==================== hilo_divider_flat
### Register map, names as in the netlist, hilo_divider_flat

Other sequential cells in the stronger gray, the rest of the logic in the fainter gray.
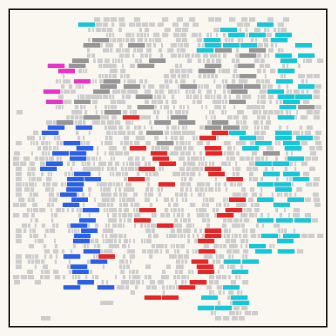
### I/O nets highlighted, hilo_divider_flat

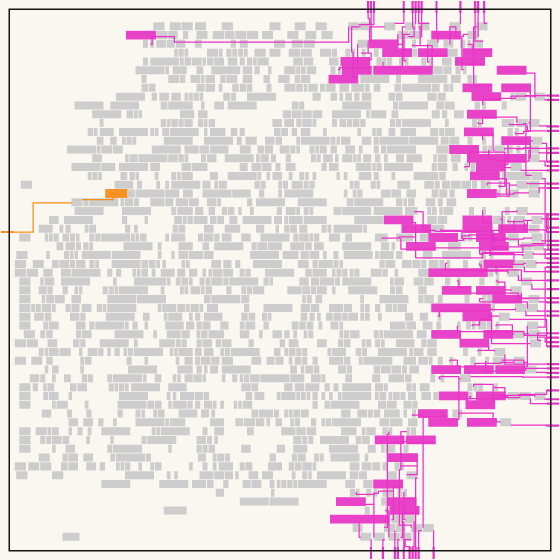
<file path="config.mk">
export PLATFORM = sky130hd
export DESIGN_NAME = hilo_divider_flat
export DESIGN_NICKNAME = d
export VERILOG_FILES = /design/src/rtl/hilo_div_pkg.sv /design/src/rtl/hilo_divider_if.sv /design/src/rtl/hilo_divider_div_step.sv /design/src/rtl/hilo_divider.sv /design/src/flat_wrapper.sv
export SDC_FILE = /design/constraint.sdc
export NUM_CORES = 1
export LEC_CHECK = 0
export CORE_UTILIZATION = 41
export CTS_BUF_LIST = sky130_fd_sc_hd__clkbuf_8
export DETAILED_ROUTE_END_ITERATION = 8
export HOLD_SLACK_MARGIN = 0.12
export PLACE_DENSITY = 0.68
export SLEW_MARGIN = 40
export SYNTH_ARGS = -nofsm -noshare
export SYNTH_HDL_FRONTEND = slang
export SYNTH_SLANG_ARGS = --single-unit
export TNS_END_PERCENT = 100
</file>
<file path="constraint.sdc">
create_clock -name Clk -period 4.7 [get_ports Clk]
set_input_delay 0.94 -clock Clk [delete_from_list [all_inputs] [get_ports Clk]]
set_output_delay 0.94 -clock Clk [all_outputs]
set_load 0.005 [all_outputs]
</file>
<file path="src/rtl/hilo_div_pkg.sv">
// Shared definitions for the HI/LO iterative divider: state encoding,
// operand width and the fixed Start-to-Done latency used for stall checks.
package hilo_div_pkg;

  localparam int unsigned DIV_WIDTH   = 32;
  localparam int unsigned DIV_LATENCY = DIV_WIDTH + 2;

  typedef enum logic [1:0] {
    S_IDLE = 2'd0,
    S_RUN  = 2'd1,
    S_FIX  = 2'd2,
    S_DONE = 2'd3
  } divState_t;

endpackage

</file>
<file path="src/rtl/hilo_divider_if.sv">
// Request/result bundle between the execute stage and the HI/LO divider.
interface hilo_divider_if
  import hilo_div_pkg::*;
#(
  parameter int unsigned WIDTH = DIV_WIDTH
) ();

  logic               Start;
  logic               Signed;
  logic [WIDTH-1:0]   Dividend;
  logic [WIDTH-1:0]   Divisor;
  logic               Busy;
  logic               Done;
  logic               DivZero;
  logic [2*WIDTH-1:0] Result64;

  modport master (
    output Start, Signed, Dividend, Divisor,
    input  Busy, Done, DivZero, Result64
  );

  modport slave (
    input  Start, Signed, Dividend, Divisor,
    output Busy, Done, DivZero, Result64
  );

endinterface

</file>
<file path="src/rtl/hilo_divider_div_step.sv">
// One combinational restoring-division iteration on {rem, quo}.
module div_step
  import hilo_div_pkg::*;
#(
  parameter int unsigned WIDTH = DIV_WIDTH
) (
  input  logic [WIDTH:0]   remIn,
  input  logic [WIDTH-1:0] quoIn,
  input  logic [WIDTH-1:0] dvsMag,
  output logic [WIDTH:0]   remOut,
  output logic [WIDTH-1:0] quoOut
);

  logic [WIDTH+1:0] diff;

  always_comb begin
    // Extra top bit catches the borrow of the trial subtract.
    diff = {remIn, quoIn[WIDTH-1]} - {2'b00, dvsMag};
    if (diff[WIDTH+1]) begin
      remOut = {remIn[WIDTH-1:0], quoIn[WIDTH-1]};
      quoOut = {quoIn[WIDTH-2:0], 1'b0};
    end else begin
      remOut = diff[WIDTH:0];
      quoOut = {quoIn[WIDTH-2:0], 1'b1};
    end
  end

endmodule

</file>
<file path="src/rtl/hilo_divider.sv">
// Fixed-latency DIV/DIVU unit: magnitudes are divided with a restoring loop,
// then signs are fixed up and {remainder, quotient} is registered for HI/LO.
module hilo_divider
  import hilo_div_pkg::*;
#(
  parameter int unsigned WIDTH = DIV_WIDTH
) (
  input  logic          Clk,
  input  logic          Rst,
  hilo_divider_if.slave divBus
);

  localparam int unsigned CW = $clog2(WIDTH);

  divState_t          state;
  logic               dvdNeg;
  logic               dvsNeg;
  logic [WIDTH-1:0]   dvsMag;
  logic [WIDTH:0]     rem;
  logic [WIDTH-1:0]   quo;
  logic [CW-1:0]      count;
  logic               busyQ;
  logic               doneQ;
  logic               divZeroQ;
  logic [2*WIDTH-1:0] resultQ;

  logic [WIDTH:0]     nextRem;
  logic [WIDTH-1:0]   nextQuo;
  logic [WIDTH-1:0]   absDvd;
  logic [WIDTH-1:0]   absDvs;
  logic [WIDTH-1:0]   quoFix;
  logic [WIDTH-1:0]   remFix;
  logic               dvsZero;

  div_step #(.WIDTH(WIDTH)) stepInst (
    .remIn  (rem),
    .quoIn  (quo),
    .dvsMag (dvsMag),
    .remOut (nextRem),
    .quoOut (nextQuo)
  );

  always_comb begin
    absDvd  = (divBus.Signed && divBus.Dividend[WIDTH-1]) ? -divBus.Dividend : divBus.Dividend;
    absDvs  = (divBus.Signed && divBus.Divisor[WIDTH-1])  ? -divBus.Divisor  : divBus.Divisor;
    dvsZero = (dvsMag == '0);
    // With a zero divisor the loop leaves quo all ones and rem = |Dividend|,
    // so only the quotient fix-up is skipped; negating rem restores Dividend.
    quoFix  = ((dvdNeg ^ dvsNeg) && !dvsZero) ? -quo : quo;
    remFix  = dvdNeg ? -rem[WIDTH-1:0] : rem[WIDTH-1:0];
  end

  always_ff @(posedge Clk or negedge Rst) begin
    if (!Rst) begin
      state    <= S_IDLE;
      dvdNeg   <= 1'b0;
      dvsNeg   <= 1'b0;
      dvsMag   <= '0;
      rem      <= '0;
      quo      <= '0;
      count    <= '0;
      busyQ    <= 1'b0;
      doneQ    <= 1'b0;
      divZeroQ <= 1'b0;
      resultQ  <= '0;
    end else begin
      case (state)
        S_IDLE, S_DONE: begin
          doneQ <= 1'b0;
          if (divBus.Start) begin
            dvdNeg <= divBus.Signed & divBus.Dividend[WIDTH-1];
            dvsNeg <= divBus.Signed & divBus.Divisor[WIDTH-1];
            dvsMag <= absDvs;
            quo    <= absDvd;
            rem    <= '0;
            count  <= '0;
            busyQ  <= 1'b1;
            state  <= S_RUN;
          end else begin
            state  <= S_IDLE;
          end
        end
        S_RUN: begin
          rem   <= nextRem;
          quo   <= nextQuo;
          count <= count + 1'b1;
          if (count == CW'(WIDTH - 1)) state <= S_FIX;
        end
        S_FIX: begin
          resultQ  <= {remFix, quoFix};
          divZeroQ <= dvsZero;
          busyQ    <= 1'b0;
          doneQ    <= 1'b1;
          state    <= S_DONE;
        end
        default: state <= S_IDLE;
      endcase
    end
  end

  assign divBus.Busy     = busyQ;
  assign divBus.Done     = doneQ;
  assign divBus.DivZero  = divZeroQ;
  assign divBus.Result64 = resultQ;

endmodule
</file>
<file path="src/flat_wrapper.sv">
// flat-port wrapper written by rule: the top's interface ports become plain ports
module hilo_divider_flat import hilo_div_pkg::*;
#(
  parameter int unsigned WIDTH = DIV_WIDTH
)
  (Clk, Rst, divBus_Start, divBus_Signed, divBus_Dividend, divBus_Divisor, divBus_Busy, divBus_Done, divBus_DivZero, divBus_Result64);
  hilo_divider_if #(.WIDTH(WIDTH)) divBus_i ();
  input  logic Clk;
  input  logic Rst;
  input wire logic [$bits(divBus_i.Start)-1:0] divBus_Start;
  input wire logic [$bits(divBus_i.Signed)-1:0] divBus_Signed;
  input wire logic [$bits(divBus_i.Dividend)-1:0] divBus_Dividend;
  input wire logic [$bits(divBus_i.Divisor)-1:0] divBus_Divisor;
  output wire logic [$bits(divBus_i.Busy)-1:0] divBus_Busy;
  output wire logic [$bits(divBus_i.Done)-1:0] divBus_Done;
  output wire logic [$bits(divBus_i.DivZero)-1:0] divBus_DivZero;
  output wire logic [$bits(divBus_i.Result64)-1:0] divBus_Result64;
  assign divBus_i.Start = divBus_Start;
  assign divBus_i.Signed = divBus_Signed;
  assign divBus_i.Dividend = divBus_Dividend;
  assign divBus_i.Divisor = divBus_Divisor;
  assign divBus_Busy = divBus_i.Busy;
  assign divBus_Done = divBus_i.Done;
  assign divBus_DivZero = divBus_i.DivZero;
  assign divBus_Result64 = divBus_i.Result64;
  hilo_divider #(.WIDTH(WIDTH)) u_core (.Clk(Clk), .Rst(Rst), .divBus(divBus_i));
endmodule
</file>
==> flow_metrics.env <==
# source this file to load flow results
export IMPL_flop_cell="dfrtp_1"
export IMPL_die_area_um2=27800
export IMPL_reg2reg_depth=13
export IMPL_netlist_area_um2=11100
export IMPL_finalPower_mw=8.28
export IMPL_grt_busiest_layer="met1"
export IMPL_pg_clk_mw=1.09
export IMPL_most_common_layout_cells="dfrtp_1, a21oi_1, nor2_1"
export IMPL_gr_total_overflow=0
export IMPL_holdCritPathClass="input pin to async pin"
export IMPL_cts_sinks=173
export IMPL_intPower_mw=4.48
export IMPL_status="complete, no violations"
export IMPL_fin_skew_ps=24.0
export IMPL_htreeDepth=4
export IMPL_tns_ps=0
export IMPL_post_place_cells=1740
export IMPL_drive_gt1_share_pct=5.01
export IMPL_sh_comb_area_pct=48.2
export IMPL_buffer_area_share_pct=11.3
export IMPL_critPathLaunchType="flop"
Notes on 'Register map, names as in the netlist' of hilo_divider_flat above:
legend:
  blue:
    name_in_the_netlist: u_core.dvsMag
    sequential_cells: 32
  cyan:
    name_in_the_netlist: u_core.divBus.Result64
    sequential_cells: 64
    where: a column on the right
  magenta:
    name_in_the_netlist: u_core.count
    sequential_cells: 5
    where: upper left
  red:
    name_in_the_netlist: u_core.rem
    sequential_cells: 33
not colored: 39

Notes on 'I/O nets highlighted' of hilo_divider_flat above:
legend:
  magenta:
    port: divBus_Result64
    direction: output
    end_cells: 64
    buffers: 64
    wire: 1,830 um
  orange:
    port: divBus_Start
    direction: input
    end_cells: 3
    buffers: 1
    wire: 43.6 um


==================== fp_addsub_sched
### Placement view, fp_addsub_sched

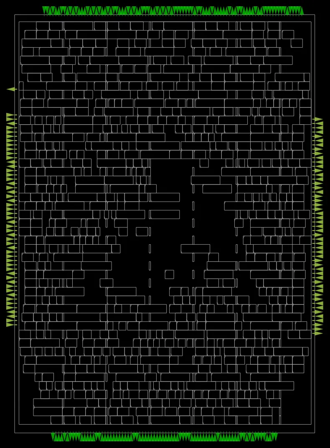
### Metal 3, fp_addsub_sched

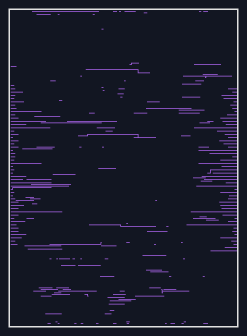
### Register map, names as in the netlist, fp_addsub_sched

Other sequential cells in the stronger gray, the rest of the logic in the fainter gray.
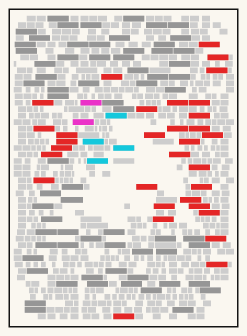
$ cat src/rtl/fp_addsub_sched.sv
// fp_addsub_sched
// Sequences operations from two requesters onto a shared combinational
// single-precision add/subtract datapath. The arbiter is round-robin. The
// operands are held stable on the datapath for SETTLE cycles. The result
// is then captured and returned on a valid/ready response channel, tagged
// with the ID of the requester that issued the operation.
//
// Ports:
//   clk, rst_n                      clock, asynchronous active-low reset
//   reqN_valid/ready/op/a/b (N=0,1) operation request handshakes
//   dp_a, dp_b, dp_op, dp_cin       registered datapath inputs (cin tied 0)
//   dp_fout                         datapath result
//   rsp_valid/ready/data/id         response handshake
//   busy                            high whenever the sequencer is not idle
module fp_addsub_sched #(
    parameter int SETTLE = 2
) (
    input  logic        clk,
    input  logic        rst_n,
    input  logic        req0_valid,
    output logic        req0_ready,
    input  logic        req0_op,
    input  logic [31:0] req0_a,
    input  logic [31:0] req0_b,
    input  logic        req1_valid,
    output logic        req1_ready,
    input  logic        req1_op,
    input  logic [31:0] req1_a,
    input  logic [31:0] req1_b,
    output logic [31:0] dp_a,
    output logic [31:0] dp_b,
    output logic        dp_op,
    output logic        dp_cin,
    input  logic [31:0] dp_fout,
    output logic        rsp_valid,
    input  logic        rsp_ready,
    output logic [31:0] rsp_data,
    output logic        rsp_id,
    output logic        busy
);

    localparam logic [1:0] IDLE_ST = 2'd0;
    localparam logic [1:0] EXEC_ST = 2'd1;
    localparam logic [1:0] RESP_ST = 2'd2;

    // The settle count is loaded as SETTLE-1 so that the capture happens on
    // exactly the SETTLE-th edge after the accept edge.
    localparam logic [3:0] CNT_LOAD = 4'(SETTLE - 1);

    logic [1:0]  state_r;
    logic [3:0]  cnt_r;
    logic        last_id_r;
    logic [31:0] dp_a_r;
    logic [31:0] dp_b_r;
    logic        dp_op_r;
    logic        rsp_valid_r;
    logic [31:0] rsp_data_r;
    logic        rsp_id_r;

    logic        idle_s;
    logic        grant1_s;
    logic        accept0_s;
    logic        accept1_s;

    assign idle_s = (state_r == IDLE_ST);

    // Round-robin grant: a lone requester wins; on a tie the requester that
    // was not served last wins.
    always_comb begin
        grant1_s = 1'b0;
        if (req0_valid && req1_valid) begin
            grant1_s = ~last_id_r;
        end else if (req1_valid) begin
            grant1_s = 1'b1;
        end else begin
            grant1_s = 1'b0;
        end
    end

    // Ready is gated by rst_n so that it drops the instant reset asserts.
    assign req0_ready = idle_s & req0_valid & ~grant1_s & rst_n;
    assign req1_ready = idle_s & req1_valid &  grant1_s & rst_n;
    assign accept0_s  = req0_valid & req0_ready;
    assign accept1_s  = req1_valid & req1_ready;

    // Sequencer: accept in IDLE, count down the settle time in EXEC,
    // hold the response in RESP until it is consumed.
    always_ff @(posedge clk or negedge rst_n) begin
        if (!rst_n) begin
            state_r     <= IDLE_ST;
            cnt_r       <= 4'd0;
            last_id_r   <= 1'b1;
            dp_a_r      <= 32'd0;
            dp_b_r      <= 32'd0;
            dp_op_r     <= 1'b0;
            rsp_valid_r <= 1'b0;
            rsp_data_r  <= 32'd0;
            rsp_id_r    <= 1'b0;
        end else begin
            case (state_r)
                IDLE_ST: begin
                    if (accept0_s) begin
                        dp_a_r    <= req0_a;
                        dp_b_r    <= req0_b;
                        dp_op_r   <= req0_op;
                        rsp_id_r  <= 1'b0;
                        last_id_r <= 1'b0;
                        cnt_r     <= CNT_LOAD;
                        state_r   <= EXEC_ST;
                    end else if (accept1_s) begin
                        dp_a_r    <= req1_a;
                        dp_b_r    <= req1_b;
                        dp_op_r   <= req1_op;
                        rsp_id_r  <= 1'b1;
                        last_id_r <= 1'b1;
                        cnt_r     <= CNT_LOAD;
                        state_r   <= EXEC_ST;
                    end else begin
                        state_r   <= IDLE_ST;
                    end
                end
                EXEC_ST: begin
                    if (cnt_r == 4'd0) begin
                        rsp_data_r  <= dp_fout;
                        rsp_valid_r <= 1'b1;
                        state_r     <= RESP_ST;
                    end else begin
                        cnt_r <= cnt_r - 4'd1;
                    end
                end
                RESP_ST: begin
                    if (rsp_valid_r && rsp_ready) begin
                        rsp_valid_r <= 1'b0;
                        state_r     <= IDLE_ST;
                    end else begin
                        state_r     <= RESP_ST;
                    end
                end
                default: begin
                    state_r     <= IDLE_ST;
                    rsp_valid_r <= 1'b0;
                end
            endcase
        end
    end

    assign dp_a      = dp_a_r;
    assign dp_b      = dp_b_r;
    assign dp_op     = dp_op_r;
    assign dp_cin    = 1'b0;
    assign rsp_valid = rsp_valid_r;
    assign rsp_data  = rsp_data_r;
    assign rsp_id    = rsp_id_r;
    assign busy      = ~idle_s;

endmodule

$ cat config.mk
export PLATFORM = sky130hd
export DESIGN_NAME = fp_addsub_sched
export DESIGN_NICKNAME = d
export VERILOG_FILES = /design/src/rtl/fp_addsub_sched.sv
export SDC_FILE = /design/constraint.sdc
export NUM_CORES = 1
export LEC_CHECK = 0
export CORE_ASPECT_RATIO = 1.4
export CORE_UTILIZATION = 43
export CTS_CLUSTER_DIAMETER = 200
export DETAILED_ROUTE_END_ITERATION = 8
export PLACE_DENSITY = 0.86
export SKIP_LAST_GASP = 1
export SLEW_MARGIN = 25
export SYNTH_ARGS = -nofsm -noshare
export SYNTH_HDL_FRONTEND = slang
export SYNTH_SLANG_ARGS = --single-unit
export TNS_END_PERCENT = 50
$ cat constraint.sdc
create_clock -name clk -period 3.85 [get_ports clk]
set_input_delay 0.77 -clock clk [delete_from_list [all_inputs] [get_ports clk]]
set_output_delay 0.77 -clock clk [all_outputs]
set_load 0.01 [all_outputs]
==> flow_metrics.env <==
# source this file to load flow results
export IMPL_finalPower_mw=5.98
export IMPL_fa_ha_area_share_pct=0.476
export IMPL_top_area_cell="dfrtp_1"
export IMPL_pg_clk_uw=877
export IMPL_cts_clk_slew_worst_paths_ps=80
export IMPL_drive_gt1_share_pct=9.67
export IMPL_worst_pin_slew_ps=949
export IMPL_top_area_share_pct=50.0
export IMPL_placed_area_um2=7890
export IMPL_critical_path_class="input pin to output pin"
export IMPL_cp_common_cell="buf_4"
export IMPL_signal_buffers=280
export IMPL_cp_depth=5
export IMPL_ys_sh_simple_pct=10.4
export IMPL_crit_path_start="rst_n"
export IMPL_async_flop_share_pct=100
export IMPL_holdCritPathClass="input pin to async pin"
export IMPL_maxSlewViolCount=0
export IMPL_flop_cell="dfrtp_1"
export IMPL_htreeDepth=3
export IMPL_gr_total_overflow=0
export IMPL_ys_seq_share_pct=50.5
export IMPL_status="complete, no violations"
export IMPL_fin_skew_ps=10.3
export IMPL_yosys_warnings=0
export IMPL_endpoint_kind="output pin"
export IMPL_ys_cells=507
About 'Placement view' of fp_addsub_sched:
# fillers: 891
tap cells: 147
Core ar.: 11,900 um^2
Final Util: 68.8%

About 'Metal 3' of fp_addsub_sched:
share of all routed wire: 6.9%
wire length on this layer: 1,300 um
longest straight run: 27.8 um

About 'Register map, names as in the netlist' of fp_addsub_sched:
legend:
  cyan:
    name_in_the_netlist: cnt_r
    sequential_cells: 4
    where: center
  magenta:
    name_in_the_netlist: state_r
    sequential_cells: 2
  red:
    name_in_the_netlist: dp_b
    sequential_cells: 32


==================== flag_branch_unit_flat
### Placement view, flag_branch_unit_flat

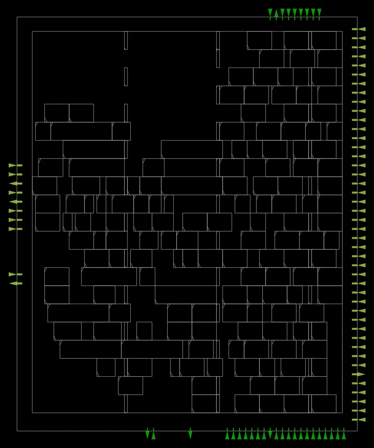
### Metal 3, flag_branch_unit_flat

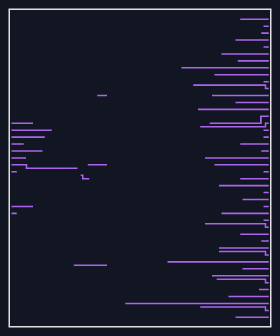
`config.mk`:
```
export PLATFORM = sky130hd
export DESIGN_NAME = flag_branch_unit_flat
export DESIGN_NICKNAME = d
export VERILOG_FILES = /design/src/rtl/flag_branch_unit_if.sv /design/src/rtl/flag_branch_unit.sv /design/src/flat_wrapper.sv
export SDC_FILE = /design/constraint.sdc
export NUM_CORES = 1
export LEC_CHECK = 0
export CAP_MARGIN = 20
export CORE_AREA = 2 2 49 60
export CTS_CLUSTER_SIZE = 10
export DETAILED_ROUTE_END_ITERATION = 8
export DIE_AREA = 0 0 51 62
export PLACE_DENSITY = 0.8
export SYNTH_ARGS = -nofsm -noshare
export SYNTH_HDL_FRONTEND = slang
export SYNTH_SLANG_ARGS = --single-unit
```
`constraint.sdc`:
```
create_clock -name clk -period 2.8 [get_ports clk]
set_input_delay 0.42 -clock clk [delete_from_list [all_inputs] [get_ports clk]]
set_output_delay 0.42 -clock clk [all_outputs]
set_load 0.01 [all_outputs]
```
`src/rtl/flag_branch_unit_if.sv`:
```
// Flag/branch bus between the ALU flag producer, branch issue and the PC-select consumer.
// Latency: none, plain wires; the registered results come from flag_branch_unit.
// Backpressure: none, the unit accepts one query and one flag write every cycle.
// Ports: master = ALU/issue side (drives flags and queries, sees results);
//        slave  = flag_branch_unit (consumes flags and queries, drives results).
interface flag_branch_unit_if #(
    parameter int WIDTH = 64
);
    logic             flag_wr;
    logic             in_negative;
    logic             in_zero;
    logic             in_carryout;
    logic             in_overflow;
    logic             br_valid;
    logic [1:0]       br_type;
    logic [3:0]       br_cond;
    logic [WIDTH-1:0] reg_val;
    logic [3:0]       flags_q;
    logic             flags_valid;
    logic             taken;
    logic             taken_valid;
    logic             cond_err;

    modport master (
        output flag_wr, in_negative, in_zero, in_carryout, in_overflow,
        output br_valid, br_type, br_cond, reg_val,
        input  flags_q, flags_valid, taken, taken_valid, cond_err
    );

    modport slave (
        input  flag_wr, in_negative, in_zero, in_carryout, in_overflow,
        input  br_valid, br_type, br_cond, reg_val,
        output flags_q, flags_valid, taken, taken_valid, cond_err
    );
endinterface

```
`src/rtl/flag_branch_unit.sv`:
```
// NZCV flag register plus B.cond/CBZ/CBNZ/B resolver producing a taken decision for fetch.
// Latency: one cycle from query to taken/taken_valid/cond_err; flags_q updates on the write edge.
// Backpressure: none, fully pipelined; a new query and a flag write are accepted every cycle.
// Ports: clk, reset (async, active-high); bus (slave modport):
//        flag_wr + in_{negative,zero,carryout,overflow} in, br_valid/br_type/br_cond/reg_val in,
//        flags_q/flags_valid/taken/taken_valid/cond_err out.
module flag_branch_unit #(
    parameter bit BYPASS = 1'b1,
    parameter int WIDTH  = 64
) (
    input  logic               clk,
    input  logic               reset,
    flag_branch_unit_if.slave  bus
);
    localparam logic [WIDTH-1:0] ZERO = '0;

    logic [3:0] flags_r;
    logic       flags_valid_r;
    logic       taken_r;
    logic       taken_valid_r;
    logic       cond_err_r;

    logic [3:0] in_flags;
    logic [3:0] eff;
    logic       use_in;
    logic       have_flags;
    logic       cond_hit;
    logic       dec_taken;
    logic       dec_err;

    assign in_flags = {bus.in_negative, bus.in_zero, bus.in_carryout, bus.in_overflow};

    // Same-cycle flag write forwards straight into the query when bypassing is enabled;
    // such a write also counts as "flags exist" for the error gate.
    assign use_in     = BYPASS && bus.flag_wr;
    assign eff        = use_in ? in_flags : flags_r;
    assign have_flags = flags_valid_r || use_in;

    always_comb begin
        cond_hit = 1'b0;
        case (bus.br_cond)
            4'h0: cond_hit =  eff[2];                          // EQ
            4'h1: cond_hit = !eff[2];                          // NE
            4'h2: cond_hit =  eff[1];                          // HS
            4'h3: cond_hit = !eff[1];                          // LO
            4'h4: cond_hit =  eff[3];                          // MI
            4'h5: cond_hit = !eff[3];                          // PL
            4'h6: cond_hit =  eff[0];                          // VS
            4'h7: cond_hit = !eff[0];                          // VC
            4'h8: cond_hit =  (eff[1] && !eff[2]);             // HI
            4'h9: cond_hit = !(eff[1] && !eff[2]);             // LS
            4'hA: cond_hit =  (eff[3] == eff[0]);              // GE
            4'hB: cond_hit =  (eff[3] != eff[0]);              // LT
            4'hC: cond_hit =  (!eff[2] && (eff[3] == eff[0])); // GT
            4'hD: cond_hit = !(!eff[2] && (eff[3] == eff[0])); // LE
            default: cond_hit = 1'b1;                          // AL, NV
        endcase
    end

    always_comb begin
        dec_taken = 1'b0;
        dec_err   = 1'b0;
        case (bus.br_type)
            2'b00: begin
                // AL/NV (codes E/F) never depend on flags, so they skip the error gate.
                if (!have_flags && (bus.br_cond[3:1] != 3'b111)) begin
                    dec_err = 1'b1;
                end else begin
                    dec_taken = cond_hit;
                end
            end
            2'b01:   dec_taken = (bus.reg_val == ZERO);
            2'b10:   dec_taken = (bus.reg_val != ZERO);
            default: dec_taken = 1'b1;
        endcase
    end

    always_ff @(posedge clk or posedge reset) begin
        if (reset) begin
            flags_r       <= 4'b0000;
            flags_valid_r <= 1'b0;
            taken_r       <= 1'b0;
            taken_valid_r <= 1'b0;
            cond_err_r    <= 1'b0;
        end else begin
            if (bus.flag_wr) begin
                flags_r       <= in_flags;
                flags_valid_r <= 1'b1;
            end
            taken_valid_r <= bus.br_valid;
            taken_r       <= bus.br_valid && dec_taken;
            cond_err_r    <= bus.br_valid && dec_err;
        end
    end

    assign bus.flags_q     = flags_r;
    assign bus.flags_valid = flags_valid_r;
    assign bus.taken       = taken_r;
    assign bus.taken_valid = taken_valid_r;
    assign bus.cond_err    = cond_err_r;
endmodule

```
`src/flat_wrapper.sv`:
```
// flat-port wrapper written by rule: the top's interface ports become plain ports
module flag_branch_unit_flat 
#(
    parameter bit BYPASS = 1'b1,
    parameter int WIDTH  = 64
)
  (clk, reset, bus_flag_wr, bus_in_negative, bus_in_zero, bus_in_carryout, bus_in_overflow, bus_br_valid, bus_br_type, bus_br_cond, bus_reg_val, bus_flags_q, bus_flags_valid, bus_taken, bus_taken_valid, bus_cond_err);
  flag_branch_unit_if #(.WIDTH(WIDTH)) bus_i ();
  input  logic clk;
  input  logic reset;
  input wire logic [$bits(bus_i.flag_wr)-1:0] bus_flag_wr;
  input wire logic [$bits(bus_i.in_negative)-1:0] bus_in_negative;
  input wire logic [$bits(bus_i.in_zero)-1:0] bus_in_zero;
  input wire logic [$bits(bus_i.in_carryout)-1:0] bus_in_carryout;
  input wire logic [$bits(bus_i.in_overflow)-1:0] bus_in_overflow;
  input wire logic [$bits(bus_i.br_valid)-1:0] bus_br_valid;
  input wire logic [$bits(bus_i.br_type)-1:0] bus_br_type;
  input wire logic [$bits(bus_i.br_cond)-1:0] bus_br_cond;
  input wire logic [$bits(bus_i.reg_val)-1:0] bus_reg_val;
  output wire logic [$bits(bus_i.flags_q)-1:0] bus_flags_q;
  output wire logic [$bits(bus_i.flags_valid)-1:0] bus_flags_valid;
  output wire logic [$bits(bus_i.taken)-1:0] bus_taken;
  output wire logic [$bits(bus_i.taken_valid)-1:0] bus_taken_valid;
  output wire logic [$bits(bus_i.cond_err)-1:0] bus_cond_err;
  assign bus_i.flag_wr = bus_flag_wr;
  assign bus_i.in_negative = bus_in_negative;
  assign bus_i.in_zero = bus_in_zero;
  assign bus_i.in_carryout = bus_in_carryout;
  assign bus_i.in_overflow = bus_in_overflow;
  assign bus_i.br_valid = bus_br_valid;
  assign bus_i.br_type = bus_br_type;
  assign bus_i.br_cond = bus_br_cond;
  assign bus_i.reg_val = bus_reg_val;
  assign bus_flags_q = bus_i.flags_q;
  assign bus_flags_valid = bus_i.flags_valid;
  assign bus_taken = bus_i.taken;
  assign bus_taken_valid = bus_i.taken_valid;
  assign bus_cond_err = bus_i.cond_err;
  flag_branch_unit #(.BYPASS(BYPASS), .WIDTH(WIDTH)) u_core (.clk(clk), .reset(reset), .bus(bus_i));
endmodule
```
==> flow_metrics.env <==
# source this file to load flow results
export IMPL_netlist_area_um2=624
export IMPL_synth_net_count=144
export IMPL_status="complete, no violations"
export IMPL_ys_seq_share_pct=32.1
export IMPL_grt_busiest_layer="met2"
export IMPL_nets=234
export IMPL_synth_flops=8
export IMPL_postSynthCellCount=66
export IMPL_grt_pass1_vias=974
export IMPL_hold_viol=0
export IMPL_place_ws_ps=295
export IMPL_power_leader="combinational cells"
export IMPL_warnings=26
export IMPL_finalPower_uw=406
export IMPL_rsz0062_at_grt="no"
export IMPL_crit_end="u_core.bus.taken"
export IMPL_firstDrtPassIters=4
export IMPL_path_cells="clkdlybuf4s50_1 -> nor2b_1 -> mux4_2 -> or3_1 -> a2111oi_0 -> o22ai_1"
Notes on 'Placement view' of flag_branch_unit_flat above:
sequential cell area share: 13.0%
# fillers: 232

Notes on 'Metal 3' of flag_branch_unit_flat above:
main direction: horizontal
share of all routed wire: 13%


==================== pipelined_cache_control
### Placement view, pipelined_cache_control

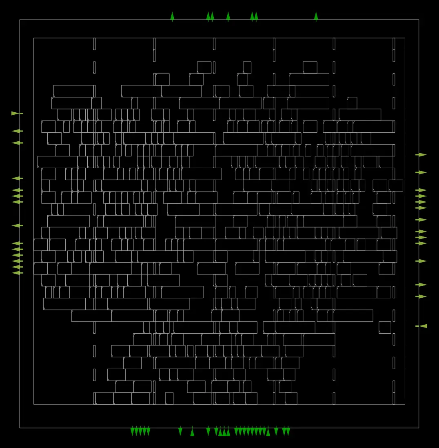
### Metal 3, pipelined_cache_control

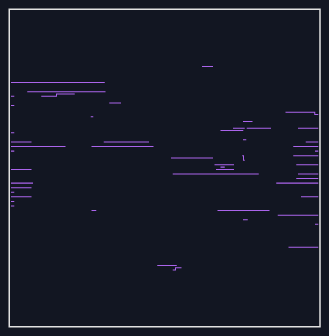
[src/rtl/pipelined_cache_control.sv]
// Control FSM for the two-way pipelined cache. It sequences dirty-line writeback,
// line fill and re-read of the set, and keeps saturating hit/miss counters.
module pipelined_cache_control #(
  parameter int CNT_W = 16
) (
  input  logic             clk,
  input  logic             rst_n,
  input  logic             req_read,
  input  logic             req_write,
  input  logic             hit,
  input  logic             dirty_signal,
  input  logic             pmem_resp,
  output logic             mem_resp,
  output logic             stall,
  output logic             pmem_read,
  output logic             pmem_write,
  output logic             data_read,
  output logic             dirty_read,
  output logic             LRU_read,
  output logic             tag_read,
  output logic             valid_read,
  output logic [1:0]       data_load,
  output logic             dirty_load,
  output logic             LRU_load,
  output logic             tag_load,
  output logic             valid_load,
  output logic             addr_out_sel,
  output logic             data_in_sel,
  output logic             dirty_in,
  output logic [CNT_W-1:0] hit_count,
  output logic [CNT_W-1:0] miss_count,
  output logic [1:0]       dbg_state
);

  typedef enum logic [1:0] {
    S_COMPARE   = 2'd0,
    S_WRITEBACK = 2'd1,
    S_FILL      = 2'd2,
    S_REREAD    = 2'd3
  } state_t;

  localparam logic [CNT_W-1:0] CNT_ONE = CNT_W'(1);
  localparam logic [CNT_W-1:0] CNT_MAX = '1;

  state_t           r_state;
  state_t           w_next;
  logic [CNT_W-1:0] r_hit_count;
  logic [CNT_W-1:0] r_miss_count;
  logic             w_req;
  logic             w_hit_evt;
  logic             w_miss_evt;

  assign w_req      = req_read | req_write;
  assign w_hit_evt  = rst_n && (r_state == S_COMPARE) && w_req && hit;
  assign w_miss_evt = rst_n && (r_state == S_COMPARE) && w_req && !hit;

  always_ff @(posedge clk or negedge rst_n) begin
    if (!rst_n) r_state <= S_COMPARE;
    else        r_state <= w_next;
  end

  always_comb begin
    w_next = r_state;
    unique case (r_state)
      S_COMPARE:   if (w_miss_evt) w_next = dirty_signal ? S_WRITEBACK : S_FILL;
      S_WRITEBACK: if (pmem_resp) w_next = S_FILL;
      S_FILL:      if (pmem_resp) w_next = S_REREAD;
      S_REREAD:    w_next = S_COMPARE;
    endcase
  end

  // Outputs are gated by rst_n so nothing is loaded or requested while reset is held.
  always_comb begin
    mem_resp     = 1'b0;
    stall        = 1'b0;
    pmem_read    = 1'b0;
    pmem_write   = 1'b0;
    data_read    = 1'b1;
    dirty_read   = 1'b1;
    LRU_read     = 1'b1;
    tag_read     = 1'b1;
    valid_read   = 1'b1;
    data_load    = 2'b00;
    dirty_load   = 1'b0;
    LRU_load     = 1'b0;
    tag_load     = 1'b0;
    valid_load   = 1'b0;
    addr_out_sel = 1'b0;
    data_in_sel  = 1'b0;
    dirty_in     = 1'b0;
    if (rst_n) begin
      unique case (r_state)
        S_COMPARE: begin
          if (w_req && hit) begin
            mem_resp = 1'b1;
            LRU_load = 1'b1;
            if (req_write) begin
              data_load  = 2'b01;
              dirty_load = 1'b1;
              dirty_in   = 1'b1;
            end
          end else if (w_req) begin
            stall = 1'b1;
          end
        end
        S_WRITEBACK: begin
          stall        = 1'b1;
          pmem_write   = 1'b1;
          addr_out_sel = 1'b1;
          {data_read, dirty_read, LRU_read, tag_read, valid_read} = 5'b00000;
        end
        S_FILL: begin
          stall     = 1'b1;
          pmem_read = 1'b1;
          {data_read, dirty_read, LRU_read, tag_read, valid_read} = 5'b00000;
          if (pmem_resp) begin
            data_load   = 2'b10;
            data_in_sel = 1'b1;
            tag_load    = 1'b1;
            valid_load  = 1'b1;
            dirty_load  = 1'b1;
          end
        end
        S_REREAD: stall = 1'b1;
      endcase
    end
  end

  always_ff @(posedge clk or negedge rst_n) begin
    if (!rst_n) begin
      r_hit_count  <= '0;
      r_miss_count <= '0;
    end else begin
      if (w_hit_evt && r_hit_count != CNT_MAX)   r_hit_count  <= r_hit_count + CNT_ONE;
      if (w_miss_evt && r_miss_count != CNT_MAX) r_miss_count <= r_miss_count + CNT_ONE;
    end
  end

  assign hit_count  = r_hit_count;
  assign miss_count = r_miss_count;
  assign dbg_state  = r_state;

endmodule
[config.mk]
export PLATFORM = sky130hd
export DESIGN_NAME = pipelined_cache_control
export DESIGN_NICKNAME = d
export VERILOG_FILES = /design/src/rtl/pipelined_cache_control.sv
export SDC_FILE = /design/constraint.sdc
export NUM_CORES = 1
export LEC_CHECK = 0
export ABC_AREA = 1
export CAP_MARGIN = 30
export CORE_AREA = 3 3 89 91
export DETAILED_ROUTE_END_ITERATION = 6
export DIE_AREA = 0 0 92 94
export GPL_TIMING_DRIVEN = 0
export PLACE_DENSITY = 0.66
export SLEW_MARGIN = 20
export SYNTH_ARGS = -nofsm -noshare
export SYNTH_HDL_FRONTEND = slang
export SYNTH_SLANG_ARGS = --single-unit
[constraint.sdc]
create_clock -name clk -period 1.5 [get_ports clk]
set_clock_uncertainty 0.05 [all_clocks]
set_input_delay 0.3 -clock clk [delete_from_list [all_inputs] [get_ports clk]]
set_output_delay 0.3 -clock clk [all_outputs]
set_load 0.02 [all_outputs]
==> flow_metrics.env <==
# source this file to load flow results
export IMPL_violations="setup timing"
export IMPL_place_ws_ps=-779
export IMPL_seq_cell_count=34
export IMPL_initCoreUtil_pct=33.4
export IMPL_rsz0062_at_grt="yes"
export IMPL_fin_ws_ps=-291
export IMPL_fmax_mhz=558
export IMPL_status="finished, violations left"
export IMPL_cp_depth=6
export IMPL_p_leak_nw=1.72
export IMPL_clkbuf_count=8
export IMPL_hpwl_um=4530
export IMPL_seq_power_mw=1.51
export IMPL_setup_violations=50
export IMPL_switching_power_mw=2.18
export IMPL_m1WireLength_um=2780
export IMPL_n_antenna_cell=0
export IMPL_async_flop_share_pct=100
export IMPL_dr_wl_met2_um=3500
export IMPL_synth_area_per_cell_um2=7.00
export IMPL_intPower_mw=2.81
export IMPL_drc_errors=0
About 'Placement view' of pipelined_cache_control:
Final Util: 50.3%
sequential cell area share: 23.9%
Core ar.: 7210 um^2
row cnt: 31

About 'Metal 3' of pipelined_cache_control:
wire length on this layer: 336 um
nets with wire on the layer: 42
share of all routed wire: 5.0%
longest straight run: 27.6 um


==================== stream_join_n
### Register map, names as in the netlist, stream_join_n

Other sequential cells in the stronger gray, the rest of the logic in the fainter gray.
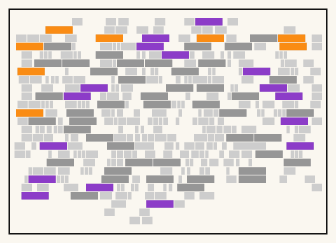
### Routed metal per tile, stream_join_n

21 x 15 tiles, from black (low) to pale yellow (high), scaled to the fullest tile. Values are wire area over tile area, all layers added.
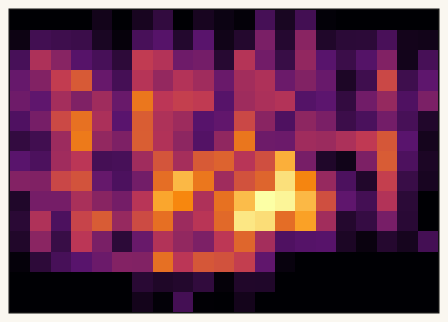
$ cat src/rtl/stream_join_n.sv
// N-channel stream join: waits for a beat on every channel, concatenates them
// and registers the result through a two-entry main/skid output buffer.

module stream_join_n_lane #(
    parameter bit HELD   = 1'b0,
    parameter bit MASTER = 1'b0
) (
    input  logic join_beat,
    input  logic last0,
    input  logic last_i,
    output logic ready,
    output logic mismatch
);
    // Held lanes keep their word for the whole packet and pop only on its last beat.
    assign ready    = join_beat & (HELD ? last0 : 1'b1);
    assign mismatch = join_beat & ~HELD & ~MASTER & (last_i ^ last0);
endmodule

module stream_join_n #(
    parameter int              N_CH      = 2,
    parameter int              DATA_WD   = 4,
    parameter logic [N_CH-1:0] HOLD_MASK = '0,
    parameter int              CNT_WD    = 16
) (
    input  logic                    clk,
    input  logic                    rst,
    input  logic [N_CH-1:0]         s_valid,
    input  logic [N_CH*DATA_WD-1:0] s_data,
    input  logic [N_CH-1:0]         s_last,
    output logic [N_CH-1:0]         s_ready,
    output logic                    m_valid,
    output logic [N_CH*DATA_WD-1:0] m_data,
    output logic                    m_last,
    output logic [CNT_WD-1:0]       m_beat,
    input  logic                    m_ready,
    output logic                    err_last
);
    logic                    skid_valid;
    logic [N_CH*DATA_WD-1:0] skid_data;
    logic                    skid_last;
    logic [CNT_WD-1:0]       skid_beat;
    logic [CNT_WD-1:0]       cnt;
    logic                    space;
    logic                    join_beat;
    logic [N_CH-1:0]         mismatch;

    // Space comes only from the registered skid flag, so m_ready never reaches s_ready.
    assign space     = ~skid_valid;
    assign join_beat = (&s_valid) & space & ~rst;

    for (genvar i = 0; i < N_CH; i++) begin : g_lane
        stream_join_n_lane #(
            .HELD   (i != 0 && HOLD_MASK[i]),
            .MASTER (i == 0)
        ) u_lane (
            .join_beat (join_beat),
            .last0     (s_last[0]),
            .last_i    (s_last[i]),
            .ready     (s_ready[i]),
            .mismatch  (mismatch[i])
        );
    end

    always_ff @(posedge clk or posedge rst) begin
        if (rst) begin
            m_valid    <= 1'b0;
            m_data     <= '0;
            m_last     <= 1'b0;
            m_beat     <= '0;
            skid_valid <= 1'b0;
            skid_data  <= '0;
            skid_last  <= 1'b0;
            skid_beat  <= '0;
        end else if (join_beat) begin
            if (!m_valid || m_ready) begin
                m_valid <= 1'b1;
                m_data  <= s_data;
                m_last  <= s_last[0];
                m_beat  <= cnt;
            end else begin
                skid_valid <= 1'b1;
                skid_data  <= s_data;
                skid_last  <= s_last[0];
                skid_beat  <= cnt;
            end
        end else if (m_ready) begin
            // No join implies either skid is full (promote it) or nothing new arrived.
            if (skid_valid) begin
                m_data     <= skid_data;
                m_last     <= skid_last;
                m_beat     <= skid_beat;
                skid_valid <= 1'b0;
            end else begin
                m_valid <= 1'b0;
            end
        end
    end

    always_ff @(posedge clk or posedge rst) begin
        if (rst) begin
            cnt      <= '0;
            err_last <= 1'b0;
        end else if (join_beat) begin
            if (s_last[0])
                cnt <= '0;
            else if (!(&cnt))
                cnt <= cnt + CNT_WD'(1);
            if (|mismatch)
                err_last <= 1'b1;
        end
    end
endmodule

$ cat config.mk
export PLATFORM = sky130hd
export DESIGN_NAME = stream_join_n
export DESIGN_NICKNAME = d
export VERILOG_FILES = /design/src/rtl/stream_join_n.sv
export SDC_FILE = /design/constraint.sdc
export NUM_CORES = 1
export LEC_CHECK = 0
export CAP_MARGIN = 20
export CORE_ASPECT_RATIO = 0.7
export CORE_MARGIN = 1
export CORE_UTILIZATION = 45
export DETAILED_ROUTE_END_ITERATION = 6
export PLACE_DENSITY = 0.75
export RECOVER_POWER = 100
export SETUP_SLACK_MARGIN = 0.15
export SLEW_MARGIN = 20
export SYNTH_ARGS = -nofsm -noshare
export SYNTH_HDL_FRONTEND = slang
export SYNTH_HIERARCHICAL = 1
export SYNTH_SLANG_ARGS = --single-unit
$ cat constraint.sdc
create_clock -name clk -period 5.5 [get_ports clk]
set_input_delay 1.1 -clock clk [delete_from_list [all_inputs] [get_ports clk]]
set_output_delay 1.1 -clock clk [all_outputs]
set_load 0.03 [all_outputs]
==> flow_metrics.env <==
# source this file to load flow results
export IMPL_status="finished, violations left"
export IMPL_violations="capacitance limit, slew limit"
export IMPL_mux_area_share_pct=17.2
export IMPL_flop_cell="dfrtp_1"
export IMPL_clkLatencyLatePin_ps=360
export IMPL_m1WireLength_um=3060
export IMPL_maxSlewViolCount=110
export IMPL_seq_area_um2=1730
export IMPL_sw_frac_of_total_pct=29.0
export IMPL_setup_violations=0
export IMPL_comb_power_uw=271
export IMPL_grt_use_met3_pct=6.25
export IMPL_ys_top_cells_by_count="nand2_1, dfrtp_1, mux2_2, nor2_1, o21ai_0"
export IMPL_synth_edff_count=0
export IMPL_top_logic_kind="simple AND/OR/NAND/NOR gates"
export IMPL_dominant_cells="flip-flops and latches"
export IMPL_use_met2_pct=32.8
export IMPL_drive_gt1_share_pct=21.3
export IMPL_die_area_um2=7600
export IMPL_warnings=26
export IMPL_antenna_found_initial=0
export IMPL_drv_cap=2
export IMPL_placed_area_um2=3750
About 'Register map, names as in the netlist' of stream_join_n:
legend:
  purple:
    name_in_the_netlist: m_beat
    sequential_cells: 16
    where: all over the die
  orange:
    name_in_the_netlist: m_data
    sequential_cells: 8
not colored: 45

About 'Routed metal per tile' of stream_join_n:
emptiest ninth of the die: lower right
mean over tiles: 0.14
fullest tile: 0.49
densest ninth of the die: center
tiles over half the peak: 17%
nearly empty tiles: 18%


==================== load_store_unit
===== config.mk =====
export PLATFORM = sky130hd
export DESIGN_NAME = load_store_unit
export DESIGN_NICKNAME = d
export VERILOG_FILES = /design/src/rtl/load_store_unit.sv
export SDC_FILE = /design/constraint.sdc
export NUM_CORES = 1
export LEC_CHECK = 0
export CAP_MARGIN = 5
export CELL_PAD_IN_SITES_DETAIL_PLACEMENT = 1
export CELL_PAD_IN_SITES_GLOBAL_PLACEMENT = 2
export CORE_UTILIZATION = 24
export CTS_BUF_LIST = sky130_fd_sc_hd__clkbuf_4
export CTS_CLUSTER_DIAMETER = 150
export DETAILED_ROUTE_END_ITERATION = 10
export PLACE_DENSITY = 0.81
export REMOVE_ABC_BUFFERS = 1
export SLEW_MARGIN = 20
export SYNTH_ARGS = -nofsm -noshare
export SYNTH_HDL_FRONTEND = slang
export SYNTH_SLANG_ARGS = --single-unit

===== constraint.sdc =====
create_clock -name clk -period 2 [get_ports clk]
set_input_delay 0.3 -clock clk [delete_from_list [all_inputs] [get_ports clk]]
set_output_delay 0.3 -clock clk [all_outputs]
set_load 0.05 [all_outputs]

===== src/rtl/load_store_unit.sv =====
// Load/store unit: turns one execute-stage memory request into a handshaked,
// byte-lane-masked data bus transaction and returns aligned, extended load data.
module load_store_unit #(
  parameter int unsigned TIMEOUT = 255
) (
  input  logic        clk,
  input  logic        rst_n,
  input  logic        req_valid,
  input  logic        mem_rw,
  input  logic [1:0]  wsel,
  input  logic [2:0]  rsel,
  input  logic [31:0] addr,
  input  logic [31:0] wdata,
  output logic        stall,
  output logic        done,
  output logic [31:0] rdata,
  output logic        err_align,
  output logic        err_bus,
  output logic        m_req,
  output logic        m_we,
  output logic [31:0] m_addr,
  output logic [3:0]  m_be,
  output logic [31:0] m_wdata,
  input  logic        m_gnt,
  input  logic        m_rvalid,
  input  logic [31:0] m_rdata
);

  localparam int unsigned CW = (TIMEOUT < 1) ? 1 : $clog2(TIMEOUT + 1);

  localparam logic [1:0] S_IDLE = 2'd0;
  localparam logic [1:0] S_REQ  = 2'd1;
  localparam logic [1:0] S_WAIT = 2'd2;
  localparam logic [1:0] S_DONE = 2'd3;

  logic [1:0]    state, state_nxt;
  logic [CW-1:0] cnt, cnt_nxt;
  logic [2:0]    l_rsel, l_rsel_nxt;
  logic [1:0]    l_off, l_off_nxt;

  logic          done_nxt, err_align_nxt, err_bus_nxt;
  logic [31:0]   rdata_nxt;
  logic          m_req_nxt, m_we_nxt;
  logic [31:0]   m_addr_nxt, m_wdata_nxt;
  logic [3:0]    m_be_nxt;

  logic          is_word, is_half, is_byte, bad_req;
  logic [3:0]    req_be;
  logic [31:0]   req_wdata;
  logic [31:0]   shifted, load_data;
  logic          tmo;

  // Decode access width, legality, byte lanes and replicated store data
  always_comb begin
    is_word = 1'b0;
    is_half = 1'b0;
    is_byte = 1'b0;
    if (mem_rw) begin
      case (wsel)
        2'd0:    is_word = 1'b1;
        2'd1:    is_half = 1'b1;
        2'd2:    is_byte = 1'b1;
        default: ;
      endcase
    end else begin
      case (rsel)
        3'd0:       is_word = 1'b1;
        3'd1, 3'd3: is_half = 1'b1;
        3'd2, 3'd4: is_byte = 1'b1;
        default:    ;
      endcase
    end
    bad_req = !(is_word || is_half || is_byte)
            || (is_word && (addr[1:0] != 2'b00))
            || (is_half && addr[0]);
    req_be    = 4'b0000;
    req_wdata = wdata;
    if (is_word) begin
      req_be    = 4'b1111;
      req_wdata = wdata;
    end else if (is_half) begin
      req_be    = 4'b0011 << addr[1:0];
      req_wdata = {2{wdata[15:0]}};
    end else if (is_byte) begin
      req_be    = 4'b0001 << addr[1:0];
      req_wdata = {4{wdata[7:0]}};
    end
  end

  // Align the returned word to the addressed lane and extend per load type
  always_comb begin
    shifted = m_rdata >> {l_off, 3'b000};
    case (l_rsel)
      3'd0:    load_data = shifted;
      3'd1:    load_data = {{16{shifted[15]}}, shifted[15:0]};
      3'd2:    load_data = {{24{shifted[7]}}, shifted[7:0]};
      3'd3:    load_data = {16'h0000, shifted[15:0]};
      3'd4:    load_data = {24'h000000, shifted[7:0]};
      default: load_data = 32'h0000_0000;
    endcase
  end

  // Last allowed cycle in REQ+WAIT; a completion in this cycle still wins
  assign tmo = (cnt == CW'(TIMEOUT - 1));

  // Pipeline hold; follows req_valid combinationally while idle
  assign stall = rst_n && (((state == S_IDLE) && req_valid)
                           || (state == S_REQ) || (state == S_WAIT));

  // Next-state and next-output logic
  always_comb begin
    state_nxt     = state;
    cnt_nxt       = cnt;
    l_rsel_nxt    = l_rsel;
    l_off_nxt     = l_off;
    done_nxt      = 1'b0;
    m_req_nxt     = 1'b0;
    err_align_nxt = err_align;
    err_bus_nxt   = err_bus;
    rdata_nxt     = rdata;
    m_we_nxt      = m_we;
    m_addr_nxt    = m_addr;
    m_be_nxt      = m_be;
    m_wdata_nxt   = m_wdata;

    case (state)
      S_IDLE: begin
        if (req_valid) begin
          l_rsel_nxt  = rsel;
          l_off_nxt   = addr[1:0];
          m_we_nxt    = mem_rw;
          m_addr_nxt  = {addr[31:2], 2'b00};
          m_be_nxt    = req_be;
          m_wdata_nxt = req_wdata;
          if (bad_req) begin
            state_nxt     = S_DONE;
            done_nxt      = 1'b1;
            err_align_nxt = 1'b1;
            err_bus_nxt   = 1'b0;
          end else begin
            state_nxt = S_REQ;
            m_req_nxt = 1'b1;
            cnt_nxt   = '0;
          end
        end
      end
      S_REQ: begin
        cnt_nxt = cnt + CW'(1);
        if (m_gnt) begin
          if (m_we) begin
            state_nxt     = S_DONE;
            done_nxt      = 1'b1;
            err_align_nxt = 1'b0;
            err_bus_nxt   = 1'b0;
          end else if (m_rvalid) begin
            state_nxt     = S_DONE;
            done_nxt      = 1'b1;
            err_align_nxt = 1'b0;
            err_bus_nxt   = 1'b0;
            rdata_nxt     = load_data;
          end else begin
            state_nxt = S_WAIT;
          end
        end else if (tmo) begin
          state_nxt     = S_DONE;
          done_nxt      = 1'b1;
          err_align_nxt = 1'b0;
          err_bus_nxt   = 1'b1;
          rdata_nxt     = 32'h0000_0000;
        end else begin
          m_req_nxt = 1'b1;
        end
      end
      S_WAIT: begin
        cnt_nxt = cnt + CW'(1);
        if (m_rvalid) begin
          state_nxt     = S_DONE;
          done_nxt      = 1'b1;
          err_align_nxt = 1'b0;
          err_bus_nxt   = 1'b0;
          rdata_nxt     = load_data;
        end else if (tmo) begin
          state_nxt     = S_DONE;
          done_nxt      = 1'b1;
          err_align_nxt = 1'b0;
          err_bus_nxt   = 1'b1;
          rdata_nxt     = 32'h0000_0000;
        end
      end
      default: begin
        state_nxt = S_IDLE;
      end
    endcase
  end

  // State, counter, latched fields and registered outputs
  always_ff @(posedge clk or negedge rst_n) begin
    if (!rst_n) begin
      state     <= S_IDLE;
      cnt       <= '0;
      l_rsel    <= 3'd0;
      l_off     <= 2'd0;
      done      <= 1'b0;
      rdata     <= 32'h0000_0000;
      err_align <= 1'b0;
      err_bus   <= 1'b0;
      m_req     <= 1'b0;
      m_we      <= 1'b0;
      m_addr    <= 32'h0000_0000;
      m_be      <= 4'b0000;
      m_wdata   <= 32'h0000_0000;
    end else begin
      state     <= state_nxt;
      cnt       <= cnt_nxt;
      l_rsel    <= l_rsel_nxt;
      l_off     <= l_off_nxt;
      done      <= done_nxt;
      rdata     <= rdata_nxt;
      err_align <= err_align_nxt;
      err_bus   <= err_bus_nxt;
      m_req     <= m_req_nxt;
      m_we      <= m_we_nxt;
      m_addr    <= m_addr_nxt;
      m_be      <= m_be_nxt;
      m_wdata   <= m_wdata_nxt;
    end
  end

endmodule


### Placement view, load_store_unit

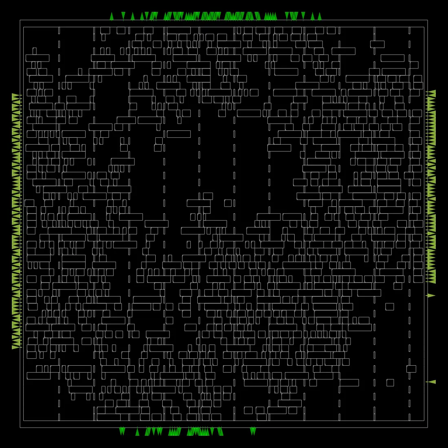
tap cells: 324
flip-flops: 118
Final Util: 38.4%

==> flow_metrics.env <==
# source this file to load flow results
export IMPL_hpwl_um=15900
export IMPL_fin_ws_ps=-176
export IMPL_antenna_found_initial=2
export IMPL_critPathSlowestCell="dfrtp_1"
export IMPL_synth_distinct_cells=60
export IMPL_max_clock_path_buffers=2
export IMPL_synth_area_per_cell_um2=9.21
export IMPL_p_per_area_nw_per_um2=1700
export IMPL_pwr_share_clk_pct=11.7
export IMPL_reg2reg_from="state[0]"
export IMPL_cts_sinks=118
export IMPL_seq_area_share_pct=31.4
export IMPL_async_flop_share_pct=100
export IMPL_ys_sh_simple_pct=20.1
export IMPL_slew_headroom_pct=45.6
export IMPL_critPathLaunchType="flop"
export IMPL_ys_cells=655
export IMPL_status="finished, violations left"
export IMPL_cts_tree="built"
export IMPL_final_cell_area_um2=9410
export IMPL_finalNonFillerCells=1257
export IMPL_avgViaCountPerCell=4.79
export IMPL_clkbuf_count=20
export IMPL_die_area_um2=25800
export IMPL_setup_violations=26
export IMPL_placed_area_um2=9020
export IMPL_violations="setup timing"
### I/O nets highlighted, load_store_unit

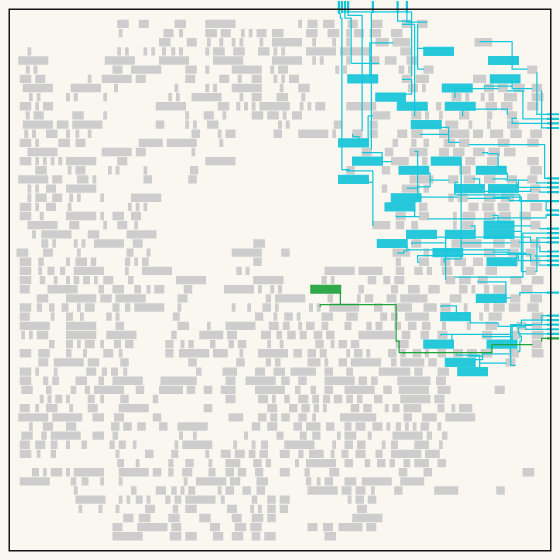
legend:
  cyan:
    port: rdata
    direction: output
    end_cells: 32
    buffers: 32
    wire: 1,280 um
  green:
    port: m_we
    direction: output
    end_cells: 1
    buffers: 1
    wire: 87.8 um


==================== mips_debug_ctrl
### Register map, names as in the netlist, mips_debug_ctrl

Other sequential cells in the stronger gray, the rest of the logic in the fainter gray.
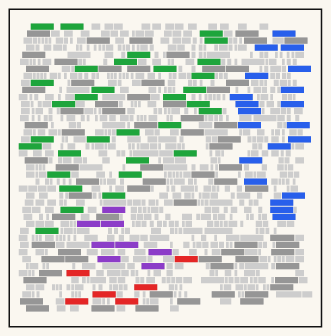
### I/O nets highlighted, mips_debug_ctrl

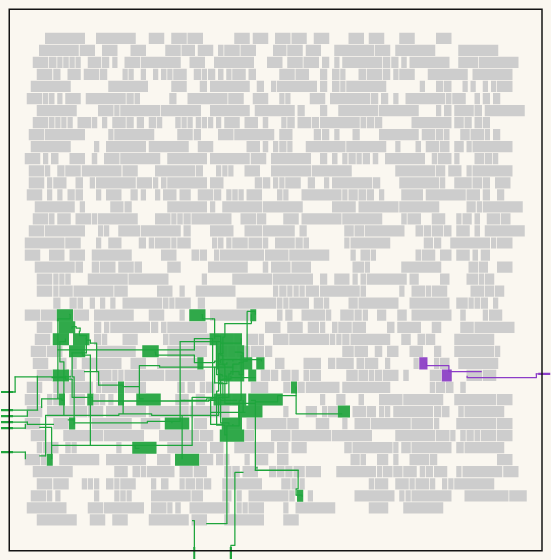
`config.mk`:
```
export PLATFORM = sky130hd
export DESIGN_NAME = mips_debug_ctrl
export DESIGN_NICKNAME = d
export VERILOG_FILES = /design/src/rtl/mips_debug_ctrl.sv
export SDC_FILE = /design/constraint.sdc
export NUM_CORES = 1
export LEC_CHECK = 0
export CORE_AREA = 3 3 117 119
export DETAILED_ROUTE_END_ITERATION = 10
export DIE_AREA = 0 0 120 122
export GPL_TIMING_DRIVEN = 0
export PLACE_DENSITY_LB_ADDON = 0.05
export REMOVE_ABC_BUFFERS = 1
export SYNTH_ARGS = -nofsm -noshare
export SYNTH_HDL_FRONTEND = slang
export SYNTH_SLANG_ARGS = --single-unit
```
`constraint.sdc`:
```
create_clock -name i_clk -period 7.2 [get_ports i_clk]
set_clock_uncertainty 0.2 [all_clocks]
set_input_delay 1.44 -clock i_clk [delete_from_list [all_inputs] [get_ports i_clk]]
set_output_delay 1.44 -clock i_clk [all_outputs]
set_load 0.01 [all_outputs]
```
`src/rtl/mips_debug_ctrl.sv`:
```
// mips_debug_ctrl: UART byte-level debug controller for the MIPS core.
// Optional inter-byte load timeout enabled by MIPS_DEBUG_CTRL_TIMEOUT_EN.
module mips_debug_ctrl #(
  parameter int SIZE            = 32,
  parameter int NUM_REGISTERS   = 32,
  parameter int MAX_INSTRUCTION = 64,
  parameter int ADDR_WIDTH      = $clog2(MAX_INSTRUCTION),
  parameter int CPU_RST_CYCLES  = 4,
  parameter int TIMEOUT_CYCLES  = 1000000
) (
  input  logic                             i_clk,
  input  logic                             i_rst,
  input  logic [7:0]                       i_rx_data,
  input  logic                             i_rx_valid,
  output logic [7:0]                       o_tx_data,
  output logic                             o_tx_start,
  input  logic                             i_tx_done,
  output logic                             o_imem_wr_en,
  output logic [ADDR_WIDTH-1:0]            o_imem_addr,
  output logic [SIZE-1:0]                  o_imem_wr_data,
  output logic                             o_stall,
  output logic                             o_cpu_rst,
  output logic [$clog2(NUM_REGISTERS)-1:0] o_reg_sel,
  input  logic [SIZE-1:0]                  i_reg_data,
  input  logic [SIZE-1:0]                  i_pc,
  input  logic                             i_halt
);

  localparam int NB  = SIZE / 8;
  localparam int BW  = $clog2(NB + 1);
  localparam int RSW = $clog2(NUM_REGISTERS);
  localparam int RIW = RSW + 1;
  localparam int CNT_MAX = (TIMEOUT_CYCLES > CPU_RST_CYCLES) ?
                           TIMEOUT_CYCLES : CPU_RST_CYCLES;
  localparam int CW  = $clog2(CNT_MAX + 1);

  localparam logic [7:0] ACK = 8'hA5;
  localparam logic [7:0] ERR = 8'hEE;

  typedef enum logic [3:0] {
    S_IDLE,
    S_LOAD_CNT,
    S_LOAD_DATA,
    S_RUN,
    S_STEP,
    S_STEP_END,
    S_CPURST,
    S_DUMP_TX,
    S_DUMP_SEL,
    S_DUMP_CAP,
    S_REPLY,
    S_TX_WAIT
  } state_t;

  state_t state_q, state_d;

  logic [SIZE-1:0]       word_q, word_d;
  logic [BW-1:0]         bcnt_q, bcnt_d;
  logic [ADDR_WIDTH-1:0] addr_q, addr_d;
  logic [7:0]            n_q, n_d;
  logic [RIW-1:0]        ridx_q, ridx_d;
  logic [CW-1:0]         cnt_q, cnt_d;
  logic [7:0]            reply_q, reply_d;
  logic                  busy_q, busy_d;

  logic [7:0]            tx_data_q, tx_data_d;
  logic                  tx_start_q, tx_start_d;
  logic                  wr_en_q, wr_en_d;
  logic [ADDR_WIDTH-1:0] imem_addr_q, imem_addr_d;
  logic [SIZE-1:0]       wr_data_q, wr_data_d;
  logic                  stall_q, stall_d;
  logic                  cpu_rst_q, cpu_rst_d;
  logic [RSW-1:0]        reg_sel_q, reg_sel_d;

  logic                  tx_free;
  logic [SIZE-1:0]       word_in;

  // A pending tx_done frees the transmitter in the same cycle.
  assign tx_free = !busy_q || i_tx_done;
  assign word_in = (word_q >> 8) | (SIZE'(i_rx_data) << (SIZE - 8));

  // Next-state and registered-output logic.
  always_comb begin
    state_d     = state_q;
    word_d      = word_q;
    bcnt_d      = bcnt_q;
    addr_d      = addr_q;
    n_d         = n_q;
    ridx_d      = ridx_q;
    cnt_d       = cnt_q;
    reply_d     = reply_q;
    busy_d      = busy_q && !i_tx_done;
    tx_data_d   = tx_data_q;
    tx_start_d  = 1'b0;
    wr_en_d     = 1'b0;
    imem_addr_d = imem_addr_q;
    wr_data_d   = wr_data_q;
    stall_d     = stall_q;
    cpu_rst_d   = cpu_rst_q;
    reg_sel_d   = reg_sel_q;

    unique case (state_q)
      S_IDLE: begin
        if (i_rx_valid) begin
          unique case (i_rx_data)
            8'h4C: begin
              cnt_d   = '0;
              state_d = S_LOAD_CNT;
            end
            8'h52: state_d = S_RUN;
            8'h53: state_d = S_STEP;
            8'h44: begin
              word_d  = i_pc;
              bcnt_d  = '0;
              ridx_d  = '0;
              state_d = S_DUMP_TX;
            end
            8'h58: begin
              cnt_d   = '0;
              state_d = S_CPURST;
            end
            default: begin
              reply_d = ERR;
              state_d = S_REPLY;
            end
          endcase
        end
      end

      S_LOAD_CNT: begin
        if (i_rx_valid) begin
          if (i_rx_data == 8'd0 ||
              32'(i_rx_data) > 32'(MAX_INSTRUCTION)) begin
            reply_d = ERR;
            state_d = S_REPLY;
          end else begin
            n_d     = i_rx_data;
            addr_d  = '0;
            bcnt_d  = '0;
            state_d = S_LOAD_DATA;
          end
        end
`ifdef MIPS_DEBUG_CTRL_TIMEOUT_EN
        cnt_d = i_rx_valid ? '0 : cnt_q + 1'b1;
        if (!i_rx_valid && cnt_q + 1'b1 == CW'(TIMEOUT_CYCLES)) begin
          reply_d = ERR;
          state_d = S_REPLY;
        end
`endif
      end

      S_LOAD_DATA: begin
        if (i_rx_valid) begin
          word_d = word_in;
          if (bcnt_q == BW'(NB - 1)) begin
            wr_en_d     = 1'b1;
            imem_addr_d = addr_q;
            wr_data_d   = word_in;
            addr_d      = addr_q + 1'b1;
            bcnt_d      = '0;
            if (32'(addr_q) + 32'd1 == 32'(n_q)) begin
              reply_d = ACK;
              state_d = S_REPLY;
            end
          end else begin
            bcnt_d = bcnt_q + 1'b1;
          end
        end
`ifdef MIPS_DEBUG_CTRL_TIMEOUT_EN
        cnt_d = i_rx_valid ? '0 : cnt_q + 1'b1;
        if (!i_rx_valid && cnt_q + 1'b1 == CW'(TIMEOUT_CYCLES)) begin
          reply_d = ERR;
          state_d = S_REPLY;
        end
`endif
      end

      S_RUN: begin
        if (i_halt || i_rx_valid) begin
          stall_d = 1'b1;
          reply_d = ACK;
          state_d = S_REPLY;
        end else begin
          stall_d = 1'b0;
        end
      end

      S_STEP: begin
        stall_d = 1'b0;
        state_d = S_STEP_END;
      end

      S_STEP_END: begin
        stall_d = 1'b1;
        reply_d = ACK;
        state_d = S_REPLY;
      end

      S_CPURST: begin
        if (cnt_q == CW'(CPU_RST_CYCLES)) begin
          cpu_rst_d = 1'b0;
          reply_d   = ACK;
          state_d   = S_REPLY;
        end else begin
          cpu_rst_d = 1'b1;
          cnt_d     = cnt_q + 1'b1;
        end
      end

      S_DUMP_TX: begin
        if (bcnt_q == BW'(NB)) begin
          if (ridx_q == RIW'(NUM_REGISTERS)) begin
            state_d = S_TX_WAIT;
          end else begin
            reg_sel_d = ridx_q[RSW-1:0];
            state_d   = S_DUMP_SEL;
          end
        end else if (tx_free) begin
          tx_start_d = 1'b1;
          tx_data_d  = word_q[7:0];
          busy_d     = 1'b1;
          word_d     = word_q >> 8;
          bcnt_d     = bcnt_q + 1'b1;
        end
      end

      S_DUMP_SEL: state_d = S_DUMP_CAP;

      S_DUMP_CAP: begin
        word_d  = i_reg_data;
        bcnt_d  = '0;
        ridx_d  = ridx_q + 1'b1;
        state_d = S_DUMP_TX;
      end

      S_REPLY: begin
        if (tx_free) begin
          tx_start_d = 1'b1;
          tx_data_d  = reply_q;
          busy_d     = 1'b1;
          state_d    = S_TX_WAIT;
        end
      end

      S_TX_WAIT: begin
        if (!busy_q || i_tx_done) state_d = S_IDLE;
      end

      default: state_d = S_IDLE;
    endcase
  end

  // State and output registers; reset aborts any operation.
  always_ff @(posedge i_clk or negedge i_rst) begin
    if (!i_rst) begin
      state_q     <= S_IDLE;
      word_q      <= '0;
      bcnt_q      <= '0;
      addr_q      <= '0;
      n_q         <= '0;
      ridx_q      <= '0;
      cnt_q       <= '0;
      reply_q     <= '0;
      busy_q      <= 1'b0;
      tx_data_q   <= '0;
      tx_start_q  <= 1'b0;
      wr_en_q     <= 1'b0;
      imem_addr_q <= '0;
      wr_data_q   <= '0;
      stall_q     <= 1'b1;
      cpu_rst_q   <= 1'b0;
      reg_sel_q   <= '0;
    end else begin
      state_q     <= state_d;
      word_q      <= word_d;
      bcnt_q      <= bcnt_d;
      addr_q      <= addr_d;
      n_q         <= n_d;
      ridx_q      <= ridx_d;
      cnt_q       <= cnt_d;
      reply_q     <= reply_d;
      busy_q      <= busy_d;
      tx_data_q   <= tx_data_d;
      tx_start_q  <= tx_start_d;
      wr_en_q     <= wr_en_d;
      imem_addr_q <= imem_addr_d;
      wr_data_q   <= wr_data_d;
      stall_q     <= stall_d;
      cpu_rst_q   <= cpu_rst_d;
      reg_sel_q   <= reg_sel_d;
    end
  end

  assign o_tx_data      = tx_data_q;
  assign o_tx_start     = tx_start_q;
  assign o_imem_wr_en   = wr_en_q;
  assign o_imem_addr    = imem_addr_q;
  assign o_imem_wr_data = wr_data_q;
  assign o_stall        = stall_q;
  assign o_cpu_rst      = cpu_rst_q;
  assign o_reg_sel      = reg_sel_q;

endmodule
```
==> flow_metrics.env <==
# source this file to load flow results
export IMPL_status="complete, no violations"
export IMPL_comb_cells=557
export IMPL_wl_um=18100
export IMPL_initCoreUtil_pct=54.6
export IMPL_comb_power_mw=1.33
export IMPL_max_clock_path_buffers=2
export IMPL_setup_violations=0
export IMPL_critPathLaunchType="input pin"
export IMPL_netlist_area_um2=6910
export IMPL_seq_area_um2=3450
export IMPL_synth_edff_count=0
export IMPL_ys_sh_xor_pct=3.55
export IMPL_grt_use_met3_pct=7.34
export IMPL_ys_seq_share_pct=50.0
export IMPL_core_area_um2=12700
export IMPL_drive_gt1_share_pct=6.80
export IMPL_postSynthCellCount=759
export IMPL_nets=957
export IMPL_most_common_layout_cells="nand2_1, dfrtp_1, clkdlybuf4s50_1"
export IMPL_io_pins=132
About 'Register map, names as in the netlist' of mips_debug_ctrl:
legend:
  purple:
    name_in_the_netlist: n_q
    sequential_cells: 8
  blue:
    name_in_the_netlist: cnt_q
    sequential_cells: 20
  green:
    name_in_the_netlist: word_q
    sequential_cells: 32
  red:
    name_in_the_netlist: addr_q
    sequential_cells: 6
not colored: 72

About 'I/O nets highlighted' of mips_debug_ctrl:
legend:
  green:
    port: i_rx_data
    direction: input
    end_cells: 43
    buffers: 8
    wire: 843 um
  purple:
    port: i_halt
    direction: input
    end_cells: 2
    buffers: 1
    wire: 32.0 um


==================== mem_wb_stage
## config.mk

```make
export PLATFORM = sky130hd
export DESIGN_NAME = mem_wb_stage
export DESIGN_NICKNAME = d
export VERILOG_FILES = /design/src/rtl/mem_wb_pkg.sv /design/src/rtl/mem_wb_stage_load_align.sv /design/src/rtl/mem_wb_stage.sv
export SDC_FILE = /design/constraint.sdc
export NUM_CORES = 1
export LEC_CHECK = 0
export CORE_MARGIN = 2
export CORE_UTILIZATION = 48
export CTS_CLUSTER_DIAMETER = 120
export DETAILED_ROUTE_END_ITERATION = 10
export PLACE_DENSITY = 0.92
export SLEW_MARGIN = 10
export SYNTH_ARGS = -nofsm -noshare
export SYNTH_HDL_FRONTEND = slang
export SYNTH_HIERARCHICAL = 1
export SYNTH_SLANG_ARGS = --single-unit
```

## constraint.sdc

```tcl
create_clock -name clk -period 7.2 [get_ports clk]
set_input_delay 1.44 -clock clk [delete_from_list [all_inputs] [get_ports clk]]
set_output_delay 1.44 -clock clk [all_outputs]
set_load 0.01 [all_outputs]
```

## src/rtl/mem_wb_pkg.sv

```systemverilog
// Shared types for the memory/writeback stage: FSM states, load size codes, history entry.
package mem_wb_pkg;

   typedef enum logic {IDLE = 1'b0, WAIT_MEM = 1'b1} MemWbState;

   localparam logic [2:0] F3_LB  = 3'b000;
   localparam logic [2:0] F3_LH  = 3'b001;
   localparam logic [2:0] F3_LW  = 3'b010;
   localparam logic [2:0] F3_LBU = 3'b100;
   localparam logic [2:0] F3_LHU = 3'b101;

   // History rd field is sized for up to 32 architectural registers.
   localparam int HIST_RD_W = 5;

   typedef struct packed {
      logic                 valid;
      logic [HIST_RD_W-1:0] rd;
      logic [31:0]          data;
   } HistEntry;

endpackage

```

## src/rtl/mem_wb_stage_load_align.sv

```systemverilog
// Combinational load data alignment: lane select by address, then sign/zero extend.
module load_align
   import mem_wb_pkg::*;
(
   input  logic [31:0] mem_rdata,
   input  logic [2:0]  funct3,
   input  logic [1:0]  addr_lo,
   output logic [31:0] data
);

   logic [7:0]  lane_b;
   logic [15:0] lane_h;

   always_comb begin
      lane_b = mem_rdata[{addr_lo, 3'b000} +: 8];
      lane_h = addr_lo[1] ? mem_rdata[31:16] : mem_rdata[15:0];
      case (funct3)
         F3_LB:   data = {{24{lane_b[7]}}, lane_b};
         F3_LBU:  data = {24'd0, lane_b};
         F3_LH:   data = {{16{lane_h[15]}}, lane_h};
         F3_LHU:  data = {16'd0, lane_h};
         F3_LW:   data = mem_rdata;
         default: data = mem_rdata;
      endcase
   end

endmodule

```

## src/rtl/mem_wb_stage.sv

```systemverilog
// Memory/writeback stage: waits for load data, aligns it, emits a one-cycle regfile write
// and keeps a commit-advanced writeback history used for forwarding.
module mem_wb_stage
   import mem_wb_pkg::*;
#(
   parameter int REG_COUNT  = 32,
   parameter int HIST_DEPTH = 2,
   localparam int REG_W     = $clog2(REG_COUNT)
) (
   input  logic                            clk,
   input  logic                            reset,
   input  logic                            in_valid,
   output logic                            in_ready,
   input  logic                            in_is_load,
   input  logic [2:0]                      in_funct3,
   input  logic [1:0]                      in_addr_lo,
   input  logic [REG_W-1:0]                in_rd,
   input  logic [31:0]                     in_result,
   input  logic                            flush,
   input  logic                            mem_rvalid,
   input  logic [31:0]                     mem_rdata,
   output logic                            regs_write_out,
   output logic [REG_W-1:0]                regs_wr_id_out,
   output logic [31:0]                     regs_data_out,
   input  logic [REG_W-1:0]                fwd_rd_in,
   output logic                            fwd_hit,
   output logic [31:0]                     fwd_data,
   output HistEntry [HIST_DEPTH-1:0]       hist_out
);

   MemWbState          state;
   logic [REG_W-1:0]   rd_q;
   logic [2:0]         f3_q;
   logic [1:0]         lo_q;
   logic [31:0]        aligned;
   logic               accept;
   logic               commit;
   logic [REG_W-1:0]   c_rd;
   logic [31:0]        c_data;

   load_align u_align (
      .mem_rdata (mem_rdata),
      .funct3    (f3_q),
      .addr_lo   (lo_q),
      .data      (aligned)
   );

   assign in_ready = (state == IDLE) && reset;
   assign accept   = in_valid && in_ready && !flush;

   // rd==0 commits are architecturally invisible: no strobe, no history push.
   always_comb begin
      commit = 1'b0;
      c_rd   = in_rd;
      c_data = in_result;
      if (state == IDLE) begin
         commit = accept && !in_is_load && (in_rd != '0);
      end else begin
         c_rd   = rd_q;
         c_data = aligned;
         commit = mem_rvalid && !flush && (rd_q != '0);
      end
   end

   always_ff @(posedge clk or negedge reset) begin
      if (!reset) begin
         state          <= IDLE;
         rd_q           <= '0;
         f3_q           <= '0;
         lo_q           <= '0;
         regs_write_out <= 1'b0;
         regs_wr_id_out <= '0;
         regs_data_out  <= '0;
         hist_out       <= '0;
      end else begin
         regs_write_out <= commit;
         if (commit) begin
            regs_wr_id_out <= c_rd;
            regs_data_out  <= c_data;
            for (int i = HIST_DEPTH - 1; i > 0; i--) hist_out[i] <= hist_out[i-1];
            hist_out[0] <= '{valid: 1'b1, rd: HIST_RD_W'(c_rd), data: c_data};
         end
         case (state)
            IDLE: if (accept && in_is_load) begin
               state <= WAIT_MEM;
               rd_q  <= in_rd;
               f3_q  <= in_funct3;
               lo_q  <= in_addr_lo;
            end
            WAIT_MEM: if (flush || mem_rvalid) state <= IDLE;
            default: state <= IDLE;
         endcase
      end
   end

   // Scan oldest to newest so the lowest matching index ends up selected.
   always_comb begin
      fwd_hit  = 1'b0;
      fwd_data = '0;
      for (int i = HIST_DEPTH - 1; i >= 0; i--) begin
         if (hist_out[i].valid && (fwd_rd_in != '0) &&
             (hist_out[i].rd == HIST_RD_W'(fwd_rd_in))) begin
            fwd_hit  = 1'b1;
            fwd_data = hist_out[i].data;
         end
      end
   end

endmodule

```

### I/O nets highlighted, mem_wb_stage

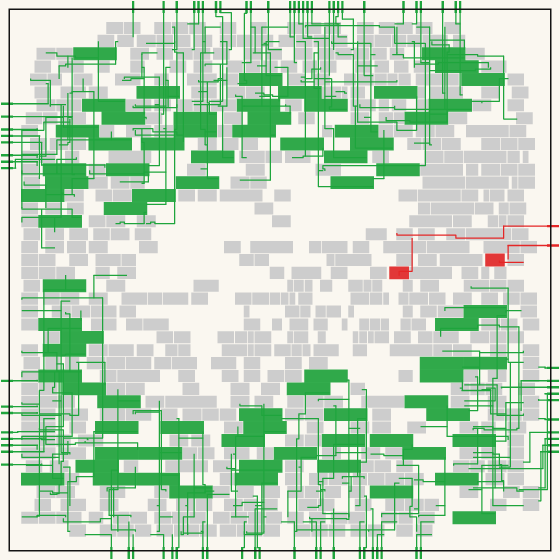
legend:
  green:
    port: hist_out
    direction: output
    end_cells: 76
    buffers: 76
    wire: 3,780 um
  red:
    port: in_addr_lo
    direction: input
    end_cells: 2
    buffers: 2
    wire: 62.9 um

### Register map, names as in the netlist, mem_wb_stage

Other sequential cells in the stronger gray, the rest of the logic in the fainter gray.
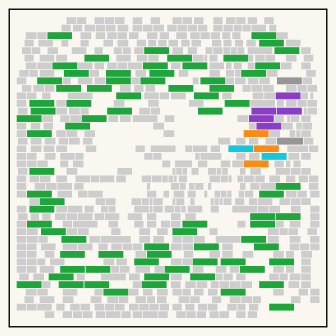
legend:
  orange:
    name_in_the_netlist: f3_q
    sequential_cells: 3
  green:
    name_in_the_netlist: hist_out
    sequential_cells: 76
    where: all over the die
  cyan:
    name_in_the_netlist: lo_q
    sequential_cells: 2
  purple:
    name_in_the_netlist: rd_q
    sequential_cells: 5
not colored: 2

### Routed metal per tile, mem_wb_stage

23 x 23 tiles, from black (low) to pale yellow (high), scaled to the fullest tile. Values are wire area over tile area, all layers added.
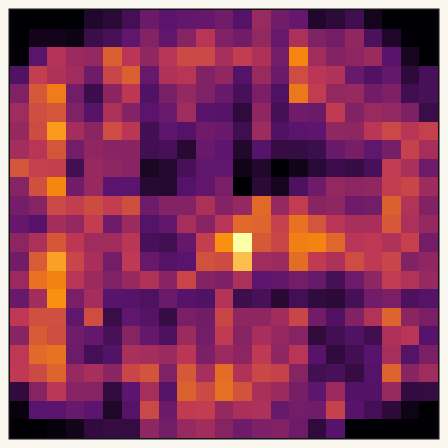
mean over tiles: 0.21
fullest tile: 0.59
emptiest ninth of the die: lower right
tiles over half the peak: 20%
nearly empty tiles: 4.3%

==> flow_metrics.env <==
# source this file to load flow results
export IMPL_status="complete, no violations"
export IMPL_cts_setup_buffers=0
export IMPL_place_ws_ps=1050
export IMPL_maxUsedRoutingLayer="met4"
export IMPL_first_iter_violations=260
export IMPL_use_met2_pct=41.4
export IMPL_antenna_found_initial=0
export IMPL_crit_path_start="fwd_rd_in[3]"
export IMPL_synth_edff_count=0
export IMPL_pwr_share_clk_pct=17.7
export IMPL_synth_net_count=547
export IMPL_die_x_um=114
export IMPL_root_buffer="clkbuf_16"
export IMPL_crit_buf_inv=3
export IMPL_async_flop_share_pct=100
export IMPL_synth_flops=88
export IMPL_intPower_mw=1.78
export IMPL_switching_power_uw=928
export IMPL_synthAoiAreaFrac_pct=9.06
export IMPL_hpwl_um=12100
export IMPL_grt_use_met3_pct=5.47
export IMPL_finalPower_mw=2.71
export IMPL_top_area_share_pct=37.9
export IMPL_clkbuf_count=9
export IMPL_inverters=3
export IMPL_postSynthCellCount=462
export IMPL_ys_seq_share_pct=37.9

==================== tree_search_level
### src/rtl/tree_pkg.sv
// Shared constants and helpers for the decision-tree level pipeline.
package tree_pkg;

    localparam logic CMP_LT = 1'b0;
    localparam logic CMP_LE = 1'b1;

    // Heap index of the first node on level l.
    function automatic int level_base(input int l);
        return (1 << l) - 1;
    endfunction

    function automatic int clog2(input int v);
        int r;
        r = 0;
        for (int i = 0; i < 31; i++) begin
            if ((1 << i) < v) r = i + 1;
        end
        return r;
    endfunction

endpackage

### src/rtl/tree_thr_ram.sv
// Per-level threshold table: synchronous read with enable, write-first.
module tree_thr_ram
    import tree_pkg::*;
#(
    parameter int KEY_W = 16,
    parameter int LEVEL = 0,
    parameter logic [KEY_W-1:0] INIT_THR = 16'h8000,
    parameter int ADDR_W = (LEVEL < 1) ? 1 : clog2(1 << LEVEL)
) (
    input  logic              clk,
    input  logic              we,
    input  logic [ADDR_W-1:0] waddr,
    input  logic [KEY_W-1:0]  wdata,
    input  logic              re,
    input  logic [ADDR_W-1:0] raddr,
    output logic [KEY_W-1:0]  rdata
);

    localparam int DEPTH = 1 << LEVEL;

    logic wr_ok;
    logic bypass;

    // At LEVEL 0 the address port is wider than the table; drop those writes.
    assign wr_ok  = we && (int'(waddr) < DEPTH);
    assign bypass = wr_ok && (waddr == raddr);

    if (LEVEL <= 10) begin : g_dist
        (* ram_style = "distributed" *)
        logic [KEY_W-1:0] mem [2**ADDR_W] = '{default: INIT_THR};

        always_ff @(posedge clk) begin
            if (wr_ok) mem[waddr] <= wdata;
            if (re) rdata <= bypass ? wdata : mem[raddr];
        end
    end else begin : g_block
        (* ram_style = "block" *)
        logic [KEY_W-1:0] mem [2**ADDR_W] = '{default: INIT_THR};

        always_ff @(posedge clk) begin
            if (wr_ok) mem[waddr] <= wdata;
            if (re) rdata <= bypass ? wdata : mem[raddr];
        end
    end

endmodule

### src/rtl/tree_search_level.sv
// One level of the pipelined decision tree: threshold lookup then child select.
module tree_search_level
    import tree_pkg::*;
#(
    parameter int KEY_W = 16,
    parameter int LEVEL = 0,
    parameter int IDX_IN_W = LEVEL + 1,
    parameter int IDX_OUT_W = LEVEL + 2,
    parameter int CMP_LE = 0,
    parameter logic [KEY_W-1:0] INIT_THR = 16'h8000,
    parameter int ERR_CNT_W = 8
) (
    input  logic                                clk,
    input  logic                                rst,
    input  logic                                in_valid,
    output logic                                in_ready,
    input  logic [KEY_W-1:0]                    key_in,
    input  logic [IDX_IN_W-1:0]                 index_in,
    output logic                                out_valid,
    input  logic                                out_ready,
    output logic [KEY_W-1:0]                    key_out,
    output logic [IDX_OUT_W-1:0]                index_out,
    output logic                                err_out,
    input  logic                                cfg_we,
    input  logic [((LEVEL < 1) ? 1 : LEVEL)-1:0] cfg_addr,
    input  logic [KEY_W-1:0]                    cfg_data,
    output logic [ERR_CNT_W-1:0]                err_cnt
);

    localparam int ADDR_W = (LEVEL < 1) ? 1 : LEVEL;
    localparam int BASE = level_base(LEVEL);
    localparam int NODES = 1 << LEVEL;
    localparam logic MODE = (CMP_LE != 0) ? tree_pkg::CMP_LE : tree_pkg::CMP_LT;

    logic                 adv;
    logic [IDX_OUT_W-1:0] idx_ext;
    logic [IDX_OUT_W-1:0] local_idx;
    logic                 range_err;

    logic                 a_valid;
    logic [KEY_W-1:0]     a_key;
    logic [IDX_OUT_W-1:0] a_idx;
    logic                 a_err;
    logic [KEY_W-1:0]     a_thr;

    logic                 go_left;
    logic [IDX_OUT_W-1:0] child;

    assign adv      = !out_valid || out_ready;
    assign in_ready = adv;

    assign idx_ext   = IDX_OUT_W'(index_in);
    assign local_idx = idx_ext - IDX_OUT_W'(BASE);
    assign range_err = (idx_ext < IDX_OUT_W'(BASE))
                    || (local_idx >= IDX_OUT_W'(NODES));

    tree_thr_ram #(
        .KEY_W    (KEY_W),
        .LEVEL    (LEVEL),
        .INIT_THR (INIT_THR),
        .ADDR_W   (ADDR_W)
    ) u_ram (
        .clk   (clk),
        .we    (cfg_we),
        .waddr (cfg_addr),
        .wdata (cfg_data),
        .re    (adv),
        .raddr (local_idx[ADDR_W-1:0]),
        .rdata (a_thr)
    );

    always_ff @(posedge clk) begin
        if (rst) begin
            a_valid <= 1'b0;
            a_key   <= '0;
            a_idx   <= '0;
            a_err   <= 1'b0;
        end else if (adv) begin
            a_valid <= in_valid;
            a_key   <= key_in;
            a_idx   <= idx_ext;
            a_err   <= range_err;
        end
    end

    assign go_left = (MODE == tree_pkg::CMP_LE) ? (a_key <= a_thr)
                                                : (a_key < a_thr);
    assign child = (a_idx << 1)
                 + (go_left ? IDX_OUT_W'(1) : IDX_OUT_W'(2));

    always_ff @(posedge clk) begin
        if (rst) begin
            out_valid <= 1'b0;
            key_out   <= '0;
            index_out <= '0;
            err_out   <= 1'b0;
        end else if (adv) begin
            out_valid <= a_valid;
            key_out   <= a_key;
            index_out <= a_err ? '0 : child;
            err_out   <= a_err;
        end
    end

    always_ff @(posedge clk) begin
        if (rst) begin
            err_cnt <= '0;
        end else if (out_valid && out_ready && err_out && (err_cnt != '1)) begin
            err_cnt <= err_cnt + ERR_CNT_W'(1);
        end
    end

endmodule
### config.mk
export PLATFORM = sky130hd
export DESIGN_NAME = tree_search_level
export DESIGN_NICKNAME = d
export VERILOG_FILES = /design/src/rtl/tree_pkg.sv /design/src/rtl/tree_thr_ram.sv /design/src/rtl/tree_search_level.sv
export SDC_FILE = /design/constraint.sdc
export NUM_CORES = 1
export LEC_CHECK = 0
export CAP_MARGIN = 20
export CELL_PAD_IN_SITES_DETAIL_PLACEMENT = 0
export CELL_PAD_IN_SITES_GLOBAL_PLACEMENT = 1
export CORE_ASPECT_RATIO = 1.2
export CORE_MARGIN = 1
export CORE_UTILIZATION = 41
export DETAILED_ROUTE_END_ITERATION = 8
export PLACE_DENSITY = 0.87
export SLEW_MARGIN = 0
export SYNTH_ARGS = -nofsm -noshare
export SYNTH_HDL_FRONTEND = slang
export SYNTH_HIERARCHICAL = 1
export SYNTH_SLANG_ARGS = --single-unit
### constraint.sdc
create_clock -name clk -period 2 [get_ports clk]
set_input_delay 0.2 -clock clk [delete_from_list [all_inputs] [get_ports clk]]
set_output_delay 0.2 -clock clk [all_outputs]
set_load 0.02 [all_outputs]
### Metal 3, tree_search_level

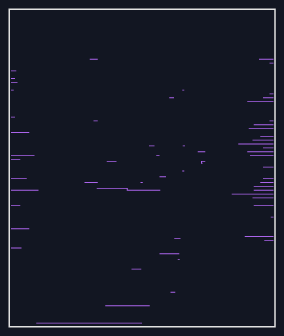
share of all routed wire: 3.9%
longest straight run: 37.0 um
wire length on this layer: 309 um

==> flow_metrics.env <==
# source this file to load flow results
export IMPL_status="complete, no violations"
export IMPL_r2r_end="index_out[0]"
export IMPL_p_per_area_nw_per_um2=836
export IMPL_drive_gt1_share_pct=9.21
export IMPL_pg_clk_mw=1.69
export IMPL_clkLatencyLatePin_ps=330
export IMPL_critPathSlowestCell="clkdlybuf4s50_1"
export IMPL_seq_power_mw=2.23
export IMPL_crit_end="in_ready"
export IMPL_seq_area_share_pct=44.8
export IMPL_ys_top_cells_by_area="edfxtp_1, dfxtp_1, nand2_1"
export IMPL_comb_cells=246
export IMPL_clk_share_pct=5.67
export IMPL_n_antenna_cell=0
export IMPL_synth_area_per_cell_um2=10.8
export IMPL_synth_flops=94
export IMPL_warnings=26
export IMPL_tns_ps=0
export IMPL_grt_max_degree=53
export IMPL_grt_pass1_vias=2804
export IMPL_m1WireLength_um=3530
export IMPL_r2r_slack_ps=280
export IMPL_fin_crit_sh_pct=87.5
export IMPL_hold_viol=0
export IMPL_setup_violations=0
export IMPL_maxUsedRoutingLayer="met4"

==================== fluxo_dados_sequencia
## src/rtl/fluxo_dados_sequencia.sv

```systemverilog
// -----------------------------------------------------------------------------
// fluxo_dados_sequencia
//
// Game datapath for the chess-square sequence trainer. Each round draws a
// SEQ_LEN-entry target sequence from a free-running LFSR. The player then
// submits moves, and each one is checked against the current target. The block
// keeps a countdown timer (with a miss penalty), a saturating score with a
// streak bonus, and the round status.
//
// Ports
//   clock, reset                 : clock, synchronous active-high reset
//   novo_desafio                 : start a new round (ignored while GERANDO)
//   zera_pontos                  : clear score and streak (wins over updates)
//   jogada_linha/jogada_coluna   : player's move
//   jogou                        : level; its rising edge submits the move
//   linha/coluna_esperada        : current target (0 outside ESPERA/AVALIA)
//   indice                       : targets hit in this round
//   pontos                       : score
//   tempo                        : remaining timer ticks
//   acertou, errou               : one-cycle result pulses
//   completo, fim_tempo, ocupado : round status levels
//   db_linha, db_coluna          : last registered move
//   db_estado                    : encoded FSM state
//
// Move handshake: there is no back-pressure. A move is accepted only on a
// cycle in ESPERA where jogou is high and its previous sample was low. Edges
// seen in any other state are dropped, not queued, so the player has to
// release and press again.
// -----------------------------------------------------------------------------
module fluxo_dados_sequencia #(
  parameter int W       = 4,
  parameter int SEQ_LEN = 4,
  parameter int T_MAX   = 30000,
  parameter int T_PEN   = 1000,
  parameter int PTS_W   = 8
) (
  input  logic             clock,
  input  logic             reset,
  input  logic             novo_desafio,
  input  logic             zera_pontos,
  input  logic [W-1:0]     jogada_linha,
  input  logic [W-1:0]     jogada_coluna,
  input  logic             jogou,
  output logic [W-1:0]     linha_esperada,
  output logic [W-1:0]     coluna_esperada,
  output logic [3:0]       indice,
  output logic [PTS_W-1:0] pontos,
  output logic [14:0]      tempo,
  output logic             acertou,
  output logic             errou,
  output logic             completo,
  output logic             fim_tempo,
  output logic             ocupado,
  output logic [W-1:0]     db_linha,
  output logic [W-1:0]     db_coluna,
  output logic [2:0]       db_estado
);

  typedef enum logic [2:0] {
    OCIOSO    = 3'd0,
    GERANDO   = 3'd1,
    ESPERA    = 3'd2,
    AVALIA    = 3'd3,
    CONCLUIDO = 3'd4,
    FIM_TEMPO = 3'd5
  } estado_t;

  // The score sum carries three spare bits, which is enough for
  // 1 + streak + SEQ_LEN on top of a full-scale score.
  localparam int              SW       = PTS_W + 3;
  localparam logic [15:0]     SEED     = 16'hACE1;
  localparam logic [14:0]     T_MAX_V  = 15'(T_MAX);
  localparam logic [14:0]     T_PEN_V  = 15'(T_PEN);
  localparam logic [3:0]      LAST_IDX = 4'(SEQ_LEN - 1);
  localparam logic [SW-1:0]   SEQ_V    = SW'(SEQ_LEN);
  localparam logic [SW-1:0]   PTS_MAX  = {3'b000, {PTS_W{1'b1}}};

  estado_t          estado_q, estado_d;
  logic [15:0]      lfsr_q, lfsr_d;
  logic             jogou_prev_q;
  logic [W-1:0]     alvo_lin_q [16];
  logic [W-1:0]     alvo_col_q [16];
  logic             alvo_we;
  logic [3:0]       gen_q, gen_d;
  logic [3:0]       idx_q, idx_d;
  logic [1:0]       streak_q, streak_d;
  logic [14:0]      tempo_q, tempo_d;
  logic [PTS_W-1:0] pontos_q, pontos_d;
  logic [W-1:0]     db_lin_q, db_lin_d;
  logic [W-1:0]     db_col_q, db_col_d;
  logic             acertou_q, acertou_d;
  logic             errou_q, errou_d;

  logic             subida;
  logic             hit;
  logic             ultimo;
  logic [14:0]      tempo_dec;
  logic [SW-1:0]    soma_add;
  logic [SW-1:0]    soma;

  // Fibonacci LFSR, taps 16,14,13,11, shifting towards bit 0.
  assign lfsr_d = {lfsr_q[0] ^ lfsr_q[2] ^ lfsr_q[3] ^ lfsr_q[5], lfsr_q[15:1]};

  assign subida    = jogou & ~jogou_prev_q;
  assign hit       = (db_lin_q == alvo_lin_q[idx_q]) && (db_col_q == alvo_col_q[idx_q]);
  assign ultimo    = (idx_q == LAST_IDX);
  assign tempo_dec = (tempo_q == 15'd0) ? 15'd0 : tempo_q - 15'd1;
  // The streak is already saturated at 3, so adding it directly gives the
  // min(streak,3) bonus.
  assign soma_add  = SW'(1) + SW'(streak_q) + (ultimo ? SEQ_V : '0);
  assign soma      = {3'b000, pontos_q} + soma_add;

  always_comb begin
    estado_d  = estado_q;
    gen_d     = gen_q;
    idx_d     = idx_q;
    streak_d  = streak_q;
    tempo_d   = tempo_q;
    pontos_d  = pontos_q;
    db_lin_d  = db_lin_q;
    db_col_d  = db_col_q;
    acertou_d = 1'b0;
    errou_d   = 1'b0;
    alvo_we   = 1'b0;

    if (novo_desafio && (estado_q != GERANDO)) begin
      // A new round also aborts an evaluation in flight. The score is kept.
      estado_d = GERANDO;
      gen_d    = '0;
      idx_d    = '0;
      streak_d = '0;
      tempo_d  = T_MAX_V;
    end else begin
      unique case (estado_q)
        GERANDO: begin
          alvo_we = 1'b1;
          if (gen_q == LAST_IDX) begin
            gen_d    = '0;
            estado_d = ESPERA;
          end else begin
            gen_d = gen_q + 4'd1;
          end
        end
        ESPERA: begin
          tempo_d = tempo_dec;
          if (subida) begin
            db_lin_d = jogada_linha;
            db_col_d = jogada_coluna;
            estado_d = AVALIA;
          end else if (tempo_q == 15'd0) begin
            estado_d = FIM_TEMPO;
          end
        end
        AVALIA: begin
          if (hit) begin
            acertou_d = 1'b1;
            idx_d     = idx_q + 4'd1;
            streak_d  = (streak_q == 2'd3) ? 2'd3 : streak_q + 2'd1;
            pontos_d  = (soma > PTS_MAX) ? PTS_MAX[PTS_W-1:0] : soma[PTS_W-1:0];
            tempo_d   = tempo_dec;
            // Finishing the sequence wins even if the timer has just hit zero.
            estado_d  = ultimo ? CONCLUIDO : ESPERA;
          end else begin
            errou_d  = 1'b1;
            streak_d = '0;
            tempo_d  = (tempo_dec > T_PEN_V) ? tempo_dec - T_PEN_V : 15'd0;
            // A penalty that empties the timer is caught back in ESPERA.
            estado_d = ESPERA;
          end
        end
        default: ;
      endcase
    end

    if (zera_pontos) begin
      pontos_d = '0;
      streak_d = '0;
    end
  end

  always_ff @(posedge clock) begin
    if (reset) begin
      estado_q     <= OCIOSO;
      lfsr_q       <= SEED;
      jogou_prev_q <= 1'b0;
      gen_q        <= '0;
      idx_q        <= '0;
      streak_q     <= '0;
      tempo_q      <= '0;
      pontos_q     <= '0;
      db_lin_q     <= '0;
      db_col_q     <= '0;
      acertou_q    <= 1'b0;
      errou_q      <= 1'b0;
      for (int i = 0; i < 16; i++) begin
        alvo_lin_q[i] <= '0;
        alvo_col_q[i] <= '0;
      end
    end else begin
      estado_q     <= estado_d;
      lfsr_q       <= lfsr_d;
      jogou_prev_q <= jogou;
      gen_q        <= gen_d;
      idx_q        <= idx_d;
      streak_q     <= streak_d;
      tempo_q      <= tempo_d;
      pontos_q     <= pontos_d;
      db_lin_q     <= db_lin_d;
      db_col_q     <= db_col_d;
      acertou_q    <= acertou_d;
      errou_q      <= errou_d;
      if (alvo_we) begin
        alvo_lin_q[gen_q] <= lfsr_q[W-1:0];
        alvo_col_q[gen_q] <= lfsr_q[2*W-1:W];
      end
    end
  end

  // The target is only meaningful while a move can be made or judged.
  assign linha_esperada  = ((estado_q == ESPERA) || (estado_q == AVALIA)) ? alvo_lin_q[idx_q] : '0;
  assign coluna_esperada = ((estado_q == ESPERA) || (estado_q == AVALIA)) ? alvo_col_q[idx_q] : '0;
  assign indice          = idx_q;
  assign pontos          = pontos_q;
  assign tempo           = tempo_q;
  assign acertou         = acertou_q;
  assign errou           = errou_q;
  assign completo        = (estado_q == CONCLUIDO);
  assign fim_tempo       = (estado_q == FIM_TEMPO);
  assign ocupado         = (estado_q == GERANDO) || (estado_q == ESPERA) || (estado_q == AVALIA);
  assign db_linha        = db_lin_q;
  assign db_coluna       = db_col_q;
  assign db_estado       = estado_q;

endmodule
```

## config.mk

```make
export PLATFORM = sky130hd
export DESIGN_NAME = fluxo_dados_sequencia
export DESIGN_NICKNAME = d
export VERILOG_FILES = /design/src/rtl/fluxo_dados_sequencia.sv
export SDC_FILE = /design/constraint.sdc
export NUM_CORES = 1
export LEC_CHECK = 0
export ABC_AREA = 1
export CAP_MARGIN = 5
export CORE_MARGIN = 3
export CORE_UTILIZATION = 55
export DETAILED_ROUTE_END_ITERATION = 7
export HOLD_SLACK_MARGIN = 0.08
export PLACE_DENSITY = 0.75
export SLEW_MARGIN = 20
export SYNTH_ARGS = -nofsm -noshare
export SYNTH_HDL_FRONTEND = slang
export SYNTH_SLANG_ARGS = --single-unit
```

## constraint.sdc

```tcl
create_clock -name clock -period 3 [get_ports clock]
set_clock_uncertainty 0.1 [all_clocks]
set_input_delay 0.75 -clock clock [delete_from_list [all_inputs] [get_ports clock]]
set_output_delay 0.75 -clock clock [all_outputs]
set_load 0.03 [all_outputs]
```

### Placement view, fluxo_dados_sequencia

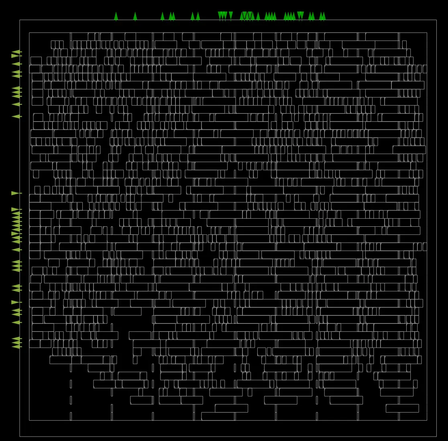
Core ar.: 17,500 um^2
Non-Filler Instances: 1,575
Final Util: 65.5%
sequential cell area share: 45.3%
flip-flops: 195

### Metal 3, fluxo_dados_sequencia

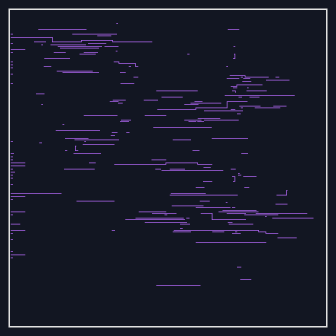
main direction: horizontal
share of all routed wire: 5.6%
longest straight run: 37.5 um

### I/O nets highlighted, fluxo_dados_sequencia

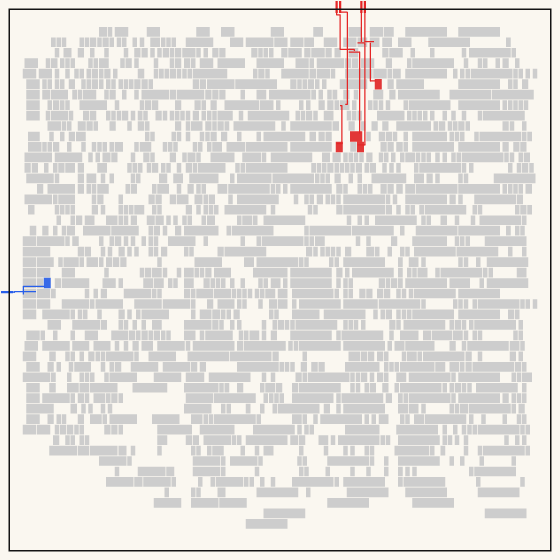
legend:
  red:
    port: coluna_esperada
    direction: output
    end_cells: 4
    buffers: 4
    wire: 137 um
  blue:
    port: fim_tempo
    direction: output
    end_cells: 1
    buffers: 1
    wire: 13.9 um

==> flow_metrics.env <==
# source this file to load flow results
export IMPL_seq_area_um2=5190
export IMPL_largestRegisters="alvo_col_q: 64 flops, alvo_lin_q: 64 flops, lfsr_q: 16 flops"
export IMPL_intPower_mw=4.37
export IMPL_cts_buffers=17
export IMPL_p_per_area_nw_per_um2=515
export IMPL_top_logic_kind="simple AND/OR/NAND/NOR gates"
export IMPL_clkbuf_count=26
export IMPL_rows=48
export IMPL_synth_area_per_cell_um2=7.87
export IMPL_avgViaCountPerCell=5.41
export IMPL_status="complete, no violations"
export IMPL_rsz0062_at_grt="yes"
export IMPL_critPathLaunchType="flop"
export IMPL_antenna_found_initial=0
export IMPL_nWellTaps=225
export IMPL_holdCritPathClass="flop to flop"

==================== demux_1ton_stream
==> src/rtl/demux_pkg.sv <==
// rtl/demux_pkg.sv - shared helpers for the 1-to-N stream demultiplexer
package demux_pkg;

  function automatic int clog2_min1(input int n);
    int r;
    r = 0;
    while ((1 << r) < n) r++;
    return (r < 1) ? 1 : r;
  endfunction

  localparam int CNT_MAX_W = 32;

  // All-ones value for a counter of width w, used as the saturation ceiling.
  function automatic logic [CNT_MAX_W-1:0] cnt_max(input int w);
    if (w >= CNT_MAX_W) return '1;
    return (CNT_MAX_W'(1) << w) - CNT_MAX_W'(1);
  endfunction

endpackage

==> src/rtl/demux_slot.sv <==
// rtl/demux_slot.sv - one-entry output holding register with valid/ready handshake
module demux_slot #(
  parameter int WIDTH = 4
) (
  input  logic             clk,
  input  logic             rst,
  input  logic             load,
  input  logic [WIDTH-1:0] load_data,
  input  logic             ready,
  output logic             valid,
  output logic [WIDTH-1:0] data,
  output logic             can_accept
);

  // A draining slot can be refilled on the same edge.
  assign can_accept = !valid || ready;

  always_ff @(posedge clk) begin
    if (rst) begin
      valid <= 1'b0;
      data  <= '0;
    end else if (load) begin
      valid <= 1'b1;
      data  <= load_data;
    end else if (valid && ready) begin
      valid <= 1'b0;
      data  <= '0;
    end
  end

endmodule

==> src/rtl/demux_1ton_stream.sv <==
// rtl/demux_1ton_stream.sv - 1-to-NCH stream demux with broadcast and bad-select counting
module demux_1ton_stream
  import demux_pkg::*;
#(
  parameter int WIDTH = 4,
  parameter int NCH   = 4,
  parameter int SELW  = clog2_min1(NCH),
  parameter int CNTW  = 8
) (
  input  logic                 clk,
  input  logic                 rst,
  input  logic                 in_valid,
  output logic                 in_ready,
  input  logic [WIDTH-1:0]     in_data,
  input  logic [SELW-1:0]      in_sel,
  input  logic                 in_bcast,
  output logic [NCH-1:0]       out_valid,
  input  logic [NCH-1:0]       out_ready,
  output logic [NCH*WIDTH-1:0] out_data,
  output logic                 err_pulse,
  output logic [CNTW-1:0]      err_cnt
);

  localparam logic [CNT_MAX_W-1:0] CNT_MAX_FULL = cnt_max(CNTW);
  localparam logic [CNTW-1:0]      CNT_MAX      = CNT_MAX_FULL[CNTW-1:0];

  logic [NCH-1:0] can_accept;
  logic [NCH-1:0] load;
  logic           sel_ok;
  logic           sel_can;
  logic           in_fire;
  logic           bad_fire;

  always_comb begin
    sel_ok  = 1'b0;
    sel_can = 1'b0;
    for (int i = 0; i < NCH; i++) begin
      if (in_sel == SELW'(i)) begin
        sel_ok  = 1'b1;
        sel_can = can_accept[i];
      end
    end
  end

  // A bad select is always accepted so the producer never deadlocks on it.
  always_comb begin
    in_ready = 1'b0;
    if (!rst) begin
      if (in_bcast)     in_ready = &can_accept;
      else if (!sel_ok) in_ready = 1'b1;
      else              in_ready = sel_can;
    end
  end

  assign in_fire  = in_valid && in_ready;
  assign bad_fire = in_fire && !in_bcast && !sel_ok;

  for (genvar g = 0; g < NCH; g++) begin : g_slot
    assign load[g] = in_fire && (in_bcast || (in_sel == SELW'(g)));

    demux_slot #(.WIDTH(WIDTH)) u_slot (
      .clk        (clk),
      .rst        (rst),
      .load       (load[g]),
      .load_data  (in_data),
      .ready      (out_ready[g]),
      .valid      (out_valid[g]),
      .data       (out_data[g*WIDTH +: WIDTH]),
      .can_accept (can_accept[g])
    );
  end

  always_ff @(posedge clk) begin
    if (rst) begin
      err_pulse <= 1'b0;
      err_cnt   <= '0;
    end else begin
      err_pulse <= bad_fire;
      if (bad_fire && (err_cnt != CNT_MAX)) err_cnt <= err_cnt + 1'b1;
    end
  end

endmodule

==> config.mk <==
export PLATFORM = sky130hd
export DESIGN_NAME = demux_1ton_stream
export DESIGN_NICKNAME = d
export VERILOG_FILES = /design/src/rtl/demux_pkg.sv /design/src/rtl/demux_slot.sv /design/src/rtl/demux_1ton_stream.sv
export SDC_FILE = /design/constraint.sdc
export NUM_CORES = 1
export LEC_CHECK = 0
export ABC_AREA = 0
export CAP_MARGIN = 20
export CELL_PAD_IN_SITES_DETAIL_PLACEMENT = 1
export CELL_PAD_IN_SITES_GLOBAL_PLACEMENT = 1
export CORE_ASPECT_RATIO = 1.25
export CORE_MARGIN = 2
export CORE_UTILIZATION = 32
export CTS_CLUSTER_DIAMETER = 150
export CTS_CLUSTER_SIZE = 16
export DETAILED_ROUTE_END_ITERATION = 10
export HOLD_SLACK_MARGIN = 0.08
export PLACE_DENSITY_LB_ADDON = 0.1
export REMOVE_ABC_BUFFERS = 1
export SYNTH_ARGS = -nofsm -noshare
export SYNTH_HDL_FRONTEND = slang
export SYNTH_SLANG_ARGS = --single-unit
==> constraint.sdc <==
create_clock -name clk -period 2 [get_ports clk]
set_input_delay 0.2 -clock clk [delete_from_list [all_inputs] [get_ports clk]]
set_output_delay 0.2 -clock clk [all_outputs]
set_load 0.02 [all_outputs]
### Placement view, demux_1ton_stream

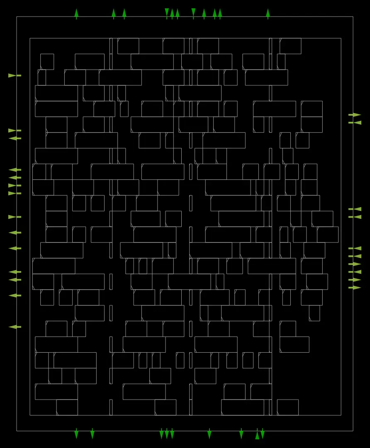
sequential cell area share: 33.0%
row cnt: 24

### Register map, names as in the netlist, demux_1ton_stream

Other sequential cells in the stronger gray, the rest of the logic in the fainter gray.
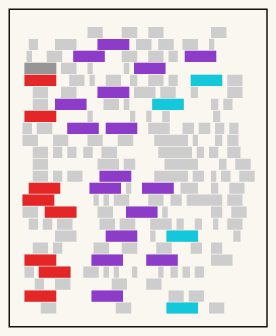
legend:
  purple:
    name_in_the_netlist: g_slot.u_slot.data
    sequential_cells: 16
  red:
    name_in_the_netlist: err_cnt
    sequential_cells: 8
  cyan:
    name_in_the_netlist: g_slot.u_slot.valid
    sequential_cells: 4
not colored: 1

### I/O nets highlighted, demux_1ton_stream

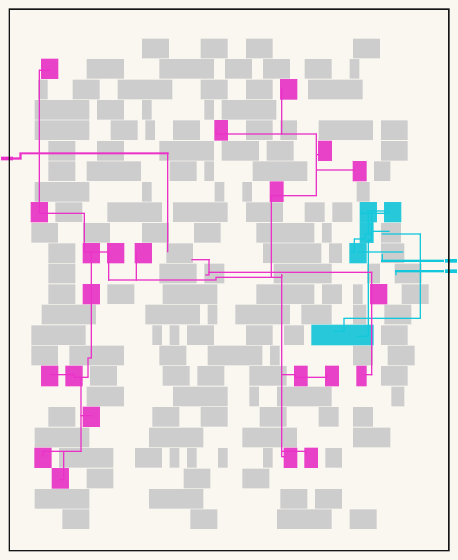
legend:
  magenta:
    port: rst
    direction: input
    end_cells: 22
    buffers: 2
    wire: 270 um
  cyan:
    port: in_sel
    direction: input
    end_cells: 5
    buffers: 3
    wire: 87.1 um

==> flow_metrics.env <==
# source this file to load flow results
export IMPL_postCtsResizedCells=3
export IMPL_lay_top_count="clkdlybuf4s50_1"
export IMPL_syn2layout_area_growth_pct=49.7
export IMPL_regMostFlops="g_slot.u_slot.data"
export IMPL_ys_sh_simple_pct=17.0
export IMPL_nWellTaps=39
export IMPL_ys_top_cells_by_area="dfxtp_1, mux2i_1, o211ai_4"
export IMPL_status="complete, no violations"
export IMPL_ys_sh_xor_pct=0
export IMPL_synth_flops=29
export IMPL_dominant_cells="flip-flops and latches"
export IMPL_use_met1_pct=17.5
export IMPL_final_cell_area_um2=1760
export IMPL_cts_setup_buffers=0
export IMPL_yosys_warnings=0
export IMPL_ys_seq_share_pct=49.4
export IMPL_antenna_left=0
export IMPL_irDropWorstVdd_uv=483
export IMPL_ys_area_um2=1170
export IMPL_hold_depth=2
export IMPL_synth_distinct_cells=18
export IMPL_holdCritPathClass="flop to flop"
export IMPL_fa_ha_area_share_pct=0
export IMPL_drv_cap=0
export IMPL_fmax_mhz=545
export IMPL_critical_path_class="input pin to output pin"
export IMPL_root_buffer="clkbuf_8"
export IMPL_inverters=1
export IMPL_cts_hold_buf=0

==================== data_bank_arbiter
### src/rtl/data_bank_arbiter.sv
// Round-robin arbiter sharing one data-bank request channel between N_REQ requesters,
// with burst locking and a single-entry registered output stage.
module data_bank_arbiter #(
  parameter int N_REQ     = 3,
  parameter int WAY_W     = 3,
  parameter int SET_W     = 10,
  parameter int BEAT_W    = 3,
  parameter int LAST_BEAT = 7,
  parameter int ID_W      = $clog2(N_REQ)
) (
  input  logic                    clock,
  input  logic                    reset,
  input  logic [N_REQ-1:0]        io_in_valid,
  output logic [N_REQ-1:0]        io_in_ready,
  input  logic [N_REQ-1:0]        io_in_bits_noop,
  input  logic [N_REQ*WAY_W-1:0]  io_in_bits_way,
  input  logic [N_REQ*SET_W-1:0]  io_in_bits_set,
  input  logic [N_REQ*BEAT_W-1:0] io_in_bits_beat,
  input  logic [N_REQ-1:0]        io_in_bits_mask,
  input  logic                    io_out_ready,
  output logic                    io_out_valid,
  output logic                    io_out_bits_noop,
  output logic [WAY_W-1:0]        io_out_bits_way,
  output logic [SET_W-1:0]        io_out_bits_set,
  output logic [BEAT_W-1:0]       io_out_bits_beat,
  output logic                    io_out_bits_mask,
  output logic [ID_W-1:0]         io_out_id,
  output logic                    io_busy
);

  typedef enum logic {
    ST_OPEN,
    ST_LOCKED
  } lock_state_t;

  lock_state_t       lock_state_q, lock_state_d;
  logic [ID_W-1:0]   owner_q, owner_d;
  logic [ID_W-1:0]   rr_ptr_q, rr_ptr_d;
  logic              out_full_q, out_full_d;
  logic              out_noop_q, out_noop_d;
  logic [WAY_W-1:0]  out_way_q, out_way_d;
  logic [SET_W-1:0]  out_set_q, out_set_d;
  logic [BEAT_W-1:0] out_beat_q, out_beat_d;
  logic              out_mask_q, out_mask_d;
  logic [ID_W-1:0]   out_id_q, out_id_d;

  logic              slot_ready;
  logic              has_grant;
  logic              found;
  logic [ID_W-1:0]   win_id;
  logic [ID_W-1:0]   scan_idx;
  logic [N_REQ-1:0]  grant;
  logic              fire;
  logic              win_noop;
  logic [WAY_W-1:0]  win_way;
  logic [SET_W-1:0]  win_set;
  logic [BEAT_W-1:0] win_beat;
  logic              win_mask;

  // Grant selection: locked owner wins unconditionally, otherwise first valid from rr_ptr.
  always_comb begin
    has_grant = 1'b0;
    found     = 1'b0;
    win_id    = '0;
    scan_idx  = '0;
    grant     = '0;
    if (lock_state_q == ST_LOCKED) begin
      has_grant = 1'b1;
      win_id    = owner_q;
    end else begin
      for (int unsigned k = 0; k < N_REQ; k++) begin
        scan_idx = ID_W'((32'(rr_ptr_q) + k) % N_REQ);
        if (!found && io_in_valid[scan_idx]) begin
          found  = 1'b1;
          win_id = scan_idx;
        end
      end
      has_grant = found;
    end
    for (int unsigned i = 0; i < N_REQ; i++) begin
      grant[i] = has_grant && (win_id == ID_W'(i));
    end
  end

  assign slot_ready  = io_out_ready | ~out_full_q;
  // Held low while reset is asserted so no requester sees an accept during reset.
  assign io_in_ready = grant & {N_REQ{slot_ready & reset}};
  assign fire        = |(io_in_valid & io_in_ready);

  assign win_noop = io_in_bits_noop[win_id];
  assign win_way  = io_in_bits_way[win_id*WAY_W +: WAY_W];
  assign win_set  = io_in_bits_set[win_id*SET_W +: SET_W];
  assign win_beat = io_in_bits_beat[win_id*BEAT_W +: BEAT_W];
  assign win_mask = io_in_bits_mask[win_id];

  always_comb begin
    lock_state_d = lock_state_q;
    owner_d      = owner_q;
    rr_ptr_d     = rr_ptr_q;
    out_full_d   = out_full_q;
    out_noop_d   = out_noop_q;
    out_way_d    = out_way_q;
    out_set_d    = out_set_q;
    out_beat_d   = out_beat_q;
    out_mask_d   = out_mask_q;
    out_id_d     = out_id_q;
    if (fire) begin
      out_full_d = 1'b1;
      out_noop_d = win_noop;
      out_way_d  = win_way;
      out_set_d  = win_set;
      out_beat_d = win_beat;
      out_mask_d = win_mask;
      out_id_d   = win_id;
      rr_ptr_d   = (win_id == ID_W'(N_REQ - 1)) ? '0 : win_id + 1'b1;
      if (win_noop || (win_beat == BEAT_W'(LAST_BEAT))) begin
        lock_state_d = ST_OPEN;
      end else begin
        lock_state_d = ST_LOCKED;
        owner_d      = win_id;
      end
    end else if (io_out_ready && out_full_q) begin
      out_full_d = 1'b0;
    end
  end

  always_ff @(posedge clock or negedge reset) begin
    if (!reset) begin
      lock_state_q <= ST_OPEN;
      owner_q      <= '0;
      rr_ptr_q     <= '0;
      out_full_q   <= 1'b0;
      out_noop_q   <= 1'b0;
      out_way_q    <= '0;
      out_set_q    <= '0;
      out_beat_q   <= '0;
      out_mask_q   <= 1'b0;
      out_id_q     <= '0;
    end else begin
      lock_state_q <= lock_state_d;
      owner_q      <= owner_d;
      rr_ptr_q     <= rr_ptr_d;
      out_full_q   <= out_full_d;
      out_noop_q   <= out_noop_d;
      out_way_q    <= out_way_d;
      out_set_q    <= out_set_d;
      out_beat_q   <= out_beat_d;
      out_mask_q   <= out_mask_d;
      out_id_q     <= out_id_d;
    end
  end

  assign io_out_valid     = out_full_q;
  assign io_out_bits_noop = out_noop_q;
  assign io_out_bits_way  = out_way_q;
  assign io_out_bits_set  = out_set_q;
  assign io_out_bits_beat = out_beat_q;
  assign io_out_bits_mask = out_mask_q;
  assign io_out_id        = out_id_q;
  assign io_busy          = (lock_state_q == ST_LOCKED);

endmodule

### config.mk
export PLATFORM = sky130hd
export DESIGN_NAME = data_bank_arbiter
export DESIGN_NICKNAME = d
export VERILOG_FILES = /design/src/rtl/data_bank_arbiter.sv
export SDC_FILE = /design/constraint.sdc
export NUM_CORES = 1
export LEC_CHECK = 0
export ABC_CLOCK_PERIOD_IN_PS = 10300
export CORE_UTILIZATION = 43
export DETAILED_ROUTE_END_ITERATION = 12
export GPL_ROUTABILITY_DRIVEN = 0
export GPL_TIMING_DRIVEN = 0
export PLACE_DENSITY = 0.84
export SLEW_MARGIN = 0
export SYNTH_ARGS = -nofsm -noshare
export SYNTH_HDL_FRONTEND = slang
export SYNTH_SLANG_ARGS = --single-unit
export TNS_END_PERCENT = 5
### constraint.sdc
create_clock -name clock -period 10.3 [get_ports clock]
set_clock_uncertainty 0.2 [all_clocks]
set_input_delay 2.06 -clock clock [delete_from_list [all_inputs] [get_ports clock]]
set_output_delay 2.06 -clock clock [all_outputs]
set_load 0.05 [all_outputs]
### Metal 3, data_bank_arbiter

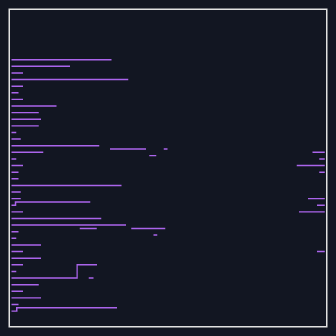
wire length on this layer: 319 um
nets with wire on the layer: 50
share of all routed wire: 7.0%

### Placement view, data_bank_arbiter

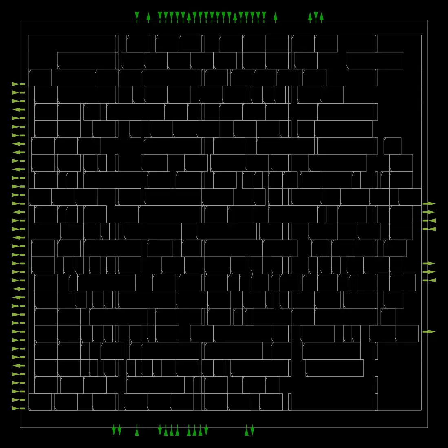
Core ar.: 3740 um^2
flip-flops: 26
tap cells: 48
Non-Filler Instances: 295

==> flow_metrics.env <==
# source this file to load flow results
export IMPL_status="complete, no violations"
export IMPL_top_area_share_pct=38.2
export IMPL_endpoint_kind="output pin"
export IMPL_comb_cells=119
export IMPL_fmax_mhz=126
export IMPL_pwr_share_clk_pct=6.0
export IMPL_ys_sh_xor_pct=0
export IMPL_top_cell="dfrtp_1"
export IMPL_finalPower_uw=937
export IMPL_fin_crit_sh_pct=77.3
export IMPL_final_util_pct=70.4
export IMPL_seq_area_um2=651
export IMPL_maxSlewViolCount=0
export IMPL_crit_family="buffers and inverters"
export IMPL_critical_path_class="input pin to output pin"
export IMPL_switching_power_uw=478
export IMPL_grt_usage_pct=23.9
export IMPL_grt_max_degree=28
export IMPL_grt_pass1_wl_um=7680
export IMPL_cp_depth=9
export IMPL_portBuffers=83
export IMPL_grt_pass1_vias=1602
export IMPL_die_area_um2=4220
export IMPL_rows=22
export IMPL_seqPwrFrac_pct=19.2
export IMPL_ys_top_cells_by_count="dfrtp_1, mux2i_1, nand2_1, nor2_1, a21oi_1"
### Routed metal per tile, data_bank_arbiter

13 x 13 tiles, from black (low) to pale yellow (high), scaled to the fullest tile. Values are wire area over tile area, all layers added.
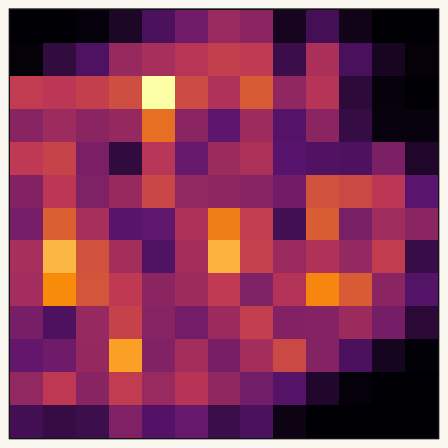
tiles over half the peak: 21%
fullest tile: 0.51
nearly empty tiles: 10%
mean over tiles: 0.17


==================== mmio_responder_flat
--- config.mk ---
export PLATFORM = sky130hd
export DESIGN_NAME = mmio_responder_flat
export DESIGN_NICKNAME = d
export VERILOG_FILES = /design/src/rtl/mmio_responder_if.sv /design/src/rtl/mmio_responder.sv /design/src/flat_wrapper.sv
export SDC_FILE = /design/constraint.sdc
export NUM_CORES = 1
export LEC_CHECK = 0
export CORE_ASPECT_RATIO = 2
export CORE_MARGIN = 1.5
export CORE_UTILIZATION = 39
export CTS_CLUSTER_DIAMETER = 30
export DETAILED_ROUTE_END_ITERATION = 10
export SYNTH_ARGS = -nofsm -noshare
export SYNTH_HDL_FRONTEND = slang
export SYNTH_SLANG_ARGS = --single-unit
--- constraint.sdc ---
create_clock -name clk -period 2.4 [get_ports clk]
set_input_delay 0.48 -clock clk [delete_from_list [all_inputs] [get_ports clk]]
set_output_delay 0.48 -clock clk [all_outputs]
set_load 0.01 [all_outputs]
--- src/rtl/mmio_responder_if.sv ---
// CPU data-memory port and host output-stream signals for the MMIO responder.
// The slave modport is the responder; the master modport is the CPU/host side.
interface mmio_responder_if;
  logic [1:0]  mem_cmd;
  logic [8:0]  mem_addr;
  logic [15:0] write_data;
  logic [15:0] read_data;
  logic        io_hit;
  logic [15:0] out_data;
  logic        out_valid;
  logic        out_ready;
  logic        fifo_full;

  modport slave (
    input  mem_cmd, mem_addr, write_data, out_ready,
    output read_data, io_hit, out_data, out_valid, fifo_full
  );

  modport master (
    output mem_cmd, mem_addr, write_data, out_ready,
    input  read_data, io_hit, out_data, out_valid, fifo_full
  );
endinterface

--- src/rtl/mmio_responder.sv ---
// I/O responder for CPU addresses 0x100-0x1FF: LED register, synchronized switches,
// free-running cycle counter and an output FIFO drained by a valid/ready host.
module mmio_responder #(
  parameter int FIFO_DEPTH = 4,
  parameter int CNT_W      = 16
) (
  input  logic               clk,
  input  logic               reset,
  mmio_responder_if.slave    bus,
  input  logic [7:0]         sw_in,
  output logic [7:0]         led_out
);
  localparam int PTR_W = $clog2(FIFO_DEPTH);
  localparam logic [PTR_W:0] CNT_FULL = (PTR_W + 1)'(FIFO_DEPTH);

  localparam logic [1:0] CMD_READ  = 2'b01;
  localparam logic [1:0] CMD_WRITE = 2'b10;

  localparam logic [7:0] OFS_LED  = 8'h00;
  localparam logic [7:0] OFS_SW   = 8'h40;
  localparam logic [7:0] OFS_CNT  = 8'h80;
  localparam logic [7:0] OFS_FIFO = 8'hC0;
  localparam logic [7:0] OFS_STAT = 8'hC1;

  logic [7:0]       led_q, led_d;
  logic [7:0]       sw_meta_q, sw_sync_q;
  logic [15:0]      read_data_q, read_data_d;
  logic [CNT_W-1:0] cnt_q, cnt_d;
  logic [15:0]      mem_q [FIFO_DEPTH];
  logic [PTR_W-1:0] wr_ptr_q, wr_ptr_d, rd_ptr_q, rd_ptr_d;
  logic [PTR_W:0]   count_q, count_d;

  logic       io_hit, io_rd, io_wr;
  logic [7:0] ofs;
  logic       fifo_full, fifo_valid;
  logic       push_req, push_ok, pop;
  logic [15:0] rd_val;

  assign ofs    = bus.mem_addr[7:0];
  assign io_hit = bus.mem_addr[8] &&
                  (bus.mem_cmd == CMD_READ || bus.mem_cmd == CMD_WRITE);
  assign io_rd  = io_hit && (bus.mem_cmd == CMD_READ);
  assign io_wr  = io_hit && (bus.mem_cmd == CMD_WRITE);

  assign fifo_valid = (count_q != '0);
  assign fifo_full  = (count_q == CNT_FULL);
  assign pop        = fifo_valid && bus.out_ready;
  assign push_req   = io_wr && (ofs == OFS_FIFO);
  // A full FIFO still accepts a push when the head leaves in the same cycle.
  assign push_ok    = push_req && (!fifo_full || pop);

  always_comb begin
    rd_val = 16'h0000;
    case (ofs)
      OFS_LED:  rd_val = {8'h00, led_q};
      OFS_SW:   rd_val = {8'h00, sw_sync_q};
      OFS_CNT:  rd_val = 16'(cnt_q);
      OFS_STAT: rd_val = {14'b0, fifo_full, ~fifo_valid};
      default:  rd_val = 16'h0000;
    endcase
  end

  always_comb begin
    led_d       = led_q;
    read_data_d = read_data_q;
    cnt_d       = cnt_q + CNT_W'(1);
    wr_ptr_d    = wr_ptr_q;
    rd_ptr_d    = rd_ptr_q;
    count_d     = count_q;

    if (io_wr && ofs == OFS_LED) led_d = bus.write_data[7:0];
    if (io_wr && ofs == OFS_CNT) cnt_d = '0;
    if (io_rd)                   read_data_d = rd_val;

    if (push_ok) wr_ptr_d = wr_ptr_q + PTR_W'(1);
    if (pop)     rd_ptr_d = rd_ptr_q + PTR_W'(1);
    if (push_ok && !pop)      count_d = count_q + (PTR_W + 1)'(1);
    else if (pop && !push_ok) count_d = count_q - (PTR_W + 1)'(1);
  end

  always_ff @(posedge clk or posedge reset) begin
    if (reset) begin
      led_q       <= '0;
      sw_meta_q   <= '0;
      sw_sync_q   <= '0;
      read_data_q <= '0;
      cnt_q       <= '0;
      wr_ptr_q    <= '0;
      rd_ptr_q    <= '0;
      count_q     <= '0;
    end else begin
      led_q       <= led_d;
      sw_meta_q   <= sw_in;
      sw_sync_q   <= sw_meta_q;
      read_data_q <= read_data_d;
      cnt_q       <= cnt_d;
      wr_ptr_q    <= wr_ptr_d;
      rd_ptr_q    <= rd_ptr_d;
      count_q     <= count_d;
    end
  end

  // Storage needs no reset: out_data is gated to zero whenever the FIFO is empty.
  always_ff @(posedge clk) begin
    if (push_ok) mem_q[wr_ptr_q] <= bus.write_data;
  end

  assign led_out       = led_q;
  assign bus.read_data = read_data_q;
  assign bus.io_hit    = io_hit;
  assign bus.out_valid = fifo_valid;
  assign bus.fifo_full = fifo_full;
  assign bus.out_data  = fifo_valid ? mem_q[rd_ptr_q] : 16'h0000;
endmodule

--- src/flat_wrapper.sv ---
// flat-port wrapper written by rule: the top's interface ports become plain ports
module mmio_responder_flat 
#(
  parameter int FIFO_DEPTH = 4,
  parameter int CNT_W      = 16
)
  (clk, reset, sw_in, led_out, bus_mem_cmd, bus_mem_addr, bus_write_data, bus_out_ready, bus_read_data, bus_io_hit, bus_out_data, bus_out_valid, bus_fifo_full);
  mmio_responder_if bus_i ();
  input  logic clk;
  input  logic reset;
  input  logic [7:0] sw_in;
  output logic [7:0] led_out;
  input wire logic [$bits(bus_i.mem_cmd)-1:0] bus_mem_cmd;
  input wire logic [$bits(bus_i.mem_addr)-1:0] bus_mem_addr;
  input wire logic [$bits(bus_i.write_data)-1:0] bus_write_data;
  input wire logic [$bits(bus_i.out_ready)-1:0] bus_out_ready;
  output wire logic [$bits(bus_i.read_data)-1:0] bus_read_data;
  output wire logic [$bits(bus_i.io_hit)-1:0] bus_io_hit;
  output wire logic [$bits(bus_i.out_data)-1:0] bus_out_data;
  output wire logic [$bits(bus_i.out_valid)-1:0] bus_out_valid;
  output wire logic [$bits(bus_i.fifo_full)-1:0] bus_fifo_full;
  assign bus_i.mem_cmd = bus_mem_cmd;
  assign bus_i.mem_addr = bus_mem_addr;
  assign bus_i.write_data = bus_write_data;
  assign bus_i.out_ready = bus_out_ready;
  assign bus_read_data = bus_i.read_data;
  assign bus_io_hit = bus_i.io_hit;
  assign bus_out_data = bus_i.out_data;
  assign bus_out_valid = bus_i.out_valid;
  assign bus_fifo_full = bus_i.fifo_full;
  mmio_responder #(.FIFO_DEPTH(FIFO_DEPTH), .CNT_W(CNT_W)) u_core (.clk(clk), .reset(reset), .bus(bus_i), .sw_in(sw_in), .led_out(led_out));
endmodule
### Placement view, mmio_responder_flat

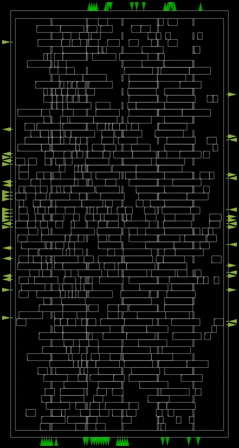
Core ar.: 13,000 um^2
tap cells: 152
sequential cell area share: 49.3%

### Register map, names as in the netlist, mmio_responder_flat

Other sequential cells in the stronger gray, the rest of the logic in the fainter gray.
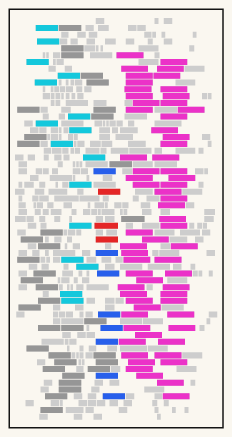
legend:
  blue:
    name_in_the_netlist: u_core.led_out
    sequential_cells: 8
  cyan:
    name_in_the_netlist: u_core.cnt_q
    sequential_cells: 16
  magenta:
    name_in_the_netlist: u_core.mem_q
    sequential_cells: 64
    where: a column on the right
  red:
    name_in_the_netlist: u_core.count_q
    sequential_cells: 3

==> flow_metrics.env <==
# source this file to load flow results
export IMPL_status="complete, no violations"
export IMPL_cts_buffers=17
export IMPL_setup_violations=0
export IMPL_clkLatencyLatePin_ps=420
export IMPL_reg2reg_from="u_core.count_q[2]"
export IMPL_async_flop_share_pct=49.6
export IMPL_fin_skew_ps=7.82
export IMPL_reg2reg_depth=9
export IMPL_gr_total_overflow=0
export IMPL_rsz0062_at_grt="yes"
export IMPL_grt_pass1_wl_um=18200
export IMPL_antenna_found_initial=0
export IMPL_comb_cells=180
export IMPL_drc_errors=0
export IMPL_path_cells="buf_6 -> or3_4 -> or4_4 -> a2111oi_4 -> ha_2 -> inv_2 -> fa_2 -> xor2_1 -> nor2_1 -> xor2_1"
export IMPL_top_area_share_pct=37.0
export IMPL_die_height_um=166
export IMPL_synth_distinct_cells=40
export IMPL_cp_slowest_stage_delay_ps=430
export IMPL_critPathSlowestCell="or4_4"
export IMPL_lay_top_count="edfxtp_1"
export IMPL_critPathRequiredTime_ps=2740
export IMPL_inverters=9
export IMPL_die_area_um2=14100
### Routed metal per tile, mmio_responder_flat

17 x 33 tiles, from black (low) to pale yellow (high), scaled to the fullest tile. Values are wire area over tile area, all layers added.
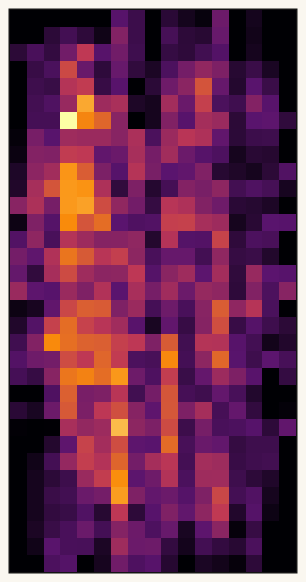
fullest tile: 0.46
tiles over half the peak: 13%
mean over tiles: 0.12
densest ninth of the die: middle left


==================== multicycle_sequencer
`src/rtl/multicycle_sequencer.sv`:
```
// Multicycle instruction sequencer: FETCH/DECODE/EXEC/MEM/WB control with registered outputs.
// Define SEQ_TIMEOUT_EN to bound the MEM wait to MEM_TIMEOUT cycles before entering ERROR.
module multicycle_sequencer #(
    parameter int MEM_TIMEOUT = 8
) (
    input  logic        clock,
    input  logic        reset,
    input  logic        start,
    input  logic [22:0] instr,
    input  logic        mem_ack,
    input  logic        zero,
    output logic [11:0] pc,
    output logic        ir_load,
    output logic        reg_write,
    output logic        reg_dst,
    output logic        alu_src,
    output logic        mem_to_reg,
    output logic [2:0]  alu_op,
    output logic        mem_req,
    output logic        mem_we,
    output logic        busy,
    output logic        halted,
    output logic        err
);

    typedef enum logic [2:0] {
        S_IDLE,
        S_FETCH,
        S_DECODE,
        S_EXEC,
        S_MEM,
        S_WB,
        S_HALT,
        S_ERROR
    } state_t;

    localparam logic [4:0] OP_NOP  = 5'b00000;
    localparam logic [4:0] OP_ADD  = 5'b00001;
    localparam logic [4:0] OP_SUB  = 5'b00010;
    localparam logic [4:0] OP_AND  = 5'b00011;
    localparam logic [4:0] OP_OR   = 5'b00100;
    localparam logic [4:0] OP_ADDI = 5'b00101;
    localparam logic [4:0] OP_LW   = 5'b00110;
    localparam logic [4:0] OP_SW   = 5'b00111;
    localparam logic [4:0] OP_BEQ  = 5'b01000;
    localparam logic [4:0] OP_J    = 5'b01001;
    localparam logic [4:0] OP_HALT = 5'b11111;

    state_t      state;
    state_t      state_nxt;
    logic [4:0]  ir_op;
    logic [11:0] ir_off;
    logic [11:0] pc_nxt;

    logic        ir_load_nxt;
    logic        reg_write_nxt;
    logic        reg_dst_nxt;
    logic        alu_src_nxt;
    logic        mem_to_reg_nxt;
    logic [2:0]  alu_op_nxt;
    logic        mem_req_nxt;
    logic        mem_we_nxt;
    logic        busy_nxt;
    logic        halted_nxt;
    logic        err_nxt;

    // Register-select fields are consumed by the datapath, not by the sequencer.
    logic unused_fields;

    function automatic logic [2:0] alu_sel(input logic [4:0] op);
        case (op)
            OP_SUB, OP_BEQ: alu_sel = 3'b001;
            OP_AND:         alu_sel = 3'b010;
            OP_OR:          alu_sel = 3'b011;
            default:        alu_sel = 3'b000;
        endcase
    endfunction

    function automatic logic is_rtype(input logic [4:0] op);
        is_rtype = (op == OP_ADD) || (op == OP_SUB) || (op == OP_AND) || (op == OP_OR);
    endfunction

    function automatic logic uses_imm(input logic [4:0] op);
        uses_imm = (op == OP_ADDI) || (op == OP_LW) || (op == OP_SW);
    endfunction

`ifdef SEQ_TIMEOUT_EN
    localparam int TW = $clog2(MEM_TIMEOUT + 1);
    logic [TW-1:0] tcnt;
    logic          mem_expired;

    assign mem_expired = (tcnt == TW'(MEM_TIMEOUT - 1));
    assign unused_fields = ^instr[17:12];

    always_ff @(posedge clock or posedge reset) begin
        if (reset) begin
            tcnt <= '0;
        end else if (state == S_MEM && state_nxt == S_MEM) begin
            tcnt <= tcnt + 1'b1;
        end else begin
            tcnt <= '0;
        end
    end
`else
    assign unused_fields = ^{instr[17:12], MEM_TIMEOUT[0]};
`endif

    // Instruction register: data only, captured while FETCH drives ir_load.
    always_ff @(posedge clock) begin
        if (state == S_FETCH) begin
            ir_op  <= instr[22:18];
            ir_off <= instr[11:0];
        end
    end

    always_comb begin
        state_nxt = state;
        pc_nxt    = pc;
        case (state)
            S_IDLE: begin
                if (start) begin
                    state_nxt = S_FETCH;
                    pc_nxt    = '0;
                end
            end
            S_FETCH: state_nxt = S_DECODE;
            S_DECODE: begin
                case (ir_op)
                    OP_NOP: begin
                        state_nxt = S_FETCH;
                        pc_nxt    = pc + 12'd1;
                    end
                    OP_ADD, OP_SUB, OP_AND, OP_OR, OP_ADDI,
                    OP_LW, OP_SW, OP_BEQ, OP_J: state_nxt = S_EXEC;
                    OP_HALT: state_nxt = S_HALT;
                    default: state_nxt = S_ERROR;
                endcase
            end
            S_EXEC: begin
                case (ir_op)
                    OP_BEQ: begin
                        state_nxt = S_FETCH;
                        pc_nxt    = zero ? (pc + 12'd1 + ir_off) : (pc + 12'd1);
                    end
                    OP_J: begin
                        state_nxt = S_FETCH;
                        pc_nxt    = ir_off;
                    end
                    OP_LW, OP_SW: state_nxt = S_MEM;
                    default:      state_nxt = S_WB;
                endcase
            end
            S_MEM: begin
                if (mem_ack) begin
                    if (ir_op == OP_SW) begin
                        state_nxt = S_FETCH;
                        pc_nxt    = pc + 12'd1;
                    end else begin
                        state_nxt = S_WB;
                    end
                end
`ifdef SEQ_TIMEOUT_EN
                else if (mem_expired) begin
                    state_nxt = S_ERROR;
                end
`endif
            end
            S_WB: begin
                state_nxt = S_FETCH;
                pc_nxt    = pc + 12'd1;
            end
            S_HALT:  state_nxt = S_HALT;
            S_ERROR: state_nxt = S_ERROR;
            default: state_nxt = S_IDLE;
        endcase
    end

    // Outputs are decoded from the state being entered so they register alongside it.
    always_comb begin
        ir_load_nxt    = 1'b0;
        reg_write_nxt  = 1'b0;
        reg_dst_nxt    = 1'b0;
        alu_src_nxt    = 1'b0;
        mem_to_reg_nxt = 1'b0;
        alu_op_nxt     = 3'b000;
        mem_req_nxt    = 1'b0;
        mem_we_nxt     = 1'b0;
        busy_nxt       = 1'b1;
        halted_nxt     = 1'b0;
        err_nxt        = 1'b0;
        case (state_nxt)
            S_IDLE:  busy_nxt = 1'b0;
            S_FETCH: ir_load_nxt = 1'b1;
            S_EXEC: begin
                alu_op_nxt  = alu_sel(ir_op);
                alu_src_nxt = uses_imm(ir_op);
            end
            S_MEM: begin
                alu_op_nxt  = alu_sel(ir_op);
                mem_req_nxt = 1'b1;
                mem_we_nxt  = (ir_op == OP_SW);
            end
            S_WB: begin
                alu_op_nxt     = alu_sel(ir_op);
                reg_write_nxt  = 1'b1;
                reg_dst_nxt    = is_rtype(ir_op);
                mem_to_reg_nxt = (ir_op == OP_LW);
            end
            S_HALT: begin
                busy_nxt   = 1'b0;
                halted_nxt = 1'b1;
            end
            S_ERROR: begin
                busy_nxt = 1'b0;
                err_nxt  = 1'b1;
            end
            default: ;
        endcase
    end

    always_ff @(posedge clock or posedge reset) begin
        if (reset) begin
            state      <= S_IDLE;
            pc         <= '0;
            ir_load    <= 1'b0;
            reg_write  <= 1'b0;
            reg_dst    <= 1'b0;
            alu_src    <= 1'b0;
            mem_to_reg <= 1'b0;
            alu_op     <= 3'b000;
            mem_req    <= 1'b0;
            mem_we     <= 1'b0;
            busy       <= 1'b0;
            halted     <= 1'b0;
            err        <= 1'b0;
        end else begin
            state      <= state_nxt;
            pc         <= pc_nxt;
            ir_load    <= ir_load_nxt;
            reg_write  <= reg_write_nxt;
            reg_dst    <= reg_dst_nxt;
            alu_src    <= alu_src_nxt;
            mem_to_reg <= mem_to_reg_nxt;
            alu_op     <= alu_op_nxt;
            mem_req    <= mem_req_nxt;
            mem_we     <= mem_we_nxt;
            busy       <= busy_nxt;
            halted     <= halted_nxt;
            err        <= err_nxt;
        end
    end

endmodule

```
`config.mk`:
```
export PLATFORM = sky130hd
export DESIGN_NAME = multicycle_sequencer
export DESIGN_NICKNAME = d
export VERILOG_FILES = /design/src/rtl/multicycle_sequencer.sv
export SDC_FILE = /design/constraint.sdc
export NUM_CORES = 1
export LEC_CHECK = 0
export CAP_MARGIN = 20
export CORE_UTILIZATION = 40
export CTS_CLUSTER_DIAMETER = 150
export DETAILED_ROUTE_END_ITERATION = 8
export PLACE_DENSITY = 0.74
export SLEW_MARGIN = 20
export SYNTH_ARGS = -nofsm -noshare
export SYNTH_HDL_FRONTEND = slang
export SYNTH_SLANG_ARGS = --single-unit
export TNS_END_PERCENT = 30
```
`constraint.sdc`:
```
create_clock -name clock -period 2.47 [get_ports clock]
set_input_delay 0.247 -clock clock [delete_from_list [all_inputs] [get_ports clock]]
set_output_delay 0.247 -clock clock [all_outputs]
set_load 0.05 [all_outputs]
```
### Placement view, multicycle_sequencer

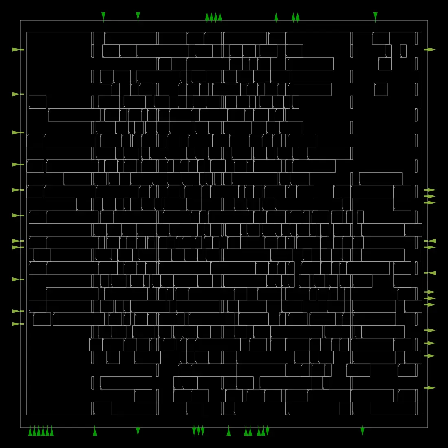
flip-flops: 44
Non-Filler Instances: 492

==> flow_metrics.env <==
# source this file to load flow results
export IMPL_die_area_um2=7530
export IMPL_setup_violations=5
export IMPL_reg2reg_depth=14
export IMPL_warnings=36
export IMPL_lay_top_count="buf_4"
export IMPL_most_common_layout_cells="buf_4, clkdlybuf4s50_1, nor2_1"
export IMPL_dr_wl_met2_um=4020
export IMPL_die_height_um=86.8
export IMPL_wl_um=7550
export IMPL_status="finished, violations left"
export IMPL_fin_ws_ps=-119
export IMPL_ys_top_cells_by_area="dfrtp_1, edfxtp_1, ha_1"
export IMPL_post_place_cells=477
export IMPL_top_cell="nor2_1"
export IMPL_violations="setup timing"
export IMPL_comb_area_um2=1820

==================== apb_master_arbiter
$ cat src/rtl/apb_master_arbiter.sv
// Round-robin arbiter that shares the bridge's master channel among NUM_REQ requesters,
// sequencing each grant through SETUP/ACCESS and aborting hung transfers after TIMEOUT cycles.
`ifndef ADDR_WIDTH
`define ADDR_WIDTH 32
`endif
`ifndef DATA_WIDTH
`define DATA_WIDTH 32
`endif

module apb_master_arbiter #(
   parameter int NUM_REQ = 4,
   parameter int AW      = `ADDR_WIDTH,
   parameter int DW      = `DATA_WIDTH,
   parameter int TIMEOUT = 16
) (
   input  logic                  clk,
   input  logic                  rst,
   input  logic [NUM_REQ-1:0]    req,
   input  logic [NUM_REQ-1:0]    req_wr,
   input  logic [NUM_REQ*AW-1:0] req_addr,
   input  logic [NUM_REQ*DW-1:0] req_wdata,
   output logic [NUM_REQ-1:0]    gnt,
   output logic [NUM_REQ-1:0]    done,
   output logic                  err,
   output logic [DW-1:0]         rdata,
   output logic                  strb,
   output logic                  trnsfr,
   output logic                  wr,
   output logic [AW-1:0]         address,
   output logic [DW-1:0]         data_in,
   input  logic [DW-1:0]         data_out,
   input  logic                  ready
);

   localparam int PW = (NUM_REQ > 1) ? $clog2(NUM_REQ) : 1;
   localparam int TW = $clog2(TIMEOUT + 1);
   localparam logic [TW-1:0] TIMER_LAST = TW'(TIMEOUT - 1);

   localparam logic [1:0] S_IDLE   = 2'd0;
   localparam logic [1:0] S_SETUP  = 2'd1;
   localparam logic [1:0] S_ACCESS = 2'd2;
   localparam logic [1:0] S_DONE   = 2'd3;

   logic [1:0]         state_q,   state_d;
   logic [PW-1:0]      ptr_q,     ptr_d;
   logic [PW-1:0]      gidx_q,    gidx_d;
   logic [TW-1:0]      timer_q,   timer_d;
   logic [NUM_REQ-1:0] gnt_q,     gnt_d;
   logic [NUM_REQ-1:0] done_q,    done_d;
   logic               err_q,     err_d;
   logic [DW-1:0]      rdata_q,   rdata_d;
   logic               strb_q,    strb_d;
   logic               trnsfr_q,  trnsfr_d;
   logic               wr_q,      wr_d;
   logic [AW-1:0]      address_q, address_d;
   logic [DW-1:0]      data_in_q, data_in_d;

   logic [NUM_REQ-1:0] req_rot;
   logic [PW:0]        arb_sum;
   logic [PW-1:0]      arb_idx;
   logic               arb_found;
   logic [NUM_REQ-1:0] arb_gnt;
   logic               sel_wr;
   logic [AW-1:0]      sel_addr;
   logic [DW-1:0]      sel_wdata;
   logic [PW-1:0]      ptr_inc;

   // Rotating the request vector by ptr turns round-robin into a fixed-priority search
   // from bit 0; the winner's index is then ptr + offset, wrapped at NUM_REQ.
   always_comb begin
      // NOTE: every combinational output gets a default first so no path can infer a latch.
      req_rot   = NUM_REQ'({req, req} >> ptr_q);
      arb_found = 1'b0;
      arb_sum   = '0;
      for (int k = 0; k < NUM_REQ; k++) begin
         if (!arb_found && req_rot[k]) begin
            arb_found = 1'b1;
            arb_sum   = {1'b0, ptr_q} + (PW+1)'(k);
         end
      end
      if (arb_sum >= (PW+1)'(NUM_REQ)) begin
         arb_sum = arb_sum - (PW+1)'(NUM_REQ);
      end
      arb_idx = arb_sum[PW-1:0];
      arb_gnt = NUM_REQ'(1) << arb_idx;
   end

   always_comb begin
      sel_wr    = 1'b0;
      sel_addr  = '0;
      sel_wdata = '0;
      for (int k = 0; k < NUM_REQ; k++) begin
         if (arb_idx == PW'(k)) begin
            sel_wr    = req_wr[k];
            sel_addr  = req_addr[k*AW +: AW];
            sel_wdata = req_wdata[k*DW +: DW];
         end
      end
   end

   assign ptr_inc = (gidx_q == PW'(NUM_REQ - 1)) ? '0 : gidx_q + PW'(1);

   always_comb begin
      state_d   = state_q;
      ptr_d     = ptr_q;
      gidx_d    = gidx_q;
      timer_d   = timer_q;
      gnt_d     = gnt_q;
      done_d    = '0;
      err_d     = 1'b0;
      rdata_d   = rdata_q;
      strb_d    = strb_q;
      trnsfr_d  = trnsfr_q;
      wr_d      = wr_q;
      address_d = address_q;
      data_in_d = data_in_q;
      case (state_q)
         S_IDLE: begin
            if (arb_found) begin
               state_d   = S_SETUP;
               gidx_d    = arb_idx;
               gnt_d     = arb_gnt;
               strb_d    = 1'b1;
               trnsfr_d  = 1'b0;
               wr_d      = sel_wr;
               address_d = sel_addr;
               data_in_d = sel_wdata;
            end
         end
         S_SETUP: begin
            trnsfr_d = 1'b1;
            timer_d  = '0;
            state_d  = S_ACCESS;
         end
         S_ACCESS: begin
            if (ready || (timer_q == TIMER_LAST)) begin
               // A timed-out transfer reports err and clears rdata even for writes.
               done_d   = gnt_q;
               err_d    = !ready;
               if (!ready) begin
                  rdata_d = '0;
               end else if (!wr_q) begin
                  rdata_d = data_out;
               end
               strb_d   = 1'b0;
               trnsfr_d = 1'b0;
               gnt_d    = '0;
               ptr_d    = ptr_inc;
               state_d  = S_DONE;
            end else begin
               timer_d = timer_q + TW'(1);
            end
         end
         S_DONE:  state_d = S_IDLE;
         default: state_d = S_IDLE;
      endcase
   end

   // NOTE: state updates use non-blocking assignments so every flop samples pre-edge values.
   always_ff @(posedge clk) begin
      if (rst) begin
         state_q   <= S_IDLE;
         ptr_q     <= '0;
         gidx_q    <= '0;
         timer_q   <= '0;
         gnt_q     <= '0;
         done_q    <= '0;
         err_q     <= 1'b0;
         rdata_q   <= '0;
         strb_q    <= 1'b0;
         trnsfr_q  <= 1'b0;
         wr_q      <= 1'b0;
         address_q <= '0;
         data_in_q <= '0;
      end else begin
         state_q   <= state_d;
         ptr_q     <= ptr_d;
         gidx_q    <= gidx_d;
         timer_q   <= timer_d;
         gnt_q     <= gnt_d;
         done_q    <= done_d;
         err_q     <= err_d;
         rdata_q   <= rdata_d;
         strb_q    <= strb_d;
         trnsfr_q  <= trnsfr_d;
         wr_q      <= wr_d;
         address_q <= address_d;
         data_in_q <= data_in_d;
      end
   end

   assign gnt     = gnt_q;
   assign done    = done_q;
   assign err     = err_q;
   assign rdata   = rdata_q;
   assign strb    = strb_q;
   assign trnsfr  = trnsfr_q;
   assign wr      = wr_q;
   assign address = address_q;
   assign data_in = data_in_q;

endmodule

$ cat config.mk
export PLATFORM = sky130hd
export DESIGN_NAME = apb_master_arbiter
export DESIGN_NICKNAME = d
export VERILOG_FILES = /design/src/rtl/apb_master_arbiter.sv
export SDC_FILE = /design/constraint.sdc
export NUM_CORES = 1
export LEC_CHECK = 0
export CORE_MARGIN = 1
export CORE_UTILIZATION = 25
export CTS_CLUSTER_SIZE = 8
export DETAILED_ROUTE_END_ITERATION = 7
export SKIP_LAST_GASP = 1
export SYNTH_ARGS = -nofsm -noshare
export SYNTH_HDL_FRONTEND = slang
export SYNTH_SLANG_ARGS = --single-unit
export TNS_END_PERCENT = 30
$ cat constraint.sdc
create_clock -name clk -period 2.8 [get_ports clk]
set_input_delay 0.28 -clock clk [delete_from_list [all_inputs] [get_ports clk]]
set_output_delay 0.28 -clock clk [all_outputs]
set_load 0.005 [all_outputs]
==> flow_metrics.env <==
# source this file to load flow results
export IMPL_status="complete, no violations"
export IMPL_lay_top_count="clkdlybuf4s50_1"
export IMPL_hold_depth=2
export IMPL_postSynthCellCount=725
export IMPL_grt_use_met3_pct=6.12
export IMPL_hpwl_um=19500
export IMPL_post_place_cells=1403
export IMPL_m1WireLength_um=10700
export IMPL_seq_area_um2=2380
export IMPL_signal_buffers=435
export IMPL_switching_power_mw=2.61
export IMPL_rsz0062_at_grt="no"
export IMPL_comb_power_mw=3.03
export IMPL_fa_ha_area_share_pct=1.46
export IMPL_ys_sh_xor_pct=0.146
export IMPL_initCoreUtil_pct=25.5
export IMPL_pwr_share_clk_pct=29.6
export IMPL_netlist_area_um2=6000
export IMPL_p_per_area_nw_per_um2=696
export IMPL_maxUsedRoutingLayer="met4"
export IMPL_drive_gt1_share_pct=7.53
export IMPL_grt_usage_pct=21.1
export IMPL_placed_area_um2=10500
export IMPL_slew_headroom_pct=57.5
export IMPL_cts_clk_slew_worst_paths_ps=60
export IMPL_endpoint_kind="flop"
export IMPL_finalNonFillerCells=1435
export IMPL_power_leader="combinational cells"
### I/O nets highlighted, apb_master_arbiter

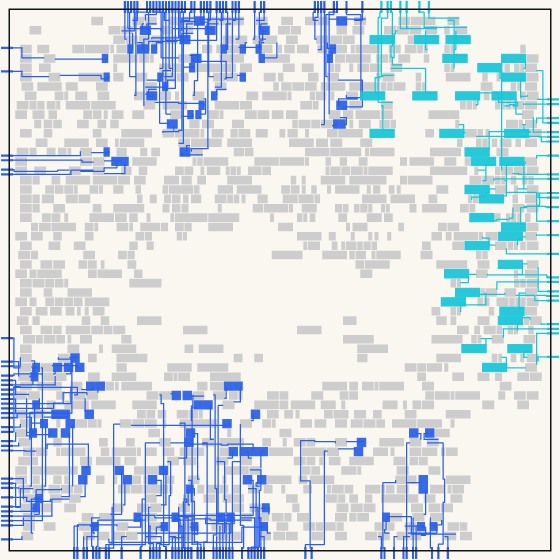
legend:
  blue:
    port: req_addr
    direction: input
    end_cells: 96
    buffers: 128
    wire: 3,300 um
  cyan:
    port: rdata
    direction: output
    end_cells: 32
    buffers: 32
    wire: 706 um

### Routed metal per tile, apb_master_arbiter

31 x 31 tiles, from black (low) to pale yellow (high), scaled to the fullest tile. Values are wire area over tile area, all layers added.
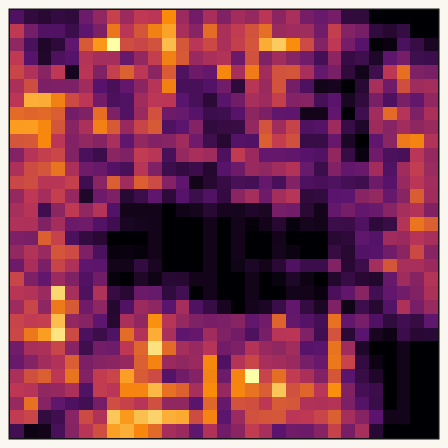
emptiest ninth of the die: center
mean over tiles: 0.17
tiles over half the peak: 21%
fullest tile: 0.52
nearly empty tiles: 7.8%

### Register map, names as in the netlist, apb_master_arbiter

Other sequential cells in the stronger gray, the rest of the logic in the fainter gray.
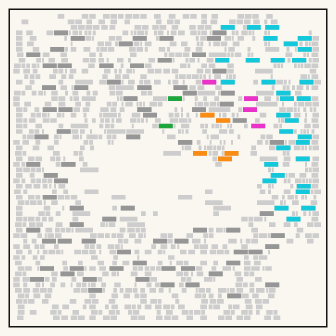
legend:
  magenta:
    name_in_the_netlist: done
    sequential_cells: 4
  green:
    name_in_the_netlist: state_q
    sequential_cells: 2
  cyan:
    name_in_the_netlist: rdata
    sequential_cells: 32
  orange:
    name_in_the_netlist: timer_q
    sequential_cells: 5


==================== weight_load_ctrl_flat
--- src/rtl/weight_load_ctrl_if.sv ---
// weight_load_ctrl_if
// Upstream weight stream (valid/ready) between the weight fetch engine and
// the weight load controller.
//   weight_in_valid  - upstream word valid
//   weight_in_data   - 16-bit weight word
//   weight_in_ready  - controller accepts the word this cycle
// Modports: master = fetch engine (source), slave = weight_load_ctrl (sink).
interface weight_load_ctrl_if;
    logic        weight_in_valid;
    logic [15:0] weight_in_data;
    logic        weight_in_ready;

    modport master (
        output weight_in_valid,
        output weight_in_data,
        input  weight_in_ready
    );

    modport slave (
        input  weight_in_valid,
        input  weight_in_data,
        output weight_in_ready
    );
endinterface

--- src/rtl/weight_load_ctrl.sv ---
// weight_load_ctrl
// Loads one layer of 16-bit CNN weights from the upstream stream into the
// local weight memory, one layer per load_req.
// Ports:
//   clk, rst             - clock, synchronous active-high reset
//   load_req, load_layer - one-cycle load request, layer id (1,2,4,5,7)
//   wif (slave)          - upstream valid/ready weight stream
//   write_weight_*       - memory write strobe, data, flat word address
//   weight_fsm_cs        - state code for the memory packing logic
//   weight_store_done    - one-cycle pulse once the layer is fully written
//   weights_ready        - resident layer complete, reads allowed
//   load_busy            - load in progress
//   perf_stall_cnt       - upstream starvation counter
// Optional feature: define WEIGHT_LOAD_PERF_EN to build the stall counter;
// otherwise perf_stall_cnt is tied to zero.
module weight_load_ctrl #(
    parameter int L1_WORDS = 216,
    parameter int L2_WORDS = 576,
    parameter int L4_WORDS = 576,
    parameter int L5_WORDS = 576,
    parameter int L7_WORDS = 400
) (
    input  logic               clk,
    input  logic               rst,
    input  logic               load_req,
    input  logic [2:0]         load_layer,
    weight_load_ctrl_if.slave  wif,
    output logic               write_weight_signal,
    output logic [15:0]        write_weight_data,
    output logic [15:0]        write_weight_addr,
    output logic [3:0]         weight_fsm_cs,
    output logic               weight_store_done,
    output logic               weights_ready,
    output logic               load_busy,
    output logic [15:0]        perf_stall_cnt
);

    typedef enum logic [3:0] {
        ST_IDLE   = 4'b0000,
        ST_L1     = 4'b0001,
        ST_L2     = 4'b0010,
        ST_L4     = 4'b0011,
        ST_L5     = 4'b0100,
        ST_L7     = 4'b0101,
        ST_FINISH = 4'b1111
    } state_t;

    state_t      state;
    logic [15:0] n_words;
    logic [15:0] acc_cnt;
    logic [15:0] wr_cnt;

    logic        req_ok;
    state_t      req_state;
    logic [15:0] req_words;
    logic        in_lx;
    logic        accept;
    logic        can_start;
    logic        last_write;

    // Layer id decode; unsupported ids leave req_ok low so the request is dropped.
    always_comb begin
        req_ok    = 1'b1;
        req_state = ST_IDLE;
        req_words = 16'd0;
        case (load_layer)
            3'd1: begin req_state = ST_L1; req_words = 16'(L1_WORDS); end
            3'd2: begin req_state = ST_L2; req_words = 16'(L2_WORDS); end
            3'd4: begin req_state = ST_L4; req_words = 16'(L4_WORDS); end
            3'd5: begin req_state = ST_L5; req_words = 16'(L5_WORDS); end
            3'd7: begin req_state = ST_L7; req_words = 16'(L7_WORDS); end
            default: req_ok = 1'b0;
        endcase
    end

    assign in_lx               = (state != ST_IDLE) && (state != ST_FINISH);
    assign wif.weight_in_ready = in_lx && (acc_cnt < n_words);
    assign accept              = wif.weight_in_valid && wif.weight_in_ready;
    assign can_start           = load_req && req_ok &&
                                 ((state == ST_IDLE) || (state == ST_FINISH));
    // The last word is on the memory port this cycle; leave for FINISH at the edge.
    assign last_write          = write_weight_signal &&
                                 (write_weight_addr == (n_words - 16'd1));

    assign weight_fsm_cs = state;
    assign load_busy     = in_lx;

    always_ff @(posedge clk) begin
        if (rst) begin
            state               <= ST_IDLE;
            n_words             <= 16'd0;
            acc_cnt             <= 16'd0;
            wr_cnt              <= 16'd0;
            write_weight_signal <= 1'b0;
            write_weight_data   <= 16'd0;
            write_weight_addr   <= 16'd0;
            weight_store_done   <= 1'b0;
            weights_ready       <= 1'b0;
        end else begin
            write_weight_signal <= 1'b0;
            weight_store_done   <= 1'b0;
            if (can_start) begin
                state         <= req_state;
                n_words       <= req_words;
                acc_cnt       <= 16'd0;
                wr_cnt        <= 16'd0;
                weights_ready <= 1'b0;
            end else if (in_lx) begin
                // Accepted word appears on the memory port one cycle later.
                if (accept) begin
                    acc_cnt             <= acc_cnt + 16'd1;
                    wr_cnt              <= wr_cnt + 16'd1;
                    write_weight_signal <= 1'b1;
                    write_weight_data   <= wif.weight_in_data;
                    write_weight_addr   <= wr_cnt;
                end
                if (last_write) begin
                    state             <= ST_FINISH;
                    weight_store_done <= 1'b1;
                    weights_ready     <= 1'b1;
                end
            end
        end
    end

`ifdef WEIGHT_LOAD_PERF_EN
    logic [15:0] stall_cnt;

    // Counts cycles the controller could take a word but upstream had none.
    always_ff @(posedge clk) begin
        if (rst) begin
            stall_cnt <= 16'd0;
        end else if (can_start) begin
            stall_cnt <= 16'd0;
        end else if (in_lx && wif.weight_in_ready && !wif.weight_in_valid &&
                     (stall_cnt != 16'hFFFF)) begin
            stall_cnt <= stall_cnt + 16'd1;
        end
    end

    assign perf_stall_cnt = stall_cnt;
`else
    assign perf_stall_cnt = 16'd0;
`endif

endmodule

--- src/flat_wrapper.sv ---
// flat-port wrapper written by rule: the top's interface ports become plain ports
module weight_load_ctrl_flat 
#(
    parameter int L1_WORDS = 216,
    parameter int L2_WORDS = 576,
    parameter int L4_WORDS = 576,
    parameter int L5_WORDS = 576,
    parameter int L7_WORDS = 400
)
  (clk, rst, load_req, load_layer, write_weight_signal, write_weight_data, write_weight_addr, weight_fsm_cs, weight_store_done, weights_ready, load_busy, perf_stall_cnt, wif_weight_in_valid, wif_weight_in_data, wif_weight_in_ready);
  weight_load_ctrl_if wif_i ();
  input  logic clk;
  input  logic rst;
  input  logic load_req;
  input  logic [2:0] load_layer;
  output logic write_weight_signal;
  output logic [15:0] write_weight_data;
  output logic [15:0] write_weight_addr;
  output logic [3:0] weight_fsm_cs;
  output logic weight_store_done;
  output logic weights_ready;
  output logic load_busy;
  output logic [15:0] perf_stall_cnt;
  input wire logic [$bits(wif_i.weight_in_valid)-1:0] wif_weight_in_valid;
  input wire logic [$bits(wif_i.weight_in_data)-1:0] wif_weight_in_data;
  output wire logic [$bits(wif_i.weight_in_ready)-1:0] wif_weight_in_ready;
  assign wif_i.weight_in_valid = wif_weight_in_valid;
  assign wif_i.weight_in_data = wif_weight_in_data;
  assign wif_weight_in_ready = wif_i.weight_in_ready;
  weight_load_ctrl #(.L1_WORDS(L1_WORDS), .L2_WORDS(L2_WORDS), .L4_WORDS(L4_WORDS), .L5_WORDS(L5_WORDS), .L7_WORDS(L7_WORDS)) u_core (.clk(clk), .rst(rst), .load_req(load_req), .load_layer(load_layer), .wif(wif_i), .write_weight_signal(write_weight_signal), .write_weight_data(write_weight_data), .write_weight_addr(write_weight_addr), .weight_fsm_cs(weight_fsm_cs), .weight_store_done(weight_store_done), .weights_ready(weights_ready), .load_busy(load_busy), .perf_stall_cnt(perf_stall_cnt));
endmodule
--- config.mk ---
export PLATFORM = sky130hd
export DESIGN_NAME = weight_load_ctrl_flat
export DESIGN_NICKNAME = d
export VERILOG_FILES = /design/src/rtl/weight_load_ctrl_if.sv /design/src/rtl/weight_load_ctrl.sv /design/src/flat_wrapper.sv
export SDC_FILE = /design/constraint.sdc
export NUM_CORES = 1
export LEC_CHECK = 0
export ABC_AREA = 0
export CAP_MARGIN = 25
export CORE_UTILIZATION = 30
export DETAILED_ROUTE_END_ITERATION = 12
export MAX_ROUTING_LAYER = met4
export PLACE_DENSITY = 0.49
export SLEW_MARGIN = 5
export SYNTH_ARGS = -nofsm -noshare
export SYNTH_HDL_FRONTEND = slang
export SYNTH_SLANG_ARGS = --single-unit
--- constraint.sdc ---
create_clock -name clk -period 5.9 [get_ports clk]
set_clock_uncertainty 0.2 [all_clocks]
set_input_delay 0.885 -clock clk [delete_from_list [all_inputs] [get_ports clk]]
set_output_delay 0.885 -clock clk [all_outputs]
set_load 0.01 [all_outputs]
### Placement view, weight_load_ctrl_flat

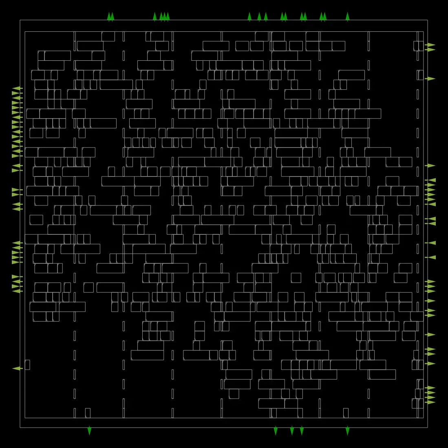
Non-Filler Instances: 686
flip-flops: 76
# fillers: 1,273
sequential cell area share: 31.7%

==> flow_metrics.env <==
# source this file to load flow results
export IMPL_drive_gt1_share_pct=6.18
export IMPL_rows=40
export IMPL_nWellTaps=168
export IMPL_final_util_pct=39.3
export IMPL_seq_area_um2=1520
export IMPL_status="complete, no violations"
export IMPL_p_per_area_nw_per_um2=266
export IMPL_dr_wl_met2_um=4690
export IMPL_async_flop_share_pct=0
export IMPL_tns_ps=0
export IMPL_hpwl_um=6960
export IMPL_synthAoiAreaFrac_pct=22.6
export IMPL_netlist_area_um2=3820
export IMPL_ys_area_um2=3820
export IMPL_reg2reg_from="u_core.n_words[7]"
export IMPL_yosys_warnings=0
export IMPL_holdCritStartpoint="u_core.weights_ready"
export IMPL_synth_edff_count=0

==================== time_syn_rx
### Placement view, time_syn_rx

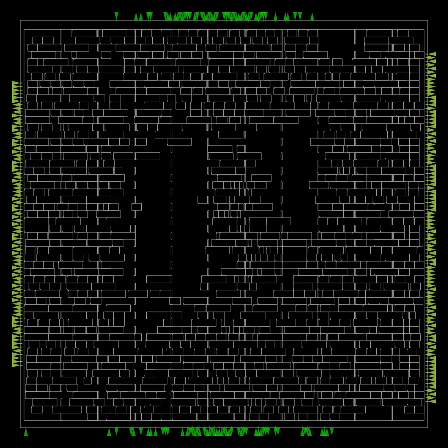
===== src/rtl/time_syn_rx.sv =====
// Receive-side parser for fixed-length time-sync frames: classifies the beat-0 preamble, captures
// the beat-1 timestamp plus local arrival time, and reports one pulse per frame.
module time_syn_rx #(
  parameter int unsigned P_FRAME_LEN   = 8,
  parameter logic [63:0] P_TS_PRE      = 64'h66,
  parameter logic [63:0] P_STD_PRE     = 64'h88,
  parameter logic [63:0] P_RETURN_PRE  = 64'h55,
  parameter bit          P_CHECK_TLAST = 1'b0
) (
  input  logic        i_clk,
  input  logic        i_rst,
  input  logic [63:0] i_local_time,
  input  logic        i_rx_axis_tvalid,
  input  logic [63:0] i_rx_axis_tdata,
  input  logic        i_rx_axis_tlast,
  input  logic [7:0]  i_rx_axis_tkeep,
  input  logic        i_rx_axis_tuser,
  output logic        o_rx_axis_tready,
  output logic        o_recv_ts_valid,
  output logic        o_recv_std_valid,
  output logic        o_recv_return_valid,
  output logic [63:0] o_recv_time,
  output logic [63:0] o_arrive_time,
  output logic        o_frame_err
);

  localparam int unsigned   CntW    = (P_FRAME_LEN > 1) ? $clog2(P_FRAME_LEN) : 1;
  localparam logic [CntW-1:0] LastCnt = CntW'(P_FRAME_LEN - 1);

  typedef enum logic [1:0] {StIdle, StTs, StDrain, StDrop} state_e;

  state_e          state_q, state_d;
  logic [CntW-1:0] cnt_q, cnt_d;
  logic            bad_q, bad_d;
  logic [2:0]      type_q, type_d;  // {return, std, ts}
  logic [63:0]     arr_shadow_q, arr_shadow_d;
  logic [63:0]     time_shadow_q, time_shadow_d;
  logic            tready_q;
  logic            ts_valid_q, ts_valid_d;
  logic            std_valid_q, std_valid_d;
  logic            ret_valid_q, ret_valid_d;
  logic            frame_err_q, frame_err_d;
  logic [63:0]     recv_time_q, recv_time_d;
  logic [63:0]     arrive_time_q, arrive_time_d;

  logic       acc, is_last, early_end, frame_end, beat_bad, frame_bad, frame_good;
  logic [2:0] hit;

  always_comb begin
    acc       = i_rx_axis_tvalid & tready_q;
    is_last   = (cnt_q == LastCnt);
    early_end = P_CHECK_TLAST && i_rx_axis_tlast && !is_last;
    frame_end = acc && (is_last || early_end);
    beat_bad  = i_rx_axis_tuser || (i_rx_axis_tkeep != 8'hFF) || early_end;
    // Only a frame that reached the drain state has both a valid preamble and a timestamp.
    frame_bad = bad_q || beat_bad || (P_CHECK_TLAST && is_last && !i_rx_axis_tlast) ||
                (state_q != StDrain);
    frame_good = frame_end && !frame_bad;
    hit = {i_rx_axis_tdata == P_RETURN_PRE,
           i_rx_axis_tdata == P_STD_PRE,
           i_rx_axis_tdata == P_TS_PRE};
  end

  always_comb begin
    state_d       = state_q;
    cnt_d         = cnt_q;
    bad_d         = bad_q;
    type_d        = type_q;
    arr_shadow_d  = arr_shadow_q;
    time_shadow_d = time_shadow_q;
    if (acc) begin
      if (frame_end) begin
        cnt_d   = '0;
        bad_d   = 1'b0;
        state_d = StIdle;
      end else begin
        cnt_d = cnt_q + CntW'(1);
        bad_d = bad_q || beat_bad;
        unique case (state_q)
          StIdle:  state_d = (hit != 3'b000) ? StTs : StDrop;
          StTs:    state_d = StDrain;
          StDrain: state_d = StDrain;
          StDrop:  state_d = StDrop;
          default: state_d = StDrop;
        endcase
      end
      if (state_q == StIdle) begin
        // Priority pick so type stays one-hot even if preambles were configured equal.
        type_d       = hit[0] ? 3'b001 : (hit[1] ? 3'b010 : (hit[2] ? 3'b100 : 3'b000));
        arr_shadow_d = i_local_time;
      end
      if (state_q == StTs) begin
        time_shadow_d = i_rx_axis_tdata;
      end
    end
  end

  always_comb begin
    ts_valid_d    = frame_good && type_q[0];
    std_valid_d   = frame_good && type_q[1];
    ret_valid_d   = frame_good && type_q[2];
    frame_err_d   = frame_end && frame_bad;
    recv_time_d   = frame_good ? time_shadow_q : recv_time_q;
    arrive_time_d = frame_good ? arr_shadow_q : arrive_time_q;
  end

  always_ff @(posedge i_clk or negedge i_rst) begin
    if (!i_rst) begin
      state_q       <= StIdle;
      cnt_q         <= '0;
      bad_q         <= 1'b0;
      type_q        <= 3'b000;
      arr_shadow_q  <= '0;
      time_shadow_q <= '0;
      tready_q      <= 1'b0;
      ts_valid_q    <= 1'b0;
      std_valid_q   <= 1'b0;
      ret_valid_q   <= 1'b0;
      frame_err_q   <= 1'b0;
      recv_time_q   <= '0;
      arrive_time_q <= '0;
    end else begin
      state_q       <= state_d;
      cnt_q         <= cnt_d;
      bad_q         <= bad_d;
      type_q        <= type_d;
      arr_shadow_q  <= arr_shadow_d;
      time_shadow_q <= time_shadow_d;
      tready_q      <= 1'b1;
      ts_valid_q    <= ts_valid_d;
      std_valid_q   <= std_valid_d;
      ret_valid_q   <= ret_valid_d;
      frame_err_q   <= frame_err_d;
      recv_time_q   <= recv_time_d;
      arrive_time_q <= arrive_time_d;
    end
  end

  assign o_rx_axis_tready    = tready_q;
  assign o_recv_ts_valid     = ts_valid_q;
  assign o_recv_std_valid    = std_valid_q;
  assign o_recv_return_valid = ret_valid_q;
  assign o_frame_err         = frame_err_q;
  assign o_recv_time         = recv_time_q;
  assign o_arrive_time       = arrive_time_q;

endmodule


===== config.mk =====
export PLATFORM = sky130hd
export DESIGN_NAME = time_syn_rx
export DESIGN_NICKNAME = d
export VERILOG_FILES = /design/src/rtl/time_syn_rx.sv
export SDC_FILE = /design/constraint.sdc
export NUM_CORES = 1
export LEC_CHECK = 0
export ABC_CLOCK_PERIOD_IN_PS = 2400
export CAP_MARGIN = 10
export CORE_UTILIZATION = 45
export DETAILED_ROUTE_END_ITERATION = 10
export PLACE_DENSITY = 0.84
export SLEW_MARGIN = 10
export SYNTH_ARGS = -nofsm -noshare
export SYNTH_HDL_FRONTEND = slang
export SYNTH_SLANG_ARGS = --single-unit

===== constraint.sdc =====
create_clock -name i_clk -period 2.4 [get_ports i_clk]
set_clock_uncertainty 0.2 [all_clocks]
set_input_delay 0.36 -clock i_clk [delete_from_list [all_inputs] [get_ports i_clk]]
set_output_delay 0.36 -clock i_clk [all_outputs]
set_load 0.02 [all_outputs]

==> flow_metrics.env <==
# source this file to load flow results
export IMPL_ys_sh_xor_pct=0
export IMPL_slew_headroom_pct=62.0
export IMPL_status="complete, no violations"
export IMPL_die_area_um2=23400
export IMPL_top_area_cell="dfrtp_1"
export IMPL_place_congestion=0.760
export IMPL_lay_top_count="clkdlybuf4s50_1"
export IMPL_cts_hold_buf=1
export IMPL_ys_seq_share_pct=65.8
export IMPL_portBuffers=272
export IMPL_finalPower_mw=12.3
export IMPL_crit_path_start="o_rx_axis_tready"
export IMPL_cts_sinks=270
export IMPL_cts_buffers=28
export IMPL_comb_cells=327
export IMPL_synthAoiAreaFrac_pct=0.670
export IMPL_wl_um=23400
export IMPL_dominant_cells="flip-flops and latches"
export IMPL_inverters=2
export IMPL_tns_ps=0
export IMPL_wl_met3_um=1990
export IMPL_synth_distinct_cells=27
export IMPL_grt_pass1_wl_um=37800
export IMPL_seq_area_um2=6760
export IMPL_drive_gt1_share_pct=27.5
export IMPL_r2r_slack_ps=330
export IMPL_final_util_pct=66.6
export IMPL_yosys_warnings=0
export IMPL_comb_power_mw=1.66
export IMPL_gr_total_overflow=0
Notes on 'Placement view' of time_syn_rx above:
# fillers: 1,543
Non-Filler Instances: 1,243
tap cells: 280
sequential cell area share: 45.9%


==================== dmem_port_arbiter
### Placement view, dmem_port_arbiter

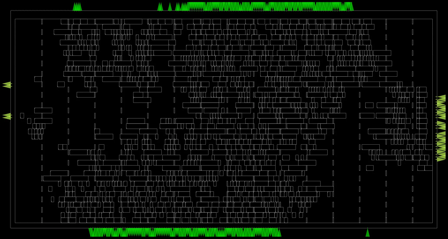
### Metal 3, dmem_port_arbiter

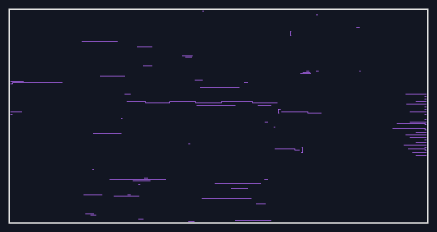
--- src/rtl/dmem_port_arbiter_pkg.sv ---
// Shared definitions for the dual-lane data-memory port arbiter.
package dmem_port_arbiter_pkg;

  localparam int unsigned DefAw = 8;
  localparam int unsigned DefDw = 32;

  typedef enum logic {
    ARB_IDLE   = 1'b0,
    ARB_SECOND = 1'b1
  } arb_state_e;

endpackage

--- src/rtl/dmem_req_mux.sv ---
// 2:1 selector for a memory request bundle {addr, wdata, rd, wr}; sel=1 picks side b.
module dmem_req_mux #(
  parameter int unsigned AW = 8,
  parameter int unsigned DW = 32
) (
  input  logic          sel,
  input  logic [AW-1:0] addr_a,
  input  logic [DW-1:0] wdata_a,
  input  logic          rd_a,
  input  logic          wr_a,
  input  logic [AW-1:0] addr_b,
  input  logic [DW-1:0] wdata_b,
  input  logic          rd_b,
  input  logic          wr_b,
  output logic [AW-1:0] addr_o,
  output logic [DW-1:0] wdata_o,
  output logic          rd_o,
  output logic          wr_o
);

  always_comb begin
    addr_o  = addr_a;
    wdata_o = wdata_a;
    rd_o    = rd_a;
    wr_o    = wr_a;
    if (sel) begin
      addr_o  = addr_b;
      wdata_o = wdata_b;
      rd_o    = rd_b;
      wr_o    = wr_b;
    end
  end

endmodule

--- src/rtl/dmem_port_arbiter.sv ---
// Shares one data-memory port between two MEM-stage lanes; a dual access is serialised
// (inst1 then inst2) at the cost of a single stall cycle.
module dmem_port_arbiter
  import dmem_port_arbiter_pkg::*;
#(
  parameter int unsigned AW    = DefAw,
  parameter int unsigned DW    = DefDw,
  parameter int unsigned CNT_W = 16
) (
  input  logic             clk,
  input  logic             reset,
  input  logic             rd_en_i1,
  input  logic             wr_en_i1,
  input  logic [AW-1:0]    addr_i1,
  input  logic [DW-1:0]    wdata_i1,
  input  logic             rd_en_i2,
  input  logic             wr_en_i2,
  input  logic [AW-1:0]    addr_i2,
  input  logic [DW-1:0]    wdata_i2,
  input  logic             flush,
  input  logic [DW-1:0]    dmem_rdata,
  output logic [AW-1:0]    dmem_addr,
  output logic [DW-1:0]    dmem_wdata,
  output logic             dmem_rd_en,
  output logic             dmem_wr_en,
  output logic [DW-1:0]    rdata_i1,
  output logic [DW-1:0]    rdata_i2,
  output logic             mem_stall,
  output logic [CNT_W-1:0] conflict_cnt
);

  arb_state_e       state_q;
  logic [AW-1:0]    pend_addr_q;
  logic [DW-1:0]    pend_wdata_q;
  logic             pend_rd_q;
  logic             pend_wr_q;
  logic [DW-1:0]    hold_rdata_q;
  logic [CNT_W-1:0] conflict_cnt_q;

  logic acc1, acc2, rd1_eff, rd2_eff, in_second, dual;

  // A write wins over a simultaneous read on the same lane.
  assign rd1_eff   = rd_en_i1 & ~wr_en_i1;
  assign rd2_eff   = rd_en_i2 & ~wr_en_i2;
  assign acc1      = rd_en_i1 | wr_en_i1;
  assign acc2      = rd_en_i2 | wr_en_i2;
  assign in_second = (state_q == ARB_SECOND);
  assign dual      = ~in_second & acc1 & acc2;

  logic [AW-1:0] b_addr;
  logic [DW-1:0] b_wdata;
  logic          b_rd, b_wr;

  // Lane-2 side: live inputs in IDLE, the latched request in SECOND.
  dmem_req_mux #(.AW(AW), .DW(DW)) u_lane2_mux (
    .sel     (in_second),
    .addr_a  (addr_i2),
    .wdata_a (wdata_i2),
    .rd_a    (rd2_eff),
    .wr_a    (wr_en_i2),
    .addr_b  (pend_addr_q),
    .wdata_b (pend_wdata_q),
    .rd_b    (pend_rd_q),
    .wr_b    (pend_wr_q),
    .addr_o  (b_addr),
    .wdata_o (b_wdata),
    .rd_o    (b_rd),
    .wr_o    (b_wr)
  );

  logic [AW-1:0] mux_addr;
  logic [DW-1:0] mux_wdata;
  logic          mux_rd, mux_wr;

  dmem_req_mux #(.AW(AW), .DW(DW)) u_out_mux (
    .sel     (in_second | (acc2 & ~acc1)),
    .addr_a  (addr_i1),
    .wdata_a (wdata_i1),
    .rd_a    (rd1_eff),
    .wr_a    (wr_en_i1),
    .addr_b  (b_addr),
    .wdata_b (b_wdata),
    .rd_b    (b_rd),
    .wr_b    (b_wr),
    .addr_o  (mux_addr),
    .wdata_o (mux_wdata),
    .rd_o    (mux_rd),
    .wr_o    (mux_wr)
  );

  assign dmem_addr    = mux_addr;
  assign dmem_wdata   = mux_wdata;
  assign dmem_rd_en   = mux_rd & ~(in_second & flush);
  assign dmem_wr_en   = mux_wr & ~(in_second & flush);
  assign mem_stall    = dual;
  assign conflict_cnt = conflict_cnt_q;

  always_comb begin
    rdata_i1 = '0;
    rdata_i2 = '0;
    if (in_second) begin
      rdata_i1 = hold_rdata_q;
      if (pend_rd_q && !flush) rdata_i2 = dmem_rdata;
    end else begin
      if (rd1_eff) rdata_i1 = dmem_rdata;
      if (rd2_eff && !acc1) rdata_i2 = dmem_rdata;
    end
  end

  always_ff @(posedge clk or negedge reset) begin
    if (!reset) begin
      state_q        <= ARB_IDLE;
      pend_addr_q    <= '0;
      pend_wdata_q   <= '0;
      pend_rd_q      <= 1'b0;
      pend_wr_q      <= 1'b0;
      hold_rdata_q   <= '0;
      conflict_cnt_q <= '0;
    end else begin
      unique case (state_q)
        ARB_IDLE: begin
          if (acc1 && acc2) begin
            state_q      <= ARB_SECOND;
            pend_addr_q  <= addr_i2;
            pend_wdata_q <= wdata_i2;
            pend_rd_q    <= rd2_eff;
            pend_wr_q    <= wr_en_i2;
            hold_rdata_q <= rd1_eff ? dmem_rdata : '0;
            if (conflict_cnt_q != '1) conflict_cnt_q <= conflict_cnt_q + 1'b1;
          end
        end
        ARB_SECOND: state_q <= ARB_IDLE;
        default:    state_q <= ARB_IDLE;
      endcase
    end
  end

endmodule

--- config.mk ---
export PLATFORM = sky130hd
export DESIGN_NAME = dmem_port_arbiter
export DESIGN_NICKNAME = d
export VERILOG_FILES = /design/src/rtl/dmem_port_arbiter_pkg.sv /design/src/rtl/dmem_req_mux.sv /design/src/rtl/dmem_port_arbiter.sv
export SDC_FILE = /design/constraint.sdc
export NUM_CORES = 1
export LEC_CHECK = 0
export ABC_AREA = 1
export ABC_CLOCK_PERIOD_IN_PS = 2240
export CORE_ASPECT_RATIO = 0.5
export CORE_MARGIN = 2
export CORE_UTILIZATION = 25
export CTS_CLUSTER_DIAMETER = 120
export DETAILED_ROUTE_END_ITERATION = 16
export SLEW_MARGIN = 0
export SYNTH_ARGS = -nofsm -noshare
export SYNTH_HDL_FRONTEND = slang
export SYNTH_HIERARCHICAL = 1
export SYNTH_SLANG_ARGS = --single-unit
--- constraint.sdc ---
create_clock -name clk -period 2.24 [get_ports clk]
set_input_delay 0.56 -clock clk [delete_from_list [all_inputs] [get_ports clk]]
set_output_delay 0.56 -clock clk [all_outputs]
set_load 0.02 [all_outputs]
==> flow_metrics.env <==
# source this file to load flow results
export IMPL_reg2reg_depth=11
export IMPL_reg2reg_from="in_second"
export IMPL_cp_slowest_stage_delay_ps=410
export IMPL_root_buffer="clkbuf_16"
export IMPL_hold_viol=0
export IMPL_setup_violations=41
export IMPL_clkLatencyLatePin_ps=340
export IMPL_synth_area_per_cell_um2=6.42
export IMPL_power_leader="combinational cells"
export IMPL_buffer_area_share_pct=33.7
export IMPL_ys_top_cells_by_count="nand2_1, dfrtp_1, inv_1, o21ai_0, nor2_1"
export IMPL_fin_ws_ps=-75.3
export IMPL_ys_sh_xor_pct=0.735
export IMPL_fmax_mhz=432
export IMPL_most_common_layout_cells="nand2_1, clkdlybuf4s50_1, buf_4"
export IMPL_seq_area_um2=2280
export IMPL_path_cells="clkdlybuf4s50_1 -> nand2_2 -> o21ai_4 -> buf_6 -> nor3_4 -> buf_6"
export IMPL_final_cell_area_um2=10400
export IMPL_top_cell="nand2_1"
export IMPL_synth_distinct_cells=30
export IMPL_ys_top_cells_by_area="dfrtp_1, nand2_1, inv_1"
export IMPL_critPathRequiredTime_ps=1680
export IMPL_status="finished, violations left"
export IMPL_cp_common_cell="buf_6"
export IMPL_seqPwrFrac_pct=31.2
export IMPL_violations="setup timing"
export IMPL_synth_net_count=1047
export IMPL_lay_top_count="nand2_1"
export IMPL_avgViaCountPerCell=4.36
About 'Placement view' of dmem_port_arbiter:
flip-flops: 91
tap cells: 307

About 'Metal 3' of dmem_port_arbiter:
main direction: horizontal
wire length on this layer: 627 um
longest straight run: 29.9 um
share of all routed wire: 2.9%


==================== noise_ctrl_flat
### Register map, names as in the netlist, noise_ctrl_flat

Other sequential cells in the stronger gray, the rest of the logic in the fainter gray.
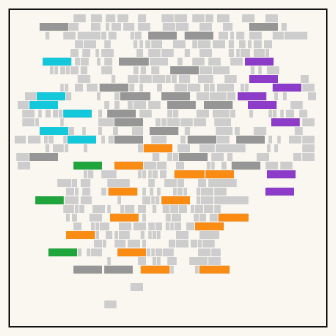
### I/O nets highlighted, noise_ctrl_flat

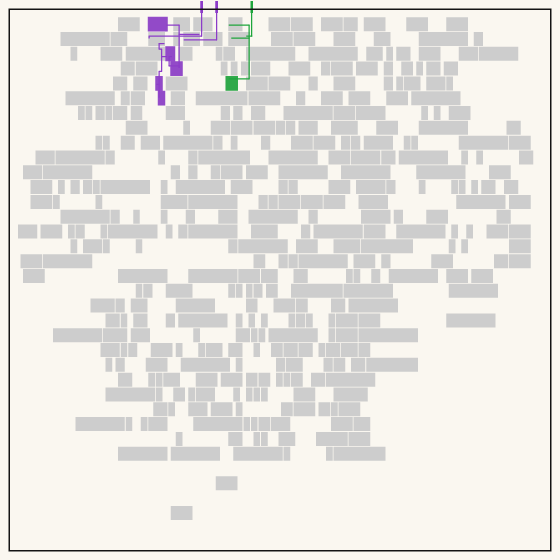
### config.mk
export PLATFORM = sky130hd
export DESIGN_NAME = noise_ctrl_flat
export DESIGN_NICKNAME = d
export VERILOG_FILES = /design/src/rtl/noise_ctrl_pkg.sv /design/src/rtl/noise_ctrl_if.sv /design/src/rtl/frame_seq.sv /design/src/rtl/noise_ctrl.sv /design/src/flat_wrapper.sv
export SDC_FILE = /design/constraint.sdc
export NUM_CORES = 1
export LEC_CHECK = 0
export ABC_AREA = 1
export CAP_MARGIN = 20
export CORE_UTILIZATION = 25
export CTS_CLUSTER_SIZE = 25
export DETAILED_ROUTE_END_ITERATION = 10
export PLACE_DENSITY = 0.52
export SETUP_SLACK_MARGIN = 0.3
export SYNTH_ARGS = -nofsm -noshare
export SYNTH_HDL_FRONTEND = slang
export SYNTH_SLANG_ARGS = --single-unit
export TNS_END_PERCENT = 100
### constraint.sdc
create_clock -name clk -period 1.3 [get_ports clk]
set_clock_uncertainty 0.15 [all_clocks]
set_input_delay 0.13 -clock clk [delete_from_list [all_inputs] [get_ports clk]]
set_output_delay 0.13 -clock clk [all_outputs]
set_load 0.02 [all_outputs]
### src/rtl/noise_ctrl_pkg.sv
// Shared constants for the noise channel register block: address map, read-back masks and
// the default frame-sequencer divide ratio.
package noise_ctrl_pkg;

    localparam logic [1:0] ADDR_NR41 = 2'd0;
    localparam logic [1:0] ADDR_NR42 = 2'd1;
    localparam logic [1:0] ADDR_NR43 = 2'd2;
    localparam logic [1:0] ADDR_NR44 = 2'd3;

    // Write-only bits read back as 1
    localparam logic [7:0] NR41_RD_MASK = 8'hFF;
    localparam logic [7:0] NR44_RD_MASK = 8'hBF;

    localparam int unsigned FRAME_DIV_DEFAULT = 8192;

endpackage

### src/rtl/noise_ctrl_if.sv
// Register bus for the noise channel: single-cycle write and read strobes with registered
// read data.
interface noise_ctrl_if;

    logic       wr_en;
    logic [1:0] wr_addr;
    logic [7:0] wr_data;
    logic       rd_en;
    logic [1:0] rd_addr;
    logic [7:0] rd_data;
    logic       rd_valid;

    modport master (
        output wr_en, wr_addr, wr_data, rd_en, rd_addr,
        input  rd_data, rd_valid
    );

    modport slave (
        input  wr_en, wr_addr, wr_data, rd_en, rd_addr,
        output rd_data, rd_valid
    );

endinterface

### src/rtl/frame_seq.sv
// 512 Hz frame sequencer: a clock divider feeding a 3-bit step counter, producing the
// 256 Hz length strobe and the 64 Hz envelope strobe. Shared by all sound channels.
module frame_seq #(
    parameter int unsigned FRAME_DIV = 8192
) (
    input  logic clk,
    input  logic reset_n,
    input  logic en,
    output logic len_tick,
    output logic env_tick
);

    localparam int unsigned CNT_W = (FRAME_DIV > 1) ? $clog2(FRAME_DIV) : 1;
    localparam logic [CNT_W-1:0] CNT_LAST = CNT_W'(FRAME_DIV - 1);

    logic [CNT_W-1:0] cnt_q;
    logic [2:0]       step_q;
    logic [2:0]       step_next;

    assign step_next = step_q + 3'd1;

    always_ff @(posedge clk or negedge reset_n) begin
        if (!reset_n) begin
            cnt_q    <= '0;
            step_q   <= '0;
            len_tick <= 1'b0;
            env_tick <= 1'b0;
        end else if (!en) begin
            cnt_q    <= '0;
            step_q   <= '0;
            len_tick <= 1'b0;
            env_tick <= 1'b0;
        end else if (cnt_q == CNT_LAST) begin
            cnt_q    <= '0;
            step_q   <= step_next;
            len_tick <= ~step_next[0];
            env_tick <= (step_next == 3'd7);
        end else begin
            cnt_q    <= cnt_q + 1'b1;
            len_tick <= 1'b0;
            env_tick <= 1'b0;
        end
    end

endmodule

### src/rtl/noise_ctrl.sv
// Noise channel control block: NR41..NR44 register file, trigger/length-write pulses and
// the frame-sequencer strobes that clock the length counter and envelope.
module noise_ctrl
    import noise_ctrl_pkg::*;
#(
    parameter int unsigned FRAME_DIV = FRAME_DIV_DEFAULT
) (
    input  logic        clk,
    input  logic        reset_n,
    input  logic        power_en,
    noise_ctrl_if.slave bus,
    output logic [5:0]  length_load,
    output logic        length_wr,
    output logic [3:0]  env_init_vol,
    output logic        env_dir,
    output logic [2:0]  env_period,
    output logic [3:0]  clock_shift,
    output logic        width_mode,
    output logic [2:0]  divisor,
    output logic        length_en,
    output logic        dac_en,
    output logic        trigger,
    output logic        len_tick,
    output logic        env_tick
);

    logic [5:0] nr41_q;
    logic [7:0] nr42_q;
    logic [7:0] nr43_q;
    logic       len_en_q;
    logic       length_wr_q;
    logic       trigger_q;
    logic [7:0] rd_data_q;
    logic       rd_valid_q;
    logic [7:0] rd_mux;

    logic wr_nr41, wr_nr42, wr_nr43, wr_nr44;

    assign wr_nr41 = bus.wr_en && (bus.wr_addr == ADDR_NR41);
    assign wr_nr42 = bus.wr_en && (bus.wr_addr == ADDR_NR42);
    assign wr_nr43 = bus.wr_en && (bus.wr_addr == ADDR_NR43);
    assign wr_nr44 = bus.wr_en && (bus.wr_addr == ADDR_NR44);

    // NR42 and NR44 can never be written together, so the current DAC state is post-write
    assign dac_en = |nr42_q[7:3];

    always_ff @(posedge clk or negedge reset_n) begin
        if (!reset_n) begin
            nr41_q      <= '0;
            nr42_q      <= '0;
            nr43_q      <= '0;
            len_en_q    <= 1'b0;
            length_wr_q <= 1'b0;
            trigger_q   <= 1'b0;
        end else if (!power_en) begin
            nr41_q      <= '0;
            nr42_q      <= '0;
            nr43_q      <= '0;
            len_en_q    <= 1'b0;
            length_wr_q <= 1'b0;
            trigger_q   <= 1'b0;
        end else begin
            length_wr_q <= wr_nr41;
            trigger_q   <= wr_nr44 && bus.wr_data[7] && dac_en;
            if (wr_nr41) nr41_q   <= bus.wr_data[5:0];
            if (wr_nr42) nr42_q   <= bus.wr_data;
            if (wr_nr43) nr43_q   <= bus.wr_data;
            if (wr_nr44) len_en_q <= bus.wr_data[6];
        end
    end

    always_comb begin
        rd_mux = '0;
        case (bus.rd_addr)
            ADDR_NR41: rd_mux = NR41_RD_MASK;
            ADDR_NR42: rd_mux = nr42_q;
            ADDR_NR43: rd_mux = nr43_q;
            default:   rd_mux = NR44_RD_MASK | {1'b0, len_en_q, 6'b0};
        endcase
    end

    // Reads stay live while powered off; cleared registers give the masked-zero values
    always_ff @(posedge clk or negedge reset_n) begin
        if (!reset_n) begin
            rd_data_q  <= '0;
            rd_valid_q <= 1'b0;
        end else begin
            rd_valid_q <= bus.rd_en;
            if (bus.rd_en) rd_data_q <= rd_mux;
        end
    end

    frame_seq #(
        .FRAME_DIV (FRAME_DIV)
    ) u_frame_seq (
        .clk      (clk),
        .reset_n  (reset_n),
        .en       (power_en),
        .len_tick (len_tick),
        .env_tick (env_tick)
    );

    assign bus.rd_data  = rd_data_q;
    assign bus.rd_valid = rd_valid_q;
    assign length_load  = nr41_q;
    assign length_wr    = length_wr_q;
    assign env_init_vol = nr42_q[7:4];
    assign env_dir      = nr42_q[3];
    assign env_period   = nr42_q[2:0];
    assign clock_shift  = nr43_q[7:4];
    assign width_mode   = nr43_q[3];
    assign divisor      = nr43_q[2:0];
    assign length_en    = len_en_q;
    assign trigger      = trigger_q;

endmodule

### src/flat_wrapper.sv
// flat-port wrapper written by rule: the top's interface ports become plain ports
module noise_ctrl_flat import noise_ctrl_pkg::*;
#(
    parameter int unsigned FRAME_DIV = FRAME_DIV_DEFAULT
)
  (clk, reset_n, power_en, length_load, length_wr, env_init_vol, env_dir, env_period, clock_shift, width_mode, divisor, length_en, dac_en, trigger, len_tick, env_tick, bus_wr_en, bus_wr_addr, bus_wr_data, bus_rd_en, bus_rd_addr, bus_rd_data, bus_rd_valid);
  noise_ctrl_if bus_i ();
  input  logic clk;
  input  logic reset_n;
  input  logic power_en;
  output logic [5:0] length_load;
  output logic length_wr;
  output logic [3:0] env_init_vol;
  output logic env_dir;
  output logic [2:0] env_period;
  output logic [3:0] clock_shift;
  output logic width_mode;
  output logic [2:0] divisor;
  output logic length_en;
  output logic dac_en;
  output logic trigger;
  output logic len_tick;
  output logic env_tick;
  input wire logic [$bits(bus_i.wr_en)-1:0] bus_wr_en;
  input wire logic [$bits(bus_i.wr_addr)-1:0] bus_wr_addr;
  input wire logic [$bits(bus_i.wr_data)-1:0] bus_wr_data;
  input wire logic [$bits(bus_i.rd_en)-1:0] bus_rd_en;
  input wire logic [$bits(bus_i.rd_addr)-1:0] bus_rd_addr;
  output wire logic [$bits(bus_i.rd_data)-1:0] bus_rd_data;
  output wire logic [$bits(bus_i.rd_valid)-1:0] bus_rd_valid;
  assign bus_i.wr_en = bus_wr_en;
  assign bus_i.wr_addr = bus_wr_addr;
  assign bus_i.wr_data = bus_wr_data;
  assign bus_i.rd_en = bus_rd_en;
  assign bus_i.rd_addr = bus_rd_addr;
  assign bus_rd_data = bus_i.rd_data;
  assign bus_rd_valid = bus_i.rd_valid;
  noise_ctrl #(.FRAME_DIV(FRAME_DIV)) u_core (.clk(clk), .reset_n(reset_n), .power_en(power_en), .bus(bus_i), .length_load(length_load), .length_wr(length_wr), .env_init_vol(env_init_vol), .env_dir(env_dir), .env_period(env_period), .clock_shift(clock_shift), .width_mode(width_mode), .divisor(divisor), .length_en(length_en), .dac_en(dac_en), .trigger(trigger), .len_tick(len_tick), .env_tick(env_tick));
endmodule
==> flow_metrics.env <==
# source this file to load flow results
export IMPL_synth_area_per_cell_um2=8.90
export IMPL_seq_area_share_pct=32.7
export IMPL_fin_ws_ps=-113
export IMPL_synth_edff_count=0
export IMPL_antenna_found_initial=0
export IMPL_avgViaCountPerCell=4.36
export IMPL_htreeDepth=2
export IMPL_cp_slowest_stage_delay_ps=430
export IMPL_grt_busiest_layer="met2"
export IMPL_setup_violations=18
export IMPL_p_leak_nw=1.89
export IMPL_p_per_area_nw_per_um2=872
export IMPL_antenna_left=0
export IMPL_crit_arrival_ps=1130
export IMPL_crit_buf_inv=1
export IMPL_status="finished, violations left"
export IMPL_cts_clk_slew_worst_paths_ps=90
export IMPL_place_ws_ps=-193
export IMPL_violations="setup timing"
Notes on 'Register map, names as in the netlist' of noise_ctrl_flat above:
legend:
  green:
    name_in_the_netlist: u_core.u_frame_seq.step_q
    sequential_cells: 3
  cyan:
    name_in_the_netlist: u_core.length_load
    sequential_cells: 6
  orange:
    name_in_the_netlist: u_core.u_frame_seq.cnt_q
    sequential_cells: 13
  purple:
    name_in_the_netlist: u_core.bus.rd_data
    sequential_cells: 8
not colored: 22

Notes on 'I/O nets highlighted' of noise_ctrl_flat above:
legend:
  green:
    port: dac_en
    direction: output
    end_cells: 1
    buffers: 1
    wire: 26.0 um
  purple:
    port: bus_wr_addr
    direction: input
    end_cells: 5
    buffers: 2
    wire: 57.1 um


==================== fast_cmd_aligner_flat
### Placement view, fast_cmd_aligner_flat

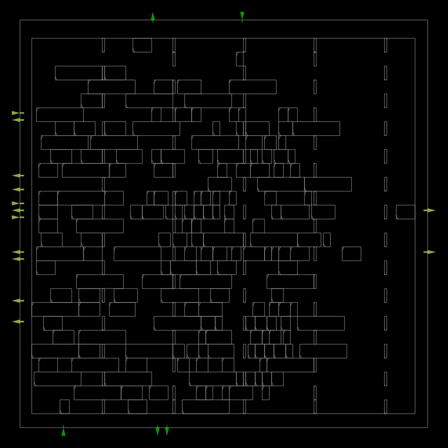
### Metal 3, fast_cmd_aligner_flat

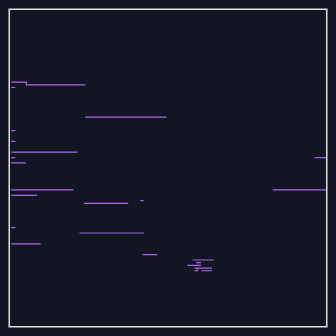
## src/rtl/fast_cmd_pkg.sv

```systemverilog
// Fast-command shared definitions: FSM state encoding, frame width and the
// fast-command code points used by the aligner and downstream decoders.
package fast_cmd_pkg;

    localparam int FC_W = 8;

    // Encoding matches the state_o output of the aligner.
    typedef enum logic [1:0] {
        SEARCH = 2'd0,
        VERIFY = 2'd1,
        LOCKED = 2'd2
    } fc_state_t;

    // IDLE must stay rotation-unique so that the hunt can only match on
    // the true frame boundary.
    localparam logic [FC_W-1:0] FC_IDLE     = 8'hF0;
    localparam logic [FC_W-1:0] FC_L1A      = 8'h2D;
    localparam logic [FC_W-1:0] FC_BCR      = 8'h4B;
    localparam logic [FC_W-1:0] FC_OCR      = 8'h55;
    localparam logic [FC_W-1:0] FC_CAL_REQ  = 8'h96;
    localparam logic [FC_W-1:0] FC_LINK_RST = 8'hA5;

endpackage

```

## src/rtl/fast_cmd_aligner_if.sv

```systemverilog
// Serial-in / aligned-word-out bundle of the FAST_CMD aligner.
// master = bit source and command consumer, slave = the aligner.
interface fast_cmd_aligner_if;
    import fast_cmd_pkg::*;

    logic            din;
    logic            din_valid;
    logic [FC_W-1:0] cmd_data;
    logic            cmd_valid;
    logic            cmd_idle;

    modport master (
        output din, din_valid,
        input  cmd_data, cmd_valid, cmd_idle
    );

    modport slave (
        input  din, din_valid,
        output cmd_data, cmd_valid, cmd_idle
    );
endinterface

```

## src/rtl/fast_cmd_shreg.sv

```systemverilog
// Serial-to-parallel shifter for the aligner: an 8-bit history of the
// incoming bits plus the in-frame bit counter that marks frame ends.
module fast_cmd_shreg
    import fast_cmd_pkg::*;
(
    input  logic            clk160,
    input  logic            rstb,
    input  logic            din,
    input  logic            din_valid,
    input  logic            cnt_en,     // count bits only once a boundary is assumed
    input  logic            cnt_clr,    // hold the counter at 0 (searching / relock)
    output logic [FC_W-1:0] sr_next,
    output logic            frame_evt
);
    logic [FC_W-1:0] sr_reg;
    logic [2:0]      bit_cnt_reg;

    assign sr_next   = {sr_reg[FC_W-2:0], din};
    assign frame_evt = din_valid && cnt_en && (bit_cnt_reg == 3'd7);

    // Shift in one bit per qualified strobe; keeps shifting regardless of state.
    always_ff @(posedge clk160 or negedge rstb) begin
        if (!rstb) begin
            sr_reg <= '0;
        end else if (din_valid) begin
            sr_reg <= sr_next;
        end
    end

    // Bit position inside the current frame; wraps naturally from 7 to 0.
    always_ff @(posedge clk160 or negedge rstb) begin
        if (!rstb) begin
            bit_cnt_reg <= 3'd0;
        end else if (cnt_clr) begin
            bit_cnt_reg <= 3'd0;
        end else if (din_valid && cnt_en) begin
            bit_cnt_reg <= bit_cnt_reg + 3'd1;
        end
    end
endmodule

```

## src/rtl/fast_cmd_aligner.sv

```systemverilog
// FAST_CMD elink frame aligner: hunts for the IDLE code, verifies lock over
// LOCK_COUNT frames, then emits aligned command words until IDLE frames stop
// for IDLE_TIMEOUT frames. Optional unlock counter: FAST_CMD_ALIGN_ERRCNT_EN.
module fast_cmd_aligner
    import fast_cmd_pkg::*;
#(
    parameter logic [FC_W-1:0] IDLE_PATTERN = FC_IDLE,
    parameter int              LOCK_COUNT   = 4,
    parameter int              IDLE_TIMEOUT = 64
) (
    input  logic              clk160,
    input  logic              rstb,
    fast_cmd_aligner_if.slave fc,
    input  logic              relock,
    output logic              locked,
    output logic [1:0]        state_o
`ifdef FAST_CMD_ALIGN_ERRCNT_EN
    ,
    input  logic              unlock_cnt_clr,
    output logic [15:0]       unlock_cnt
`endif
);
    fc_state_t       state_reg;
    logic [3:0]      good_cnt_reg;
    logic [7:0]      miss_cnt_reg;
    logic [FC_W-1:0] cmd_data_reg;
    logic            cmd_valid_reg;
    logic            cmd_idle_reg;
    logic            locked_reg;

    logic [FC_W-1:0] sr_next;
    logic            frame_evt;
    logic            sr_is_idle;
    logic [3:0]      good_inc;
    logic [7:0]      miss_inc;
    logic            timeout_hit;

    fast_cmd_shreg u_shreg (
        .clk160    (clk160),
        .rstb      (rstb),
        .din       (fc.din),
        .din_valid (fc.din_valid),
        .cnt_en    (state_reg != SEARCH),
        .cnt_clr   (relock || (state_reg == SEARCH)),
        .sr_next   (sr_next),
        .frame_evt (frame_evt)
    );

    assign sr_is_idle  = (sr_next == IDLE_PATTERN);
    assign good_inc    = good_cnt_reg + 4'd1;
    assign miss_inc    = miss_cnt_reg + 8'd1;
    assign timeout_hit = frame_evt && !sr_is_idle && (miss_inc >= 8'(IDLE_TIMEOUT));

    assign fc.cmd_data  = cmd_data_reg;
    assign fc.cmd_valid = cmd_valid_reg;
    assign fc.cmd_idle  = cmd_idle_reg;
    assign locked       = locked_reg;
    assign state_o      = state_reg;

    // Alignment FSM with its counters and registered command outputs.
    always_ff @(posedge clk160 or negedge rstb) begin
        if (!rstb) begin
            state_reg     <= SEARCH;
            good_cnt_reg  <= 4'd0;
            miss_cnt_reg  <= 8'd0;
            cmd_data_reg  <= '0;
            cmd_valid_reg <= 1'b0;
            cmd_idle_reg  <= 1'b0;
            locked_reg    <= 1'b0;
        end else begin
            cmd_valid_reg <= 1'b0;
            if (relock) begin
                // Relock beats any coincident match or frame event.
                state_reg    <= SEARCH;
                good_cnt_reg <= 4'd0;
                miss_cnt_reg <= 8'd0;
                locked_reg   <= 1'b0;
            end else begin
                case (state_reg)
                    SEARCH: begin
                        if (fc.din_valid && sr_is_idle) begin
                            good_cnt_reg <= 4'd1;
                            miss_cnt_reg <= 8'd0;
                            if (LOCK_COUNT == 1) begin
                                state_reg  <= LOCKED;
                                locked_reg <= 1'b1;
                            end else begin
                                state_reg <= VERIFY;
                            end
                        end
                    end
                    VERIFY: begin
                        if (frame_evt) begin
                            if (sr_is_idle) begin
                                good_cnt_reg <= good_inc;
                                if (good_inc == 4'(LOCK_COUNT)) begin
                                    state_reg    <= LOCKED;
                                    locked_reg   <= 1'b1;
                                    miss_cnt_reg <= 8'd0;
                                end
                            end else begin
                                state_reg    <= SEARCH;
                                good_cnt_reg <= 4'd0;
                            end
                        end
                    end
                    LOCKED: begin
                        if (frame_evt) begin
                            if (timeout_hit) begin
                                // The frame that exhausts the budget is not forwarded.
                                state_reg    <= SEARCH;
                                locked_reg   <= 1'b0;
                                good_cnt_reg <= 4'd0;
                                miss_cnt_reg <= 8'd0;
                            end else begin
                                miss_cnt_reg  <= sr_is_idle ? 8'd0 : miss_inc;
                                cmd_data_reg  <= sr_next;
                                cmd_valid_reg <= 1'b1;
                                cmd_idle_reg  <= sr_is_idle;
                            end
                        end
                    end
                    default: begin
                        state_reg  <= SEARCH;
                        locked_reg <= 1'b0;
                    end
                endcase
            end
        end
    end

`ifdef FAST_CMD_ALIGN_ERRCNT_EN
    logic [15:0] unlock_cnt_reg;
    logic        unlock_evt;

    assign unlock_evt = (state_reg == LOCKED) && (relock || timeout_hit);
    assign unlock_cnt = unlock_cnt_reg;

    // Saturating count of lock losses; a clear request wins over an increment.
    always_ff @(posedge clk160 or negedge rstb) begin
        if (!rstb) begin
            unlock_cnt_reg <= 16'd0;
        end else if (unlock_cnt_clr) begin
            unlock_cnt_reg <= 16'd0;
        end else if (unlock_evt && (unlock_cnt_reg != 16'hFFFF)) begin
            unlock_cnt_reg <= unlock_cnt_reg + 16'd1;
        end
    end
`endif

endmodule

```

## src/flat_wrapper.sv

```systemverilog
// flat-port wrapper written by rule: the top's interface ports become plain ports
module fast_cmd_aligner_flat import fast_cmd_pkg::*;
#(
    parameter logic [FC_W-1:0] IDLE_PATTERN = FC_IDLE,
    parameter int              LOCK_COUNT   = 4,
    parameter int              IDLE_TIMEOUT = 64
)
  (clk160, rstb, relock, locked, state_o, fc_din, fc_din_valid, fc_cmd_data, fc_cmd_valid, fc_cmd_idle);
  fast_cmd_aligner_if fc_i ();
  input  logic clk160;
  input  logic rstb;
  input  logic relock;
  output logic locked;
  output logic [1:0] state_o;
  input wire logic [$bits(fc_i.din)-1:0] fc_din;
  input wire logic [$bits(fc_i.din_valid)-1:0] fc_din_valid;
  output wire logic [$bits(fc_i.cmd_data)-1:0] fc_cmd_data;
  output wire logic [$bits(fc_i.cmd_valid)-1:0] fc_cmd_valid;
  output wire logic [$bits(fc_i.cmd_idle)-1:0] fc_cmd_idle;
  assign fc_i.din = fc_din;
  assign fc_i.din_valid = fc_din_valid;
  assign fc_cmd_data = fc_i.cmd_data;
  assign fc_cmd_valid = fc_i.cmd_valid;
  assign fc_cmd_idle = fc_i.cmd_idle;
  fast_cmd_aligner #(.IDLE_PATTERN(IDLE_PATTERN), .LOCK_COUNT(LOCK_COUNT), .IDLE_TIMEOUT(IDLE_TIMEOUT)) u_core (.clk160(clk160), .rstb(rstb), .fc(fc_i), .relock(relock), .locked(locked), .state_o(state_o));
endmodule
```

## config.mk

```make
export PLATFORM = sky130hd
export DESIGN_NAME = fast_cmd_aligner_flat
export DESIGN_NICKNAME = d
export VERILOG_FILES = /design/src/rtl/fast_cmd_pkg.sv /design/src/rtl/fast_cmd_aligner_if.sv /design/src/rtl/fast_cmd_shreg.sv /design/src/rtl/fast_cmd_aligner.sv /design/src/flat_wrapper.sv
export SDC_FILE = /design/constraint.sdc
export NUM_CORES = 1
export LEC_CHECK = 0
export ABC_AREA = 0
export CORE_MARGIN = 2
export CORE_UTILIZATION = 32
export CTS_BUF_LIST = sky130_fd_sc_hd__clkbuf_4 sky130_fd_sc_hd__clkbuf_8 sky130_fd_sc_hd__clkbuf_16
export DETAILED_ROUTE_END_ITERATION = 8
export GPL_ROUTABILITY_DRIVEN = 0
export GPL_TIMING_DRIVEN = 0
export PLACE_DENSITY = 0.55
export SLEW_MARGIN = 5
export SYNTH_ARGS = -nofsm -noshare
export SYNTH_HDL_FRONTEND = slang
export SYNTH_SLANG_ARGS = --single-unit
```

## constraint.sdc

```tcl
create_clock -name clk160 -period 2.4 [get_ports clk160]
set_input_delay 0.24 -clock clk160 [delete_from_list [all_inputs] [get_ports clk160]]
set_output_delay 0.24 -clock clk160 [all_outputs]
set_load 0.02 [all_outputs]
```

==> flow_metrics.env <==
# source this file to load flow results
export IMPL_status="complete, no violations"
export IMPL_cp_common_cell="nand3_1"
export IMPL_maxSlewViolCount=0
export IMPL_dominant_cells="combinational gates"
export IMPL_crit_buf_inv=0
export IMPL_place_ws_ps=-285
export IMPL_critPathLaunchType="flop"
export IMPL_cts_tree="built"
export IMPL_ys_area_um2=1840
export IMPL_critPathRequiredTime_ps=2620
export IMPL_p_leak_nw=0.919
export IMPL_max_clock_path_buffers=2
export IMPL_sw_frac_of_total_pct=30.4
export IMPL_ys_top_cells_by_area="dfrtp_1, mux2_2, ha_1"
export IMPL_r2r_end="u_core.good_cnt_reg[3]"
## Picture notes: 'Placement view' of fast_cmd_aligner_flat
Final Util: 40.1%
sequential cell area share: 39.7%
tap cells: 72

## Picture notes: 'Metal 3' of fast_cmd_aligner_flat
wire length on this layer: 154 um
nets with wire on the layer: 19
main direction: horizontal


==================== synch_link_ctrl
[src/rtl/synch_link_ctrl.sv]
// Link bring-up controller: qualifies PMA signal-detect, sequences re-sync pulses,
// selects the PUDI source and tracks link status, acquisition timeouts and sync losses.
module synch_link_ctrl #(
    parameter int DEBOUNCE_CYC    = 4,
    parameter int SYNC_STABLE_CYC = 16,
    parameter int ACQ_TIMEOUT_CYC = 1024,
    parameter int CNT_W           = 8
) (
    input  logic             CLK,
    input  logic             RESET,
    input  logic             PMA_SIGNAL_DETECT,
    input  logic [9:0]       PMA_RX_CG,
    input  logic [9:0]       TX_CG,
    input  logic             MR_LOOPBACK_REQ,
    input  logic             CODE_SYNC,
    output logic             SIGNAL_DETECT,
    output logic             SIGNAL_CHANGE,
    output logic [9:0]       PUDI,
    output logic             MR_LOOPBACK,
    output logic             LINK_STATUS,
    output logic             TIMEOUT,
    output logic [CNT_W-1:0] SYNC_LOSS_CNT
);
    localparam int DEB_W = $clog2(DEBOUNCE_CYC + 1);
    localparam int STB_W = $clog2(SYNC_STABLE_CYC + 1);
    localparam int TMR_W = $clog2(ACQ_TIMEOUT_CYC);
    localparam logic [DEB_W-1:0] DEB_MAX  = DEB_W'(DEBOUNCE_CYC);
    localparam logic [STB_W-1:0] STB_MAX  = STB_W'(SYNC_STABLE_CYC);
    localparam logic [STB_W-1:0] STB_ONE  = STB_W'(1);
    localparam logic [TMR_W-1:0] TMR_LAST = TMR_W'(ACQ_TIMEOUT_CYC - 1);

    typedef enum logic [1:0] {ST_DOWN, ST_ACQ, ST_STABLE, ST_UP} state_e;

    state_e             state_q, state_d;
    logic [DEB_W-1:0]   deb_q, deb_d;
    logic [STB_W-1:0]   stable_q, stable_d;
    logic [TMR_W-1:0]   timer_q, timer_d;
    logic [CNT_W-1:0]   loss_q, loss_d;
    logic [9:0]         pudi_q, pudi_d;
    logic               lb_q, lb_d;
    logic               link_q, link_d;
    logic               sc_q, sc_d;
    logic               to_q, to_d;

    logic eff_det, lb_toggle, qual;
    logic sc_evt, to_evt, loss_evt, tmr_clr, stb_start, stb_inc;

    // Loopback forces detect so that switching the PUDI source never drops the link to DOWN.
    assign eff_det   = MR_LOOPBACK_REQ | PMA_SIGNAL_DETECT;
    assign lb_toggle = MR_LOOPBACK_REQ ^ lb_q;

    always_comb begin
        deb_d = '0;
        if (eff_det)
            deb_d = (deb_q == DEB_MAX) ? deb_q : deb_q + 1'b1;
    end

    // Qualification looks at the updated count so the Nth high cycle already arms ACQUIRE.
    assign qual = (deb_d == DEB_MAX);

    always_ff @(posedge CLK or negedge RESET) begin
        if (!RESET) state_q <= ST_DOWN;
        else        state_q <= state_d;
    end

    always_comb begin
        state_d   = state_q;
        sc_evt    = 1'b0;
        to_evt    = 1'b0;
        loss_evt  = 1'b0;
        tmr_clr   = 1'b0;
        stb_start = 1'b0;
        stb_inc   = 1'b0;
        if (state_q != ST_DOWN && !eff_det) begin
            state_d  = ST_DOWN;
            loss_evt = (state_q == ST_UP);
        end else if (state_q != ST_DOWN && lb_toggle) begin
            state_d  = ST_ACQ;
            sc_evt   = 1'b1;
            tmr_clr  = 1'b1;
            loss_evt = (state_q == ST_UP);
        end else begin
            case (state_q)
                ST_DOWN: begin
                    if (qual) begin
                        state_d = ST_ACQ;
                        sc_evt  = 1'b1;
                        tmr_clr = 1'b1;
                    end
                end
                ST_ACQ: begin
                    if (CODE_SYNC) begin
                        state_d   = (STB_MAX == STB_ONE) ? ST_UP : ST_STABLE;
                        tmr_clr   = 1'b1;
                        stb_start = 1'b1;
                    end else if (timer_q == TMR_LAST) begin
                        to_evt  = 1'b1;
                        sc_evt  = 1'b1;
                        tmr_clr = 1'b1;
                    end
                end
                ST_STABLE: begin
                    if (CODE_SYNC) begin
                        stb_inc = 1'b1;
                        if (stable_q + 1'b1 == STB_MAX) state_d = ST_UP;
                    end else begin
                        state_d = ST_ACQ;
                        tmr_clr = 1'b1;
                    end
                end
                ST_UP: begin
                    if (!CODE_SYNC) begin
                        state_d  = ST_ACQ;
                        loss_evt = 1'b1;
                        tmr_clr  = 1'b1;
                    end
                end
                default: state_d = ST_DOWN;
            endcase
        end
    end

    always_comb begin
        timer_d  = (state_d == ST_ACQ && !tmr_clr) ? timer_q + 1'b1 : '0;
        stable_d = stable_q;
        if (stb_start)                stable_d = STB_ONE;
        else if (stb_inc)             stable_d = stable_q + 1'b1;
        else if (state_d != ST_STABLE) stable_d = '0;
        loss_d = loss_q;
        if (loss_evt && loss_q != '1) loss_d = loss_q + 1'b1;
        link_d = (state_d == ST_UP);
        sc_d   = sc_evt;
        to_d   = to_evt;
        lb_d   = MR_LOOPBACK_REQ;
        pudi_d = MR_LOOPBACK_REQ ? TX_CG : PMA_RX_CG;
    end

    always_ff @(posedge CLK or negedge RESET) begin
        if (!RESET) begin
            deb_q    <= '0;
            stable_q <= '0;
            timer_q  <= '0;
            loss_q   <= '0;
            pudi_q   <= '0;
            lb_q     <= 1'b0;
            link_q   <= 1'b0;
            sc_q     <= 1'b0;
            to_q     <= 1'b0;
        end else begin
            deb_q    <= deb_d;
            stable_q <= stable_d;
            timer_q  <= timer_d;
            loss_q   <= loss_d;
            pudi_q   <= pudi_d;
            lb_q     <= lb_d;
            link_q   <= link_d;
            sc_q     <= sc_d;
            to_q     <= to_d;
        end
    end

    assign SIGNAL_DETECT = (state_q != ST_DOWN);
    assign SIGNAL_CHANGE = sc_q;
    assign TIMEOUT       = to_q;
    assign LINK_STATUS   = link_q;
    assign MR_LOOPBACK   = lb_q;
    assign PUDI          = pudi_q;
    assign SYNC_LOSS_CNT = loss_q;
endmodule

[config.mk]
export PLATFORM = sky130hd
export DESIGN_NAME = synch_link_ctrl
export DESIGN_NICKNAME = d
export VERILOG_FILES = /design/src/rtl/synch_link_ctrl.sv
export SDC_FILE = /design/constraint.sdc
export NUM_CORES = 1
export LEC_CHECK = 0
export CAP_MARGIN = 25
export CELL_PAD_IN_SITES_DETAIL_PLACEMENT = 1
export CELL_PAD_IN_SITES_GLOBAL_PLACEMENT = 1
export CORE_UTILIZATION = 34
export CTS_BUF_LIST = sky130_fd_sc_hd__clkbuf_16
export DETAILED_ROUTE_END_ITERATION = 6
export GPL_TIMING_DRIVEN = 0
export PLACE_DENSITY = 0.8
export SETUP_SLACK_MARGIN = 0.02
export SLEW_MARGIN = 30
export SYNTH_ARGS = -nofsm -noshare
export SYNTH_HDL_FRONTEND = slang
export SYNTH_SLANG_ARGS = --single-unit
[constraint.sdc]
create_clock -name CLK -period 1.8 [get_ports CLK]
set_input_delay 0.18 -clock CLK [delete_from_list [all_inputs] [get_ports CLK]]
set_output_delay 0.18 -clock CLK [all_outputs]
set_load 0.05 [all_outputs]
### Metal 3, synch_link_ctrl

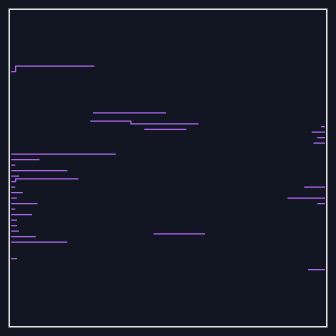
wire length on this layer: 222 um
main direction: horizontal
nets with wire on the layer: 29

### Routed metal per tile, synch_link_ctrl

16 x 16 tiles, from black (low) to pale yellow (high), scaled to the fullest tile. Values are wire area over tile area, all layers added.
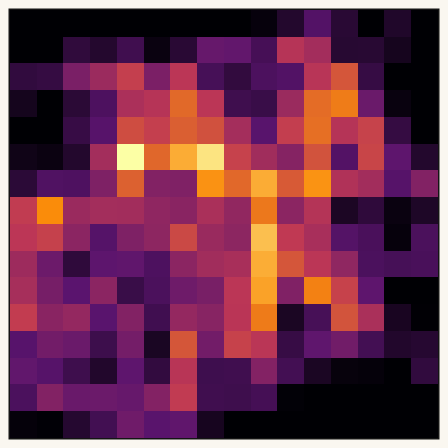
mean over tiles: 0.12
tiles over half the peak: 17%
nearly empty tiles: 18%

==> flow_metrics.env <==
# source this file to load flow results
export IMPL_status="complete, no violations"
export IMPL_grt_use_met3_pct=5.47
export IMPL_clkLatencyLatePin_ps=290
export IMPL_fin_ws_ps=68.1
export IMPL_hpwl_um=3200
export IMPL_drc_errors=0
export IMPL_irDropWorstVdd_uv=528
export IMPL_gr_total_overflow=0
export IMPL_p_comb_share_pct=33.3
export IMPL_async_flop_share_pct=100
export IMPL_seq_power_mw=1.15
export IMPL_synth_area_per_cell_um2=11.1
export IMPL_fin_crit_sh_pct=96.2
export IMPL_slew_headroom_pct=58.9
export IMPL_top_cell="dfrtp_1"
export IMPL_dominant_cells="flip-flops and latches"
export IMPL_postCtsResizedCells=14
export IMPL_lay_top_count="clkdlybuf4s50_1"
export IMPL_setup_violations=0
export IMPL_holdCritStartpoint="MR_LOOPBACK_REQ"
export IMPL_crit_path_start="MR_LOOPBACK_REQ"
export IMPL_rsz0062_at_grt="yes"
export IMPL_grt_pass1_vias=1637
### Register map, names as in the netlist, synch_link_ctrl

Other sequential cells in the stronger gray, the rest of the logic in the fainter gray.
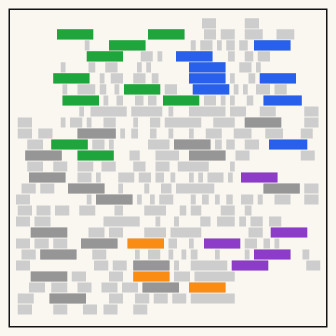
legend:
  purple:
    name_in_the_netlist: stable_q
    sequential_cells: 5
    where: lower right
  orange:
    name_in_the_netlist: deb_q
    sequential_cells: 3
  green:
    name_in_the_netlist: timer_q
    sequential_cells: 10
  blue:
    name_in_the_netlist: SYNC_LOSS_CNT
    sequential_cells: 8
    where: upper right
not colored: 16


==================== ring_pe_port
### I/O nets highlighted, ring_pe_port

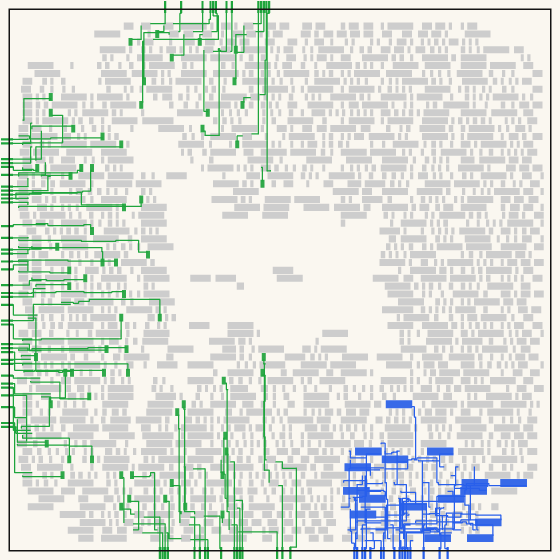
### Register map, names as in the netlist, ring_pe_port

Other sequential cells in the stronger gray, the rest of the logic in the fainter gray.
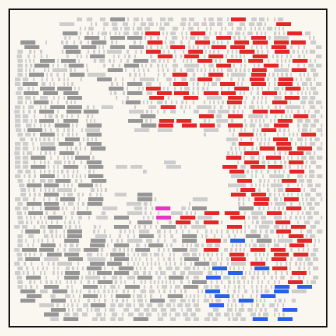
**src/rtl/ring_pe_port.sv**
```systemverilog
// PE-side port of a two-phase ring: double-buffered injection and ejection
// slots that alternate between PE and router ownership on each ring phase.
module ring_pe_port #(
  parameter int DW = 64,
  parameter int CW = 16
) (
  input  logic          clk,
  input  logic          reset,
  input  logic          polarity,
  input  logic          pesi,
  input  logic [DW-1:0] pedi,
  output logic          peri,
  output logic          inj_so,
  output logic [DW-1:0] inj_do,
  input  logic          inj_ri,
  input  logic          ej_si,
  input  logic [DW-1:0] ej_di,
  output logic          ej_ri,
  output logic          peso,
  output logic [DW-1:0] pedo,
  input  logic          pero,
  output logic [CW-1:0] tx_cnt,
  output logic [CW-1:0] rx_cnt,
  output logic          proto_err
);

  logic [1:0]    r_inj_full;
  logic [1:0]    r_ej_full;
  logic [DW-1:0] r_inj_data [2];
  logic [DW-1:0] r_ej_data  [2];
  logic [CW-1:0] r_tx_cnt;
  logic [CW-1:0] r_rx_cnt;
  logic          r_proto_err;

  logic w_pol;
  logic w_npol;
  logic w_inj_wr;
  logic w_inj_rd;
  logic w_ej_wr;
  logic w_ej_rd;
  logic w_viol;

  // The PE owns slot [polarity], the router owns slot [~polarity], so a
  // write and a drain in the same cycle can never target the same entry.
  assign w_pol  = polarity;
  assign w_npol = ~polarity;

  assign peri   = ~r_inj_full[w_pol];
  assign inj_so = r_inj_full[w_npol];
  assign inj_do = r_inj_data[w_npol];
  assign ej_ri  = ~r_ej_full[w_npol];
  assign peso   = r_ej_full[w_pol];
  assign pedo   = r_ej_data[w_pol];

  assign w_inj_wr = pesi & peri;
  assign w_inj_rd = inj_so & inj_ri;
  assign w_ej_wr  = ej_si & ej_ri;
  assign w_ej_rd  = peso & pero;
  assign w_viol   = (pesi & ~peri) | (ej_si & ~ej_ri);

  assign tx_cnt    = r_tx_cnt;
  assign rx_cnt    = r_rx_cnt;
  assign proto_err = r_proto_err;

  always_ff @(posedge clk or negedge reset) begin
    if (!reset) begin
      r_inj_full    <= '0;
      r_inj_data[0] <= '0;
      r_inj_data[1] <= '0;
    end else begin
      if (w_inj_wr) begin
        r_inj_full[w_pol] <= 1'b1;
        r_inj_data[w_pol] <= pedi;
      end
      if (w_inj_rd) begin
        r_inj_full[w_npol] <= 1'b0;
      end
    end
  end

  always_ff @(posedge clk or negedge reset) begin
    if (!reset) begin
      r_ej_full    <= '0;
      r_ej_data[0] <= '0;
      r_ej_data[1] <= '0;
    end else begin
      if (w_ej_wr) begin
        r_ej_full[w_npol] <= 1'b1;
        r_ej_data[w_npol] <= ej_di;
      end
      if (w_ej_rd) begin
        r_ej_full[w_pol] <= 1'b0;
      end
    end
  end

  // Counters wrap naturally at 2^CW; the error flag is sticky until reset.
  always_ff @(posedge clk or negedge reset) begin
    if (!reset) begin
      r_tx_cnt    <= '0;
      r_rx_cnt    <= '0;
      r_proto_err <= 1'b0;
    end else begin
      if (w_inj_rd) r_tx_cnt <= r_tx_cnt + 1'b1;
      if (w_ej_rd)  r_rx_cnt <= r_rx_cnt + 1'b1;
      if (w_viol)   r_proto_err <= 1'b1;
    end
  end

endmodule

```
**config.mk**
```make
export PLATFORM = sky130hd
export DESIGN_NAME = ring_pe_port
export DESIGN_NICKNAME = d
export VERILOG_FILES = /design/src/rtl/ring_pe_port.sv
export SDC_FILE = /design/constraint.sdc
export NUM_CORES = 1
export LEC_CHECK = 0
export ABC_AREA = 1
export CAP_MARGIN = 15
export CELL_PAD_IN_SITES_DETAIL_PLACEMENT = 1
export CELL_PAD_IN_SITES_GLOBAL_PLACEMENT = 1
export CORE_MARGIN = 2
export CORE_UTILIZATION = 39
export DETAILED_ROUTE_END_ITERATION = 7
export GPL_ROUTABILITY_DRIVEN = 0
export PLACE_DENSITY = 0.93
export SYNTH_ARGS = -nofsm -noshare
export SYNTH_HDL_FRONTEND = slang
export SYNTH_SLANG_ARGS = --single-unit
```
**constraint.sdc**
```tcl
create_clock -name clk -period 2 [get_ports clk]
set_input_delay 0.2 -clock clk [delete_from_list [all_inputs] [get_ports clk]]
set_output_delay 0.2 -clock clk [all_outputs]
set_load 0.005 [all_outputs]
```
==> flow_metrics.env <==
# source this file to load flow results
export IMPL_tns_ps=0
export IMPL_synth_edff_count=0
export IMPL_status="complete, no violations"
export IMPL_cp_depth=4
export IMPL_top_cell="nand2_1"
export IMPL_yosys_warnings=0
export IMPL_hold_viol=0
export IMPL_cts_buffers=34
export IMPL_top_logic_kind="simple AND/OR/NAND/NOR gates"
export IMPL_finalPower_mw=23.4
export IMPL_postSynthCellCount=1631
export IMPL_seq_cell_count=293
export IMPL_antenna_found_initial=2
export IMPL_cts_sinks=293
export IMPL_grt_max_degree=107
export IMPL_critPathRequiredTime_ps=1800
export IMPL_endpoint_kind="output pin"
export IMPL_fin_ws_ps=68.3
export IMPL_wl_um=42300
export IMPL_hold_depth=4
export IMPL_grt_busiest_layer="met2"
export IMPL_firstDrtPassIters=5
export IMPL_antenna_left=0
export IMPL_seq_area_um2=7330
export IMPL_p_comb_share_pct=30.4
export IMPL_clk_share_pct=6.84
export IMPL_warnings=29
export IMPL_vias=12030
export IMPL_io_pins=300
## Picture notes: 'I/O nets highlighted' of ring_pe_port
legend:
  blue:
    port: rx_cnt
    direction: output
    end_cells: 16
    buffers: 16
    wire: 987 um
  green:
    port: inj_do
    direction: output
    end_cells: 64
    buffers: 64
    wire: 2,460 um

## Picture notes: 'Register map, names as in the netlist' of ring_pe_port
legend:
  magenta:
    name_in_the_netlist: r_inj_full
    sequential_cells: 2
  red:
    name_in_the_netlist: r_ej_data
    sequential_cells: 128
  blue:
    name_in_the_netlist: rx_cnt
    sequential_cells: 16
    where: lower right
not colored: 147


==================== sync_ram_arbiter
**config.mk**
```make
export PLATFORM = sky130hd
export DESIGN_NAME = sync_ram_arbiter
export DESIGN_NICKNAME = d
export VERILOG_FILES = /design/src/rtl/sync_ram_pkg.sv /design/src/rtl/rr_arb2.sv /design/src/rtl/sync_ram_arbiter.sv
export SDC_FILE = /design/constraint.sdc
export NUM_CORES = 1
export LEC_CHECK = 0
export ABC_AREA = 1
export CORE_MARGIN = 2
export CORE_UTILIZATION = 41
export CTS_CLUSTER_DIAMETER = 200
export CTS_CLUSTER_SIZE = 28
export DETAILED_ROUTE_END_ITERATION = 6
export PLACE_DENSITY = 0.8
export SLEW_MARGIN = 20
export SYNTH_ARGS = -nofsm -noshare
export SYNTH_HDL_FRONTEND = slang
export SYNTH_SLANG_ARGS = --single-unit
```
**constraint.sdc**
```tcl
create_clock -name clk -period 1.6 [get_ports clk]
set_input_delay 0.32 -clock clk [delete_from_list [all_inputs] [get_ports clk]]
set_output_delay 0.32 -clock clk [all_outputs]
set_load 0.03 [all_outputs]
```
**src/rtl/sync_ram_pkg.sv**
```systemverilog
// Shared widths and the response-tracking tag carried alongside each accepted command.
package sync_ram_pkg;
    localparam int ADDR_W_DEF = 4;
    localparam int DATA_W_DEF = 8;

    typedef struct packed {
        logic valid;
        logic is_read;
        logic id;
    } tag_t;

    localparam tag_t TAG_IDLE = '{valid: 1'b0, is_read: 1'b0, id: 1'b0};
endpackage

```
**src/rtl/rr_arb2.sv**
```systemverilog
// Two-way round-robin arbiter: combinational grant, pointer moves to the loser after each grant.
module rr_arb2 (
    input  logic clk,
    input  logic rst_n,
    input  logic valid0,
    input  logic valid1,
    output logic gnt0,
    output logic gnt1
);
    logic ptr;

    // Grants are gated by reset so no command is taken while the block is held in reset.
    assign gnt0 = rst_n & valid0 & (~valid1 | ~ptr);
    assign gnt1 = rst_n & valid1 & (~valid0 |  ptr);

    always_ff @(posedge clk or negedge rst_n) begin
        if (!rst_n) begin
            ptr <= 1'b0;
        end else if (gnt0) begin
            ptr <= 1'b1;
        end else if (gnt1) begin
            ptr <= 1'b0;
        end
    end
endmodule

```
**src/rtl/sync_ram_arbiter.sv**
```systemverilog
// Two-requester front end for a synchronous RAM: round-robin grant, registered RAM
// command, and a two-stage tag pipeline that routes read data back to its issuer.
module sync_ram_arbiter #(
    parameter int ADDR_W = sync_ram_pkg::ADDR_W_DEF,
    parameter int DATA_W = sync_ram_pkg::DATA_W_DEF
) (
    input  logic              clk,
    input  logic              rst_n,
    input  logic              req0_valid,
    output logic              req0_ready,
    input  logic              req0_we,
    input  logic [ADDR_W-1:0] req0_addr,
    input  logic [DATA_W-1:0] req0_wdata,
    input  logic              req1_valid,
    output logic              req1_ready,
    input  logic              req1_we,
    input  logic [ADDR_W-1:0] req1_addr,
    input  logic [DATA_W-1:0] req1_wdata,
    output logic              rsp0_valid,
    output logic [DATA_W-1:0] rsp0_rdata,
    output logic              rsp1_valid,
    output logic [DATA_W-1:0] rsp1_rdata,
    output logic              ram_we,
    output logic [ADDR_W-1:0] ram_addr,
    output logic [DATA_W-1:0] ram_din,
    input  logic [DATA_W-1:0] ram_dout,
    output logic [7:0]        gnt0_cnt,
    output logic [7:0]        gnt1_cnt
);
    import sync_ram_pkg::*;

    logic              gnt0;
    logic              gnt1;
    logic              accept;
    logic              sel_we;
    logic [ADDR_W-1:0] sel_addr;
    logic [DATA_W-1:0] sel_wdata;
    tag_t              tag_s1;
    tag_t              tag_s2;

    rr_arb2 u_arb (
        .clk    (clk),
        .rst_n  (rst_n),
        .valid0 (req0_valid),
        .valid1 (req1_valid),
        .gnt0   (gnt0),
        .gnt1   (gnt1)
    );

    assign req0_ready = gnt0;
    assign req1_ready = gnt1;
    assign accept     = gnt0 | gnt1;
    assign sel_we     = gnt1 ? req1_we    : req0_we;
    assign sel_addr   = gnt1 ? req1_addr  : req0_addr;
    assign sel_wdata  = gnt1 ? req1_wdata : req0_wdata;

    always_ff @(posedge clk or negedge rst_n) begin
        if (!rst_n) begin
            ram_we   <= 1'b0;
            ram_addr <= '0;
            ram_din  <= '0;
            tag_s1   <= TAG_IDLE;
            tag_s2   <= TAG_IDLE;
            gnt0_cnt <= 8'd0;
            gnt1_cnt <= 8'd0;
        end else begin
            ram_we <= accept & sel_we;
            if (accept) begin
                ram_addr <= sel_addr;
                ram_din  <= sel_wdata;
            end
            // Stage 1 lines up with the RAM command, stage 2 with the RAM's registered dout.
            tag_s1 <= '{valid: accept, is_read: ~sel_we, id: gnt1};
            tag_s2 <= tag_s1;
            if (gnt0) gnt0_cnt <= gnt0_cnt + 8'd1;
            if (gnt1) gnt1_cnt <= gnt1_cnt + 8'd1;
        end
    end

    assign rsp0_valid = tag_s2.valid & tag_s2.is_read & ~tag_s2.id;
    assign rsp1_valid = tag_s2.valid & tag_s2.is_read &  tag_s2.id;
    assign rsp0_rdata = ram_dout;
    assign rsp1_rdata = ram_dout;
endmodule

```
### Placement view, sync_ram_arbiter

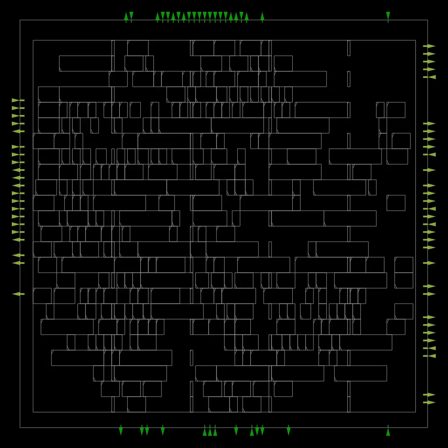
Core ar.: 4380 um^2
# fillers: 417

### Metal 3, sync_ram_arbiter

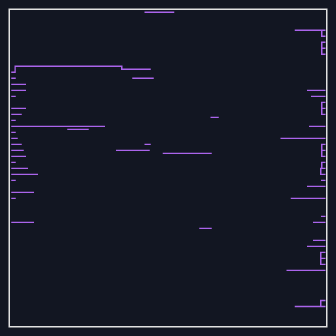
share of all routed wire: 5.9%
wire length on this layer: 230 um

==> flow_metrics.env <==
# source this file to load flow results
export IMPL_status="complete, no violations"
export IMPL_cts_setup_buffers=1
export IMPL_finalNonFillerCells=351
export IMPL_crit_end="ram_we"
export IMPL_top_area_share_pct=48.1
export IMPL_hpwl_um=3050
export IMPL_fin_ws_ps=31.8
export IMPL_nWellTaps=52
export IMPL_ys_top_cells_by_count="nand2_1, inv_1, dfrtp_1, nand3_1, buf_4"
export IMPL_die_x_um=71.6
export IMPL_sh_comb_area_pct=25.3
export IMPL_comb_cells=135
export IMPL_grt_pass1_wl_um=6940
export IMPL_fmax_mhz=638
export IMPL_holdCritPathClass="input pin to async pin"
export IMPL_crit_arrival_ps=1250
export IMPL_use_met2_pct=30.0
export IMPL_postSynthCellCount=238
export IMPL_most_common_layout_cells="nand2_1, inv_1, dfrtp_1"
export IMPL_reg2reg_from="u_arb.ptr"
export IMPL_die_area_um2=5120
export IMPL_seqPwrFrac_pct=41.3
export IMPL_critPathRequiredTime_ps=1280
export IMPL_cp_slowest_stage_delay_ps=660
export IMPL_nets=338
export IMPL_lay_top_count="nand2_1"
export IMPL_top_area_cell="dfrtp_1"
export IMPL_use_met1_pct=20.2
export IMPL_fin_crit_sh_pct=98.0


==> notes/layouts.md <==
Pictures saved along the way, in no particular order.

Routed metal per tile.
picture 1
24 x 24 tiles, from black (low) to pale yellow (high), scaled to the fullest tile. Values are wire area over tile area, all layers added.
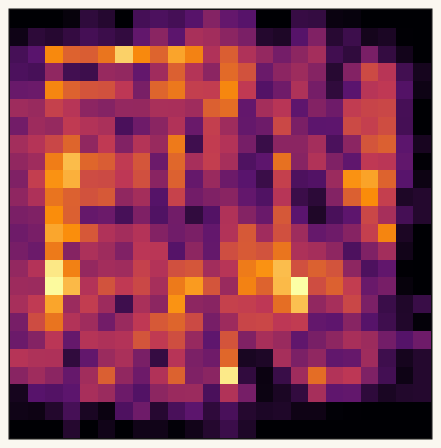
picture 2
28 x 28 tiles, from black (low) to pale yellow (high), scaled to the fullest tile. Values are wire area over tile area, all layers added.
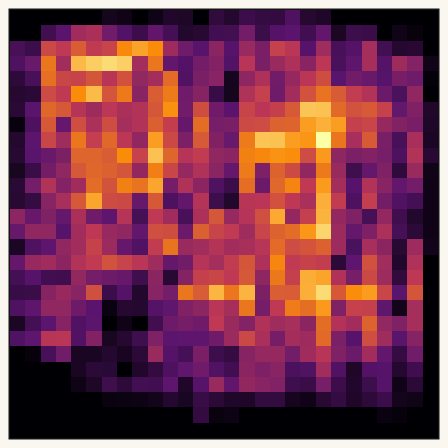
picture 3
22 x 11 tiles, from black (low) to pale yellow (high), scaled to the fullest tile. Values are wire area over tile area, all layers added.
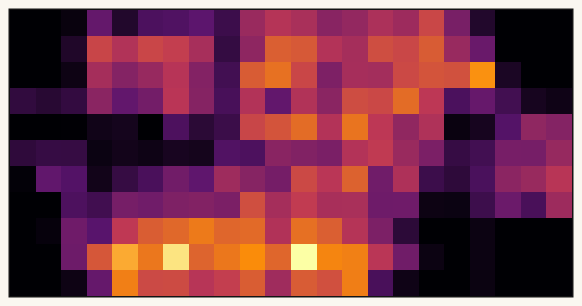
picture 4
18 x 19 tiles, from black (low) to pale yellow (high), scaled to the fullest tile. Values are wire area over tile area, all layers added.
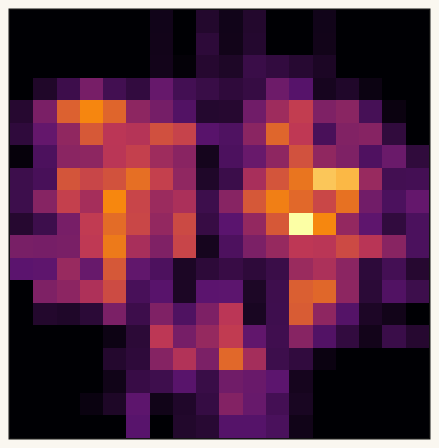
picture 5
19 x 22 tiles, from black (low) to pale yellow (high), scaled to the fullest tile. Values are wire area over tile area, all layers added.
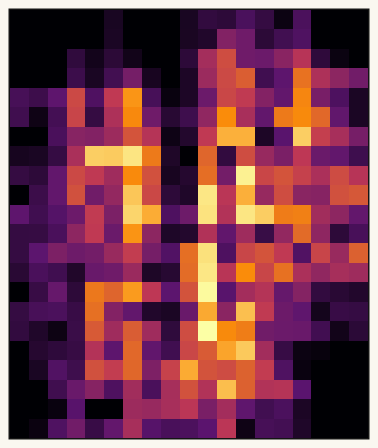
picture 6
16 x 16 tiles, from black (low) to pale yellow (high), scaled to the fullest tile. Values are wire area over tile area, all layers added.
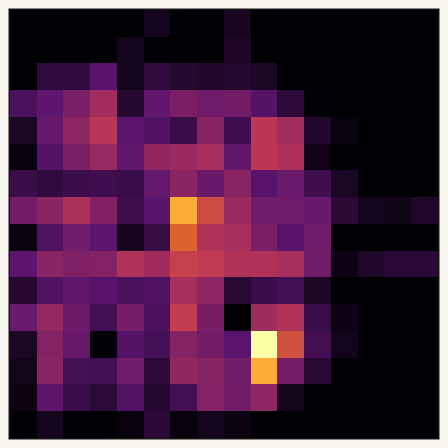
fast_cmd_aligner_flat is picture 6.
fluxo_dados_sequencia is picture 2.
mips_debug_ctrl is picture 1.
pipelined_cache_control is picture 4.
dmem_port_arbiter is picture 3.
tree_search_level is picture 5.

Key to picture 1:
mean over tiles: 0.20
fullest tile: 0.56
nearly empty tiles: 8.0%


==> notes/layouts.md <==
Pictures saved along the way, in no particular order.

Routed metal per tile.
(a)
17 x 17 tiles, from black (low) to pale yellow (high), scaled to the fullest tile. Values are wire area over tile area, all layers added.
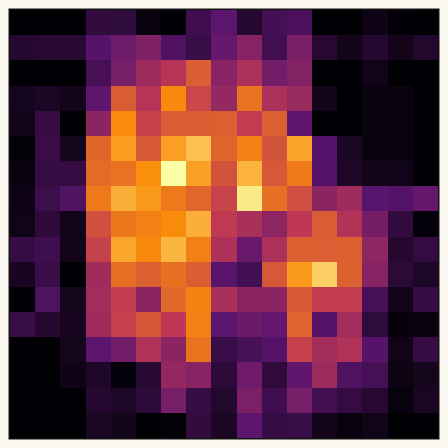
(b)
37 x 37 tiles, from black (low) to pale yellow (high), scaled to the fullest tile. Values are wire area over tile area, all layers added.
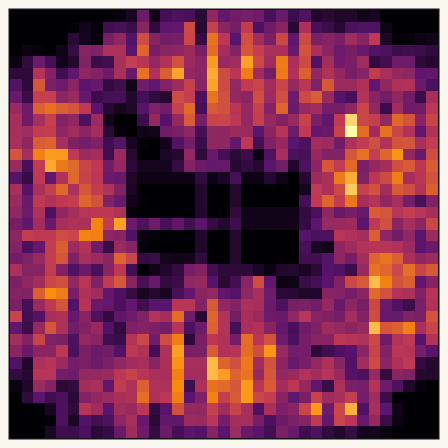
(c)
12 x 14 tiles, from black (low) to pale yellow (high), scaled to the fullest tile. Values are wire area over tile area, all layers added.
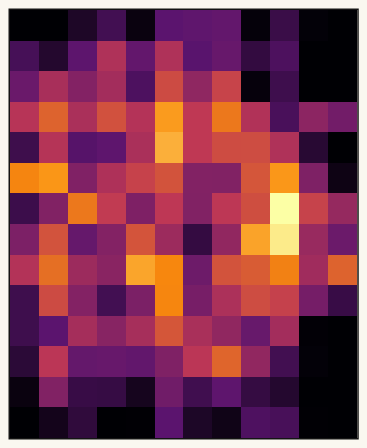
(d)
19 x 27 tiles, from black (low) to pale yellow (high), scaled to the fullest tile. Values are wire area over tile area, all layers added.
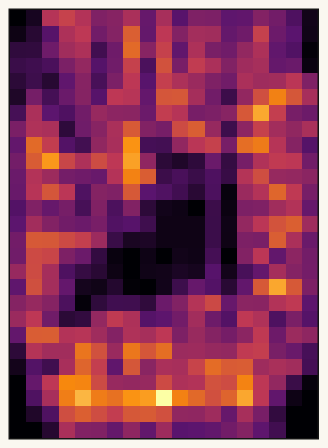
(e)
20 x 20 tiles, from black (low) to pale yellow (high), scaled to the fullest tile. Values are wire area over tile area, all layers added.
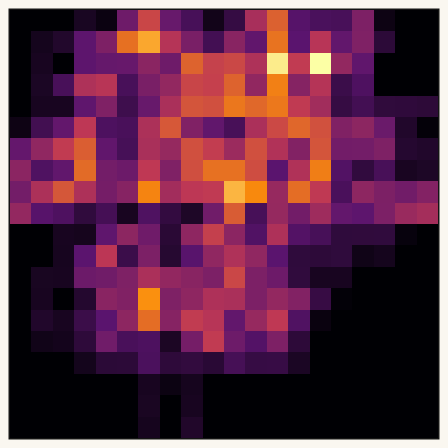
(f)
33 x 33 tiles, from black (low) to pale yellow (high), scaled to the fullest tile. Values are wire area over tile area, all layers added.
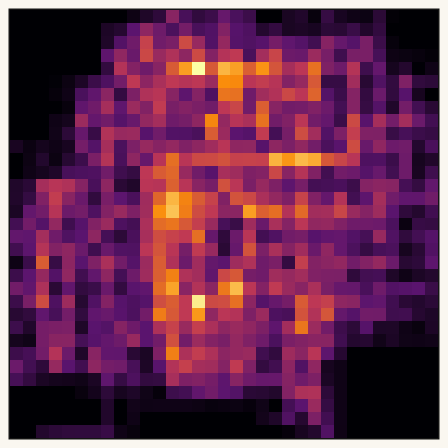
fp_addsub_sched is (d).
multicycle_sequencer is (a).
ring_pe_port is (b).
hilo_divider_flat is (f).
noise_ctrl_flat is (e).
demux_1ton_stream is (c).

